==================== block 1
[src/rtl/case_demux_pkg.sv]
// Shared types and constants for the registered 1-to-4 demultiplexer.
package case_demux_pkg;

   localparam int NUM_CH     = 4;
   localparam int DATA_W_DEF = 4;
   localparam int CNT_W_DEF  = 8;

   typedef logic [1:0]            sel_t;
   typedef logic [DATA_W_DEF-1:0] data_t;

   typedef enum logic {
      EMPTY = 1'b0,
      FULL  = 1'b1
   } slot_state_t;

endpackage

[src/rtl/demux_slot.sv]
// One output channel: a one-entry holding register with a valid/ready slot FSM
// and a saturating count of beats delivered to the consumer.
module demux_slot
   import case_demux_pkg::*;
#(
   parameter int DATA_W = DATA_W_DEF,
   parameter int CNT_W  = CNT_W_DEF
) (
   input  logic              clk,
   input  logic              rst_n,
   input  logic              accept,
   input  logic              drain,
   input  logic [DATA_W-1:0] data_in,
   output logic              valid,
   output logic [DATA_W-1:0] data_out,
   output logic [CNT_W-1:0]  count
);

   slot_state_t       r_state;
   logic [DATA_W-1:0] r_data;
   logic [CNT_W-1:0]  r_count;
   logic              w_drain;
   logic              w_cnt_max;

   assign w_drain   = drain && (r_state == FULL);
   assign w_cnt_max = (r_count == {CNT_W{1'b1}});

   // NOTE: state registers use non-blocking assignments so every register
   // samples the pre-edge values regardless of statement order.
   always_ff @(posedge clk or negedge rst_n) begin
      if (!rst_n) begin
         r_state <= EMPTY;
         // NOTE: the holding register is reset because out_data must read 0
         // after reset; it is a single word, not a memory array.
         r_data  <= '0;
         r_count <= '0;
      end else begin
         case (r_state)
            EMPTY:   if (accept) r_state <= FULL;
            FULL:    if (w_drain && !accept) r_state <= EMPTY;
            default: r_state <= EMPTY;
         endcase

         if (accept) r_data <= data_in;

         if (w_drain && !w_cnt_max) r_count <= r_count + 1'b1;
      end
   end

   assign valid    = (r_state == FULL);
   assign data_out = r_data;
   assign count    = r_count;

endmodule

[src/rtl/case_demux.sv]
// Registered 1-to-4 demultiplexer: steers each input beat to the channel named
// by sel; only the addressed channel can stall the producer.
module case_demux
   import case_demux_pkg::*;
#(
   parameter int DATA_W = DATA_W_DEF,
   parameter int CNT_W  = CNT_W_DEF
) (
   input  logic              clk,
   input  logic              rst_n,
   input  sel_t              sel,
   input  logic [DATA_W-1:0] in_data,
   input  logic              in_valid,
   output logic              in_ready,
   output logic [DATA_W-1:0] out_data0,
   output logic [DATA_W-1:0] out_data1,
   output logic [DATA_W-1:0] out_data2,
   output logic [DATA_W-1:0] out_data3,
   output logic              out_valid0,
   output logic              out_valid1,
   output logic              out_valid2,
   output logic              out_valid3,
   input  logic              out_ready0,
   input  logic              out_ready1,
   input  logic              out_ready2,
   input  logic              out_ready3,
   output logic [CNT_W-1:0]  count0,
   output logic [CNT_W-1:0]  count1,
   output logic [CNT_W-1:0]  count2,
   output logic [CNT_W-1:0]  count3
);

   logic [NUM_CH-1:0] w_accept;
   logic [NUM_CH-1:0] w_valid;
   logic [NUM_CH-1:0] w_ready;
   logic [NUM_CH-1:0] w_drain;
   logic [DATA_W-1:0] w_data  [NUM_CH];
   logic [CNT_W-1:0]  w_count [NUM_CH];
   logic              w_sel_valid;
   logic              w_sel_ready;

   assign w_ready = {out_ready3, out_ready2, out_ready1, out_ready0};
   assign w_drain = w_valid & w_ready;

   // NOTE: every output of this block gets a default before the case, so no
   // path leaves a signal unassigned and no latch is inferred.
   always_comb begin
      w_accept    = '0;
      w_sel_valid = 1'b0;
      w_sel_ready = 1'b0;
      case (sel)
         2'b00: begin w_sel_valid = w_valid[0]; w_sel_ready = w_ready[0]; end
         2'b01: begin w_sel_valid = w_valid[1]; w_sel_ready = w_ready[1]; end
         2'b10: begin w_sel_valid = w_valid[2]; w_sel_ready = w_ready[2]; end
         2'b11: begin w_sel_valid = w_valid[3]; w_sel_ready = w_ready[3]; end
      endcase

      // Ready only looks at the addressed slot, so a stalled channel never
      // blocks beats headed elsewhere.
      in_ready = !w_sel_valid || w_sel_ready;

      if (in_valid && in_ready) begin
         case (sel)
            2'b00: w_accept[0] = 1'b1;
            2'b01: w_accept[1] = 1'b1;
            2'b10: w_accept[2] = 1'b1;
            2'b11: w_accept[3] = 1'b1;
         endcase
      end
   end

   for (genvar g = 0; g < NUM_CH; g++) begin : g_slot
      demux_slot #(
         .DATA_W (DATA_W),
         .CNT_W  (CNT_W)
      ) u_slot (
         .clk      (clk),
         .rst_n    (rst_n),
         .accept   (w_accept[g]),
         .drain    (w_drain[g]),
         .data_in  (in_data),
         .valid    (w_valid[g]),
         .data_out (w_data[g]),
         .count    (w_count[g])
      );
   end

   assign out_valid0 = w_valid[0];
   assign out_valid1 = w_valid[1];
   assign out_valid2 = w_valid[2];
   assign out_valid3 = w_valid[3];
   assign out_data0  = w_data[0];
   assign out_data1  = w_data[1];
   assign out_data2  = w_data[2];
   assign out_data3  = w_data[3];
   assign count0     = w_count[0];
   assign count1     = w_count[1];
   assign count2     = w_count[2];
   assign count3     = w_count[3];

endmodule

[config.mk]
export PLATFORM = sky130hd
export DESIGN_NAME = case_demux
export DESIGN_NICKNAME = d
export VERILOG_FILES = /design/src/rtl/case_demux_pkg.sv /design/src/rtl/demux_slot.sv /design/src/rtl/case_demux.sv
export SDC_FILE = /design/constraint.sdc
export NUM_CORES = 1
export LEC_CHECK = 0
export CAP_MARGIN = 5
export CORE_ASPECT_RATIO = 0.9
export CORE_UTILIZATION = 50
export CTS_CLUSTER_SIZE = 14
export DETAILED_ROUTE_END_ITERATION = 16
export DONT_BUFFER_PORTS = 1
export PLACE_DENSITY = 0.74
export RECOVER_POWER = 25
export SLEW_MARGIN = 10
export SYNTH_ARGS = -nofsm -noshare
export SYNTH_HDL_FRONTEND = slang
export SYNTH_SLANG_ARGS = --single-unit
[constraint.sdc]
create_clock -name clk -period 2.12 [get_ports clk]
set_input_delay 0.424 -clock clk [delete_from_list [all_inputs] [get_ports clk]]
set_output_delay 0.424 -clock clk [all_outputs]
set_load 0.02 [all_outputs]
==================== block 2
--- src/rtl/uart_rx_param.sv ---
// uart_rx_param -- parametrised oversampling UART receiver.
//
// Receives one frame: a start bit, DATA_BITS payload bits (LSB first), an
// optional parity bit, then STOP_BITS stop bits. Each bit is decided by a
// 2-of-3 majority vote of the samples taken at ticks OVERSAMPLE/2-1,
// OVERSAMPLE/2 and OVERSAMPLE/2+1 of that bit. The received frame is held
// until the next frame completes.
//
// Ports:
//   clk        system clock, rising edge
//   rst        asynchronous active-low reset
//   rx         asynchronous serial input, idle high
//   rd         one-cycle consumer acknowledge, clears ready and overrun
//   data       last received payload
//   ready      high while unread data is held
//   parity_err parity mismatch on the frame held in data
//   frame_err  a stop bit was sampled low on the frame held in data
//   break_det  one-cycle pulse when payload, parity and first stop were all 0
//   overrun    sticky, a frame completed while ready was still high
//   state_dbg  FSM state: 0 IDLE, 1 START, 2 DATA, 3 PARITY, 4 STOP
//
// Handshake: ready rises on the edge that loads data/parity_err/frame_err.
// A cycle with rd=1 and ready=1 clears ready and overrun on the next edge;
// rd while ready=0 is ignored. When a frame completes in the same cycle as
// rd, the completion wins: new data loads, ready stays 1, overrun is 0.
module uart_rx_param #(
    parameter int CLK_HZ     = 100_000_000,
    parameter int BAUD       = 115_200,
    parameter int OVERSAMPLE = 16,
    parameter int DATA_BITS  = 8,
    parameter int PARITY     = 0,
    parameter int STOP_BITS  = 1
) (
    input  logic                 clk,
    input  logic                 rst,
    input  logic                 rx,
    input  logic                 rd,
    output logic [DATA_BITS-1:0] data,
    output logic                 ready,
    output logic                 parity_err,
    output logic                 frame_err,
    output logic                 break_det,
    output logic                 overrun,
    output logic [2:0]           state_dbg
);

    // Clocks per oversampling tick, rounded to nearest.
    localparam int DIV   = (CLK_HZ + BAUD * OVERSAMPLE / 2) / (BAUD * OVERSAMPLE);
    localparam int DIV_W = (DIV > 1) ? $clog2(DIV) : 1;
    localparam int OS_W  = $clog2(OVERSAMPLE);
    localparam int BC_W  = $clog2(DATA_BITS);

    localparam logic [DIV_W-1:0] DIV_LAST = DIV_W'(DIV - 1);
    localparam logic [OS_W-1:0]  OS_LAST  = OS_W'(OVERSAMPLE - 1);
    // tick_cnt holds ticks already elapsed in the bit, so the tick numbered
    // n within the bit is seen while tick_cnt == n-1.
    localparam logic [OS_W-1:0]  SMP_A    = OS_W'(OVERSAMPLE / 2 - 2);
    localparam logic [OS_W-1:0]  SMP_B    = OS_W'(OVERSAMPLE / 2 - 1);
    localparam logic [OS_W-1:0]  SMP_C    = OS_W'(OVERSAMPLE / 2);
    localparam logic [BC_W-1:0]  BIT_LAST = BC_W'(DATA_BITS - 1);
    localparam logic             STOP_LAST = (STOP_BITS == 2);
    localparam logic             ODD       = (PARITY == 1);

    typedef enum logic [2:0] {
        ST_IDLE   = 3'd0,
        ST_START  = 3'd1,
        ST_DATA   = 3'd2,
        ST_PARITY = 3'd3,
        ST_STOP   = 3'd4
    } state_t;

    state_t                state;
    logic                  rx_meta, rx_s;
    logic [DIV_W-1:0]      div_cnt;
    logic [OS_W-1:0]       tick_cnt;
    logic [BC_W-1:0]       bit_cnt;
    logic                  stop_idx;
    logic                  samp_a, samp_b;
    logic [DATA_BITS-1:0]  shift;
    logic                  par_bad, par_bit, frame_bad, stop1_low;
    // armed: the line has been seen high in IDLE since the last frame, so a
    // low level is a genuine start edge and not a held break or leftover bit.
    logic                  armed;

    logic tick, maj, start_edge;

    assign tick       = (div_cnt == DIV_LAST);
    assign maj        = (samp_a & samp_b) | (samp_a & rx_s) | (samp_b & rx_s);
    assign start_edge = (state == ST_IDLE) && armed && !rx_s;
    assign state_dbg  = state;

    always_ff @(posedge clk or negedge rst) begin
        if (!rst) begin
            state      <= ST_IDLE;
            rx_meta    <= 1'b1;
            rx_s       <= 1'b1;
            div_cnt    <= '0;
            tick_cnt   <= '0;
            bit_cnt    <= '0;
            stop_idx   <= 1'b0;
            samp_a     <= 1'b0;
            samp_b     <= 1'b0;
            shift      <= '0;
            par_bad    <= 1'b0;
            par_bit    <= 1'b0;
            frame_bad  <= 1'b0;
            stop1_low  <= 1'b0;
            armed      <= 1'b0;
            data       <= '0;
            ready      <= 1'b0;
            parity_err <= 1'b0;
            frame_err  <= 1'b0;
            break_det  <= 1'b0;
            overrun    <= 1'b0;
        end else begin
            rx_meta   <= rx;
            rx_s      <= rx_meta;
            break_det <= 1'b0;

            if (rd && ready) begin
                ready   <= 1'b0;
                overrun <= 1'b0;
            end

            // Free-running divider, re-phased to the detected start edge.
            if (start_edge || tick) div_cnt <= '0;
            else                    div_cnt <= div_cnt + 1'b1;

            if (tick) tick_cnt <= (tick_cnt == OS_LAST) ? '0 : tick_cnt + 1'b1;

            if (tick && tick_cnt == SMP_A) samp_a <= rx_s;
            if (tick && tick_cnt == SMP_B) samp_b <= rx_s;

            case (state)
                ST_IDLE: begin
                    if (rx_s) begin
                        armed <= 1'b1;
                    end else if (armed) begin
                        state     <= ST_START;
                        tick_cnt  <= '0;
                        bit_cnt   <= '0;
                        stop_idx  <= 1'b0;
                        par_bad   <= 1'b0;
                        par_bit   <= 1'b0;
                        frame_bad <= 1'b0;
                        stop1_low <= 1'b0;
                    end
                end
                ST_START: begin
                    if (tick) begin
                        if (tick_cnt == SMP_C && maj) begin
                            // Glitch shorter than half a bit: drop it silently.
                            state <= ST_IDLE;
                            armed <= 1'b0;
                        end else if (tick_cnt == OS_LAST) begin
                            state <= ST_DATA;
                        end
                    end
                end
                ST_DATA: begin
                    if (tick) begin
                        if (tick_cnt == SMP_C) begin
                            shift <= {maj, shift[DATA_BITS-1:1]};
                        end else if (tick_cnt == OS_LAST) begin
                            if (bit_cnt == BIT_LAST)
                                state <= (PARITY != 0) ? ST_PARITY : ST_STOP;
                            else
                                bit_cnt <= bit_cnt + 1'b1;
                        end
                    end
                end
                ST_PARITY: begin
                    if (tick) begin
                        if (tick_cnt == SMP_C) begin
                            par_bit <= maj;
                            par_bad <= ODD ? ~(^shift ^ maj) : (^shift ^ maj);
                        end else if (tick_cnt == OS_LAST) begin
                            state <= ST_STOP;
                        end
                    end
                end
                ST_STOP: begin
                    if (tick) begin
                        if (tick_cnt == SMP_C) begin
                            if (stop_idx == STOP_LAST) begin
                                // Complete mid-stop-bit so a back-to-back
                                // start edge is never missed.
                                data       <= shift;
                                parity_err <= par_bad;
                                frame_err  <= frame_bad | ~maj;
                                break_det  <= (shift == '0) && !par_bit &&
                                              (stop_idx ? stop1_low : ~maj);
                                ready      <= 1'b1;
                                overrun    <= ready & ~rd;
                                state      <= ST_IDLE;
                                armed      <= 1'b0;
                            end else begin
                                frame_bad <= frame_bad | ~maj;
                                stop1_low <= ~maj;
                            end
                        end else if (tick_cnt == OS_LAST) begin
                            stop_idx <= 1'b1;
                        end
                    end
                end
                default: state <= ST_IDLE;
            endcase
        end
    end

endmodule

--- config.mk ---
export PLATFORM = sky130hd
export DESIGN_NAME = uart_rx_param
export DESIGN_NICKNAME = d
export VERILOG_FILES = /design/src/rtl/uart_rx_param.sv
export SDC_FILE = /design/constraint.sdc
export NUM_CORES = 1
export LEC_CHECK = 0
export CORE_ASPECT_RATIO = 2
export CORE_UTILIZATION = 50
export CTS_CLUSTER_DIAMETER = 30
export DETAILED_ROUTE_END_ITERATION = 8
export PLACE_DENSITY = 0.83
export RECOVER_POWER = 50
export SYNTH_ARGS = -nofsm -noshare
export SYNTH_HDL_FRONTEND = slang
export SYNTH_SLANG_ARGS = --single-unit
export TNS_END_PERCENT = 20
--- constraint.sdc ---
create_clock -name clk -period 2.45 [get_ports clk]
set_input_delay 0.3675 -clock clk [delete_from_list [all_inputs] [get_ports clk]]
set_output_delay 0.3675 -clock clk [all_outputs]
set_load 0.1 [all_outputs]
==================== block 3
`src/rtl/branch_resolver_if.sv`:
```
// Decode-stage branch resolution bus: Decode inputs toward the resolver and
// its mispredict/redirect/flush feedback and performance counters.
interface branch_resolver_if #(
   parameter int unsigned CNT_WIDTH = 32
);
   logic                 en_i;
   logic                 pred_taken_i;
   logic [31:0]          pred_pc_i;
   logic                 is_branch_d_i;
   logic                 is_jump_d_i;
   logic                 taken_d_i;
   logic [31:0]          pc_plus_4_d_i;
   logic [31:0]          target_d_i;
   logic                 cnt_clr_i;
   logic                 miss_o;
   logic                 redirect_o;
   logic [31:0]          pc_branch_o;
   logic                 flush_o;
   logic [CNT_WIDTH-1:0] branch_cnt_o;
   logic [CNT_WIDTH-1:0] miss_cnt_o;

   modport slave (
      input  en_i, pred_taken_i, pred_pc_i, is_branch_d_i, is_jump_d_i,
             taken_d_i, pc_plus_4_d_i, target_d_i, cnt_clr_i,
      output miss_o, redirect_o, pc_branch_o, flush_o, branch_cnt_o, miss_cnt_o
   );

   modport master (
      output en_i, pred_taken_i, pred_pc_i, is_branch_d_i, is_jump_d_i,
             taken_d_i, pc_plus_4_d_i, target_d_i, cnt_clr_i,
      input  miss_o, redirect_o, pc_branch_o, flush_o, branch_cnt_o, miss_cnt_o
   );
endinterface

```
`src/rtl/branch_resolver.sv`:
```
// Resolves Decode branches/jumps against the prediction, issues redirects,
// runs a counted wrong-path flush and keeps saturating branch/miss counters.
module branch_resolver #(
   parameter int unsigned FLUSH_CYCLES = 1,
   parameter int unsigned CNT_WIDTH    = 32
) (
   input logic              clk_i,
   input logic              rst_ni,
   branch_resolver_if.slave bus
);

   typedef enum logic {RUN, RECOVER} state_e;

   state_e               state_q;
   logic [3:0]           flush_cnt_q;
   logic                 flush_q;
   logic [CNT_WIDTH-1:0] branch_cnt_q, branch_cnt_d;
   logic [CNT_WIDTH-1:0] miss_cnt_q, miss_cnt_d;

   logic        valid;
   logic        actual_taken;
   logic        cond_branch;
   logic        miss;
   logic        redirect;
   logic [31:0] pc_branch;

   // A branch+jump encoding is treated purely as a jump: no miss, no counting.
   always_comb begin
      valid        = bus.en_i && (state_q == RUN);
      actual_taken = bus.is_jump_d_i || (bus.is_branch_d_i && bus.taken_d_i);
      pc_branch    = actual_taken ? bus.target_d_i : bus.pc_plus_4_d_i;
      cond_branch  = valid && bus.is_branch_d_i && !bus.is_jump_d_i;
      miss         = cond_branch && (bus.pred_taken_i != bus.taken_d_i);
      redirect     = valid && (bus.is_branch_d_i || bus.is_jump_d_i)
                     && (pc_branch != bus.pred_pc_i);
   end

   always_ff @(posedge clk_i or negedge rst_ni) begin
      if (!rst_ni) begin
         state_q     <= RUN;
         flush_cnt_q <= '0;
         flush_q     <= 1'b0;
      end else if (bus.en_i) begin
         case (state_q)
            RUN: begin
               if (redirect) begin
                  state_q     <= RECOVER;
                  flush_cnt_q <= 4'(FLUSH_CYCLES);
                  flush_q     <= 1'b1;
               end
            end
            RECOVER: begin
               flush_cnt_q <= flush_cnt_q - 4'd1;
               if (flush_cnt_q == 4'd1) begin
                  state_q <= RUN;
                  flush_q <= 1'b0;
               end
            end
            default: begin
               state_q     <= RUN;
               flush_cnt_q <= '0;
               flush_q     <= 1'b0;
            end
         endcase
      end
   end

   always_comb begin
      branch_cnt_d = branch_cnt_q;
      miss_cnt_d   = miss_cnt_q;
      if (bus.cnt_clr_i) begin
         branch_cnt_d = '0;
         miss_cnt_d   = '0;
      end else if (cond_branch) begin
         if (branch_cnt_q != '1) branch_cnt_d = branch_cnt_q + CNT_WIDTH'(1);
         if (miss && (miss_cnt_q != '1)) miss_cnt_d = miss_cnt_q + CNT_WIDTH'(1);
      end
   end

   always_ff @(posedge clk_i or negedge rst_ni) begin
      if (!rst_ni) begin
         branch_cnt_q <= '0;
         miss_cnt_q   <= '0;
      end else begin
         branch_cnt_q <= branch_cnt_d;
         miss_cnt_q   <= miss_cnt_d;
      end
   end

   assign bus.miss_o       = miss;
   assign bus.redirect_o   = redirect;
   assign bus.pc_branch_o  = pc_branch;
   assign bus.flush_o      = flush_q;
   assign bus.branch_cnt_o = branch_cnt_q;
   assign bus.miss_cnt_o   = miss_cnt_q;

endmodule
```
`src/flat_wrapper.sv`:
```
// flat-port wrapper written by rule: the top's interface ports become plain ports
module branch_resolver_flat 
#(
   parameter int unsigned FLUSH_CYCLES = 1,
   parameter int unsigned CNT_WIDTH    = 32
)
  (clk_i, rst_ni, bus_en_i, bus_pred_taken_i, bus_pred_pc_i, bus_is_branch_d_i, bus_is_jump_d_i, bus_taken_d_i, bus_pc_plus_4_d_i, bus_target_d_i, bus_cnt_clr_i, bus_miss_o, bus_redirect_o, bus_pc_branch_o, bus_flush_o, bus_branch_cnt_o, bus_miss_cnt_o);
  branch_resolver_if #(.CNT_WIDTH(CNT_WIDTH)) bus_i ();
  input logic clk_i;
  input logic rst_ni;
  input wire logic [$bits(bus_i.en_i)-1:0] bus_en_i;
  input wire logic [$bits(bus_i.pred_taken_i)-1:0] bus_pred_taken_i;
  input wire logic [$bits(bus_i.pred_pc_i)-1:0] bus_pred_pc_i;
  input wire logic [$bits(bus_i.is_branch_d_i)-1:0] bus_is_branch_d_i;
  input wire logic [$bits(bus_i.is_jump_d_i)-1:0] bus_is_jump_d_i;
  input wire logic [$bits(bus_i.taken_d_i)-1:0] bus_taken_d_i;
  input wire logic [$bits(bus_i.pc_plus_4_d_i)-1:0] bus_pc_plus_4_d_i;
  input wire logic [$bits(bus_i.target_d_i)-1:0] bus_target_d_i;
  input wire logic [$bits(bus_i.cnt_clr_i)-1:0] bus_cnt_clr_i;
  output wire logic [$bits(bus_i.miss_o)-1:0] bus_miss_o;
  output wire logic [$bits(bus_i.redirect_o)-1:0] bus_redirect_o;
  output wire logic [$bits(bus_i.pc_branch_o)-1:0] bus_pc_branch_o;
  output wire logic [$bits(bus_i.flush_o)-1:0] bus_flush_o;
  output wire logic [$bits(bus_i.branch_cnt_o)-1:0] bus_branch_cnt_o;
  output wire logic [$bits(bus_i.miss_cnt_o)-1:0] bus_miss_cnt_o;
  assign bus_i.en_i = bus_en_i;
  assign bus_i.pred_taken_i = bus_pred_taken_i;
  assign bus_i.pred_pc_i = bus_pred_pc_i;
  assign bus_i.is_branch_d_i = bus_is_branch_d_i;
  assign bus_i.is_jump_d_i = bus_is_jump_d_i;
  assign bus_i.taken_d_i = bus_taken_d_i;
  assign bus_i.pc_plus_4_d_i = bus_pc_plus_4_d_i;
  assign bus_i.target_d_i = bus_target_d_i;
  assign bus_i.cnt_clr_i = bus_cnt_clr_i;
  assign bus_miss_o = bus_i.miss_o;
  assign bus_redirect_o = bus_i.redirect_o;
  assign bus_pc_branch_o = bus_i.pc_branch_o;
  assign bus_flush_o = bus_i.flush_o;
  assign bus_branch_cnt_o = bus_i.branch_cnt_o;
  assign bus_miss_cnt_o = bus_i.miss_cnt_o;
  branch_resolver #(.FLUSH_CYCLES(FLUSH_CYCLES), .CNT_WIDTH(CNT_WIDTH)) u_core (.clk_i(clk_i), .rst_ni(rst_ni), .bus(bus_i));
endmodule
```
`config.mk`:
```
export PLATFORM = sky130hd
export DESIGN_NAME = branch_resolver_flat
export DESIGN_NICKNAME = d
export VERILOG_FILES = /design/src/rtl/branch_resolver_if.sv /design/src/rtl/branch_resolver.sv /design/src/flat_wrapper.sv
export SDC_FILE = /design/constraint.sdc
export NUM_CORES = 1
export LEC_CHECK = 0
export CAP_MARGIN = 20
export CORE_MARGIN = 1.5
export CORE_UTILIZATION = 44
export DETAILED_ROUTE_END_ITERATION = 10
export GPL_ROUTABILITY_DRIVEN = 0
export PLACE_DENSITY = 0.82
export REMOVE_ABC_BUFFERS = 1
export SLEW_MARGIN = 20
export SYNTH_ARGS = -nofsm -noshare
export SYNTH_HDL_FRONTEND = slang
export SYNTH_SLANG_ARGS = --single-unit
```
`constraint.sdc`:
```
create_clock -name clk_i -period 4.55 [get_ports clk_i]
set_input_delay 1.365 -clock clk_i [delete_from_list [all_inputs] [get_ports clk_i]]
set_output_delay 1.365 -clock clk_i [all_outputs]
set_load 0.02 [all_outputs]
```
**Block 2: port wiring**

The bar under the picture is 10 um long.
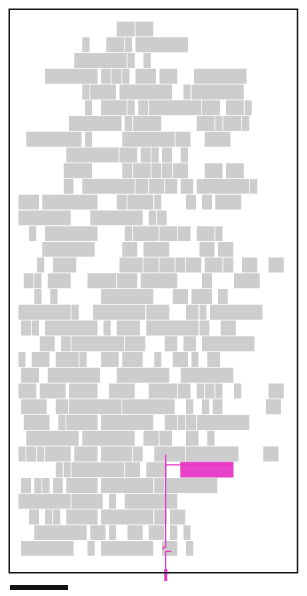
| port | colour | bits | direction | edge | end cells | buffers | wire |
|---|---|---|---|---|---|---|---|
| `frame_err` | magenta | 1 | output | bottom | 1 | 1 | 32.4 um |
Port Buf Inserts: 19
boundary pin count: 20

==> flow_summary.ini, block 2 <==
; flow metrics
[floorplan]
die_h_um = 97.13
core_area_mm2 = 0.004339
die_area_mm2 = 0.004814
initCoreUtil_pct = 52.13

[outcome]
outcome = finished clean

[grt]
antenna_found_initial = 0
overflow = 0
grtUsageMet2_pct = 34.30

[detailed_routing]
met1Wirelength_mm = 1.673
drtIter0Drc = 26
first_pass_iters = 4

[synth]
synth_flops = 46
synth-warning-count = 0
ys.flop_type = dfrtp_1

[critical_path]
crit_slowest_cell = or3_1
crit_fanout = 14
setup.worst_path.class = flop to flop
crit_path_end_kind = flop
cp_slowest_stage_delay_ns = 0.61
crit_arrival_ns = 2.41
crit_start = tick_cnt[0]

[place]
gp_congestion = 0.8268

[layout]
layout.nets = 243

[sta]
fin_skew_ns = 0.008910
block 2: placed cells by master, fill, tap and decap left out, drive strengths merged, types with 3 or more instances in the layout:
master,n
nor2,13
a31o,3
o21ai,12
mux2,13
xor2,4
clkbuf,14
nand2,19
nand3,7
inv,16
buf,14
dfrtp,44
ha,11
xnor2,5
a21oi,9
nor4,3
o2bb2ai,3
nor3b,3
and3,3
block 2: flip-flops by register name (all words and copies together), names as in the netlist, 3 cells and up:
signal,cells
bit_cnt,3
data,8
div_cnt,6
shift,8
state_dbg,3
tick_cnt,4
block 2: kinds of logic after synthesis:
group,share of synthesized area (%)
compound gates,8.960
xor+xnor,3.484
fa+ha+maj,6.526
buf+inv,5.365
flops,51.00
mux,8.352
simple gates,16.32
block 2: area by class of cell:
class | instances | area, um2 | share of cell area [%]
tap | 54 | 67.56 | 2.691
sequential | 46 | 1154 | 45.94
inverter | 16 | 60.06 | 2.392
multi-input combinational | 135 | 987.2 | 39.31
timing repair buffer | 24 | 156.4 | 6.228
clock buffer | 6 | 72.57 | 2.890
clock inverter | 2 | 13.76 | 0.5481
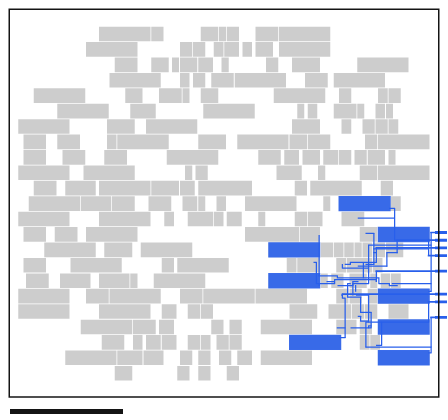
**Above:** block 1 (port wiring).
The bar under the picture is 20 um long.
| port | colour | bits | direction | edge | end cells | buffers | wire |
|---|---|---|---|---|---|---|---|
| `count3` | blue | 8 | output | right | 8 | 0 | 277 um |
Port Buf Inserts: 0
boundary pin count: 66

==> flow_summary.ini, block 1 <==
; flow metrics
[layout]
seq_cells = 52
final_area_mm2 = 0.002628
logic_gate_count = 145
finalNonFillerCells = 271
num_antenna_cells = 0
largestClassByArea = registers

[sta]
relSlewSlack_pct = 16.19
setup_slack_ns = 0.06197
tightest_slew_ns = 1.257

[critical_path]
cp_slowest_stage_delay_ns = 0.66
r2r_start = g_slot[1].u_slot.count[0]
worst-path-buf-inv = 0
crit_path_end_kind = output port
regToRegSetupSlack_ns = 0.38

[pwr]
ir_drop_mv = 0.6021
power.density_mw_per_mm2 = 1075

[synth]
synth.top_cell.area_share_pct = 53.53
ys_area_mm2 = 0.002431
yosysUniqueCellTypes = 34

[outcome]
outcome = finished clean

[clocking]
clock-sinks = 52

[grt]
met1_usage_pct = 24.66
grtUsageMet2_pct = 28.57
grt_pass1_wl_mm = 7.210

[detailed_routing]
drtIter0Drc = 78

[floorplan]
core_area_mm2 = 0.004547
die_area_mm2 = 0.005145
initCoreUtil_pct = 53.47
## block 1: power by group
group	switching [W]	leakage [nW]	internal (W)	total, W
Combinational	0.000213	0.448	0.000257	0.000469
Sequential	0.000567	0.657	0.00122	0.00179
Clock	0.000307	0.0510	0.000261	0.000568
## block 1: how the worst max path moves through the flow
| stage | endpoint | cells past startpoint | slack (ns) |
|---|---|---|---|
| after floorplan | g_slot[3].u_slot.count[1] | 4 | 0.49 |
| after global routing | in_ready | 2 | 0.003 |
| after detailed placement | g_slot[1].u_slot.count[1] | 4 | 0.37 |
| after CTS | in_ready | 2 | 0.04 |
| final | in_ready | 2 | 0.06 |
| after global placement | g_slot[1].u_slot.count[1] | 4 | 0.39 |
## block 1: timing repair
action                                  in CTS  in global routing
endpoints found under the setup margin       0                  1
hold endpoints to repair                    52                  0
resized                                      0                  1
hold buffers                                 2                  0
## block 1: logic make-up (layout without fill, tap and decap cells)
kind of cell	after synthesis	count (layout)	share of synthesized area, %
buffers and inverters	1	12	0.2057
and+or+nand+nor	72	72	18.27
adders and majority gates	4	4	2.059
xor gates and xnor gates	6	6	2.162
muxes	30	30	15.08
DFF	52	52	53.53
AOI/OAI and AO/OA	33	33	8.698
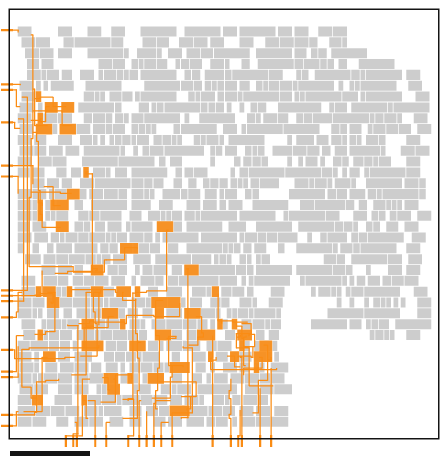
**Above:** block 3 (port wiring).
The bar under the picture is 20 um long.
| port | colour | bits | direction | edge | end cells | buffers | wire |
|---|---|---|---|---|---|---|---|
| `bus_target_d_i` | orange | 32 | input | 17 bottom, 15 left | 59 | 35 | 1,300 um |
boundary pin count: 203
Port Buf Inserts: 202

==> flow_summary.ini, block 3 <==
; flow metrics
[critical_path]
crit_top_cell = nand4_1
regToRegSetupSlack_ns = 1.79

[layout]
area_delta_synth_final_pct = 60.87
final_util_pct = 73.74

[place]
placed_cells = 961
dp_hpwl_mm = 13.09
dpl_worst_slack_ns = -0.8399

[detailed_routing]
top_layer = met4

[synth]
simple_gate_area_share_pct = 28.88
synthArstFlopShare_pct = 100.0
seq_area_frac_synth_pct = 36.52

[pwr]
p_switching_w = 0.0005048
p_comb_w = 0.000505

[grt]
met1_usage_pct = 32.68

[floorplan]
die_h_um = 107.4

[outcome]
outcome = finished clean
-- block 3: layout make-up --
cell class	count	area, um2	share of cell area, %
clock buffer	10	127.6	1.654
clock inverter	6	61.31	0.7947
inverter	38	142.6	1.849
multi-input combinational	454	2940	38.11
sequential	70	1752	22.71
tap	136	170.2	2.206
timing repair buffer	268	2521	32.68
-- block 3: cells in the final DEF, fill, tap and decap left out, drive strengths merged, types with 3 or more instances in the layout --
cell	n
nand2	96
o21ai	18
a22oi	4
and3	5
ha	4
clkdlybuf4s50	156
clkinv	3
a21oi	16
or4	6
nor2	67
dlymetal6s2s	15
nor4	6
dlygate4sd2	24
buf	73
and4	5
inv	39
xor2	35
mux2	9
nand3	17
nand2b	3
o22ai	3
or3	13
o221ai	3
nor2b	8
nor3	16
xnor2	45
clkbuf	10
and2	8
mux2i	5
dfrtp	70
o2bb2ai	3
nand4	27
a211oi	4
a222oi	4
-- block 3: state kept, by name (all words and copies together), names as in the netlist --
name and flops:
u_core.bus.miss_cnt_o 32, u_core.state_q 1, u_core.bus.flush_o 1, u_core.flush_cnt_q 4, u_core.bus.branch_cnt_o 32

==================== block 4
**Block 4: signal wires by layer**

Only two layers are drawn.
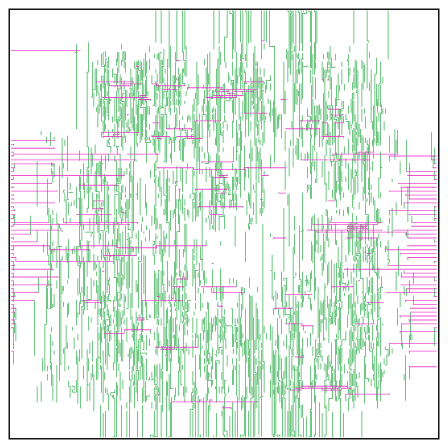

### config.mk
export PLATFORM = sky130hd
export DESIGN_NAME = dp_tile_sequencer
export DESIGN_NICKNAME = d
export VERILOG_FILES = /design/src/rtl/dp_tile_sequencer.sv
export SDC_FILE = /design/constraint.sdc
export NUM_CORES = 1
export LEC_CHECK = 0
export CORE_MARGIN = 8
export CORE_UTILIZATION = 52
export CTS_CLUSTER_SIZE = 10
export DETAILED_ROUTE_END_ITERATION = 16
export PLACE_DENSITY = 0.81
export SLEW_MARGIN = 10
export SYNTH_ARGS = -nofsm -noshare
export SYNTH_HDL_FRONTEND = slang
export SYNTH_SLANG_ARGS = --single-unit
### constraint.sdc
create_clock -name clk -period 3.75 [get_ports clk]
set_clock_uncertainty 0.1 [all_clocks]
set_input_delay 0.75 -clock clk [delete_from_list [all_inputs] [get_ports clk]]
set_output_delay 0.75 -clock clk [all_outputs]
set_load 0.01 [all_outputs]
### src/rtl/dp_tile_sequencer.sv
// Per-channel sequencer for the depthwise/pointwise data path: walks num_ch channel maps,
// issuing weight/data fetch inits, holding data_load per map and checking the tile count.
//
// state | meaning
// IDLE  | waiting for start; config latched on an accepted start
// LOAD  | one-cycle fetch-init pulses with the current channel addresses
// RUN   | data path running the map; blkend counted until mapend
// NEXT  | one-cycle channel advance, or finish on the last channel
// DONE  | one-cycle done pulse
module dp_tile_sequencer #(
    parameter int AW     = 32,
    parameter int CHW    = 11,
    parameter int IW     = 224,
    parameter int IH     = 224,
    parameter int POX    = 15,
    parameter int POY    = 3,
    parameter int KSIZE  = 3,
    parameter int STRIDE = 2,
    parameter int DBYTES = 4
) (
    input  logic           clk,
    input  logic           rst_n,
    input  logic           start,
    input  logic           abort,
    input  logic           mode,
    input  logic [CHW-1:0] num_ch,
    input  logic [AW-1:0]  data_base,
    input  logic [AW-1:0]  weight_base,
    input  logic [AW-1:0]  ch_stride,
    output logic           busy,
    output logic           done,
    output logic           err,
    output logic [CHW-1:0] ch_idx,
    output logic [1:0]     dw_comp,
    output logic           data_load,
    output logic [AW-1:0]  data_init_addr,
    output logic           data_init_addr_en,
    output logic           weight_load,
    output logic [AW-1:0]  weight_init_addr,
    input  logic           blkend,
    input  logic           mapend
);

    localparam int OW_DW   = (IW - KSIZE) / STRIDE + 1;
    localparam int OH_DW   = (IH - KSIZE) / STRIDE + 1;
    localparam int NBLK_DW = ((OW_DW + POX - 1) / POX) * ((OH_DW + POY - 1) / POY);
    localparam int NBLK_PW = ((IW + POX - 1) / POX) * ((IH + POY - 1) / POY);
    localparam int BW      = 16;

    localparam logic [BW-1:0] NBLK_DW_C  = BW'(NBLK_DW);
    localparam logic [BW-1:0] NBLK_PW_C  = BW'(NBLK_PW);
    localparam logic [AW-1:0] WSTEP_DW_C = AW'(KSIZE * KSIZE * DBYTES);
    localparam logic [AW-1:0] WSTEP_PW_C = AW'(DBYTES);

    typedef enum logic [2:0] {
        IDLE = 3'd0,
        LOAD = 3'd1,
        RUN  = 3'd2,
        NEXT = 3'd3,
        DONE = 3'd4
    } state_t;

    state_t          state;
    logic            mode_q;
    logic            run_q;
    logic [CHW-1:0]  num_ch_q;
    logic [AW-1:0]   stride_q;
    logic [BW-1:0]   blk_cnt;
    logic [BW-1:0]   blk_nxt;
    logic [BW-1:0]   nblk;
    logic [AW-1:0]   wstep;

    assign dw_comp = {run_q, mode_q};
    assign nblk    = mode_q ? NBLK_PW_C : NBLK_DW_C;
    assign wstep   = mode_q ? WSTEP_PW_C : WSTEP_DW_C;

    // Saturating count so a runaway blkend stream cannot wrap back onto NBLK.
    always_comb begin
        blk_nxt = blk_cnt;
        if (blkend && (blk_cnt != {BW{1'b1}})) begin
            blk_nxt = blk_cnt + BW'(1);
        end
    end

    always_ff @(posedge clk or negedge rst_n) begin
        if (!rst_n) begin
            state             <= IDLE;
            mode_q            <= 1'b0;
            run_q             <= 1'b0;
            num_ch_q          <= '0;
            stride_q          <= '0;
            blk_cnt           <= '0;
            busy              <= 1'b0;
            done              <= 1'b0;
            err               <= 1'b0;
            ch_idx            <= '0;
            data_load         <= 1'b0;
            data_init_addr    <= '0;
            data_init_addr_en <= 1'b0;
            weight_load       <= 1'b0;
            weight_init_addr  <= '0;
        end else begin
            data_init_addr_en <= 1'b0;
            weight_load       <= 1'b0;
            done              <= 1'b0;
            if (abort) begin
                // Abort wins over everything; err and ch_idx are left as they were.
                if (state != IDLE) begin
                    state     <= IDLE;
                    busy      <= 1'b0;
                    data_load <= 1'b0;
                    run_q     <= 1'b0;
                end
            end else begin
                case (state)
                    IDLE: begin
                        if (start) begin
                            if (num_ch == '0) begin
                                err <= 1'b1;
                            end else begin
                                mode_q            <= mode;
                                num_ch_q          <= num_ch;
                                stride_q          <= ch_stride;
                                data_init_addr    <= data_base;
                                weight_init_addr  <= weight_base;
                                err               <= 1'b0;
                                ch_idx            <= '0;
                                blk_cnt           <= '0;
                                busy              <= 1'b1;
                                data_init_addr_en <= 1'b1;
                                weight_load       <= 1'b1;
                                state             <= LOAD;
                            end
                        end
                    end
                    LOAD: begin
                        blk_cnt   <= '0;
                        data_load <= 1'b1;
                        run_q     <= 1'b1;
                        state     <= RUN;
                    end
                    RUN: begin
                        blk_cnt <= blk_nxt;
                        if (mapend) begin
                            if (blk_nxt != nblk) begin
                                err <= 1'b1;
                            end
                            data_load <= 1'b0;
                            run_q     <= 1'b0;
                            state     <= NEXT;
                        end
                    end
                    NEXT: begin
                        if (ch_idx == num_ch_q - CHW'(1)) begin
                            done  <= 1'b1;
                            state <= DONE;
                        end else begin
                            ch_idx            <= ch_idx + CHW'(1);
                            data_init_addr    <= data_init_addr + stride_q;
                            weight_init_addr  <= weight_init_addr + wstep;
                            data_init_addr_en <= 1'b1;
                            weight_load       <= 1'b1;
                            state             <= LOAD;
                        end
                    end
                    DONE: begin
                        busy  <= 1'b0;
                        state <= IDLE;
                    end
                    default: begin
                        busy      <= 1'b0;
                        data_load <= 1'b0;
                        run_q     <= 1'b0;
                        state     <= IDLE;
                    end
                endcase
            end
        end
    end

endmodule

==================== block 5
**src/rtl/wb_serial_master.sv**
```systemverilog
// rtl/wb_serial_master.sv - byte-stream command frames to single 32-bit Wishbone cycles
module wb_serial_master #(
    parameter int bus_timeout   = 1024,
    parameter int frame_timeout = 1000000
) (
    input  logic        clk,
    input  logic        reset,
    input  logic [7:0]  rx_data,
    input  logic        rx_valid,
    output logic [7:0]  tx_data,
    output logic        tx_valid,
    input  logic        tx_ready,
    output logic [31:0] wb_adr_o,
    output logic [31:0] wb_dat_o,
    input  logic [31:0] wb_dat_i,
    output logic [3:0]  wb_sel_o,
    output logic        wb_we_o,
    output logic        wb_cyc_o,
    output logic        wb_stb_o,
    input  logic        wb_ack_i,
    input  logic        wb_err_i,
    input  logic        wb_rty_i,
    output logic        busy
);
    localparam logic [2:0] st_idle = 3'd0;
    localparam logic [2:0] st_addr = 3'd1;
    localparam logic [2:0] st_data = 3'd2;
    localparam logic [2:0] st_bus  = 3'd3;
    localparam logic [2:0] st_resp = 3'd4;

    localparam int bw = (bus_timeout > 1) ? $clog2(bus_timeout) : 1;
    localparam int fw = (frame_timeout > 1) ? $clog2(frame_timeout) : 1;

    localparam logic [7:0] ch_w = 8'h57;
    localparam logic [7:0] ch_r = 8'h52;
    localparam logic [7:0] ch_k = 8'h4B;
    localparam logic [7:0] ch_e = 8'h45;

    logic [2:0]    state, state_next;
    logic          we;
    logic [1:0]    byte_cnt;
    logic [31:0]   addr, wdata, resp_shift;
    logic [1:0]    resp_left;
    logic [bw-1:0] bus_cnt;
    logic [fw-1:0] frame_cnt;
    logic          term, bus_timeout_hit, frame_timeout_hit, tx_fire;

    assign term              = wb_ack_i | wb_err_i | wb_rty_i;
    assign bus_timeout_hit   = (bus_cnt == bw'(bus_timeout - 1));
    assign frame_timeout_hit = !rx_valid && (frame_cnt == fw'(frame_timeout - 1));
    assign tx_fire           = tx_valid & tx_ready;
    assign wb_sel_o          = 4'hF;

    always_comb begin
        state_next = state;
        case (state)
            st_idle: if (rx_valid && (rx_data == ch_w || rx_data == ch_r)) state_next = st_addr;
            st_addr: begin
                if (rx_valid && byte_cnt == 2'd3) state_next = we ? st_data : st_bus;
                else if (frame_timeout_hit)       state_next = st_idle;
            end
            st_data: begin
                if (rx_valid && byte_cnt == 2'd3) state_next = st_bus;
                else if (frame_timeout_hit)       state_next = st_idle;
            end
            st_bus:  if (term || bus_timeout_hit) state_next = st_resp;
            st_resp: if (tx_fire && resp_left == 2'd0) state_next = st_idle;
            default: state_next = st_idle;
        endcase
    end

    always_ff @(posedge clk) begin
        if (reset) begin
            state      <= st_idle;
            busy       <= 1'b0;
            we         <= 1'b0;
            byte_cnt   <= 2'd0;
            addr       <= 32'd0;
            wdata      <= 32'd0;
            resp_shift <= 32'd0;
            resp_left  <= 2'd0;
            bus_cnt    <= '0;
            frame_cnt  <= '0;
            wb_adr_o   <= 32'd0;
            wb_dat_o   <= 32'd0;
            wb_we_o    <= 1'b0;
            wb_cyc_o   <= 1'b0;
            wb_stb_o   <= 1'b0;
            tx_data    <= 8'd0;
            tx_valid   <= 1'b0;
        end else begin
            state <= state_next;
            busy  <= (state_next != st_idle);
            case (state)
                st_idle: begin
                    byte_cnt  <= 2'd0;
                    frame_cnt <= '0;
                    if (state_next == st_addr) we <= (rx_data == ch_w);
                end
                st_addr, st_data: begin
                    if (rx_valid) begin
                        byte_cnt  <= byte_cnt + 2'd1;
                        frame_cnt <= '0;
                        if (state == st_addr) addr  <= {addr[23:0], rx_data};
                        else                  wdata <= {wdata[23:0], rx_data};
                        // The final byte is still on rx_data, so the bus fields are assembled from it directly.
                        if (state_next == st_bus) begin
                            wb_cyc_o <= 1'b1;
                            wb_stb_o <= 1'b1;
                            wb_we_o  <= we;
                            bus_cnt  <= '0;
                            if (state == st_addr) begin
                                wb_adr_o <= {addr[23:0], rx_data[7:2], 2'b00};
                                wb_dat_o <= wdata;
                            end else begin
                                wb_adr_o <= {addr[31:2], 2'b00};
                                wb_dat_o <= {wdata[23:0], rx_data};
                            end
                        end
                    end else begin
                        frame_cnt <= frame_cnt + 1'b1;
                    end
                end
                st_bus: begin
                    bus_cnt <= bus_cnt + 1'b1;
                    if (term || bus_timeout_hit) begin
                        wb_cyc_o <= 1'b0;
                        wb_stb_o <= 1'b0;
                        wb_we_o  <= 1'b0;
                        tx_valid <= 1'b1;
                        if (wb_ack_i && !we) begin
                            tx_data    <= wb_dat_i[31:24];
                            resp_shift <= {wb_dat_i[23:0], 8'd0};
                            resp_left  <= 2'd3;
                        end else begin
                            tx_data   <= wb_ack_i ? ch_k : ch_e;
                            resp_left <= 2'd0;
                        end
                    end
                end
                st_resp: begin
                    if (tx_fire) begin
                        if (resp_left == 2'd0) begin
                            tx_valid <= 1'b0;
                        end else begin
                            tx_data    <= resp_shift[31:24];
                            resp_shift <= {resp_shift[23:0], 8'd0};
                            resp_left  <= resp_left - 2'd1;
                        end
                    end
                end
                default: ;
            endcase
        end
    end
endmodule

```
**config.mk**
```make
export PLATFORM = sky130hd
export DESIGN_NAME = wb_serial_master
export DESIGN_NICKNAME = d
export VERILOG_FILES = /design/src/rtl/wb_serial_master.sv
export SDC_FILE = /design/constraint.sdc
export NUM_CORES = 1
export LEC_CHECK = 0
export ABC_AREA = 1
export CORE_MARGIN = 5
export CORE_UTILIZATION = 50
export CTS_CLUSTER_SIZE = 14
export DETAILED_ROUTE_END_ITERATION = 7
export PLACE_DENSITY = 0.72
export SLEW_MARGIN = 20
export SYNTH_ARGS = -nofsm -noshare
export SYNTH_HDL_FRONTEND = slang
export SYNTH_SLANG_ARGS = --single-unit
```
**constraint.sdc**
```tcl
create_clock -name clk -period 3.9 [get_ports clk]
set_clock_uncertainty 0.15 [all_clocks]
set_input_delay 0.585 -clock clk [delete_from_list [all_inputs] [get_ports clk]]
set_output_delay 0.585 -clock clk [all_outputs]
set_load 0.02 [all_outputs]
```
==================== block 6
`src/rtl/stopwatch_display_mux.sv`:
```
// Scans eight stopwatch BCD digits onto a common-anode 8-digit 7-segment display.
// Define DISP_LZ_BLANK_EN to blank leading zeros in the hours field.
module stopwatch_display_mux #(
  parameter int REFRESH_DIV = 100000,
  parameter int BLANK_CYC   = 2
) (
  input  logic       clk,
  input  logic       rst_n,
  input  logic [3:0] i_hr_1,
  input  logic [3:0] i_hr_0,
  input  logic [3:0] i_min_1,
  input  logic [3:0] i_min_0,
  input  logic [3:0] i_sec_1,
  input  logic [3:0] i_sec_0,
  input  logic [3:0] i_cent_1,
  input  logic [3:0] i_cent_0,
  output logic [7:0] o_an,
  output logic [6:0] o_seg,
  output logic       o_dp
);

  localparam int CW = $clog2(REFRESH_DIV);
  localparam logic [CW-1:0] CMAX = CW'(REFRESH_DIV - 1);
  localparam logic [CW-1:0] CBLK = CW'(BLANK_CYC);

  logic [CW-1:0]   r_cnt;
  logic [2:0]      r_idx;
  logic [7:0][3:0] r_snap;

  logic [7:0][3:0] w_in;
  logic            w_wrap;
  logic            w_frame;
  logic            w_blank;
  logic [3:0]      w_dig;
  logic [7:0]      w_an;
  logic [6:0]      w_seg;
  logic            w_dp;

  assign w_in    = {i_hr_1, i_hr_0, i_min_1, i_min_0,
                    i_sec_1, i_sec_0, i_cent_1, i_cent_0};
  assign w_wrap  = (r_cnt == CMAX);
  assign w_frame = (r_cnt == '0) && (r_idx == 3'd0);
  assign w_blank = (r_cnt < CBLK);
  assign w_dig   = r_snap[r_idx];

  function automatic logic [6:0] dec(input logic [3:0] d);
    case (d)
      4'd0:    dec = 7'h40;
      4'd1:    dec = 7'h79;
      4'd2:    dec = 7'h24;
      4'd3:    dec = 7'h30;
      4'd4:    dec = 7'h19;
      4'd5:    dec = 7'h12;
      4'd6:    dec = 7'h02;
      4'd7:    dec = 7'h78;
      4'd8:    dec = 7'h00;
      4'd9:    dec = 7'h10;
      default: dec = 7'h3F;
    endcase
  endfunction

  always_ff @(posedge clk or negedge rst_n) begin
    if (!rst_n) begin
      r_cnt <= '0;
      r_idx <= '0;
    end else if (w_wrap) begin
      r_cnt <= '0;
      r_idx <= r_idx + 3'd1;
    end else begin
      r_cnt <= r_cnt + 1'b1;
    end
  end

  // Latch a whole frame at once so a digit rollover never tears
  always_ff @(posedge clk or negedge rst_n) begin
    if (!rst_n) begin
      r_snap <= '0;
    end else if (w_frame) begin
      r_snap <= w_in;
    end
  end

  always_comb begin
    w_an  = 8'hFF;
    w_seg = 7'h7F;
    w_dp  = 1'b1;
    if (!w_blank) begin
      w_an  = ~(8'd1 << r_idx);
      w_seg = dec(w_dig);
      w_dp  = ~((r_idx != 3'd0) && !r_idx[0]);
`ifdef DISP_LZ_BLANK_EN
      if (r_idx == 3'd7 && r_snap[7] == 4'd0) begin
        w_seg = 7'h7F;
      end
      if (r_idx == 3'd6 && r_snap[7] == 4'd0
          && r_snap[6] == 4'd0) begin
        w_seg = 7'h7F;
        w_dp  = 1'b1;
      end
`endif
    end
  end

  always_ff @(posedge clk or negedge rst_n) begin
    if (!rst_n) begin
      o_an  <= 8'hFF;
      o_seg <= 7'h7F;
      o_dp  <= 1'b1;
    end else begin
      o_an  <= w_an;
      o_seg <= w_seg;
      o_dp  <= w_dp;
    end
  end

endmodule

```
`config.mk`:
```
export PLATFORM = sky130hd
export DESIGN_NAME = stopwatch_display_mux
export DESIGN_NICKNAME = d
export VERILOG_FILES = /design/src/rtl/stopwatch_display_mux.sv
export SDC_FILE = /design/constraint.sdc
export NUM_CORES = 1
export LEC_CHECK = 0
export CAP_MARGIN = 20
export CORE_ASPECT_RATIO = 1.1
export CORE_UTILIZATION = 48
export DETAILED_ROUTE_END_ITERATION = 10
export PLACE_DENSITY = 0.75
export SYNTH_ARGS = -nofsm -noshare
export SYNTH_HDL_FRONTEND = slang
export SYNTH_SLANG_ARGS = --single-unit
export TNS_END_PERCENT = 20
```
`constraint.sdc`:
```
create_clock -name clk -period 2 [get_ports clk]
set_clock_uncertainty 0.1 [all_clocks]
set_input_delay 0.5 -clock clk [delete_from_list [all_inputs] [get_ports clk]]
set_output_delay 0.5 -clock clk [all_outputs]
set_load 0.005 [all_outputs]
```
**Block 5: metal 1**

The bar under the picture is 50 um long. Supply wires on this layer in grey.
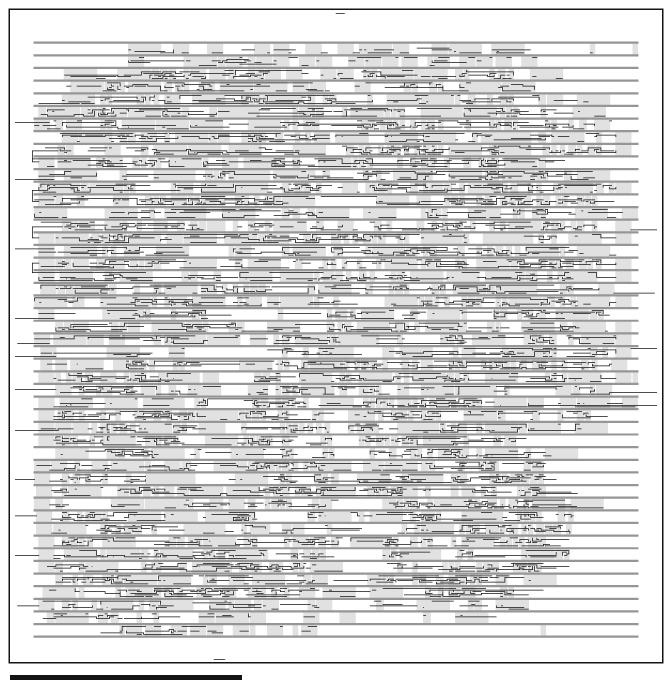
wire length on this layer: 9,700 um
longest straight run: 27.6 um
nets with wire on the layer: 1,193
total wire length: 20.89 mm
grt met1 use: 28.25%

==> flow_summary.ini, block 5 <==
; flow metrics
[outcome]
outcome = finished clean

[hold_path]
hold_depth = 2
worst_hold_path.endpoint = wdata[29]

[synth]
synth.top_cell.area_share_pct = 47.15
syn_inst = 1160

[sta]
finalMaxSlewViolations = 0

[detailed_routing]
wl_per_cell_um = 14.18
first_pass_iters = 5

[floorplan]
ios = 128
rows = 47
initCoreUtil_pct = 51.03
core_area_mm2 = 0.01664

[clocking]
cts_buffers = 17
ctsHoldBuffers = 0

[place]
dp_hpwl_mm = 13.62

[pwr]
powerClk_w = 0.00188
total_power_w = 0.004041
leakage_nw = 3.960

[layout]
layout.non_clock_buffers = 133
clk_share_pct = 6.101
regArea_mm2 = 0.004004
logic_area_mm2 = 0.003887
-- block 5: flip-flops by register name (all words and copies together) (netlist names), 2 cells and up --
signal and flops:
byte_cnt 2, wb_adr_o 30, frame_cnt 20, state 3, wdata 32, resp_shift 24, bus_cnt 10, wb_dat_o 32
resp_left 2, addr 32, tx_data 8
-- block 5: synthesized netlist by cell type, types with 2 or more instances --
library cell,n
buf_6,5
nor2_1,112
inv_2,3
buf_4,8
xnor2_1,2
clkinv_1,2
clkbuf_1,42
nor3_1,6
a221oi_1,5
mux2i_1,28
nand3_1,27
a31oi_1,16
buf_2,18
a21o_1,2
nand2_1,308
nand4_1,9
buf_1,3
dfxtp_1,200
a211oi_1,4
inv_1,61
o21ai_1,11
ha_1,4
o21ai_0,122
conb_1,2
o22ai_1,3
a21oi_1,145
-- block 5: worst max-delay path, delay by kind of cell, from the launching register on --
family / cells / cell delay [ns]
AND/OR/NAND/NOR: 4 / 0.46
buffers and inverters: 4 / 1.73
flip-flops: 1 / 0.40
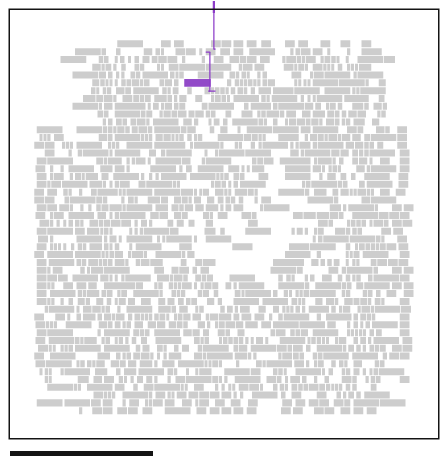
**Above:** block 4 (port wiring).
The bar under the picture is 50 um long.
| port | colour | bits | direction | edge | end cells | buffers | wire |
|---|---|---|---|---|---|---|---|
| `err` | purple | 1 | output | top | 1 | 1 | 31.6 um |
Port Buf Inserts: 196
boundary pin count: 197

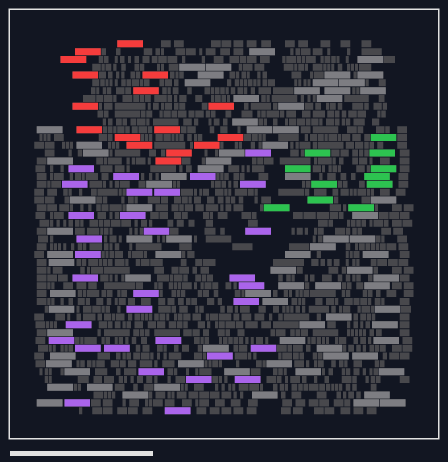
**Above:** block 4 (where the registers sit).
The bar under the picture is 50 um long. Other sequential cells in the stronger grey, the rest of the logic in the fainter grey.
| netlist name | colour | placed flops |
|---|---|---|
| `ch_idx` | green | 11 |
| `blk_cnt` | red | 16 |
| `data_init_addr` | purple | 32 |
Core Util, Final: 69.45%
Sequential Power: 0.00215 W
register area: 0.003578 mm2
register share of the cell area: 29.79%

Notes on 'signal wires by layer' of block 4 above:
| layer | colour | wire length |
|---|---|---|
| M3 | magenta | 1,850 um |
| M2 | green | 12,500 um |
DR vias: 9,107
total wire length: 26.56 mm
Routed WL per cell: 16.98 um

==> flow_summary.ini, block 4 <==
; flow metrics
[clocking]
cts_buffers = 17
clock-sinks = 143
clkLatencyLatePin_ns = 0.42

[synth]
edf_count = 0
top_area_cell = dfrtp_1
yosysUniqueCellTypes = 67

[grt]
grt_pass1_vias = 8794
antenna_found_initial = 0
grt_pass1_wl_mm = 43.39

[critical_path]
worst-path-buf-inv = 0
setup.worst_path.class = flop to flop
cp.required_ns = 3.95

[pwr]
swShare_pct = 35.69
p_switching_w = 0.002410
power.density_mw_per_mm2 = 562.1
power_leader = combinational logic
total_power_w = 0.006752

[detailed_routing]
viasPerCell = 5.823
drcViolationCount = 0

[floorplan]
die_h_um = 149.2

[sta]
setup_violations = 0

[outcome]
outcome = finished clean

[run]
warning_count = 26

[layout]
nFillCells = 1393
layout_top_cells = nand2_1 (268), clkdlybuf4s50_1 (195), dfrtp_1 (143)
## block 4: routing by layer
| metal | vias to the layer above | global-route usage [%] | routed length (um) |
|---|---|---|---|
| li1 | 4433 | - | - |
| met1 | 4314 | 30.11 | 11590 |
| met5 | - | 0 | 0 |
| met3 | 47 | 5.340 | 1848 |
| met2 | 313 | 38.89 | 12490 |
| met4 | 0 | 9.389 | 624 |
## block 4: how the worst max path moves through the flow
stage | endpoint | cells after the start | from | slack (ns)
finish | data_init_addr[31] | 9 | data_init_addr[15] | 0.56
global route | data_init_addr[30] | 12 | data_init_addr[0] | 0.34
CTS | data_init_addr[31] | 9 | data_init_addr[15] | 0.57
detailed placement | data_init_addr[10] | 10 | num_ch[2] | 0.34
global placement | weight_init_addr[24] | 11 | num_ch[4] | 0.43
floorplan | data_init_addr[31] | 10 | data_init_addr[14] | 0.74
## block 4: flip-flops by register name, indices dropped and copies added, names as in the netlist
signal            flops
data_init_addr       32
stride_q             32
weight_init_addr     32
blk_cnt              16
ch_idx               11
num_ch_q             11
state                 3
busy                  1
done                  1
err                   1
mode_q                1
run_q                 1
weight_load           1
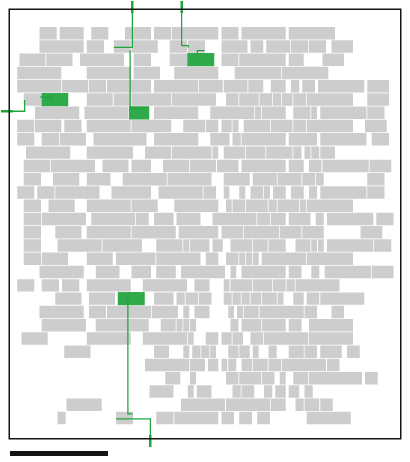
**Above:** block 6 (port wiring).
The bar under the picture is 20 um long.
| port | colour | bits | direction | edge | end cells | buffers | wire |
|---|---|---|---|---|---|---|---|
| `i_hr_1` | green | 4 | input | 2 top, 1 left, 1 bottom | 4 | 4 | 80.3 um |
Port Buf Inserts: 49
boundary pin count: 50

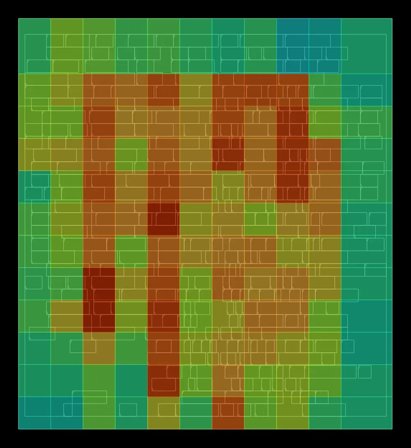
**Above:** block 6 (track usage over the die).
met3 GRT Util: 6.979%
Tot GR Track Use: 20.99%
grt met1 use: 26.14%
Core Util, Final: 72.84%
Routed WL per cell: 17.63 um

==> flow_summary.ini, block 6 <==
; flow metrics
[place]
dpl_worst_slack_ns = -0.1431
dp_hpwl_mm = 4.284

[layout]
inv_count = 11
seq_cells = 68
layout.nets = 384
largestClassByArea = registers
logic_area_mm2 = 0.001575

[outcome]
violations = negative setup slack
outcome = finished with violations

[clocking]
h-tree-depth = 3

[critical_path]
cp-start-kind = flop
setup.worst_path.end = r_snap[8]
setup.worst_path.class = flop to flop
r2r-end = r_snap[8]

[sta]
setup_slack_ns = -0.1017
setup_violations = 32
finalMaxSlewViolations = 0

[grt]
grt_pass1_wl_mm = 10.80
overflow = 0

[synth]
yosysUniqueCellTypes = 39
fp_nets = 290
seq_area_frac_synth_pct = 53.71

[pwr]
p_comb_share_pct = 8.4

[run]
warning_count = 39
==> block 6: timing repair <==
item	in CTS	in global routing
setup buffers	1	7
pin swaps	3	4
hold endpoints to repair	0	0
gates cloned	0	2
resized	12	50
setup endpoints to repair	38	47
==> block 6: cell families (layout without fill, tap and decap cells) <==
family,after synthesis,after routing,share of synthesized area (%)
flip-flops,68,68,53.71
AND/OR/NAND/NOR,59,59,9.134
multiplexers,51,51,21.23
buffers and inverters,20,119,3.435
AND-OR/OR-AND,16,16,3.201
adder cells (fa/ha/maj),14,14,5.465
XOR/XNOR,14,14,3.825
==> block 6: cell usage in the layout, fill, tap and decap left out, drive strengths merged, types with 2 or more instances in the layout <==
cell           count
clkdlybuf4s50     40
a32oi              2
nor2b              2
dfrtp             52
a22oi              2
and3               2
nand2             11
dlymetal6s2s       8
mux2i              5
nand4              3
xnor2             10
dfstp             16
bufinv             3
mux4               8
nor3               4
xor2               4
clkbuf            12
ha                14
nor4               5
mux2              38
inv               11
buf               42
nor2              13
o21ai              3
clkinv             2
nand3             13
a21oi              7

==================== block 7
**Block 7: port wiring**

The bar under the picture is 20 um long.
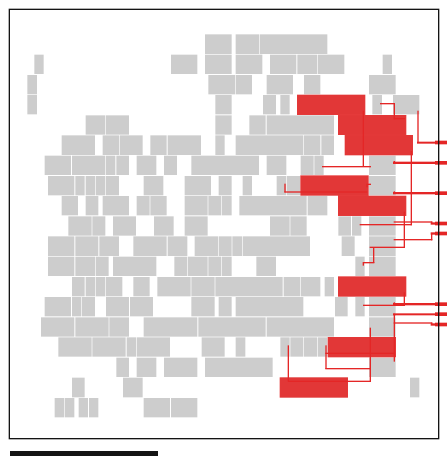

==> config.mk <==
export PLATFORM = sky130hd
export DESIGN_NAME = ones_csum_check
export DESIGN_NICKNAME = d
export VERILOG_FILES = /design/src/rtl/ones_csum_pkg.sv /design/src/rtl/ones_add.sv /design/src/rtl/ones_csum_check.sv
export SDC_FILE = /design/constraint.sdc
export NUM_CORES = 1
export LEC_CHECK = 0
export CAP_MARGIN = 20
export CORE_MARGIN = 2
export CORE_UTILIZATION = 45
export CTS_BUF_LIST = sky130_fd_sc_hd__clkbuf_4
export CTS_CLUSTER_DIAMETER = 80
export DETAILED_ROUTE_END_ITERATION = 8
export PLACE_DENSITY = 0.78
export SLEW_MARGIN = 20
export SYNTH_ARGS = -nofsm -noshare
export SYNTH_HDL_FRONTEND = slang
export SYNTH_SLANG_ARGS = --single-unit
==> constraint.sdc <==
create_clock -name clk -period 5.77 [get_ports clk]
set_input_delay 1.154 -clock clk [delete_from_list [all_inputs] [get_ports clk]]
set_output_delay 1.154 -clock clk [all_outputs]
set_load 0.05 [all_outputs]
==> src/rtl/ones_csum_pkg.sv <==
// ones_csum_pkg: shared FSM encoding and all-ones constant for the ones'-complement checksum checker.
package ones_csum_pkg;
    typedef enum logic [1:0] {IDLE, ACCUM, FOLD, DONE} state_t;

    function automatic logic [63:0] all_ones(input int w);
        return (64'd1 << w) - 64'd1;
    endfunction
endpackage

==> src/rtl/ones_add.sv <==
// ones_add: combinational ones'-complement adder with end-around carry.
module ones_add #(
    parameter int BUS_WIDTH = 8
) (
    input  logic [BUS_WIDTH-1:0] a,
    input  logic [BUS_WIDTH-1:0] b,
    output logic [BUS_WIDTH-1:0] y
);
    logic [BUS_WIDTH:0] s;

    assign s = {1'b0, a} + {1'b0, b};
    // Adding the carry back into a sum of two W-bit values cannot overflow again.
    assign y = s[BUS_WIDTH-1:0] + {{(BUS_WIDTH-1){1'b0}}, s[BUS_WIDTH]};
endmodule

==> src/rtl/ones_csum_check.sv <==
// ones_csum_check: streams a frame, verifies its ones'-complement sum is all-ones.
// Define ONES_CSUM_ERR_CNT_EN to enable the saturating failed-frame counter.
module ones_csum_check
    import ones_csum_pkg::*;
#(
    parameter int BUS_WIDTH = 8
) (
    input  logic                 clk,
    input  logic                 rst,
    input  logic                 start,
    input  logic                 in_valid,
    output logic                 in_ready,
    input  logic [BUS_WIDTH-1:0] in_data,
    input  logic                 in_last,
    output logic                 busy,
    output logic                 done,
    output logic                 csum_ok,
    output logic [BUS_WIDTH-1:0] sum_out,
    output logic [7:0]           err_cnt
);
    localparam logic [BUS_WIDTH-1:0] ONES = BUS_WIDTH'(all_ones(BUS_WIDTH));

    state_t               state_q, state_d;
    logic [BUS_WIDTH-1:0] acc_q, acc_d, sum_q, sum_d, acc_sum;
    logic                 ok_q, ok_d;

    ones_add #(.BUS_WIDTH(BUS_WIDTH)) u_add (
        .a(acc_q),
        .b(in_data),
        .y(acc_sum)
    );

    always_comb begin
        state_d = state_q;
        acc_d   = acc_q;
        ok_d    = ok_q;
        sum_d   = sum_q;
        case (state_q)
            IDLE: if (start) begin
                state_d = ACCUM;
                acc_d   = '0;
            end
            ACCUM: if (in_valid) begin
                acc_d   = acc_sum;
                state_d = in_last ? FOLD : ACCUM;
            end
            FOLD: begin
                ok_d    = (acc_q == ONES);
                sum_d   = ~acc_q;
                state_d = DONE;
            end
            default: state_d = IDLE;
        endcase
    end

    always_ff @(posedge clk or posedge rst) begin
        if (rst) begin
            state_q <= IDLE;
            acc_q   <= '0;
            ok_q    <= 1'b0;
            sum_q   <= '0;
        end else begin
            state_q <= state_d;
            acc_q   <= acc_d;
            ok_q    <= ok_d;
            sum_q   <= sum_d;
        end
    end

    assign in_ready = (state_q == ACCUM);
    assign busy     = (state_q != IDLE);
    assign done     = (state_q == DONE);
    assign csum_ok  = ok_q;
    assign sum_out  = sum_q;

`ifdef ONES_CSUM_ERR_CNT_EN
    logic [7:0] err_q, err_d;

    always_comb begin
        err_d = (state_q == FOLD && acc_q != ONES && err_q != 8'hFF) ? err_q + 8'd1 : err_q;
    end

    always_ff @(posedge clk or posedge rst) begin
        if (rst) begin
            err_q <= 8'd0;
        end else begin
            err_q <= err_d;
        end
    end

    assign err_cnt = err_q;
`else
    assign err_cnt = 8'd0;
`endif
endmodule

==================== block 8
`src/rtl/vote_pkg.sv`:
```
// Shared types and constants for the voting-round tally block.
package vote_pkg;

    typedef enum logic [1:0] {IDLE, COLLECT, DECIDE, DONE} state_t;

    localparam logic [2:0] RES_PASS = 3'b100;
    localparam logic [2:0] RES_TIE  = 3'b010;
    localparam logic [2:0] RES_FAIL = 3'b001;

    // Counter width able to hold 0..n inclusive.
    function automatic int cnt_width(input int n);
        return $clog2(n + 1);
    endfunction

endpackage

```
`src/rtl/vote_round_tally_if.sv`:
```
// Vote-input and decision-output bundle between the voter front-end and the tally block.
interface vote_round_tally_if #(
    parameter int N_VOTERS = 4
);
    import vote_pkg::*;

    localparam int CW = cnt_width(N_VOTERS);

    logic                start;
    logic [N_VOTERS-1:0] vote_valid;
    logic [N_VOTERS-1:0] vote_val;
    logic                busy;
    logic [N_VOTERS-1:0] voted;
    logic [CW-1:0]       yes_cnt;
    logic [CW-1:0]       no_cnt;
    logic                done;
    logic [2:0]          result;
    logic                no_quorum;

    modport master (
        output start, vote_valid, vote_val,
        input  busy, voted, yes_cnt, no_cnt, done, result, no_quorum
    );

    modport slave (
        input  start, vote_valid, vote_val,
        output busy, voted, yes_cnt, no_cnt, done, result, no_quorum
    );

endinterface

```
`src/rtl/vote_popcount.sv`:
```
// Combinational population count of an N-bit vector.
module vote_popcount #(
    parameter int N  = 4,
    parameter int CW = $clog2(N + 1)
) (
    input  logic [N-1:0]  bits,
    output logic [CW-1:0] count
);

    always_comb begin
        count = '0;
        for (int i = 0; i < N; i++) begin
            count = count + CW'(bits[i]);
        end
    end

endmodule

```
`src/rtl/vote_round_tally.sv`:
```
// Multi-cycle voting round: collects one vote per voter, closes on full turnout or timeout.
// Optional VOTE_CHAIR_CAST_EN: voter 0 breaks ties with its own vote.
//
// state   | meaning
// IDLE    | waiting for start; previous round's result held
// COLLECT | accepting first vote from each voter, timer running
// DECIDE  | compute result and quorum from final counts
// DONE    | done pulse, result valid
module vote_round_tally
    import vote_pkg::*;
#(
    parameter int N_VOTERS = 4,
    parameter int TIMEOUT  = 16,
    parameter int QUORUM   = 3
) (
    input logic              clk,
    input logic              rst,
    vote_round_tally_if.slave bus
);

    localparam int CW = cnt_width(N_VOTERS);
    localparam int TW = $clog2(TIMEOUT);
    localparam logic [TW-1:0]       T_LAST    = TW'(TIMEOUT - 1);
    localparam logic [N_VOTERS-1:0] ALL_VOTED = '1;

    state_t              state_q, state_d;
    logic [N_VOTERS-1:0] voted_q, voted_d;
    logic [CW-1:0]       yes_q, yes_d, no_q, no_d;
    logic [TW-1:0]       timer_q, timer_d;
    logic [2:0]          result_q, result_d;
    logic                no_quorum_q, no_quorum_d;
`ifdef VOTE_CHAIR_CAST_EN
    logic                chair_q, chair_d;
`endif

    logic [N_VOTERS-1:0] accept, new_yes, new_no;
    logic [CW-1:0]       yes_inc, no_inc;
    logic [CW:0]         cast_total;

    // A voter is only counted on its first strobe of the round.
    assign accept  = bus.vote_valid & ~voted_q;
    assign new_yes = accept & bus.vote_val;
    assign new_no  = accept & ~bus.vote_val;

    vote_popcount #(.N(N_VOTERS), .CW(CW)) u_pop_yes (.bits(new_yes), .count(yes_inc));
    vote_popcount #(.N(N_VOTERS), .CW(CW)) u_pop_no  (.bits(new_no),  .count(no_inc));

    assign cast_total = {1'b0, yes_q} + {1'b0, no_q};

    always_comb begin
        state_d     = state_q;
        voted_d     = voted_q;
        yes_d       = yes_q;
        no_d        = no_q;
        timer_d     = timer_q;
        result_d    = result_q;
        no_quorum_d = no_quorum_q;
`ifdef VOTE_CHAIR_CAST_EN
        chair_d     = chair_q;
`endif
        case (state_q)
            IDLE: begin
                if (bus.start) begin
                    state_d     = COLLECT;
                    voted_d     = '0;
                    yes_d       = '0;
                    no_d        = '0;
                    timer_d     = '0;
                    result_d    = '0;
                    no_quorum_d = 1'b0;
`ifdef VOTE_CHAIR_CAST_EN
                    chair_d     = 1'b0;
`endif
                end
            end
            COLLECT: begin
                voted_d = voted_q | accept;
                yes_d   = yes_q + yes_inc;
                no_d    = no_q + no_inc;
                timer_d = timer_q + TW'(1);
`ifdef VOTE_CHAIR_CAST_EN
                if (accept[0]) chair_d = bus.vote_val[0];
`endif
                if (voted_d == ALL_VOTED || timer_q == T_LAST) state_d = DECIDE;
            end
            DECIDE: begin
                if (yes_q > no_q)      result_d = RES_PASS;
                else if (no_q > yes_q) result_d = RES_FAIL;
                else                   result_d = RES_TIE;
`ifdef VOTE_CHAIR_CAST_EN
                if (yes_q == no_q && voted_q[0]) result_d = chair_q ? RES_PASS : RES_FAIL;
`endif
                no_quorum_d = cast_total < (CW + 1)'(QUORUM);
                state_d     = DONE;
            end
            DONE:    state_d = IDLE;
            default: state_d = IDLE;
        endcase
    end

    always_ff @(posedge clk) begin
        if (rst) begin
            state_q     <= IDLE;
            voted_q     <= '0;
            yes_q       <= '0;
            no_q        <= '0;
            timer_q     <= '0;
            result_q    <= '0;
            no_quorum_q <= 1'b0;
`ifdef VOTE_CHAIR_CAST_EN
            chair_q     <= 1'b0;
`endif
        end else begin
            state_q     <= state_d;
            voted_q     <= voted_d;
            yes_q       <= yes_d;
            no_q        <= no_d;
            timer_q     <= timer_d;
            result_q    <= result_d;
            no_quorum_q <= no_quorum_d;
`ifdef VOTE_CHAIR_CAST_EN
            chair_q     <= chair_d;
`endif
        end
    end

    assign bus.busy      = (state_q == COLLECT) || (state_q == DECIDE);
    assign bus.done      = (state_q == DONE);
    assign bus.voted     = voted_q;
    assign bus.yes_cnt   = yes_q;
    assign bus.no_cnt    = no_q;
    assign bus.result    = result_q;
    assign bus.no_quorum = no_quorum_q;

endmodule

```
`src/flat_wrapper.sv`:
```
// flat-port wrapper written by rule: the top's interface ports become plain ports
module vote_round_tally_flat import vote_pkg::*;
#(
    parameter int N_VOTERS = 4,
    parameter int TIMEOUT  = 16,
    parameter int QUORUM   = 3
)
  (clk, rst, bus_start, bus_vote_valid, bus_vote_val, bus_busy, bus_voted, bus_yes_cnt, bus_no_cnt, bus_done, bus_result, bus_no_quorum);
  vote_round_tally_if #(.N_VOTERS(N_VOTERS)) bus_i ();
  input logic clk;
  input logic rst;
  input wire logic [$bits(bus_i.start)-1:0] bus_start;
  input wire logic [$bits(bus_i.vote_valid)-1:0] bus_vote_valid;
  input wire logic [$bits(bus_i.vote_val)-1:0] bus_vote_val;
  output wire logic [$bits(bus_i.busy)-1:0] bus_busy;
  output wire logic [$bits(bus_i.voted)-1:0] bus_voted;
  output wire logic [$bits(bus_i.yes_cnt)-1:0] bus_yes_cnt;
  output wire logic [$bits(bus_i.no_cnt)-1:0] bus_no_cnt;
  output wire logic [$bits(bus_i.done)-1:0] bus_done;
  output wire logic [$bits(bus_i.result)-1:0] bus_result;
  output wire logic [$bits(bus_i.no_quorum)-1:0] bus_no_quorum;
  assign bus_i.start = bus_start;
  assign bus_i.vote_valid = bus_vote_valid;
  assign bus_i.vote_val = bus_vote_val;
  assign bus_busy = bus_i.busy;
  assign bus_voted = bus_i.voted;
  assign bus_yes_cnt = bus_i.yes_cnt;
  assign bus_no_cnt = bus_i.no_cnt;
  assign bus_done = bus_i.done;
  assign bus_result = bus_i.result;
  assign bus_no_quorum = bus_i.no_quorum;
  vote_round_tally #(.N_VOTERS(N_VOTERS), .TIMEOUT(TIMEOUT), .QUORUM(QUORUM)) u_core (.clk(clk), .rst(rst), .bus(bus_i));
endmodule
```
`config.mk`:
```
export PLATFORM = sky130hd
export DESIGN_NAME = vote_round_tally_flat
export DESIGN_NICKNAME = d
export VERILOG_FILES = /design/src/rtl/vote_pkg.sv /design/src/rtl/vote_round_tally_if.sv /design/src/rtl/vote_popcount.sv /design/src/rtl/vote_round_tally.sv /design/src/flat_wrapper.sv
export SDC_FILE = /design/constraint.sdc
export NUM_CORES = 1
export LEC_CHECK = 0
export ABC_AREA = 1
export CAP_MARGIN = 20
export CELL_PAD_IN_SITES_DETAIL_PLACEMENT = 2
export CELL_PAD_IN_SITES_GLOBAL_PLACEMENT = 2
export CORE_MARGIN = 2
export CORE_UTILIZATION = 31
export CTS_CLUSTER_DIAMETER = 200
export DETAILED_ROUTE_END_ITERATION = 16
export PLACE_DENSITY = 0.83
export SLEW_MARGIN = 30
export SYNTH_ARGS = -nofsm -noshare
export SYNTH_HDL_FRONTEND = slang
export SYNTH_HIERARCHICAL = 1
export SYNTH_SLANG_ARGS = --single-unit
```
`constraint.sdc`:
```
create_clock -name clk -period 7.2 [get_ports clk]
set_input_delay 0.72 -clock clk [delete_from_list [all_inputs] [get_ports clk]]
set_output_delay 0.72 -clock clk [all_outputs]
set_load 0.05 [all_outputs]
```
**Block 8: port wiring**

The bar under the picture is 20 um long.
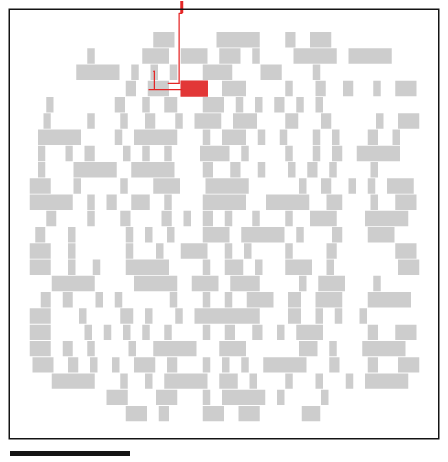
| port | colour | bits | direction | edge | end cells | buffers | wire |
|---|---|---|---|---|---|---|---|
| `bus_busy` | red | 1 | output | top | 1 | 1 | 23.1 um |
boundary pin count: 27
Port Buf Inserts: 26

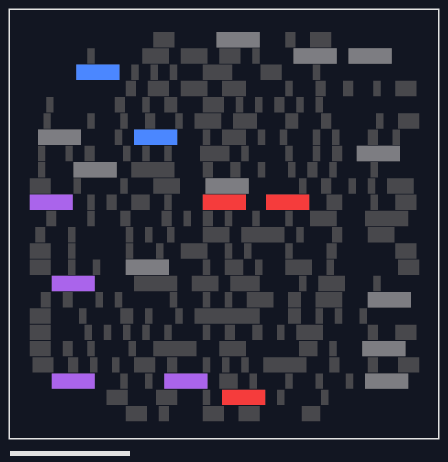
**Above:** block 8 (where the registers sit).
The bar under the picture is 20 um long. Other sequential cells in the stronger grey, the rest of the logic in the fainter grey.
| netlist name | colour | placed flops |
|---|---|---|
| `u_core/bus.no_cnt` | red | 3 |
| `u_core/state_q` | blue | 2 |
| `u_core/bus.voted` | purple | 4 |
Core Util, Final: 41.30%
register share of the cell area: 22.11%

==> flow_summary.ini, block 8 <==
; flow metrics
[synth]
ys.flop_type = dfxtp_1
ys_sh_xor_pct = 2.471

[place]
placed_cell_area_mm2 = 0.001739
dp_hpwl_mm = 3.143
dpl_worst_slack_ns = 3.795

[grt]
grt_pass1_wl_mm = 6.658
antenna_found_initial = 0
grt.busiest_layer = met2
grt_pass1_vias = 1459

[sta]
tightest_slew_ns = 0.5184
hold-worst-slack_ns = 0.4666
finalSetupTns_ns = 0

[outcome]
outcome = finished clean

[detailed_routing]
wl_met3_um = 86

[layout]
layout.nets = 260

[floorplan]
initCoreUtil_pct = 32.33

[critical_path]
crit_top_cell = inv_1
crit_path_end_kind = flop
cp-start-kind = input pin

[run]
warning_count = 32
## block 8: layout by cell type, fill, tap and decap left out, types with 2 or more instances in the layout
master	instances
a21oi_1	19
clkbuf_8	3
clkdlybuf4s50_1	26
dfxtp_1	20
fa_1	5
ha_1	17
inv_1	43
nand2_1	33
nand2_4	3
nand3_1	7
nor2_1	28
nor2_2	2
o21ai_0	7
o22ai_1	2
xnor2_1	2
xor2_1	2
## block 8: layout make-up
class / instances / area [um2]
sequential: 20 / 400.4
tap: 52 / 65.06
clock buffer: 3 / 41.29
multi-input combinational: 131 / 839.6
timing repair buffer: 26 / 260.3
inverter: 45 / 173.9
fill: 525 / 2574
clock inverter: 1 / 30.03
## block 8: power breakdown
| part | switching, W | total (W) | internal (W) | leakage (nW) |
|---|---|---|---|---|
| sequential | 0.0000212 | 0.000153 | 0.000132 | 0.163 |
| combinational | 0.000196 | 0.000291 | 0.0000955 | 0.673 |
| clock | 0.0000430 | 0.000117 | 0.0000743 | 0.0357 |
## block 8: cells by family after synthesis
group / Yosys count
and+or+nand+nor: 75
xor gates and xnor gates: 4
adders and majority gates: 22
DFF: 20
buffers and inverters: 46
AOI/OAI and AO/OA: 30
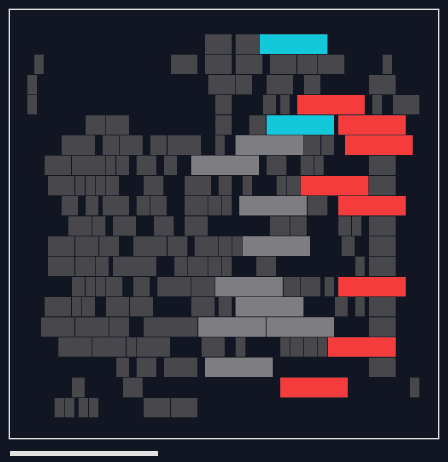
**Above:** block 7 (where the registers sit).
The bar under the picture is 20 um long. Other sequential cells in the stronger grey, the rest of the logic in the fainter grey.
| netlist name | colour | placed flops |
|---|---|---|
| `sum_out` | red | 8 |
| `state_q` | cyan | 2 |
Core Util, Final: 56.70%
register share of the cell area: 30.67%
Sequential Power: 0.000247 W

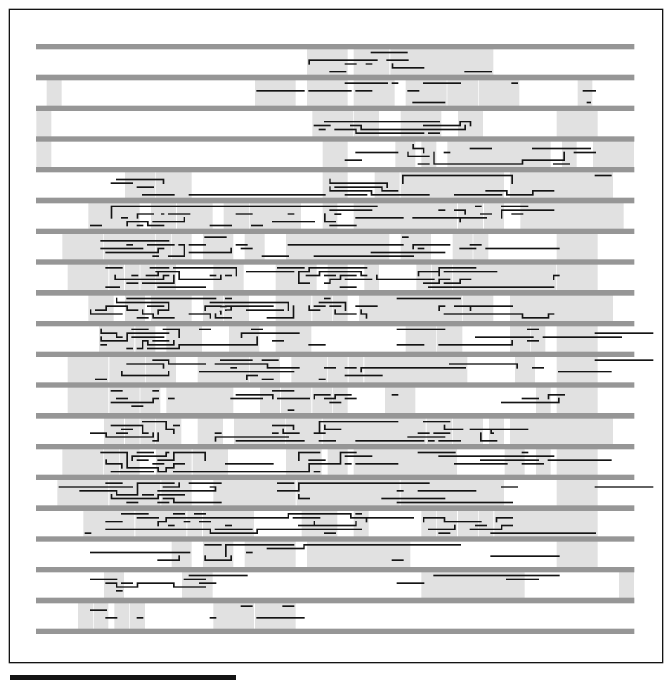
**Above:** block 7 (metal 1).
The bar under the picture is 20 um long. Supply wires on this layer in grey.
longest straight run: 23.5 um
nets with wire on the layer: 163
wire length on this layer: 1,130 um
grt met1 use: 20.89%
total wire length: 2.551 mm

Notes on 'port wiring' of block 7 above:
| port | colour | bits | direction | edge | end cells | buffers | wire |
|---|---|---|---|---|---|---|---|
| `sum_out` | red | 8 | output | right | 8 | 8 | 163 um |
boundary pin count: 33
Port Buf Inserts: 24

==> flow_summary.ini, block 7 <==
; flow metrics
[sta]
period_needed_ns = 4.132
finalCritPeriodShare_pct = 71.61
finalHoldViolCount = 0

[floorplan]
die_h_um = 57.65
rows = 19

[clocking]
ctsHoldBuffers = 0
h-tree-depth = 1
ctsRootBufferMaster = clkbuf_4
cts_buffers = 3
path_clk_slew_ns = 0.10

[pwr]
powerClk_w = 0.0000698
p_comb_share_pct = 65.0

[layout]
final_area_mm2 = 0.001550
seq_cells = 19

[critical_path]
crit_arrival_ns = 4.32
rr_worst_depth = 13

[hold_path]
hold_depth = 2

[detailed_routing]
wl_per_cell_um = 13.15

[outcome]
outcome = finished clean

[grt]
overflow = 0
grtUsageTotal_pct = 16.02
grt_pass1_wl_mm = 4.188

[synth]
ys_area_mm2 = 0.001295
ys_cells = 140
[block 7: logic make-up after synthesis]
group / Yosys count / share of synthesized area [%]
AOI/OAI and AO/OA: 42 / 21.16
xor gates and xnor gates: 9 / 6.667
adders and majority gates: 11 / 11.21
buffers and inverters: 15 / 7.053
DFF: 19 / 36.72
muxes: 2 / 1.546
other: 1 / 0.2896
and+or+nand+nor: 41 / 15.36
[block 7: flip-flops by register name, indices dropped and copies added (netlist names)]
| signal | count |
|---|---|
| state_q | 2 |
| sum_out | 8 |
| csum_ok | 1 |
| acc_q | 8 |
[block 7: critical path: stages]
cell	delay (ns)
clkdlybuf4s50_1	0.40
ha_1	0.24
fa_1	0.42
a211oi_2	0.33
o21bai_1	0.13
a21oi_2	0.17
o21ai_0	0.10
a21o_1	0.18
ha_1	0.20
and3_2	0.20
nand4_1	0.11
a211oi_1	0.07
or3_1	0.36
a32o_1	0.25
[block 7: metal layers]
layer,share of wire (%),wire length [um],GRT usage (%),vias to the layer above
li1,-,-,-,534
met1,44,1129,20.89,494
met2,49,1257,27.27,32
met3,5.3,135,2.009,4
met4,1.1,29,5.980,0
met5,0,0,0,-

==================== block 9
**Block 9: track usage over the die**

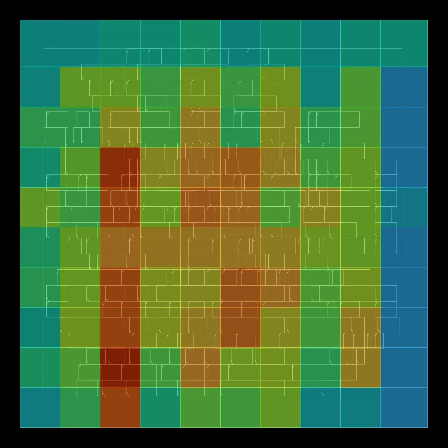

**src/rtl/hazard_stall_unit_if.sv**
```systemverilog
// ---------------------------------------------------------------------------
// hazard_stall_unit_if
//   Bundles the pipeline-side and data-memory-side signals of the interlock
//   controller so the datapath and the controller connect through one port.
//
//   Pipeline / memory side (master drives, slave receives):
//     id_ir[15:0]   instruction currently in ID
//     id_valid      id_ir is a real instruction (0 = bubble)
//     flush         taken control transfer, kill the instruction leaving ID
//     dmem_resp     data memory completed the current access this cycle
//   Controller side (slave drives, master receives):
//     pipe_en       load enable for all pipeline latches and PC
//     ifid_hold     hold PC and IF/ID while ID/EX advances
//     idex_bubble   load a NOP into ID/EX instead of the ID instruction
//     dmem_read     data-memory read request
//     dmem_write    data-memory write request
//     mem_phase     0 = address access, 1 = indirect access of LDI/STI
//     stall_count   saturating count of cycles lost to stalls and bubbles
// ---------------------------------------------------------------------------
interface hazard_stall_unit_if #(
   parameter int CNT_W = 16
);
   logic [15:0]      id_ir;
   logic             id_valid;
   logic             flush;
   logic             dmem_resp;
   logic             pipe_en;
   logic             ifid_hold;
   logic             idex_bubble;
   logic             dmem_read;
   logic             dmem_write;
   logic             mem_phase;
   logic [CNT_W-1:0] stall_count;

   modport master (
      output id_ir, id_valid, flush, dmem_resp,
      input  pipe_en, ifid_hold, idex_bubble, dmem_read, dmem_write,
             mem_phase, stall_count
   );

   modport slave (
      input  id_ir, id_valid, flush, dmem_resp,
      output pipe_en, ifid_hold, idex_bubble, dmem_read, dmem_write,
             mem_phase, stall_count
   );
endinterface

```
**src/rtl/hazard_stall_unit.sv**
```systemverilog
// ---------------------------------------------------------------------------
// hazard_stall_unit
//   Interlock controller for the five-stage LC-3b pipeline. It shadows the
//   ID/EX and EX/MEM contents, inserts one bubble for load-use hazards that
//   forwarding cannot cover, and sequences the one- or two-access data-memory
//   handshake in MEM (LDI/STI take an indirect second access). While a memory
//   op in MEM is unfinished the whole pipeline is frozen via pipe_en.
//
//   Ports:
//     clk        clock
//     reset_n    synchronous, active-low reset
//     bus        hazard_stall_unit_if.slave (see interface for signal list)
// ---------------------------------------------------------------------------
module hazard_stall_unit #(
   parameter int CNT_W = 16
) (
   input  logic                  clk,
   input  logic                  reset_n,
   hazard_stall_unit_if.slave    bus
);

   // LC-3b opcodes
   localparam logic [3:0] OP_ADD = 4'b0001;
   localparam logic [3:0] OP_AND = 4'b0101;
   localparam logic [3:0] OP_NOT = 4'b1001;
   localparam logic [3:0] OP_SHF = 4'b1101;
   localparam logic [3:0] OP_JMP = 4'b1100;
   localparam logic [3:0] OP_JSR = 4'b0100;
   localparam logic [3:0] OP_LDB = 4'b0010;
   localparam logic [3:0] OP_LDI = 4'b1010;
   localparam logic [3:0] OP_LDR = 4'b0110;
   localparam logic [3:0] OP_STB = 4'b0011;
   localparam logic [3:0] OP_STI = 4'b1011;
   localparam logic [3:0] OP_STR = 4'b0111;

   // MEM access phases
   localparam logic [0:0] PH0 = 1'b0;
   localparam logic [0:0] PH1 = 1'b1;

   localparam logic [CNT_W-1:0] CNT_ONE = {{(CNT_W-1){1'b0}}, 1'b1};

   function automatic logic [CNT_W-1:0] sat_inc(input logic [CNT_W-1:0] v);
      return (&v) ? v : v + CNT_ONE;
   endfunction

   // ex_slot and mem_slot shadows; the opcode rides along in ex so that
   // MEM can decode the access type once the op arrives there
   logic             ex_vld_q;
   logic [2:0]       ex_dest_q;
   logic             ex_load_q;
   logic [3:0]       ex_opc_q;
   logic             mem_vld_q;
   logic [3:0]       mem_opc_q;
   logic [0:0]       phase_q, phase_d;
   logic [CNT_W-1:0] cnt_q;

   logic [3:0] opc;
   logic [2:0] sr1, sr2, st_src;
   logic       need_sr1, need_sr2, need_st, id_is_load;
   logic       hazard;
   logic       mem_is_mem, mem_indirect, mem_done;
   logic       rd, wr, pipe_en;
   logic       stall_inc;

   // ir[4:3] never selects a source register
   logic       unused_ir_bits;
   assign unused_ir_bits = ^bus.id_ir[4:3];

   // ---- ID decode and load-use detection ----
   always_comb begin
      opc        = bus.id_ir[15:12];
      st_src     = bus.id_ir[11:9];
      sr1        = bus.id_ir[8:6];
      sr2        = bus.id_ir[2:0];
      need_sr1   = 1'b0;
      case (opc)
         OP_ADD, OP_AND, OP_NOT, OP_SHF, OP_JMP,
         OP_LDB, OP_LDI, OP_LDR, OP_STB, OP_STI, OP_STR: need_sr1 = 1'b1;
         OP_JSR:  need_sr1 = ~bus.id_ir[11];   // only JSRR reads a register
         default: need_sr1 = 1'b0;
      endcase
      need_sr2   = ((opc == OP_ADD) || (opc == OP_AND)) && !bus.id_ir[5];
      need_st    = (opc == OP_STB) || (opc == OP_STI) || (opc == OP_STR);
      id_is_load = (opc == OP_LDB) || (opc == OP_LDR) || (opc == OP_LDI);
      hazard     = bus.id_valid && ex_vld_q && ex_load_q &&
                   ((need_sr1 && (sr1 == ex_dest_q)) ||
                    (need_sr2 && (sr2 == ex_dest_q)) ||
                    (need_st  && (st_src == ex_dest_q)));
   end

   // ---- MEM access sequencing ----
   always_comb begin
      mem_is_mem   = mem_vld_q &&
                     ((mem_opc_q == OP_LDB) || (mem_opc_q == OP_LDR) ||
                      (mem_opc_q == OP_LDI) || (mem_opc_q == OP_STB) ||
                      (mem_opc_q == OP_STR) || (mem_opc_q == OP_STI));
      mem_indirect = (mem_opc_q == OP_LDI) || (mem_opc_q == OP_STI);
      phase_d      = phase_q;
      rd           = 1'b0;
      wr           = 1'b0;
      mem_done     = 1'b0;
      if (!mem_is_mem) begin
         phase_d = PH0;
      end else if (phase_q == PH0) begin
         // STI's first access reads the pointer, so it is a read
         rd = (mem_opc_q != OP_STB) && (mem_opc_q != OP_STR);
         wr = (mem_opc_q == OP_STB) || (mem_opc_q == OP_STR);
         if (bus.dmem_resp) begin
            if (mem_indirect) phase_d  = PH1;
            else              mem_done = 1'b1;
         end
      end else begin
         rd = (mem_opc_q == OP_LDI);
         wr = (mem_opc_q == OP_STI);
         if (bus.dmem_resp) begin
            mem_done = 1'b1;
            phase_d  = PH0;
         end
      end
      pipe_en   = !mem_is_mem || mem_done;
      // a flush-driven bubble is not a lost cycle; the branch already paid
      stall_inc = !pipe_en || (hazard && !bus.flush);
   end

   // ---- control state ----
   always_ff @(posedge clk) begin
      if (!reset_n) begin
         ex_vld_q  <= 1'b0;
         mem_vld_q <= 1'b0;
         phase_q   <= PH0;
         cnt_q     <= '0;
      end else begin
         phase_q <= phase_d;
         if (stall_inc) cnt_q <= sat_inc(cnt_q);
         if (pipe_en) begin
            mem_vld_q <= ex_vld_q;
            ex_vld_q  <= (bus.flush || hazard) ? 1'b0 : bus.id_valid;
         end
      end
   end

   // ---- shadow payload, qualified by the valid bits above ----
   always_ff @(posedge clk) begin
      if (pipe_en) begin
         mem_opc_q <= ex_opc_q;
         ex_dest_q <= bus.id_ir[11:9];
         ex_load_q <= id_is_load;
         ex_opc_q  <= opc;
      end
   end

   assign bus.pipe_en     = pipe_en;
   assign bus.idex_bubble = bus.flush || hazard;
   assign bus.ifid_hold   = !bus.flush && hazard;
   assign bus.dmem_read   = rd;
   assign bus.dmem_write  = wr;
   assign bus.mem_phase   = phase_q[0];
   assign bus.stall_count = cnt_q;

endmodule

```
**src/flat_wrapper.sv**
```systemverilog
// flat-port wrapper written by rule: the top's interface ports become plain ports
module hazard_stall_unit_flat 
#(
   parameter int CNT_W = 16
)
  (clk, reset_n, bus_id_ir, bus_id_valid, bus_flush, bus_dmem_resp, bus_pipe_en, bus_ifid_hold, bus_idex_bubble, bus_dmem_read, bus_dmem_write, bus_mem_phase, bus_stall_count);
  hazard_stall_unit_if #(.CNT_W(CNT_W)) bus_i ();
  input  logic clk;
  input  logic reset_n;
  input wire logic [$bits(bus_i.id_ir)-1:0] bus_id_ir;
  input wire logic [$bits(bus_i.id_valid)-1:0] bus_id_valid;
  input wire logic [$bits(bus_i.flush)-1:0] bus_flush;
  input wire logic [$bits(bus_i.dmem_resp)-1:0] bus_dmem_resp;
  output wire logic [$bits(bus_i.pipe_en)-1:0] bus_pipe_en;
  output wire logic [$bits(bus_i.ifid_hold)-1:0] bus_ifid_hold;
  output wire logic [$bits(bus_i.idex_bubble)-1:0] bus_idex_bubble;
  output wire logic [$bits(bus_i.dmem_read)-1:0] bus_dmem_read;
  output wire logic [$bits(bus_i.dmem_write)-1:0] bus_dmem_write;
  output wire logic [$bits(bus_i.mem_phase)-1:0] bus_mem_phase;
  output wire logic [$bits(bus_i.stall_count)-1:0] bus_stall_count;
  assign bus_i.id_ir = bus_id_ir;
  assign bus_i.id_valid = bus_id_valid;
  assign bus_i.flush = bus_flush;
  assign bus_i.dmem_resp = bus_dmem_resp;
  assign bus_pipe_en = bus_i.pipe_en;
  assign bus_ifid_hold = bus_i.ifid_hold;
  assign bus_idex_bubble = bus_i.idex_bubble;
  assign bus_dmem_read = bus_i.dmem_read;
  assign bus_dmem_write = bus_i.dmem_write;
  assign bus_mem_phase = bus_i.mem_phase;
  assign bus_stall_count = bus_i.stall_count;
  hazard_stall_unit #(.CNT_W(CNT_W)) u_core (.clk(clk), .reset_n(reset_n), .bus(bus_i));
endmodule
```
**config.mk**
```make
export PLATFORM = sky130hd
export DESIGN_NAME = hazard_stall_unit_flat
export DESIGN_NICKNAME = d
export VERILOG_FILES = /design/src/rtl/hazard_stall_unit_if.sv /design/src/rtl/hazard_stall_unit.sv /design/src/flat_wrapper.sv
export SDC_FILE = /design/constraint.sdc
export NUM_CORES = 1
export LEC_CHECK = 0
export CAP_MARGIN = 0
export CORE_MARGIN = 4
export CORE_UTILIZATION = 45
export DETAILED_ROUTE_END_ITERATION = 16
export GPL_TIMING_DRIVEN = 0
export PLACE_DENSITY = 0.8
export SYNTH_ARGS = -nofsm -noshare
export SYNTH_HDL_FRONTEND = slang
export SYNTH_SLANG_ARGS = --single-unit
```
**constraint.sdc**
```tcl
create_clock -name clk -period 2.2 [get_ports clk]
set_clock_uncertainty 0.15 [all_clocks]
set_input_delay 0.22 -clock clk [delete_from_list [all_inputs] [get_ports clk]]
set_output_delay 0.22 -clock clk [all_outputs]
set_load 0.02 [all_outputs]
```
==================== block 10
**src/rtl/burst_grant_scheduler.sv**
```systemverilog
// Round-robin burst arbiter: grants one requester at a time for a burst of beats,
// with forced release at MAX_BEATS and a one-cycle dead cycle between owners.
module burst_grant_scheduler #(
    parameter int N         = 4,
    parameter int MAX_BEATS = 16
) (
    input  logic                 clk,
    input  logic                 reset,
    input  logic                 en,
    input  logic [N-1:0]         req,
    input  logic                 beat,
    input  logic                 last,
    output logic [N-1:0]         gnt,
    output logic [$clog2(N)-1:0] gnt_id,
    output logic                 busy,
    output logic                 timeout
);
    localparam int IW = $clog2(N);
    localparam int CW = $clog2(MAX_BEATS) + 1;

    typedef enum logic [1:0] {IDLE, GRANT, RELEASE} state_t;

    state_t        state, state_nxt;
    logic [IW-1:0] ptr, ptr_nxt;
    logic [IW-1:0] owner, owner_nxt;
    logic [IW-1:0] id_nxt, pick_id;
    logic [CW-1:0] cnt, cnt_nxt;
    logic [N-1:0]  gnt_nxt;
    logic          tmo_nxt;
    logic          pick_found;
    int            idx;

    // First set request at or after ptr, wrapping at N (N need not be a power of two).
    always_comb begin
        pick_found = 1'b0;
        pick_id    = '0;
        idx        = 0;
        for (int i = 0; i < N; i++) begin
            idx = int'(ptr) + i;
            if (idx >= N) idx = idx - N;
            if (!pick_found && req[idx[IW-1:0]]) begin
                pick_found = 1'b1;
                pick_id    = idx[IW-1:0];
            end
        end
    end

    always_comb begin
        state_nxt = state;
        ptr_nxt   = ptr;
        owner_nxt = owner;
        cnt_nxt   = cnt;
        gnt_nxt   = gnt;
        id_nxt    = gnt_id;
        tmo_nxt   = 1'b0;
        case (state)
            IDLE: begin
                if (en && pick_found) begin
                    gnt_nxt   = N'(1) << pick_id;
                    id_nxt    = pick_id;
                    owner_nxt = pick_id;
                    cnt_nxt   = '0;
                    state_nxt = GRANT;
                end
            end
            GRANT: begin
                if (beat) begin
                    cnt_nxt = cnt + CW'(1);
                    if (last) begin
                        state_nxt = RELEASE;
                    end else if (cnt == CW'(MAX_BEATS - 1)) begin
                        state_nxt = RELEASE;
                        tmo_nxt   = 1'b1;
                    end
                end else if (!req[gnt_id]) begin
                    state_nxt = RELEASE;
                end
                if (state_nxt == RELEASE) begin
                    gnt_nxt = '0;
                    id_nxt  = '0;
                end
            end
            RELEASE: begin
                ptr_nxt   = (owner == IW'(N - 1)) ? '0 : owner + IW'(1);
                cnt_nxt   = '0;
                state_nxt = IDLE;
            end
            default: begin
                state_nxt = IDLE;
                gnt_nxt   = '0;
                id_nxt    = '0;
            end
        endcase
    end

    always_ff @(posedge clk) begin
        if (!reset) begin
            state   <= IDLE;
            ptr     <= '0;
            owner   <= '0;
            cnt     <= '0;
            gnt     <= '0;
            gnt_id  <= '0;
            timeout <= 1'b0;
        end else begin
            state   <= state_nxt;
            ptr     <= ptr_nxt;
            owner   <= owner_nxt;
            cnt     <= cnt_nxt;
            gnt     <= gnt_nxt;
            gnt_id  <= id_nxt;
            timeout <= tmo_nxt;
        end
    end

    assign busy = (state != IDLE);

endmodule

```
**config.mk**
```make
export PLATFORM = sky130hd
export DESIGN_NAME = burst_grant_scheduler
export DESIGN_NICKNAME = d
export VERILOG_FILES = /design/src/rtl/burst_grant_scheduler.sv
export SDC_FILE = /design/constraint.sdc
export NUM_CORES = 1
export LEC_CHECK = 0
export CELL_PAD_IN_SITES_DETAIL_PLACEMENT = 1
export CELL_PAD_IN_SITES_GLOBAL_PLACEMENT = 2
export CORE_MARGIN = 4
export CORE_UTILIZATION = 27
export DETAILED_ROUTE_END_ITERATION = 8
export PLACE_DENSITY = 0.7
export SLEW_MARGIN = 20
export SYNTH_ARGS = -nofsm -noshare
export SYNTH_HDL_FRONTEND = slang
export SYNTH_SLANG_ARGS = --single-unit
```
**constraint.sdc**
```tcl
create_clock -name clk -period 3.3 [get_ports clk]
set_input_delay 0.495 -clock clk [delete_from_list [all_inputs] [get_ports clk]]
set_output_delay 0.495 -clock clk [all_outputs]
set_load 0.02 [all_outputs]
```
==================== block 11
**config.mk**
```make
export PLATFORM = sky130hd
export DESIGN_NAME = fp_mul_stage
export DESIGN_NICKNAME = d
export VERILOG_FILES = /design/src/rtl/fp_mul_stage.sv
export SDC_FILE = /design/constraint.sdc
export NUM_CORES = 2
export LEC_CHECK = 0
export CAP_MARGIN = 10
export CORE_ASPECT_RATIO = 0.5
export CORE_MARGIN = 2
export CORE_UTILIZATION = 45
export CTS_CLUSTER_SIZE = 10
export DETAILED_ROUTE_END_ITERATION = 10
export HOLD_SLACK_MARGIN = 0.02
export PLACE_DENSITY = 0.61
export SETUP_SLACK_MARGIN = 0.4
export SLEW_MARGIN = 20
export SYNTH_ARGS = -nofsm -noshare
export SYNTH_HDL_FRONTEND = slang
export SYNTH_SLANG_ARGS = --single-unit
export TNS_END_PERCENT = 50
```
**constraint.sdc**
```tcl
create_clock -name clk -period 15.5 [get_ports clk]
set_input_delay 2.325 -clock clk [delete_from_list [all_inputs] [get_ports clk]]
set_output_delay 2.325 -clock clk [all_outputs]
set_load 0.005 [all_outputs]
```
**src/rtl/fp_mul_stage.sv**
```systemverilog
// fp_mul_stage: 3-stage pipelined IEEE-754 binary32 multiplier (round-nearest-even, flush-to-zero).
// Define FP_MUL_FLAGS_EN to add the Flags {invalid, overflow, underflow} output.
module fp_mul_stage #(
   parameter int DataWidth = 32,
   parameter int Latency   = 3
) (
   input  logic                 clk,
   input  logic                 aclr,
   input  logic                 DataInValid,
   output logic                 DataInRdy,
   input  logic [DataWidth-1:0] DataInA,
   input  logic [DataWidth-1:0] DataInB,
   output logic                 DataOutValid,
   input  logic                 DataOutRdy,
   output logic [DataWidth-1:0] DataOut
`ifdef FP_MUL_FLAGS_EN
   ,
   output logic [2:0]           Flags
`endif
);

   if (DataWidth != 32 || Latency != 3) begin : gUnsupported
      $error("fp_mul_stage supports only DataWidth=32 and Latency=3");
   end

   typedef enum logic [1:0] {ClsNorm, ClsZero, ClsInf, ClsNan} opClassT;

   logic stall;
   logic advance;

   // Operand unpack and classification
   logic [1:0][DataWidth-1:0] op;
   logic [1:0]                opSign, opZero, opInf, opNan;
   logic [1:0][7:0]           opExp;
   logic [1:0][23:0]          opMan;

   assign op[0] = DataInA;
   assign op[1] = DataInB;

   for (genvar gi = 0; gi < 2; gi++) begin : gOperand
      assign opSign[gi] = op[gi][31];
      assign opExp[gi]  = op[gi][30:23];
      assign opZero[gi] = (opExp[gi] == 8'h00);
      assign opInf[gi]  = (opExp[gi] == 8'hFF) && (op[gi][22:0] == 23'd0);
      assign opNan[gi]  = (opExp[gi] == 8'hFF) && (op[gi][22:0] != 23'd0);
      assign opMan[gi]  = {~opZero[gi], op[gi][22:0]};
   end

   opClassT            s1ClsNext;
   logic signed [10:0] s1ExpNext;

   always_comb begin
      s1ClsNext = ClsNorm;
      if ((|opNan) || (opInf[0] && opZero[1]) || (opInf[1] && opZero[0]))
         s1ClsNext = ClsNan;
      else if (|opInf)
         s1ClsNext = ClsInf;
      else if (|opZero)
         s1ClsNext = ClsZero;
   end

   assign s1ExpNext = {3'b000, opExp[0]} + {3'b000, opExp[1]} - 11'd127;

   // Pipeline registers
   logic               s1ValidReg, s2ValidReg, s3ValidReg;
   logic               s1SignReg, s2SignReg;
   logic signed [10:0] s1ExpReg, s2ExpReg;
   logic [23:0]        s1ManAReg, s1ManBReg;
   logic [47:0]        s2ProdReg;
   opClassT            s1ClsReg, s2ClsReg;
   logic [DataWidth-1:0] s3DataReg;

   // Normalize, round, pack
   logic                 normShift, guardBit, roundBit, stickyBit, roundUp;
   logic [23:0]          manPre;
   logic [24:0]          manRnd;
   logic [22:0]          manFrac;
   logic signed [10:0]   expAdj;
   logic [DataWidth-1:0] s3DataNext;

   always_comb begin
      normShift = s2ProdReg[47];
      if (normShift) begin
         manPre    = s2ProdReg[47:24];
         guardBit  = s2ProdReg[23];
         roundBit  = s2ProdReg[22];
         stickyBit = |s2ProdReg[21:0];
      end else begin
         manPre    = s2ProdReg[46:23];
         guardBit  = s2ProdReg[22];
         roundBit  = s2ProdReg[21];
         stickyBit = |s2ProdReg[20:0];
      end
      roundUp = guardBit & (roundBit | stickyBit | manPre[0]);
      manRnd  = {1'b0, manPre} + {24'd0, roundUp};
      // A rounding carry leaves 1.000..0, so the fraction is all zeros
      manFrac = manRnd[24] ? manRnd[23:1] : manRnd[22:0];
      expAdj  = s2ExpReg + {10'd0, normShift} + {10'd0, manRnd[24]};

      case (s2ClsReg)
         ClsNan:  s3DataNext = 32'h7FC0_0000;
         ClsInf:  s3DataNext = {s2SignReg, 8'hFF, 23'd0};
         ClsZero: s3DataNext = {s2SignReg, 31'd0};
         default: begin
            if (expAdj >= 11'sd255)
               s3DataNext = {s2SignReg, 8'hFF, 23'd0};
            else if (expAdj <= 11'sd0)
               s3DataNext = {s2SignReg, 31'd0};
            else
               s3DataNext = {s2SignReg, expAdj[7:0], manFrac};
         end
      endcase
   end

   assign stall        = s3ValidReg & ~DataOutRdy;
   assign advance      = ~stall;
   assign DataInRdy    = advance;
   assign DataOutValid = s3ValidReg;
   assign DataOut      = s3DataReg;

   always_ff @(posedge clk or posedge aclr) begin
      if (aclr) begin
         s1ValidReg <= 1'b0;
         s1SignReg  <= 1'b0;
         s1ExpReg   <= '0;
         s1ManAReg  <= '0;
         s1ManBReg  <= '0;
         s1ClsReg   <= ClsNorm;
         s2ValidReg <= 1'b0;
         s2SignReg  <= 1'b0;
         s2ExpReg   <= '0;
         s2ProdReg  <= '0;
         s2ClsReg   <= ClsNorm;
         s3ValidReg <= 1'b0;
         s3DataReg  <= '0;
      end else if (advance) begin
         s1ValidReg <= DataInValid;
         s1SignReg  <= opSign[0] ^ opSign[1];
         s1ExpReg   <= s1ExpNext;
         s1ManAReg  <= opMan[0];
         s1ManBReg  <= opMan[1];
         s1ClsReg   <= s1ClsNext;
         s2ValidReg <= s1ValidReg;
         s2SignReg  <= s1SignReg;
         s2ExpReg   <= s1ExpReg;
         s2ProdReg  <= 48'(s1ManAReg) * 48'(s1ManBReg);
         s2ClsReg   <= s1ClsReg;
         s3ValidReg <= s2ValidReg;
         s3DataReg  <= s3DataNext;
      end
   end

`ifdef FP_MUL_FLAGS_EN
   // Subnormal inputs are flushed, which counts as an underflow event
   logic       s1SubInReg, s2SubInReg;
   logic       resOvf, resUdf;
   logic [2:0] flagsReg;
   logic [1:0] opSub;

   for (genvar gi = 0; gi < 2; gi++) begin : gSubnormal
      assign opSub[gi] = opZero[gi] && (op[gi][22:0] != 23'd0);
   end

   assign resOvf = (s2ClsReg == ClsNorm) && (expAdj >= 11'sd255);
   assign resUdf = (s2ClsReg == ClsNorm) && (expAdj <= 11'sd0);

   always_ff @(posedge clk or posedge aclr) begin
      if (aclr) begin
         s1SubInReg <= 1'b0;
         s2SubInReg <= 1'b0;
         flagsReg   <= 3'b000;
      end else if (advance) begin
         s1SubInReg <= |opSub;
         s2SubInReg <= s1SubInReg;
         flagsReg   <= {s2ClsReg == ClsNan, resOvf, resUdf | s2SubInReg};
      end
   end

   assign Flags = flagsReg;
`endif

endmodule

```
==================== block 12
--- src/rtl/debounce_edge_sync.sv ---
// Purpose : synchronise and debounce a raw button input; emit a clean level,
//           one-cycle rise/fall pulses and a wrapping count of accepted presses.
// Latency : SYNC_STAGES + STABLE_CYCLES edges from the first edge that sees a new
//           stable btn_in until btn_level and the matching pulse change.
// Backpressure: none; outputs are free-running registered levels and pulses.
//
// Ports:
//   clk          system clock, rising edge
//   rst          asynchronous active-low reset
//   btn_in       raw asynchronous button input
//   btn_level    debounced level (feeds the downstream flip-flop D input)
//   rise_pulse   one cycle high on the first cycle of btn_level=1
//   fall_pulse   one cycle high on the first cycle of btn_level=0
//   press_count  accepted rising edges, modulo 2^COUNT_W

module debounce_edge_sync #(
    parameter int SYNC_STAGES   = 2,
    parameter int STABLE_CYCLES = 8,
    parameter int COUNT_W       = 4
) (
    input  logic               clk,
    input  logic               rst,
    input  logic               btn_in,
    output logic               btn_level,
    output logic               rise_pulse,
    output logic               fall_pulse,
    output logic [COUNT_W-1:0] press_count
);

    // A single-cycle stability window still needs a 1-bit counter.
    localparam int CNT_W = (STABLE_CYCLES > 1) ? $clog2(STABLE_CYCLES) : 1;
    localparam logic [CNT_W-1:0] CNT_LAST = CNT_W'(STABLE_CYCLES - 1);

    typedef enum logic [1:0] {
        LOW,
        WAIT_HIGH,
        HIGH,
        WAIT_LOW
    } state_t;

    logic [SYNC_STAGES-1:0] sync;
    logic                   s;

    state_t                 state;
    state_t                 state_nxt;
    logic [CNT_W-1:0]       cnt;
    logic [CNT_W-1:0]       cnt_nxt;
    logic                   level_nxt;
    logic                   rise_nxt;
    logic                   fall_nxt;
    logic [COUNT_W-1:0]     count_nxt;

    // Only the last synchroniser stage is ever looked at by the FSM.
    assign s = sync[SYNC_STAGES-1];

    always_ff @(posedge clk or negedge rst) begin
        if (!rst) begin
            sync <= '0;
        end else begin
            sync <= {sync[SYNC_STAGES-2:0], btn_in};
        end
    end

    always_ff @(posedge clk or negedge rst) begin
        if (!rst) begin
            state       <= LOW;
            cnt         <= '0;
            btn_level   <= 1'b0;
            rise_pulse  <= 1'b0;
            fall_pulse  <= 1'b0;
            press_count <= '0;
        end else begin
            state       <= state_nxt;
            cnt         <= cnt_nxt;
            btn_level   <= level_nxt;
            rise_pulse  <= rise_nxt;
            fall_pulse  <= fall_nxt;
            press_count <= count_nxt;
        end
    end

    // Outputs are computed here and registered above, so each pulse lands on
    // the same cycle as the first cycle of the new btn_level.
    always_comb begin
        state_nxt = state;
        cnt_nxt   = cnt;
        level_nxt = btn_level;
        rise_nxt  = 1'b0;
        fall_nxt  = 1'b0;
        count_nxt = press_count;

        case (state)
            LOW: begin
                level_nxt = 1'b0;
                if (s) begin
                    state_nxt = WAIT_HIGH;
                    cnt_nxt   = '0;
                end
            end
            WAIT_HIGH: begin
                if (!s) begin
                    // Bounce: drop back and restart the window next time.
                    state_nxt = LOW;
                    cnt_nxt   = '0;
                end else if (cnt == CNT_LAST) begin
                    state_nxt = HIGH;
                    cnt_nxt   = '0;
                    level_nxt = 1'b1;
                    rise_nxt  = 1'b1;
                    count_nxt = press_count + COUNT_W'(1);
                end else begin
                    cnt_nxt = cnt + CNT_W'(1);
                end
            end
            HIGH: begin
                level_nxt = 1'b1;
                if (!s) begin
                    state_nxt = WAIT_LOW;
                    cnt_nxt   = '0;
                end
            end
            WAIT_LOW: begin
                if (s) begin
                    state_nxt = HIGH;
                    cnt_nxt   = '0;
                end else if (cnt == CNT_LAST) begin
                    state_nxt = LOW;
                    cnt_nxt   = '0;
                    level_nxt = 1'b0;
                    fall_nxt  = 1'b1;
                end else begin
                    cnt_nxt = cnt + CNT_W'(1);
                end
            end
            default: begin
                state_nxt = LOW;
                cnt_nxt   = '0;
                level_nxt = 1'b0;
            end
        endcase
    end

endmodule

--- config.mk ---
export PLATFORM = sky130hd
export DESIGN_NAME = debounce_edge_sync
export DESIGN_NICKNAME = d
export VERILOG_FILES = /design/src/rtl/debounce_edge_sync.sv
export SDC_FILE = /design/constraint.sdc
export NUM_CORES = 1
export LEC_CHECK = 0
export CAP_MARGIN = 20
export CORE_ASPECT_RATIO = 1.25
export CORE_MARGIN = 2
export CORE_UTILIZATION = 28
export CTS_CLUSTER_SIZE = 40
export DETAILED_ROUTE_END_ITERATION = 10
export DONT_BUFFER_PORTS = 1
export REMOVE_ABC_BUFFERS = 1
export SYNTH_ARGS = -nofsm -noshare
export SYNTH_HDL_FRONTEND = slang
export SYNTH_SLANG_ARGS = --single-unit
--- constraint.sdc ---
create_clock -name clk -period 1.6 [get_ports clk]
set_input_delay 0.24 -clock clk [delete_from_list [all_inputs] [get_ports clk]]
set_output_delay 0.24 -clock clk [all_outputs]
set_load 0.02 [all_outputs]
**Block 12: track usage over the die**

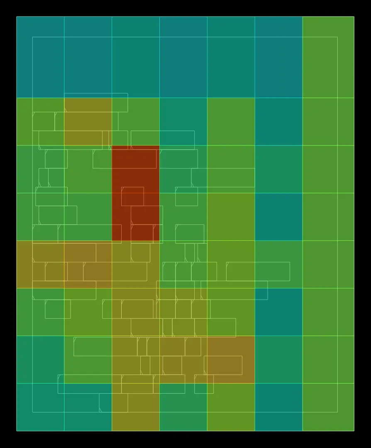
most used routing layer: met2
Routed WL per cell: 11.91 um
grt met1 use: 9.546%
met3 GRT Util: 2.500%
Tot GR Track Use: 8.924%

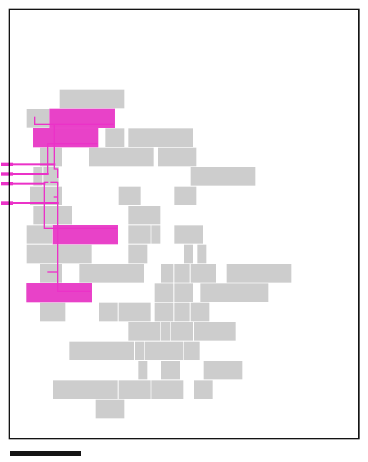
**Above:** block 12 (port wiring).
The bar under the picture is 10 um long.
| port | colour | bits | direction | edge | end cells | buffers | wire |
|---|---|---|---|---|---|---|---|
| `press_count` | magenta | 4 | output | left | 4 | 0 | 92.0 um |
Port Buf Inserts: 0
boundary pin count: 10

==> flow_summary.ini, block 12 <==
; flow metrics
[outcome]
outcome = finished clean

[clocking]
postCtsSetupRepairBufs = 0
path_clk_slew_ns = 0.08
clkLatencyLatePin_ns = 0.27

[synth]
synth-warning-count = 0
syn_inst = 54

[sta]
setup_violations = 0

[critical_path]
cp_slowest_stage_delay_ns = 0.38
setup.worst_path.end = state[0]
crit_arrival_ns = 1.74
regToRegSetupSlack_ns = 0.02

[layout]
largestRegisters = press_count: 4 flops, cnt: 3 flops, sync: 2 flops
nClkBuffers = 3
buffer_area_share_pct = 3.520

[place]
gp_congestion = 0.6512
-- block 12: cell usage after synthesis, drive strengths merged --
cell | n | area, um2
nand2 | 2 | 7.510
a21boi | 1 | 7.510
o32ai | 2 | 25.03
xnor2 | 2 | 17.52
a21oi | 1 | 5.000
dfrtp | 14 | 350.3
inv | 3 | 11.26
and3 | 1 | 6.260
nand4 | 1 | 6.260
o21bai | 2 | 15.01
and2b | 1 | 7.510
mux2i | 1 | 10.01
mux2 | 4 | 52.55
ha | 7 | 87.58
nand2b | 2 | 12.51
xor2 | 1 | 8.760
a22o | 3 | 26.28
nor2 | 3 | 18.77
buf | 2 | 22.52
nor2b | 1 | 6.260
-- block 12: per-layer routing --
metal	part of all wire [%]	wire length, um	vias up	track usage [%]
met5	0	0	-	0
li1	-	-	194	-
met4	0.55	6	0	6.122
met2	50	546	8	15.46
met1	44	478	196	9.546
met3	4.8	52	2	2.500
-- block 12: metrics by stage --
step,hold slack (ns),TNS (ns)
3_5_place_dp,-0.05524,-0.02339
6_report,0.3516,0
4_1_cts,0.3545,0
5_1_grt,0.3613,-0.03517
3_3_place_gp,-0.05517,0
2_1_floorplan,-0.05559,0
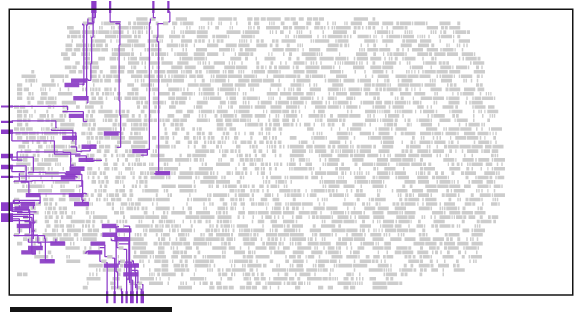
**Above:** block 11 (port wiring).
The bar under the picture is 100 um long.
| port | colour | bits | direction | edge | end cells | buffers | wire |
|---|---|---|---|---|---|---|---|
| `DataOut` | purple | 32 | output | 17 left, 9 bottom, 6 top | 32 | 32 | 1,670 um |
Port Buf Inserts: 101
boundary pin count: 102

==> flow_summary.ini, block 11 <==
; flow metrics
[grt]
grt.busiest_layer = met2
met3_usage_pct = 5.888
grtUsageTotal_pct = 25.10

[critical_path]
crit_arrival_ns = 8.30
crit_fanout = 25
regToRegSetupSlack_ns = 7.54
r2r_start = s1ManBReg[11]
crit_path_end_kind = flop

[layout]
num_antenna_cells = 0
seq_cells = 157
layout.non_clock_buffers = 128
largestClassByArea = combinational gates

[floorplan]
core_area_mm2 = 0.05779
taps = 768

[detailed_routing]
routed_wl_mm = 72.40
met1Wirelength_mm = 33.13

[place]
dpl_worst_slack_ns = 7.706

[synth]
common_cells = nand2_1 (590), inv_1 (571), fa_1 (484)
synth.top_cell.area_share_pct = 36.60
fp_nets = 3752

[outcome]
outcome = finished clean

[sta]
finalHoldViolCount = 0

[clocking]
clockBufferDepth = 2

[hold_path]
hold_depth = 2
min_path_type = flop to flop
-- block 11: worst max path at each step --
stage | slack, ns | depth (start not counted) | endpoint | startpoint
2_1_floorplan | 8.66 | 27 | s2ProdReg[47] | s1ManBReg[3]
3_3_place_gp | 7.81 | 22 | s2ProdReg[46] | s1ManBReg[10]
3_5_place_dp | 7.71 | 22 | s2ProdReg[46] | s1ManBReg[11]
4_1_cts | 7.66 | 22 | s2ProdReg[46] | s1ManBReg[11]
5_1_grt | 7.31 | 23 | s2ProdReg[34] | s1ManAReg[14]
6_report | 7.54 | 22 | s2ProdReg[46] | s1ManBReg[11]
-- block 11: layout by cell type, fill, tap and decap left out, types with 7 or more instances in the layout --
cell type          n
dfrtp_1          151
nor2b_1           11
nand2_1          590
clkdlybuf4s50_1  101
a21o_1            15
clkbuf_16         17
ha_1             192
nor4_1            21
a22o_1             9
xnor2_1           45
mux2i_1           11
a21oi_1          101
nor2_1            72
xor2_1            26
o21ai_0           69
inv_1            570
a221o_1            8
buf_4             27
and3_1            14
and2_1           289
a211oi_1          13
a31oi_1            7
nand3_1           21
nand2b_1           9
nand4_1           16
fa_1             484
nor3_1            15
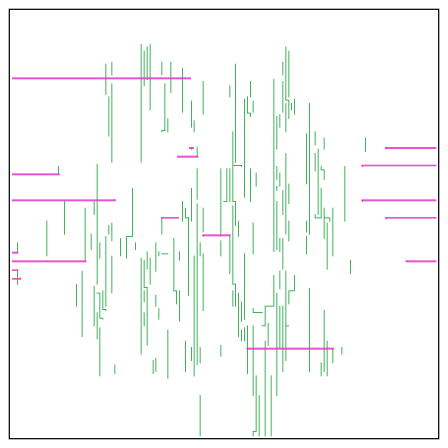
**Above:** block 10 (signal wires by layer).
Only two layers are drawn.
| layer | colour | wire length |
|---|---|---|
| M3 | magenta | 130 um |
| M2 | green | 916 um |
DR vias: 844
Tot GR Track Use: 12.84%
total wire length: 2.372 mm
Routed WL per cell: 13.71 um

==> flow_summary.ini, block 10 <==
; flow metrics
[synth]
yosysUniqueCellTypes = 31
synth.top_cell.area_share_pct = 38.66
ys_cells = 110
avgSynthCellArea_um2 = 8.474
yosys.area_share.aoi_pct = 23.89
synth_area_um2 = 932.1
synth-warning-count = 0

[run]
drv_cap = 0

[layout]
regArea_um2 = 360.3
layout_top_cells = dfxtp_1 (18), clkdlybuf4s50_1 (16), nor2_1 (14)

[sta]
fmax_mhz = 483.4
finalHoldViolCount = 0
rsz0062_at_grt = no
setup_violations = 0

[detailed_routing]
wl_met3_um = 130

[critical_path]
setup.worst_path.class = input pin to flop
cp.required_ns = 3.46
crit_arrival_ns = 2.23
rr_worst_depth = 6

[outcome]
outcome = finished clean

[place]
gp_congestion = 0.7861
io_buffers = 16

[clocking]
clockBufferDepth = 2
clock-sinks = 18

[floorplan]
rows = 21

[pwr]
block 10: stage by stage:
| step | hold WS [ns] | cells | utilization, % | worst slack (ns) | instance area (um2) |
|---|---|---|---|---|---|
| floorplan | 0.4400 | 110 | - | 1.563 | 932.1 |
| detailed placement | 0.4690 | 170 | 34.20 | 0.9216 | 1141 |
| global placement | 0.4685 | 170 | 34.20 | 0.9381 | 1141 |
| finish | 0.4793 | 173 | 34.87 | 1.231 | 1164 |
| global route | 0.5105 | 173 | 34.87 | 1.146 | 1164 |
| CTS | 0.4855 | 173 | 34.87 | 1.232 | 1164 |
block 10: area by class of cell:
type	count	area share [%]
Clock buffer	3	1.935
Inverter	9	2.903
Multi-Input combinational cell	81	45.48
Sequential cell	18	30.97
Tap cell	46	4.946
Timing Repair Buffer	16	13.76
block 10: flip-flops by register name (all words and copies together), names as in the netlist:
signal,count
cnt,5
state,2
gnt,4
gnt_id,2
timeout,1
owner,2
ptr,2
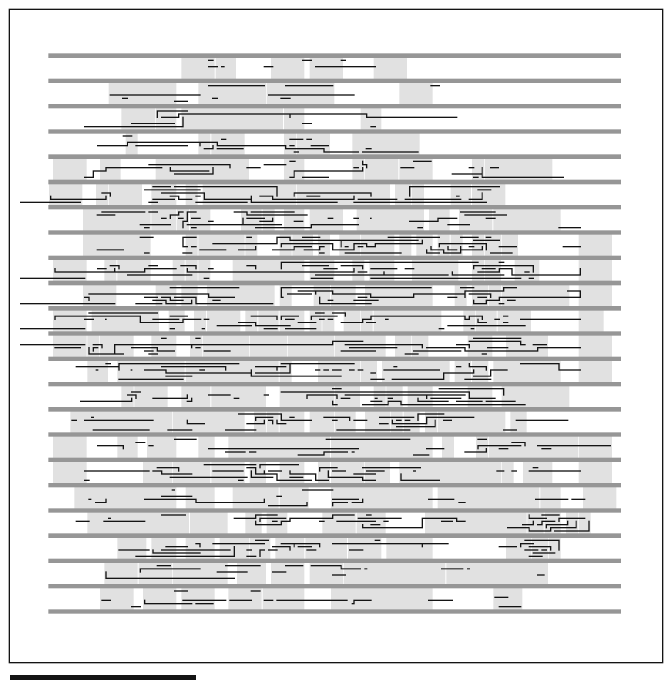
**Above:** block 9 (metal 1).
The bar under the picture is 20 um long. Supply wires on this layer in grey.
share of all routed wire: 46%
longest straight run: 23.5 um
main direction: horizontal
grt met1 use: 17.68%
total wire length: 3.841 mm

About 'track usage over the die' of block 9:
Routed WL per cell: 13.72 um
GRT met2 Usage: 25.50%
most used routing layer: met2
Tot GR Track Use: 14.90%

==> flow_summary.ini, block 9 <==
; flow metrics
[outcome]
outcome = finished clean

[sta]
rsz0062_at_grt = yes

[place]
io_buffers = 40
dp_hpwl_mm = 2.700

[floorplan]
initCoreUtil_pct = 47.18

[clocking]
cts_tree = yes
clkLatencyLatePin_ns = 0.28

[critical_path]
r2r-end = u_core.bus.stall_count[15]
crit_path_end_kind = flop
crit_start = u_core.ex_dest_q[2]
rr_worst_depth = 7
critPathTopFamily = AND-OR/OR-AND gates

[synth]
muxShareOfSynthArea_pct = 7.477
synthAdderAreaFrac_pct = 0.7189
synthArstFlopShare_pct = 0
ys.flop_type = dfxtp_1
fp_nets = 197

[layout]
final_util_pct = 65.77
num_antenna_cells = 0

[grt]
antenna_found_initial = 0

[hold_path]
hold_depth = 1
[block 9: layout by cell type, fill, tap and decap left out, types with 3 or more instances in the layout]
cell type | netlist | final
nand3_1 | 11 | 10
o211ai_1 | 4 | 4
nand4_1 | 6 | 6
a2111oi_4 | 4 | 4
nand2_1 | 28 | 27
clkdlybuf4s50_1 | 0 | 33
xor2_1 | 3 | 3
edfxtp_1 | 12 | 12
a21oi_1 | 9 | 9
mux2i_1 | 13 | 13
dfxtp_1 | 19 | 19
buf_4 | 1 | 9
clkbuf_8 | 0 | 5
nor2_1 | 13 | 12
buf_6 | 1 | 3
a211oi_1 | 5 | 5
inv_1 | 5 | 5
xnor2_1 | 6 | 4
nand2b_1 | 11 | 11
[block 9: cell type report]
| class | count | area, um2 |
|---|---|---|
| fill | 301 | 1262 |
| clock inverter | 3 | 38.79 |
| buffer | 4 | 26.28 |
| inverter | 7 | 26.28 |
| timing repair buffer | 49 | 480.5 |
| sequential | 31 | 740.7 |
| tap | 48 | 60.06 |
| clock buffer | 5 | 68.82 |
| multi-input combinational | 133 | 984.7 |

==================== block 13
**Block 13: port wiring**

The bar under the picture is 20 um long.
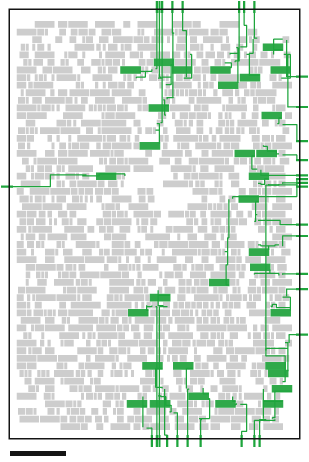

<file path="src/rtl/if_fetch_stage.sv">
// Instruction fetch stage: issues one instruction-memory request at a time,
// delivers the returned word into the IF/ID pipeline register, and
// supplies the sequential next PC to the PC unit.
//
// state | meaning
// ------+-----------------------------------------------------------------
// IDLE  | no request outstanding; capture PC as the next fetch address
// REQ   | request outstanding on reqAddr, waiting for IMemAck
// KILL  | flushed while a request was outstanding; drain and drop its ack
// HOLD  | word returned while decode stalled; parked in holdInstr
module if_fetch_stage #(
    parameter int CNT_W = 16
) (
    input  logic             Clk,
    input  logic             Reset,
    input  logic [31:0]      PC,
    input  logic             Stall,
    input  logic             Flush,
    output logic             IMemReq,
    output logic [31:0]      IMemAddr,
    input  logic             IMemAck,
    input  logic [31:0]      IMemData,
    output logic [31:0]      nextPC,
    output logic [31:0]      IF_ID_Instr,
    output logic [31:0]      IF_ID_PC4,
    output logic             IF_ID_Valid,
    output logic [CNT_W-1:0] FetchCnt
);

    typedef enum logic [1:0] {
        IDLE = 2'd0,
        REQ  = 2'd1,
        KILL = 2'd2,
        HOLD = 2'd3
    } fetchState_t;

    fetchState_t      state;
    fetchState_t      stateNext;
    logic [31:0]      reqAddr;
    logic [31:0]      reqAddrNext;
    logic [31:0]      reqAddrPlus4;
    logic [31:0]      holdInstr;
    logic [31:0]      holdInstrNext;
    logic [31:0]      instrNext;
    logic [31:0]      pc4Next;
    logic             validNext;
    logic [CNT_W-1:0] cntNext;
    logic             advance;

    // Address arithmetic is plain 32-bit modular; 0xFFFF_FFFC wraps to 0.
    assign reqAddrPlus4 = reqAddr + 32'd4;
    assign IMemAddr     = reqAddr;

    // Request and next-PC outputs are gated by Reset so a reset cycle never
    // issues a request or redirects the PC unit.
    assign IMemReq = !Reset && ((state == REQ) || (state == KILL));
    assign nextPC  = (advance && !Reset) ? reqAddrPlus4 : PC;

    // Next-state and next-register values; every register holds by default.
    always_comb begin
        stateNext     = state;
        reqAddrNext   = reqAddr;
        holdInstrNext = holdInstr;
        instrNext     = IF_ID_Instr;
        pc4Next       = IF_ID_PC4;
        validNext     = IF_ID_Valid;
        cntNext       = FetchCnt;
        advance       = 1'b0;

        case (state)
            IDLE: begin
                reqAddrNext = PC;
                stateNext   = REQ;
                if (Flush) begin
                    validNext = 1'b0;
                end
            end
            REQ: begin
                if (IMemAck) begin
                    if (Flush) begin
                        validNext = 1'b0;
                        stateNext = IDLE;
                    end else if (Stall) begin
                        holdInstrNext = IMemData;
                        stateNext     = HOLD;
                    end else begin
                        advance   = 1'b1;
                        instrNext = IMemData;
                    end
                end else begin
                    // On a flush the outstanding request keeps its address so
                    // the memory sees a stable request until it acks.
                    if (Flush) begin
                        validNext = 1'b0;
                        stateNext = KILL;
                    end else if (!Stall) begin
                        validNext = 1'b0;
                    end
                end
            end
            KILL: begin
                if (Flush) begin
                    validNext = 1'b0;
                end
                if (IMemAck) begin
                    stateNext = IDLE;
                end
            end
            HOLD: begin
                if (Flush) begin
                    validNext = 1'b0;
                    stateNext = IDLE;
                end else if (!Stall) begin
                    advance   = 1'b1;
                    instrNext = holdInstr;
                    stateNext = REQ;
                end
            end
            default: begin
                stateNext = IDLE;
            end
        endcase

        if (advance) begin
            pc4Next     = reqAddrPlus4;
            validNext   = 1'b1;
            cntNext     = FetchCnt + 1'b1;
            reqAddrNext = reqAddrPlus4;
        end
    end

    // State register and datapath registers with synchronous reset.
    always_ff @(posedge Clk) begin
        if (Reset) begin
            state       <= IDLE;
            reqAddr     <= 32'd0;
            holdInstr   <= 32'd0;
            IF_ID_Instr <= 32'd0;
            IF_ID_PC4   <= 32'd0;
            IF_ID_Valid <= 1'b0;
            FetchCnt    <= '0;
        end else begin
            state       <= stateNext;
            reqAddr     <= reqAddrNext;
            holdInstr   <= holdInstrNext;
            IF_ID_Instr <= instrNext;
            IF_ID_PC4   <= pc4Next;
            IF_ID_Valid <= validNext;
            FetchCnt    <= cntNext;
        end
    end

endmodule

</file>
<file path="config.mk">
export PLATFORM = sky130hd
export DESIGN_NAME = if_fetch_stage
export DESIGN_NICKNAME = d
export VERILOG_FILES = /design/src/rtl/if_fetch_stage.sv
export SDC_FILE = /design/constraint.sdc
export NUM_CORES = 1
export LEC_CHECK = 0
export CAP_MARGIN = 20
export CORE_ASPECT_RATIO = 1.5
export CORE_MARGIN = 2
export CORE_UTILIZATION = 48
export DETAILED_ROUTE_END_ITERATION = 10
export HOLD_SLACK_MARGIN = 0.06
export PLACE_DENSITY_LB_ADDON = 0.1
export SLEW_MARGIN = 10
export SYNTH_ARGS = -nofsm -noshare
export SYNTH_HDL_FRONTEND = slang
export SYNTH_SLANG_ARGS = --single-unit
export TNS_END_PERCENT = 1
</file>
<file path="constraint.sdc">
create_clock -name Clk -period 3.2 [get_ports Clk]
set_input_delay 0.64 -clock Clk [delete_from_list [all_inputs] [get_ports Clk]]
set_output_delay 0.64 -clock Clk [all_outputs]
set_load 0.1 [all_outputs]
</file>
==================== block 14
--- src/rtl/abs_diff_pkg.sv ---
// Shared defaults, mode encoding and truncation-mask helper for abs_diff_pipe.
package abs_diff_pkg;

  localparam int unsigned DEF_WIDTH = 8;
  localparam int unsigned DEF_TRUNC = 2;
  localparam int unsigned DEF_ET    = 1;
  localparam int unsigned DEF_CNT_W = 16;
  localparam int unsigned MASK_W    = 64;

  typedef enum logic {
    MODE_EXACT  = 1'b0,
    MODE_APPROX = 1'b1
  } abs_mode_t;

  // Mask covering the TRUNC low-order bits; callers cast down to their width.
  function automatic logic [MASK_W-1:0] trunc_mask(input int unsigned trunc);
    return (MASK_W'(1) << trunc) - MASK_W'(1);
  endfunction

endpackage

--- src/rtl/abs_diff_errmon.sv ---
// Result/violation counters with saturation and a sticky error flag.
// Only instantiated when ABS_DIFF_PIPE_ERRMON_EN is defined.
module abs_diff_errmon
  import abs_diff_pkg::*;
#(
  parameter int unsigned WIDTH = DEF_WIDTH,
  parameter int unsigned ET    = DEF_ET,
  parameter int unsigned CNT_W = DEF_CNT_W
) (
  input  logic             clk,
  input  logic             rst,
  input  logic             hs_i,
  input  abs_mode_t        mode_i,
  input  logic [WIDTH-1:0] err_i,
  input  logic             clr_i,
  output logic [CNT_W-1:0] res_cnt_o,
  output logic [CNT_W-1:0] viol_cnt_o,
  output logic             err_flag_o
);

  localparam logic [CNT_W-1:0] CNT_MAX = {CNT_W{1'b1}};

  logic [CNT_W-1:0] res_q, res_d;
  logic [CNT_W-1:0] viol_q, viol_d;
  logic             flag_q, flag_d;
  logic             viol_c;

  assign viol_c = hs_i && (mode_i == MODE_APPROX) && (32'(err_i) > ET);

  // Next-state: clear dominates, otherwise count handshakes and violations.
  always_comb begin
    res_d  = res_q;
    viol_d = viol_q;
    flag_d = flag_q;
    if (clr_i) begin
      res_d  = '0;
      viol_d = '0;
      flag_d = 1'b0;
    end else begin
      if (hs_i && (res_q != CNT_MAX)) res_d = res_q + CNT_W'(1);
      if (viol_c) begin
        if (viol_q != CNT_MAX) viol_d = viol_q + CNT_W'(1);
        flag_d = 1'b1;
      end
    end
  end

  // Counter and flag registers.
  always_ff @(posedge clk or posedge rst) begin
    if (rst) begin
      res_q  <= '0;
      viol_q <= '0;
      flag_q <= 1'b0;
    end else begin
      res_q  <= res_d;
      viol_q <= viol_d;
      flag_q <= flag_d;
    end
  end

  assign res_cnt_o  = res_q;
  assign viol_cnt_o = viol_q;
  assign err_flag_o = flag_q;

endmodule

--- src/rtl/abs_diff_pipe.sv ---
// Two-stage valid/ready |a - b| pipeline with optional LSB truncation.
// Define ABS_DIFF_PIPE_ERRMON_EN to build the result/violation monitor.
module abs_diff_pipe
  import abs_diff_pkg::*;
#(
  parameter int unsigned WIDTH = DEF_WIDTH,
  parameter int unsigned TRUNC = DEF_TRUNC,
  parameter int unsigned ET    = DEF_ET,
  parameter int unsigned CNT_W = DEF_CNT_W
) (
  input  logic             clk,
  input  logic             rst,
  input  logic             in_valid,
  output logic             in_ready,
  input  logic [WIDTH-1:0] in_a,
  input  logic [WIDTH-1:0] in_b,
  input  logic             in_approx,
  output logic             out_valid,
  input  logic             out_ready,
  output logic [WIDTH-1:0] out_diff,
  input  logic             cnt_clr,
  output logic [CNT_W-1:0] res_cnt,
  output logic [CNT_W-1:0] viol_cnt,
  output logic             err_flag
);

  localparam logic [WIDTH-1:0] LSB_MASK = WIDTH'(trunc_mask(TRUNC));

  logic             s1_valid_q, s1_valid_d;
  logic [WIDTH:0]   s1_amb_q, s1_amb_d;
  logic [WIDTH:0]   s1_bma_q, s1_bma_d;
  logic             s1_borrow_q, s1_borrow_d;
  abs_mode_t        s1_mode_q, s1_mode_d;

  logic             s2_valid_q, s2_valid_d;
  logic [WIDTH-1:0] s2_diff_q, s2_diff_d;
  logic [WIDTH-1:0] s2_err_q, s2_err_d;
  abs_mode_t        s2_mode_q, s2_mode_d;

  logic             s1_adv_c, s2_adv_c, out_hs_c;
  logic [WIDTH:0]   amb_c, bma_c;
  logic [WIDTH-1:0] exact_c;

  // A stage moves when it is empty or its successor moves.
  assign s2_adv_c = !s2_valid_q || out_ready;
  assign s1_adv_c = !s1_valid_q || s2_adv_c;
  assign in_ready = s1_adv_c;
  assign out_hs_c = s2_valid_q && out_ready;

  assign amb_c   = {1'b0, in_a} - {1'b0, in_b};
  assign bma_c   = {1'b0, in_b} - {1'b0, in_a};
  assign exact_c = s1_borrow_q ? s1_bma_q[WIDTH-1:0] : s1_amb_q[WIDTH-1:0];

  // Stage 1: capture both signed differences, borrow and mode.
  always_comb begin
    s1_valid_d  = s1_valid_q;
    s1_amb_d    = s1_amb_q;
    s1_bma_d    = s1_bma_q;
    s1_borrow_d = s1_borrow_q;
    s1_mode_d   = s1_mode_q;
    if (s1_adv_c) begin
      s1_valid_d = in_valid;
      if (in_valid) begin
        s1_amb_d    = amb_c;
        s1_bma_d    = bma_c;
        s1_borrow_d = amb_c[WIDTH];
        s1_mode_d   = in_approx ? MODE_APPROX : MODE_EXACT;
      end
    end
  end

  // Stage 2: pick the non-negative difference and apply truncation.
  always_comb begin
    s2_valid_d = s2_valid_q;
    s2_diff_d  = s2_diff_q;
    s2_err_d   = s2_err_q;
    s2_mode_d  = s2_mode_q;
    if (s2_adv_c) begin
      s2_valid_d = s1_valid_q;
      if (s1_valid_q) begin
        s2_diff_d = (s1_mode_q == MODE_APPROX) ? (exact_c & ~LSB_MASK) : exact_c;
        s2_err_d  = exact_c & LSB_MASK;
        s2_mode_d = s1_mode_q;
      end
    end
  end

  // Pipeline registers; reset discards anything in flight.
  always_ff @(posedge clk or posedge rst) begin
    if (rst) begin
      s1_valid_q  <= 1'b0;
      s1_amb_q    <= '0;
      s1_bma_q    <= '0;
      s1_borrow_q <= 1'b0;
      s1_mode_q   <= MODE_EXACT;
      s2_valid_q  <= 1'b0;
      s2_diff_q   <= '0;
      s2_err_q    <= '0;
      s2_mode_q   <= MODE_EXACT;
    end else begin
      s1_valid_q  <= s1_valid_d;
      s1_amb_q    <= s1_amb_d;
      s1_bma_q    <= s1_bma_d;
      s1_borrow_q <= s1_borrow_d;
      s1_mode_q   <= s1_mode_d;
      s2_valid_q  <= s2_valid_d;
      s2_diff_q   <= s2_diff_d;
      s2_err_q    <= s2_err_d;
      s2_mode_q   <= s2_mode_d;
    end
  end

  assign out_valid = s2_valid_q;
  assign out_diff  = s2_diff_q;

`ifdef ABS_DIFF_PIPE_ERRMON_EN
  abs_diff_errmon #(
    .WIDTH(WIDTH),
    .ET   (ET),
    .CNT_W(CNT_W)
  ) u_errmon (
    .clk       (clk),
    .rst       (rst),
    .hs_i      (out_hs_c),
    .mode_i    (s2_mode_q),
    .err_i     (s2_err_q),
    .clr_i     (cnt_clr),
    .res_cnt_o (res_cnt),
    .viol_cnt_o(viol_cnt),
    .err_flag_o(err_flag)
  );

  // The sign bits are carried only so the captured differences are complete.
  logic unused_ok;
  assign unused_ok = ^{s1_amb_q[WIDTH], s1_bma_q[WIDTH]};
`else
  assign res_cnt  = '0;
  assign viol_cnt = '0;
  assign err_flag = 1'b0;

  // Monitor-only signals have no load in this build.
  logic unused_ok;
  assign unused_ok = ^{cnt_clr, out_hs_c, s2_mode_q, s2_err_q,
                       s1_amb_q[WIDTH], s1_bma_q[WIDTH], 1'(ET)};
`endif

endmodule
--- config.mk ---
export PLATFORM = sky130hd
export DESIGN_NAME = abs_diff_pipe
export DESIGN_NICKNAME = d
export VERILOG_FILES = /design/src/rtl/abs_diff_pkg.sv /design/src/rtl/abs_diff_errmon.sv /design/src/rtl/abs_diff_pipe.sv
export SDC_FILE = /design/constraint.sdc
export NUM_CORES = 1
export LEC_CHECK = 0
export CAP_MARGIN = 5
export CELL_PAD_IN_SITES_DETAIL_PLACEMENT = 0
export CELL_PAD_IN_SITES_GLOBAL_PLACEMENT = 1
export CORE_MARGIN = 4
export CORE_UTILIZATION = 36
export DETAILED_ROUTE_END_ITERATION = 7
export PLACE_DENSITY = 0.83
export SKIP_CTS_REPAIR_TIMING = 1
export SYNTH_ARGS = -nofsm -noshare
export SYNTH_HDL_FRONTEND = slang
export SYNTH_SLANG_ARGS = --single-unit
--- constraint.sdc ---
create_clock -name clk -period 3.85 [get_ports clk]
set_clock_uncertainty 0.2 [all_clocks]
set_input_delay 1.155 -clock clk [delete_from_list [all_inputs] [get_ports clk]]
set_output_delay 1.155 -clock clk [all_outputs]
set_load 0.01 [all_outputs]
==================== block 15
$ cat config.mk
export PLATFORM = sky130hd
export DESIGN_NAME = wport_arbiter
export DESIGN_NICKNAME = d
export VERILOG_FILES = /design/src/rtl/wport_arbiter_pkg.sv /design/src/rtl/wport_arbiter_rr_pick8.sv /design/src/rtl/wport_arbiter.sv
export SDC_FILE = /design/constraint.sdc
export NUM_CORES = 1
export LEC_CHECK = 0
export CAP_MARGIN = 30
export CORE_MARGIN = 1
export CORE_UTILIZATION = 50
export DETAILED_ROUTE_END_ITERATION = 12
export MAX_ROUTING_LAYER = met4
export PLACE_DENSITY = 0.75
export SYNTH_ARGS = -nofsm -noshare
export SYNTH_HDL_FRONTEND = slang
export SYNTH_SLANG_ARGS = --single-unit
$ cat constraint.sdc
create_clock -name clock -period 11.9 [get_ports clock]
set_clock_uncertainty 0.15 [all_clocks]
set_input_delay 2.38 -clock clock [delete_from_list [all_inputs] [get_ports clock]]
set_output_delay 2.38 -clock clock [all_outputs]
set_load 0.02 [all_outputs]
$ cat src/rtl/wport_arbiter_pkg.sv
// Shared definitions for the register-file write-port arbiter.
package wport_arbiter_pkg;

  localparam int unsigned WPORT_N     = 8;
  localparam int unsigned WPORT_IDX_W = 3;
  localparam int unsigned HOLD_CNT_W  = 8;

  typedef enum logic {
    WPORT_IDLE    = 1'b0,
    WPORT_GRANTED = 1'b1
  } wport_state_e;

  // One-hot decode of a requester index.
  function automatic logic [WPORT_N-1:0] onehot_idx(input logic [WPORT_IDX_W-1:0] i);
    return WPORT_N'(1) << i;
  endfunction

endpackage

$ cat src/rtl/wport_arbiter_rr_pick8.sv
// rr_pick8: combinational round-robin picker. Returns the first set request
// bit found scanning start, start+1, ... modulo 8.
module rr_pick8
  import wport_arbiter_pkg::*;
(
  input  logic [WPORT_N-1:0]     req,
  input  logic [WPORT_IDX_W-1:0] start,
  output logic                   found,
  output logic [WPORT_IDX_W-1:0] idx
);

  logic [WPORT_N-1:0]     rot;
  logic [WPORT_IDX_W-1:0] off;

  // Rotate so that position 0 corresponds to the scan start.
  always_comb begin
    rot = '0;
    for (int unsigned i = 0; i < WPORT_N; i++) begin
      rot[i] = req[start + WPORT_IDX_W'(i)];
    end
  end

  // Priority-encode the lowest set bit of the rotated vector.
  always_comb begin
    off = '0;
    for (int unsigned i = 0; i < WPORT_N; i++) begin
      if (rot[WPORT_N-1-i]) off = WPORT_IDX_W'(WPORT_N-1-i);
    end
  end

  assign found = |req;
  assign idx   = start + off;

endmodule

$ cat src/rtl/wport_arbiter.sv
// wport_arbiter: round-robin arbiter for the register file's single write
// port, eight requesters, registered and locked grant.
// Optional macro WPORT_ARB_TIMEOUT_EN builds the hold counter and the
// MAX_HOLD preemption; without it grants are held indefinitely.
module wport_arbiter
  import wport_arbiter_pkg::*;
#(
  parameter int unsigned MAX_HOLD = 16
) (
  input  logic                   clock,
  input  logic                   reset_n,
  input  logic [WPORT_N-1:0]     req,
  output logic [WPORT_N-1:0]     grant,
  output logic [WPORT_IDX_W-1:0] grant_idx,
  output logic                   grant_valid,
  output logic                   preempt
);

  if (MAX_HOLD < 2 || MAX_HOLD > 255) begin : g_max_hold_range
    $error("wport_arbiter: MAX_HOLD must be in 2..255");
  end

  wport_state_e           state, state_nxt;
  logic [WPORT_IDX_W-1:0] owner, owner_nxt;
  logic [WPORT_IDX_W-1:0] last, last_nxt;
  logic [WPORT_N-1:0]     grant_nxt;
  logic [WPORT_IDX_W-1:0] grant_idx_nxt;
  logic                   take;
  logic                   timeout;
  logic                   pick_found;
  logic [WPORT_IDX_W-1:0] pick_idx;
  logic [WPORT_IDX_W-1:0] pick_start;

  // While granted last == owner, so both starts agree; kept explicit for clarity.
  assign pick_start = (state == WPORT_GRANTED) ? owner + 3'd1 : last + 3'd1;

  rr_pick8 u_pick (
    .req   (req),
    .start (pick_start),
    .found (pick_found),
    .idx   (pick_idx)
  );

`ifdef WPORT_ARB_TIMEOUT_EN
  logic [HOLD_CNT_W-1:0] hold_cnt, hold_nxt;

  assign timeout = (state == WPORT_GRANTED) && req[owner] &&
                   (hold_cnt == HOLD_CNT_W'(MAX_HOLD));

  // Hold counter: restarts at 1 on every (re)grant, otherwise saturating count.
  always_comb begin
    hold_nxt = hold_cnt;
    if (take) hold_nxt = HOLD_CNT_W'(1);
    else if (state == WPORT_GRANTED && hold_cnt != '1) hold_nxt = hold_cnt + 1'b1;
  end

  // Hold counter and preempt pulse registers.
  always_ff @(posedge clock or negedge reset_n) begin
    if (!reset_n) begin
      hold_cnt <= '0;
      preempt  <= 1'b0;
    end else begin
      hold_cnt <= hold_nxt;
      preempt  <= timeout;
    end
  end
`else
  assign timeout = 1'b0;
  assign preempt = 1'b0;
`endif

  // Next-state: new grant from idle, release/handover, or timeout re-arbitration.
  always_comb begin
    state_nxt = state;
    owner_nxt = owner;
    last_nxt  = last;
    take      = 1'b0;
    case (state)
      WPORT_IDLE: begin
        if (pick_found) begin
          state_nxt = WPORT_GRANTED;
          owner_nxt = pick_idx;
          last_nxt  = pick_idx;
          take      = 1'b1;
        end
      end
      WPORT_GRANTED: begin
        if (!req[owner] || timeout) begin
          if (pick_found) begin
            owner_nxt = pick_idx;
            last_nxt  = pick_idx;
            take      = 1'b1;
          end else begin
            state_nxt = WPORT_IDLE;
          end
        end
      end
    endcase
    grant_idx_nxt = (state_nxt == WPORT_GRANTED) ? owner_nxt : '0;
    grant_nxt     = (state_nxt == WPORT_GRANTED) ? onehot_idx(owner_nxt) : '0;
  end

  // State and registered grant outputs.
  always_ff @(posedge clock or negedge reset_n) begin
    if (!reset_n) begin
      state     <= WPORT_IDLE;
      owner     <= '0;
      last      <= 3'd7;
      grant     <= '0;
      grant_idx <= '0;
    end else begin
      state     <= state_nxt;
      owner     <= owner_nxt;
      last      <= last_nxt;
      grant     <= grant_nxt;
      grant_idx <= grant_idx_nxt;
    end
  end

  assign grant_valid = (state == WPORT_GRANTED);

endmodule
==================== block 16
[src/rtl/spi_pkg.sv]
// Shared types and helpers for the SPI register responder.
// Holds the FSM state encoding, command layout and mode decoding.
package spi_pkg;

  localparam int unsigned CMD_DW = 8;
  localparam logic [7:0] STATUS_BYTE_DEF = 8'hA5;
  localparam int unsigned SYNC_STAGES = 2;

  typedef struct packed {
    logic              rw;
    logic [CMD_DW-2:0] addr;
  } cmd_t;

  typedef enum logic [1:0] {
    IDLE,
    CMD,
    WR,
    RD
  } state_t;

  function automatic logic cpol(input int unsigned mode);
    return mode[1];
  endfunction

  function automatic logic cpha(input int unsigned mode);
    return mode[0];
  endfunction

endpackage

[src/rtl/spi_sync_edge.sv]
// Multi-stage synchronizer with rise/fall pulses on the synced level.
// Ports: clk_i, arstn_i, d_i in; q_o level, rise_o/fall_o one-clk pulses.
module spi_sync_edge #(
  parameter int unsigned STAGES  = 2,
  parameter logic        RST_VAL = 1'b0
) (
  input  logic clk_i,
  input  logic arstn_i,
  input  logic d_i,
  output logic q_o,
  output logic rise_o,
  output logic fall_o
);

  logic [STAGES-1:0] sync_q, sync_d;
  logic              prev_q, prev_d;

  always_comb begin
    sync_d = {sync_q[STAGES-2:0], d_i};
    prev_d = sync_q[STAGES-1];
  end

  always_ff @(posedge clk_i or negedge arstn_i) begin
    if (!arstn_i) begin
      sync_q <= {STAGES{RST_VAL}};
      prev_q <= RST_VAL;
    end else begin
      sync_q <= sync_d;
      prev_q <= prev_d;
    end
  end

  assign q_o    = sync_q[STAGES-1];
  assign rise_o = q_o & ~prev_q;
  assign fall_o = ~q_o & prev_q;

endmodule

[src/rtl/spi_reg_responder.sv]
// SPI slave register file: {rw,addr} command byte, then data bytes.
// Ports: clk_i/arstn_i, SPI pins, regs_o, wr_stb/addr/data_o, busy_o.
module spi_reg_responder
  import spi_pkg::*;
#(
  parameter int unsigned SPI_MODE   = 3,
  parameter int unsigned DATA_WIDTH = 8,
  parameter int unsigned NUM_REGS   = 16,
  parameter logic [DATA_WIDTH-1:0] STATUS_BYTE =
    DATA_WIDTH'(STATUS_BYTE_DEF)
) (
  input  logic                           clk_i,
  input  logic                           arstn_i,
  input  logic                           spi_clk_i,
  input  logic                           spi_cs_i,
  input  logic                           spi_mosi_i,
  output logic                           spi_miso_o,
  output logic [NUM_REGS*DATA_WIDTH-1:0] regs_o,
  output logic                           wr_stb_o,
  output logic [DATA_WIDTH-2:0]          wr_addr_o,
  output logic [DATA_WIDTH-1:0]          wr_data_o,
  output logic                           busy_o
);

  localparam int unsigned AW = DATA_WIDTH - 1;
  localparam int unsigned CW = $clog2(DATA_WIDTH);
  localparam int unsigned IW =
    (NUM_REGS > 1) ? $clog2(NUM_REGS) : 1;
  localparam logic CPOL = cpol(SPI_MODE);
  localparam logic CPHA = cpha(SPI_MODE);
  localparam logic [AW-1:0] PTR_ONE = AW'(1);
  localparam logic [CW-1:0] LAST = CW'(DATA_WIDTH - 1);

  logic sclk_s, sclk_rise, sclk_fall;
  logic cs_s, cs_rise, cs_fall;

  spi_sync_edge #(.STAGES(SYNC_STAGES), .RST_VAL(CPOL)) u_sclk (
    .clk_i   (clk_i),
    .arstn_i (arstn_i),
    .d_i     (spi_clk_i),
    .q_o     (sclk_s),
    .rise_o  (sclk_rise),
    .fall_o  (sclk_fall)
  );

  spi_sync_edge #(.STAGES(SYNC_STAGES), .RST_VAL(1'b1)) u_cs (
    .clk_i   (clk_i),
    .arstn_i (arstn_i),
    .d_i     (spi_cs_i),
    .q_o     (cs_s),
    .rise_o  (cs_rise),
    .fall_o  (cs_fall)
  );

  // MOSI gets the same depth as SCLK so a detected edge sees its bit.
  logic [SYNC_STAGES-1:0] mosi_sync_q, mosi_sync_d;
  logic                   mosi_s;

  assign mosi_s = mosi_sync_q[SYNC_STAGES-1];

  // Leading edge leaves CPOL, trailing edge returns to it.
  logic sclk_edge, lead, trail, samp, shft;

  assign sclk_edge = sclk_rise | sclk_fall;
  assign lead      = sclk_edge & (sclk_s != CPOL);
  assign trail     = sclk_edge & (sclk_s == CPOL);
  assign samp      = CPHA ? trail : lead;
  assign shft      = CPHA ? lead : trail;

  state_t                  state_q, state_d;
  logic [CW-1:0]           bit_cnt_q, bit_cnt_d;
  logic [DATA_WIDTH-2:0]   rx_q, rx_d;
  logic [DATA_WIDTH-1:0]   tx_q, tx_d;
  logic                    miso_q, miso_d;
  logic [AW-1:0]           ptr_q, ptr_d;
  logic [DATA_WIDTH-1:0]   regs_q [NUM_REGS];
  logic [DATA_WIDTH-1:0]   regs_d [NUM_REGS];
  logic                    wr_stb_q, wr_stb_d;
  logic [AW-1:0]           wr_addr_q, wr_addr_d;
  logic [DATA_WIDTH-1:0]   wr_data_q, wr_data_d;
  logic [DATA_WIDTH-1:0]   rx_byte;
  logic                    last_bit;

  assign rx_byte  = {rx_q, mosi_s};
  assign last_bit = (bit_cnt_q == LAST);

  function automatic logic [DATA_WIDTH-1:0] rd_data(
    input logic [AW-1:0] a
  );
    if (int'(a) < NUM_REGS) return regs_q[a[IW-1:0]];
    return '0;
  endfunction

  always_comb begin
    mosi_sync_d = {mosi_sync_q[SYNC_STAGES-2:0], spi_mosi_i};
    state_d     = state_q;
    bit_cnt_d   = bit_cnt_q;
    rx_d        = rx_q;
    tx_d        = tx_q;
    miso_d      = miso_q;
    ptr_d       = ptr_q;
    regs_d      = regs_q;
    wr_stb_d    = 1'b0;
    wr_addr_d   = wr_addr_q;
    wr_data_d   = wr_data_q;
    // CS release wins over any SCLK edge in the same cycle.
    if (cs_rise) begin
      state_d   = IDLE;
      bit_cnt_d = '0;
      tx_d      = '0;
      miso_d    = 1'b0;
    end else if (state_q == IDLE) begin
      miso_d = 1'b0;
      if (cs_fall) begin
        state_d   = CMD;
        bit_cnt_d = '0;
        // CPHA=0 needs the MSB on the wire before the first edge.
        if (CPHA) begin
          tx_d = STATUS_BYTE;
        end else begin
          tx_d   = STATUS_BYTE << 1;
          miso_d = STATUS_BYTE[DATA_WIDTH-1];
        end
      end
    end else begin
      if (shft) begin
        miso_d = tx_q[DATA_WIDTH-1];
        tx_d   = tx_q << 1;
      end
      if (samp) begin
        rx_d      = rx_byte[DATA_WIDTH-2:0];
        bit_cnt_d = last_bit ? '0 : bit_cnt_q + CW'(1);
        if (last_bit) begin
          unique case (state_q)
            CMD: begin
              ptr_d = rx_byte[AW-1:0];
              if (rx_byte[DATA_WIDTH-1]) begin
                state_d = RD;
                tx_d    = rd_data(rx_byte[AW-1:0]);
              end else begin
                state_d = WR;
                tx_d    = '0;
              end
            end
            WR: begin
              if (int'(ptr_q) < NUM_REGS) begin
                regs_d[ptr_q[IW-1:0]] = rx_byte;
                wr_stb_d  = 1'b1;
                wr_addr_d = ptr_q;
                wr_data_d = rx_byte;
              end
              ptr_d = ptr_q + PTR_ONE;
            end
            RD: begin
              ptr_d = ptr_q + PTR_ONE;
              tx_d  = rd_data(ptr_q + PTR_ONE);
            end
            default: ;
          endcase
        end
      end
    end
  end

  always_ff @(posedge clk_i or negedge arstn_i) begin
    if (!arstn_i) begin
      mosi_sync_q <= '0;
      state_q     <= IDLE;
      bit_cnt_q   <= '0;
      rx_q        <= '0;
      tx_q        <= '0;
      miso_q      <= 1'b0;
      ptr_q       <= '0;
      regs_q      <= '{default: '0};
      wr_stb_q    <= 1'b0;
      wr_addr_q   <= '0;
      wr_data_q   <= '0;
    end else begin
      mosi_sync_q <= mosi_sync_d;
      state_q     <= state_d;
      bit_cnt_q   <= bit_cnt_d;
      rx_q        <= rx_d;
      tx_q        <= tx_d;
      miso_q      <= miso_d;
      ptr_q       <= ptr_d;
      regs_q      <= regs_d;
      wr_stb_q    <= wr_stb_d;
      wr_addr_q   <= wr_addr_d;
      wr_data_q   <= wr_data_d;
    end
  end

  for (genvar n = 0; n < NUM_REGS; n++) begin : g_regs
    assign regs_o[n*DATA_WIDTH +: DATA_WIDTH] = regs_q[n];
  end

  assign spi_miso_o = miso_q;
  assign wr_stb_o   = wr_stb_q;
  assign wr_addr_o  = wr_addr_q;
  assign wr_data_o  = wr_data_q;
  assign busy_o     = ~cs_s;

endmodule
[config.mk]
export PLATFORM = sky130hd
export DESIGN_NAME = spi_reg_responder
export DESIGN_NICKNAME = d
export VERILOG_FILES = /design/src/rtl/spi_pkg.sv /design/src/rtl/spi_sync_edge.sv /design/src/rtl/spi_reg_responder.sv
export SDC_FILE = /design/constraint.sdc
export NUM_CORES = 1
export LEC_CHECK = 0
export ABC_CLOCK_PERIOD_IN_PS = 3100
export CAP_MARGIN = 20
export CORE_MARGIN = 2
export CORE_UTILIZATION = 40
export DETAILED_ROUTE_END_ITERATION = 6
export GPL_TIMING_DRIVEN = 0
export PLACE_DENSITY = 0.62
export SETUP_SLACK_MARGIN = 0.02
export SYNTH_ARGS = -nofsm -noshare
export SYNTH_HDL_FRONTEND = slang
export SYNTH_SLANG_ARGS = --single-unit
[constraint.sdc]
create_clock -name clk_i -period 3.1 [get_ports clk_i]
set_clock_uncertainty 0.15 [all_clocks]
set_input_delay 0.62 -clock clk_i [delete_from_list [all_inputs] [get_ports clk_i]]
set_output_delay 0.62 -clock clk_i [all_outputs]
set_load 0.01 [all_outputs]

==> gallery <==
Signal wires by layer.
Only two layers are drawn.
picture 1
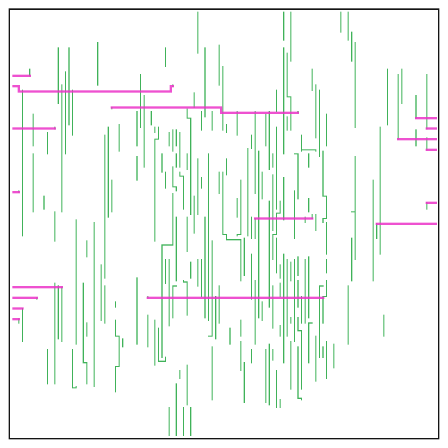
picture 2
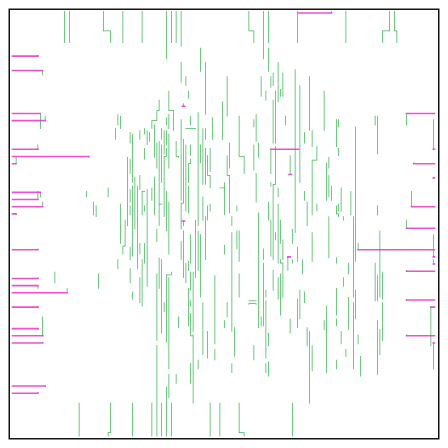
picture 3
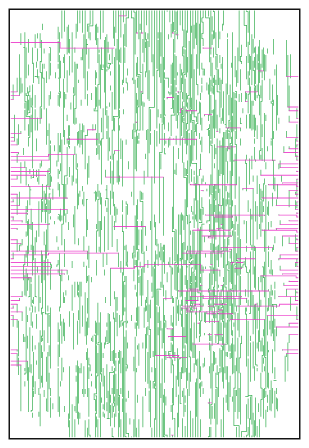
picture 4
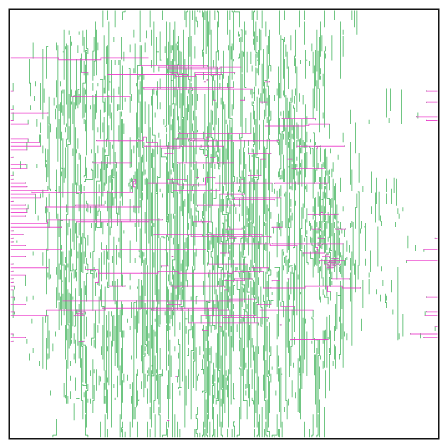
The one with the most wire is picture 4.
The one with the least wire is picture 1.
block 13 -> picture 3
block 14 -> picture 2
block 15 -> picture 1
block 16 -> picture 4

**Block 16: where the registers sit**

The bar under the picture is 50 um long. Other sequential cells in the stronger grey, the rest of the logic in the fainter grey.
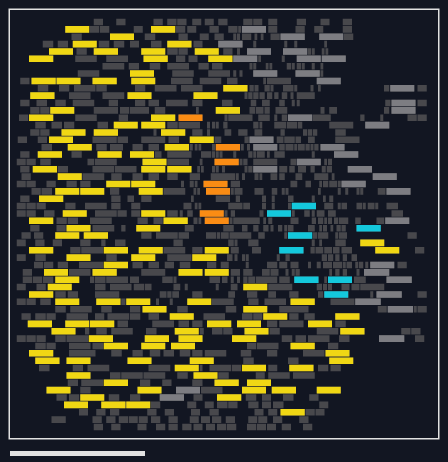
| netlist name | colour | placed flops |
|---|---|---|
| `regs_o` | yellow | 128 |
| `rx_q` | orange | 7 |
| `tx_q` | cyan | 8 |
not coloured: 37
register area: 0.004512 mm2
register share of the cell area: 37.51%
Core Util, Final: 51.40%

==> flow_summary.ini, block 16 <==
; flow metrics
[detailed_routing]
first_pass_iters = 4
top_layer = met4
ant_nets = 0

[clocking]
ctsRootBufferMaster = clkbuf_16

[critical_path]
path_cells = buf_6, buf_6, inv_1, ha_4, clkbuf_8, mux4_2, mux2i_1, mux2i_1, a221oi_2, nor2_1
crit_arrival_ns = 3.09
cp.required_ns = 3.27
r2r_start = ptr_q[0]
crit_path_end_kind = flop

[layout]
sh_comb_area_pct = 39.31
area_delta_synth_final_pct = 26.60
largestClassByArea = combinational gates
logic_area_mm2 = 0.004728
num_antenna_cells = 0

[synth]
ys.flop_type = dfrtp_1
ys_cells = 721

[grt]
grt.busiest_layer = met2
grt_pass1_wl_mm = 45.01
grtUsageTotal_pct = 25.08

[sta]
relSlewSlack_pct = 26.10
setup_slack_ns = 0.1785

[floorplan]
die_x_um = 158.1
core_area_mm2 = 0.02340
ios = 151

[place]
dpl_worst_slack_ns = -0.7438

[hold_path]
min_path_type = input pin to asynchronous set/reset pin

[outcome]
outcome = finished clean
-- block 16: sequential cells by signal (all words and copies together), names as in the netlist, 3 cells and up --
name,cells
ptr_q,7
wr_addr_o,7
wr_data_o,8
regs_o,128
rx_q,7
tx_q,8
bit_cnt_q,3
-- block 16: how the worst min path moves through the flow --
stage                     cells after the start            from              to
after global placement                        0  mosi_sync_q[0]  mosi_sync_q[1]
after floorplan                               0         arstn_i    bit_cnt_q[0]
final                                         1         arstn_i      regs_o[42]
after global routing                          1         arstn_i      regs_o[42]
after CTS                                     1         arstn_i      regs_o[50]
after detailed placement                      0  mosi_sync_q[0]  mosi_sync_q[1]
-- block 16: synth_stat cells (all sizes together) (4+ instances only) --
library cell	instances	area, um2
dfrtp	174	4354
mux2	142	1599
nand2	90	365.3
mux4	60	1351
clkbuf	31	116.4
mux2i	27	270.3
nor2	23	93.84
a21oi	21	105.1
buf	20	133.9
o21ai	17	85.08
nand3	8	40.04
ha	7	87.58
a22oi	6	45.04
and2	6	37.54
dfstp	6	157.7
inv	6	22.52
a22o	5	43.79
nor2b	5	31.28
a31oi	4	25.02
nor4	4	25.02
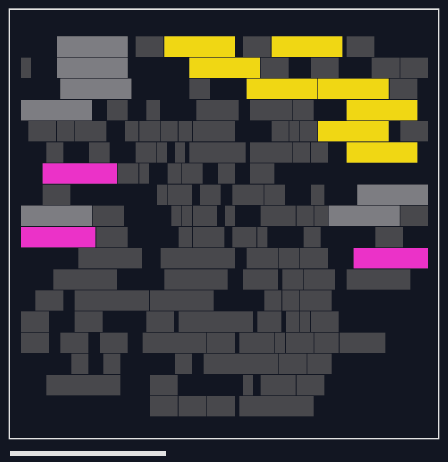
**Above:** block 15 (where the registers sit).
The bar under the picture is 20 um long. Other sequential cells in the stronger grey, the rest of the logic in the fainter grey.
| netlist name | colour | placed flops |
|---|---|---|
| `grant` | yellow | 8 |
| `last` | magenta | 3 |
register share of the cell area: 27.44%
Core Util, Final: 64.47%
register area: 454.2 um2

==> flow_summary.ini, block 15 <==
; flow metrics
[place]
placed_cells = 158
dpl_worst_slack_ns = 6.094

[clocking]
ctsHoldBuffers = 0
clock-sinks = 18

[synth]
ys_cells = 112
fp_nets = 126
yosysUniqueCellTypes = 42

[layout]
layout.nets = 148
finalNonFillerCells = 163

[outcome]
outcome = finished clean

[critical_path]
crit_fanout = 5
path_cells = clkdlybuf4s50_1, mux4_1, mux2i_1, a21bo_2, a22oi_1, a21boi_0, ha_1, inv_1, fa_1, nor3b_1, o21ai_0, nor4b_2

[floorplan]
rows = 18

[sta]
relSlewSlack_pct = 50.04
## block 15: layout make-up
class,instances,area [um2],share of cell area (%)
multi-input cells,85,904.6,54.65
clock buffers,4,26.28,1.587
well taps,30,37.54,2.268
inverters,4,15.01,0.9070
repair buffers,22,217.7,13.15
flip-flops and latches,18,454.2,27.44
## block 15: logic make-up after synthesis
logic type	Yosys count	synth area share, %
mux	26	31.32
flops	18	32.30
fa+ha+maj	4	4.093
compound gates	19	9.431
buf+inv	9	3.380
other cells	1	0.2666
simple gates	31	16.19
xor+xnor	4	3.026
## block 15: state kept, by name, summed over array words and instances, names as in the netlist
signal and cells:
grant 8, grant_idx 3, grant_valid 1, last 3, owner 3
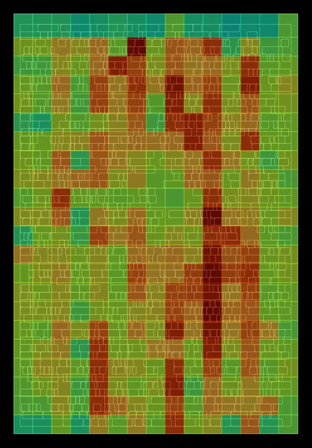
**Above:** block 13 (track usage over the die).
Tot GR Track Use: 26.49%
GRT met2 Usage: 48.28%

Notes on 'port wiring' of block 13 above:
| port | colour | bits | direction | edge | end cells | buffers | wire |
|---|---|---|---|---|---|---|---|
| `IF_ID_PC4` | green | 32 | output | 13 right, 10 bottom, 8 top, 1 left | 32 | 32 | 1,040 um |
Port Buf Inserts: 214
boundary pin count: 215

==> flow_summary.ini, block 13 <==
; flow metrics
[synth]
common_cells = nand2_1 (149), dfxtp_1 (147), nor2_1 (91)
yosysMostFrequentCell = nand2_1
synth_flops = 147
ys_area_mm2 = 0.007146
edf_count = 0
syn_inst = 902
synth.top_cell.area_share_pct = 41.18
synthAdderAreaFrac_pct = 1.051
synthArstFlopShare_pct = 0

[sta]
setup_violations = 0
relSlewSlack_pct = 48.56
fin_skew_ns = 0.01081

[clocking]
postCtsSetupRepairBufs = 0
ctsRootBufferMaster = clkbuf_16

[layout]
nFillCells = 1188
layout.non_clock_buffers = 240
finalNonFillerCells = 1299

[run]
warning_count = 32

[grt]
grt_max_degree = 84

[outcome]
outcome = finished clean

[detailed_routing]
first_pass_iters = 5

[floorplan]
taps = 196
die_x_um = 103.6

[place]
dp_hpwl_mm = 15.05

[critical_path]
regToRegSetupSlack_ns = 0.85
crit_path_end_kind = output port
crit_fanout = 7
## block 13: per-layer routing
| layer | global-route usage [%] | wire (um) |
|---|---|---|
| met5 | 0 | 0 |
| met4 | 11.65 | 653 |
| met3 | 5.288 | 1133 |
| met2 | 48.28 | 11370 |
| met1 | 29.75 | 8237 |
## block 13: worst min path at each step
stage | endpoint | cells past startpoint | from | slack, ns
after floorplan | holdInstr[0] | 2 | holdInstr[0] | 0.44
after global placement | holdInstr[27] | 2 | holdInstr[27] | 0.44
after detailed placement | holdInstr[22] | 2 | holdInstr[22] | 0.45
after CTS | holdInstr[15] | 2 | holdInstr[15] | 0.46
after global routing | holdInstr[11] | 2 | holdInstr[11] | 0.47
final | holdInstr[9] | 2 | holdInstr[9] | 0.46
## block 13: flip-flops by register name (all words and copies together), names as in the netlist
name,cells
FetchCnt,16
IF_ID_Instr,32
IF_ID_PC4,32
IF_ID_Valid,1
IMemAddr,32
holdInstr,32
state,2
## block 13: critical path, stage by stage (launching register included)
cell and delay, ns:
dfxtp_2 0.33, buf_4 0.16, nand4_1 0.31, or3_4 0.47, or2_2 0.34, xnor2_2 0.17
o21ai_4 0.15, buf_12 0.19
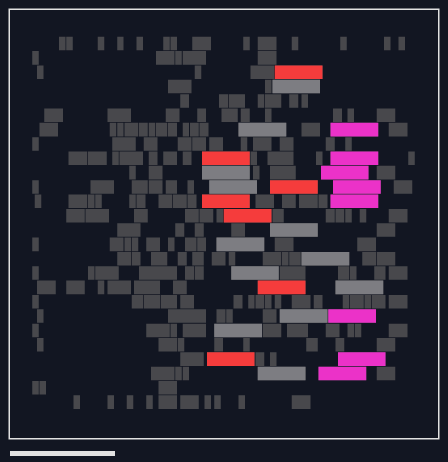
**Above:** block 14 (where the registers sit).
The bar under the picture is 20 um long. Other sequential cells in the stronger grey, the rest of the logic in the fainter grey.
| netlist name | colour | placed flops |
|---|---|---|
| `s1_bma_q` | red | 7 |
| `out_diff` | magenta | 8 |
not coloured: 12
register share of the cell area: 30.27%
Core Util, Final: 43.43%

==> flow_summary.ini, block 14 <==
; flow metrics
[outcome]
outcome = finished clean

[sta]
setup_slack_ns = 0.1926
hold-worst-slack_ns = 0.2685

[layout]
num_antenna_cells = 0
layout_top_cells = conb_1 (33), clkdlybuf4s50_1 (30), dfrtp_1 (27)
area_delta_synth_final_pct = 15.84
layout.nets = 284
finalNonFillerCells = 314

[critical_path]
cp-start-kind = input pin
crit_arrival_ns = 2.30

[synth]
yosysMostFrequentCell = buf_4
synthArstFlopShare_pct = 100.0
edf_count = 0
yosys.area_share.aoi_pct = 16.43
ys.flop_type = dfrtp_1
simple_gate_area_share_pct = 12.34
top_area_cell = dfrtp_1
synth-warning-count = 0

[detailed_routing]
drcViolationCount = 0
num_vias = 1376

[floorplan]
initCoreUtil_pct = 37.49
die_area_mm2 = 0.006587
die_h_um = 81.16

[clocking]
clockBufferDepth = 2

[place]
gp_congestion = 0.8157
[block 14: registers in the layout (all words and copies together), names as in the netlist]
name / cells
out_valid: 1
s1_mode_q: 1
s1_bma_q: 7
s1_valid_q: 1
out_diff: 8
s1_borrow_q: 1
s1_amb_q: 8
[block 14: worst max-delay path: stages]
cell and delay (ns):
clkdlybuf4s50_1 0.47, nand3b_1 0.13, clkdlybuf4s50_1 0.55
[block 14: layout make-up]
type                    count  area (um2)
clock buffers               4       45.04
fillers                   545        2908
inverters                  17       63.81
multi-input cells         161        1022
flip-flops and latches     27       675.6
well taps                  70       87.58
repair buffers             35       337.8
[block 14: per-layer routing]
layer  routed length [um]  vias to the layer above
met5                    0                        -
met4                   63                        0
met3                  179                        6
met2                 1558                       41
met1                 1592                      618
li1                     -                      711


## Gallery

Track usage over the die.
shot_01.png
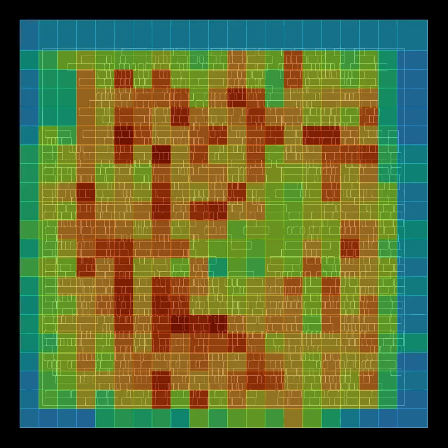
shot_02.png
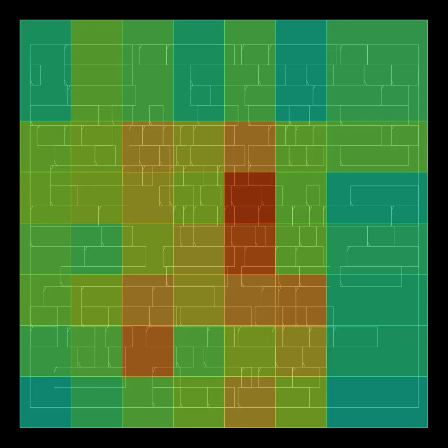
shot_03.png
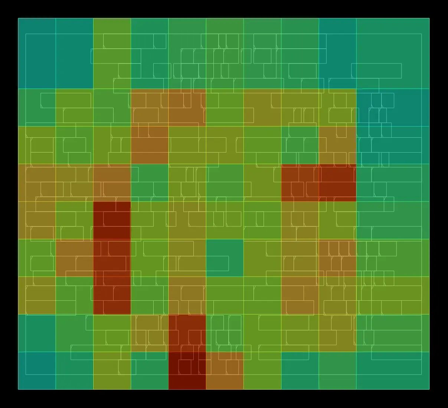
shot_04.png
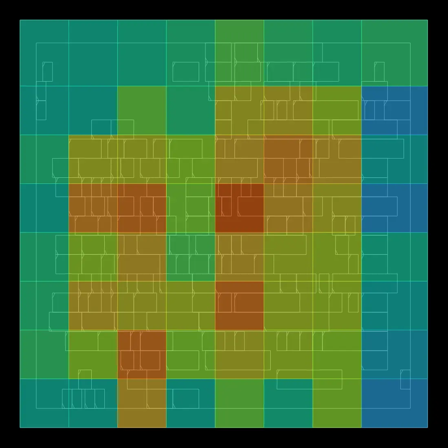
shot_05.png
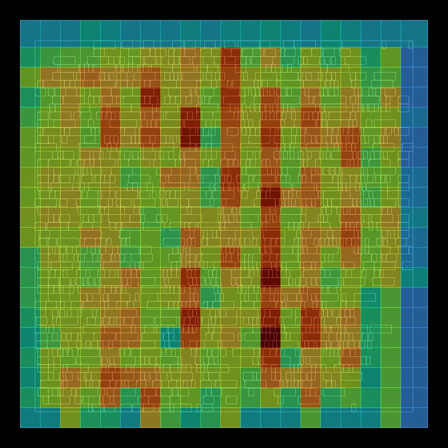
shot_06.png
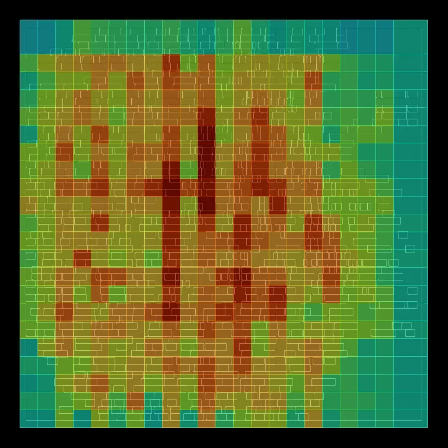
shot_02.png -> block 15
shot_01.png -> block 4
shot_04.png -> block 7
shot_03.png -> block 1
shot_05.png -> block 5
shot_06.png -> block 16
Of these, most wire per cell: shot_06.png
Of these, lowest track usage: shot_04.png


==> layout pictures side by side <==
Track usage over the die.
(a)
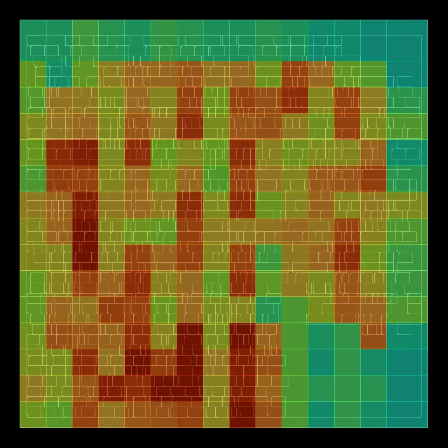
(b)
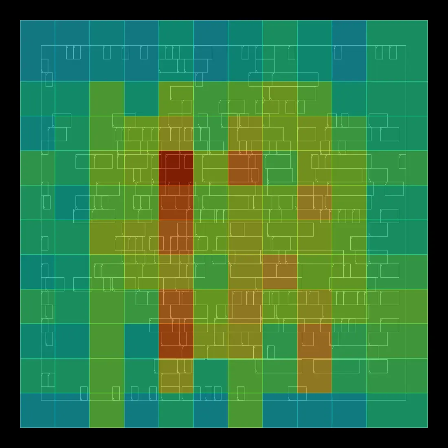
(c)
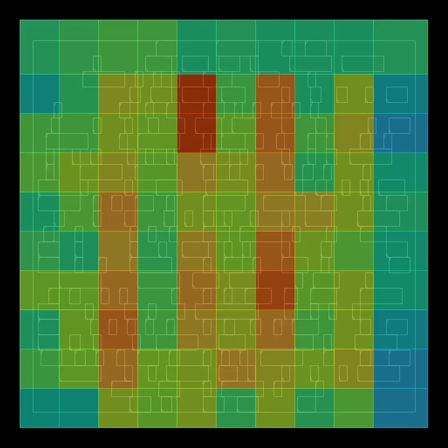
block 8: (c)
block 3: (a)
block 14: (b)
- most wire per cell: (a)
- highest track usage: (a)

No activity file was given, so power comes from the tool's default toggle rates.
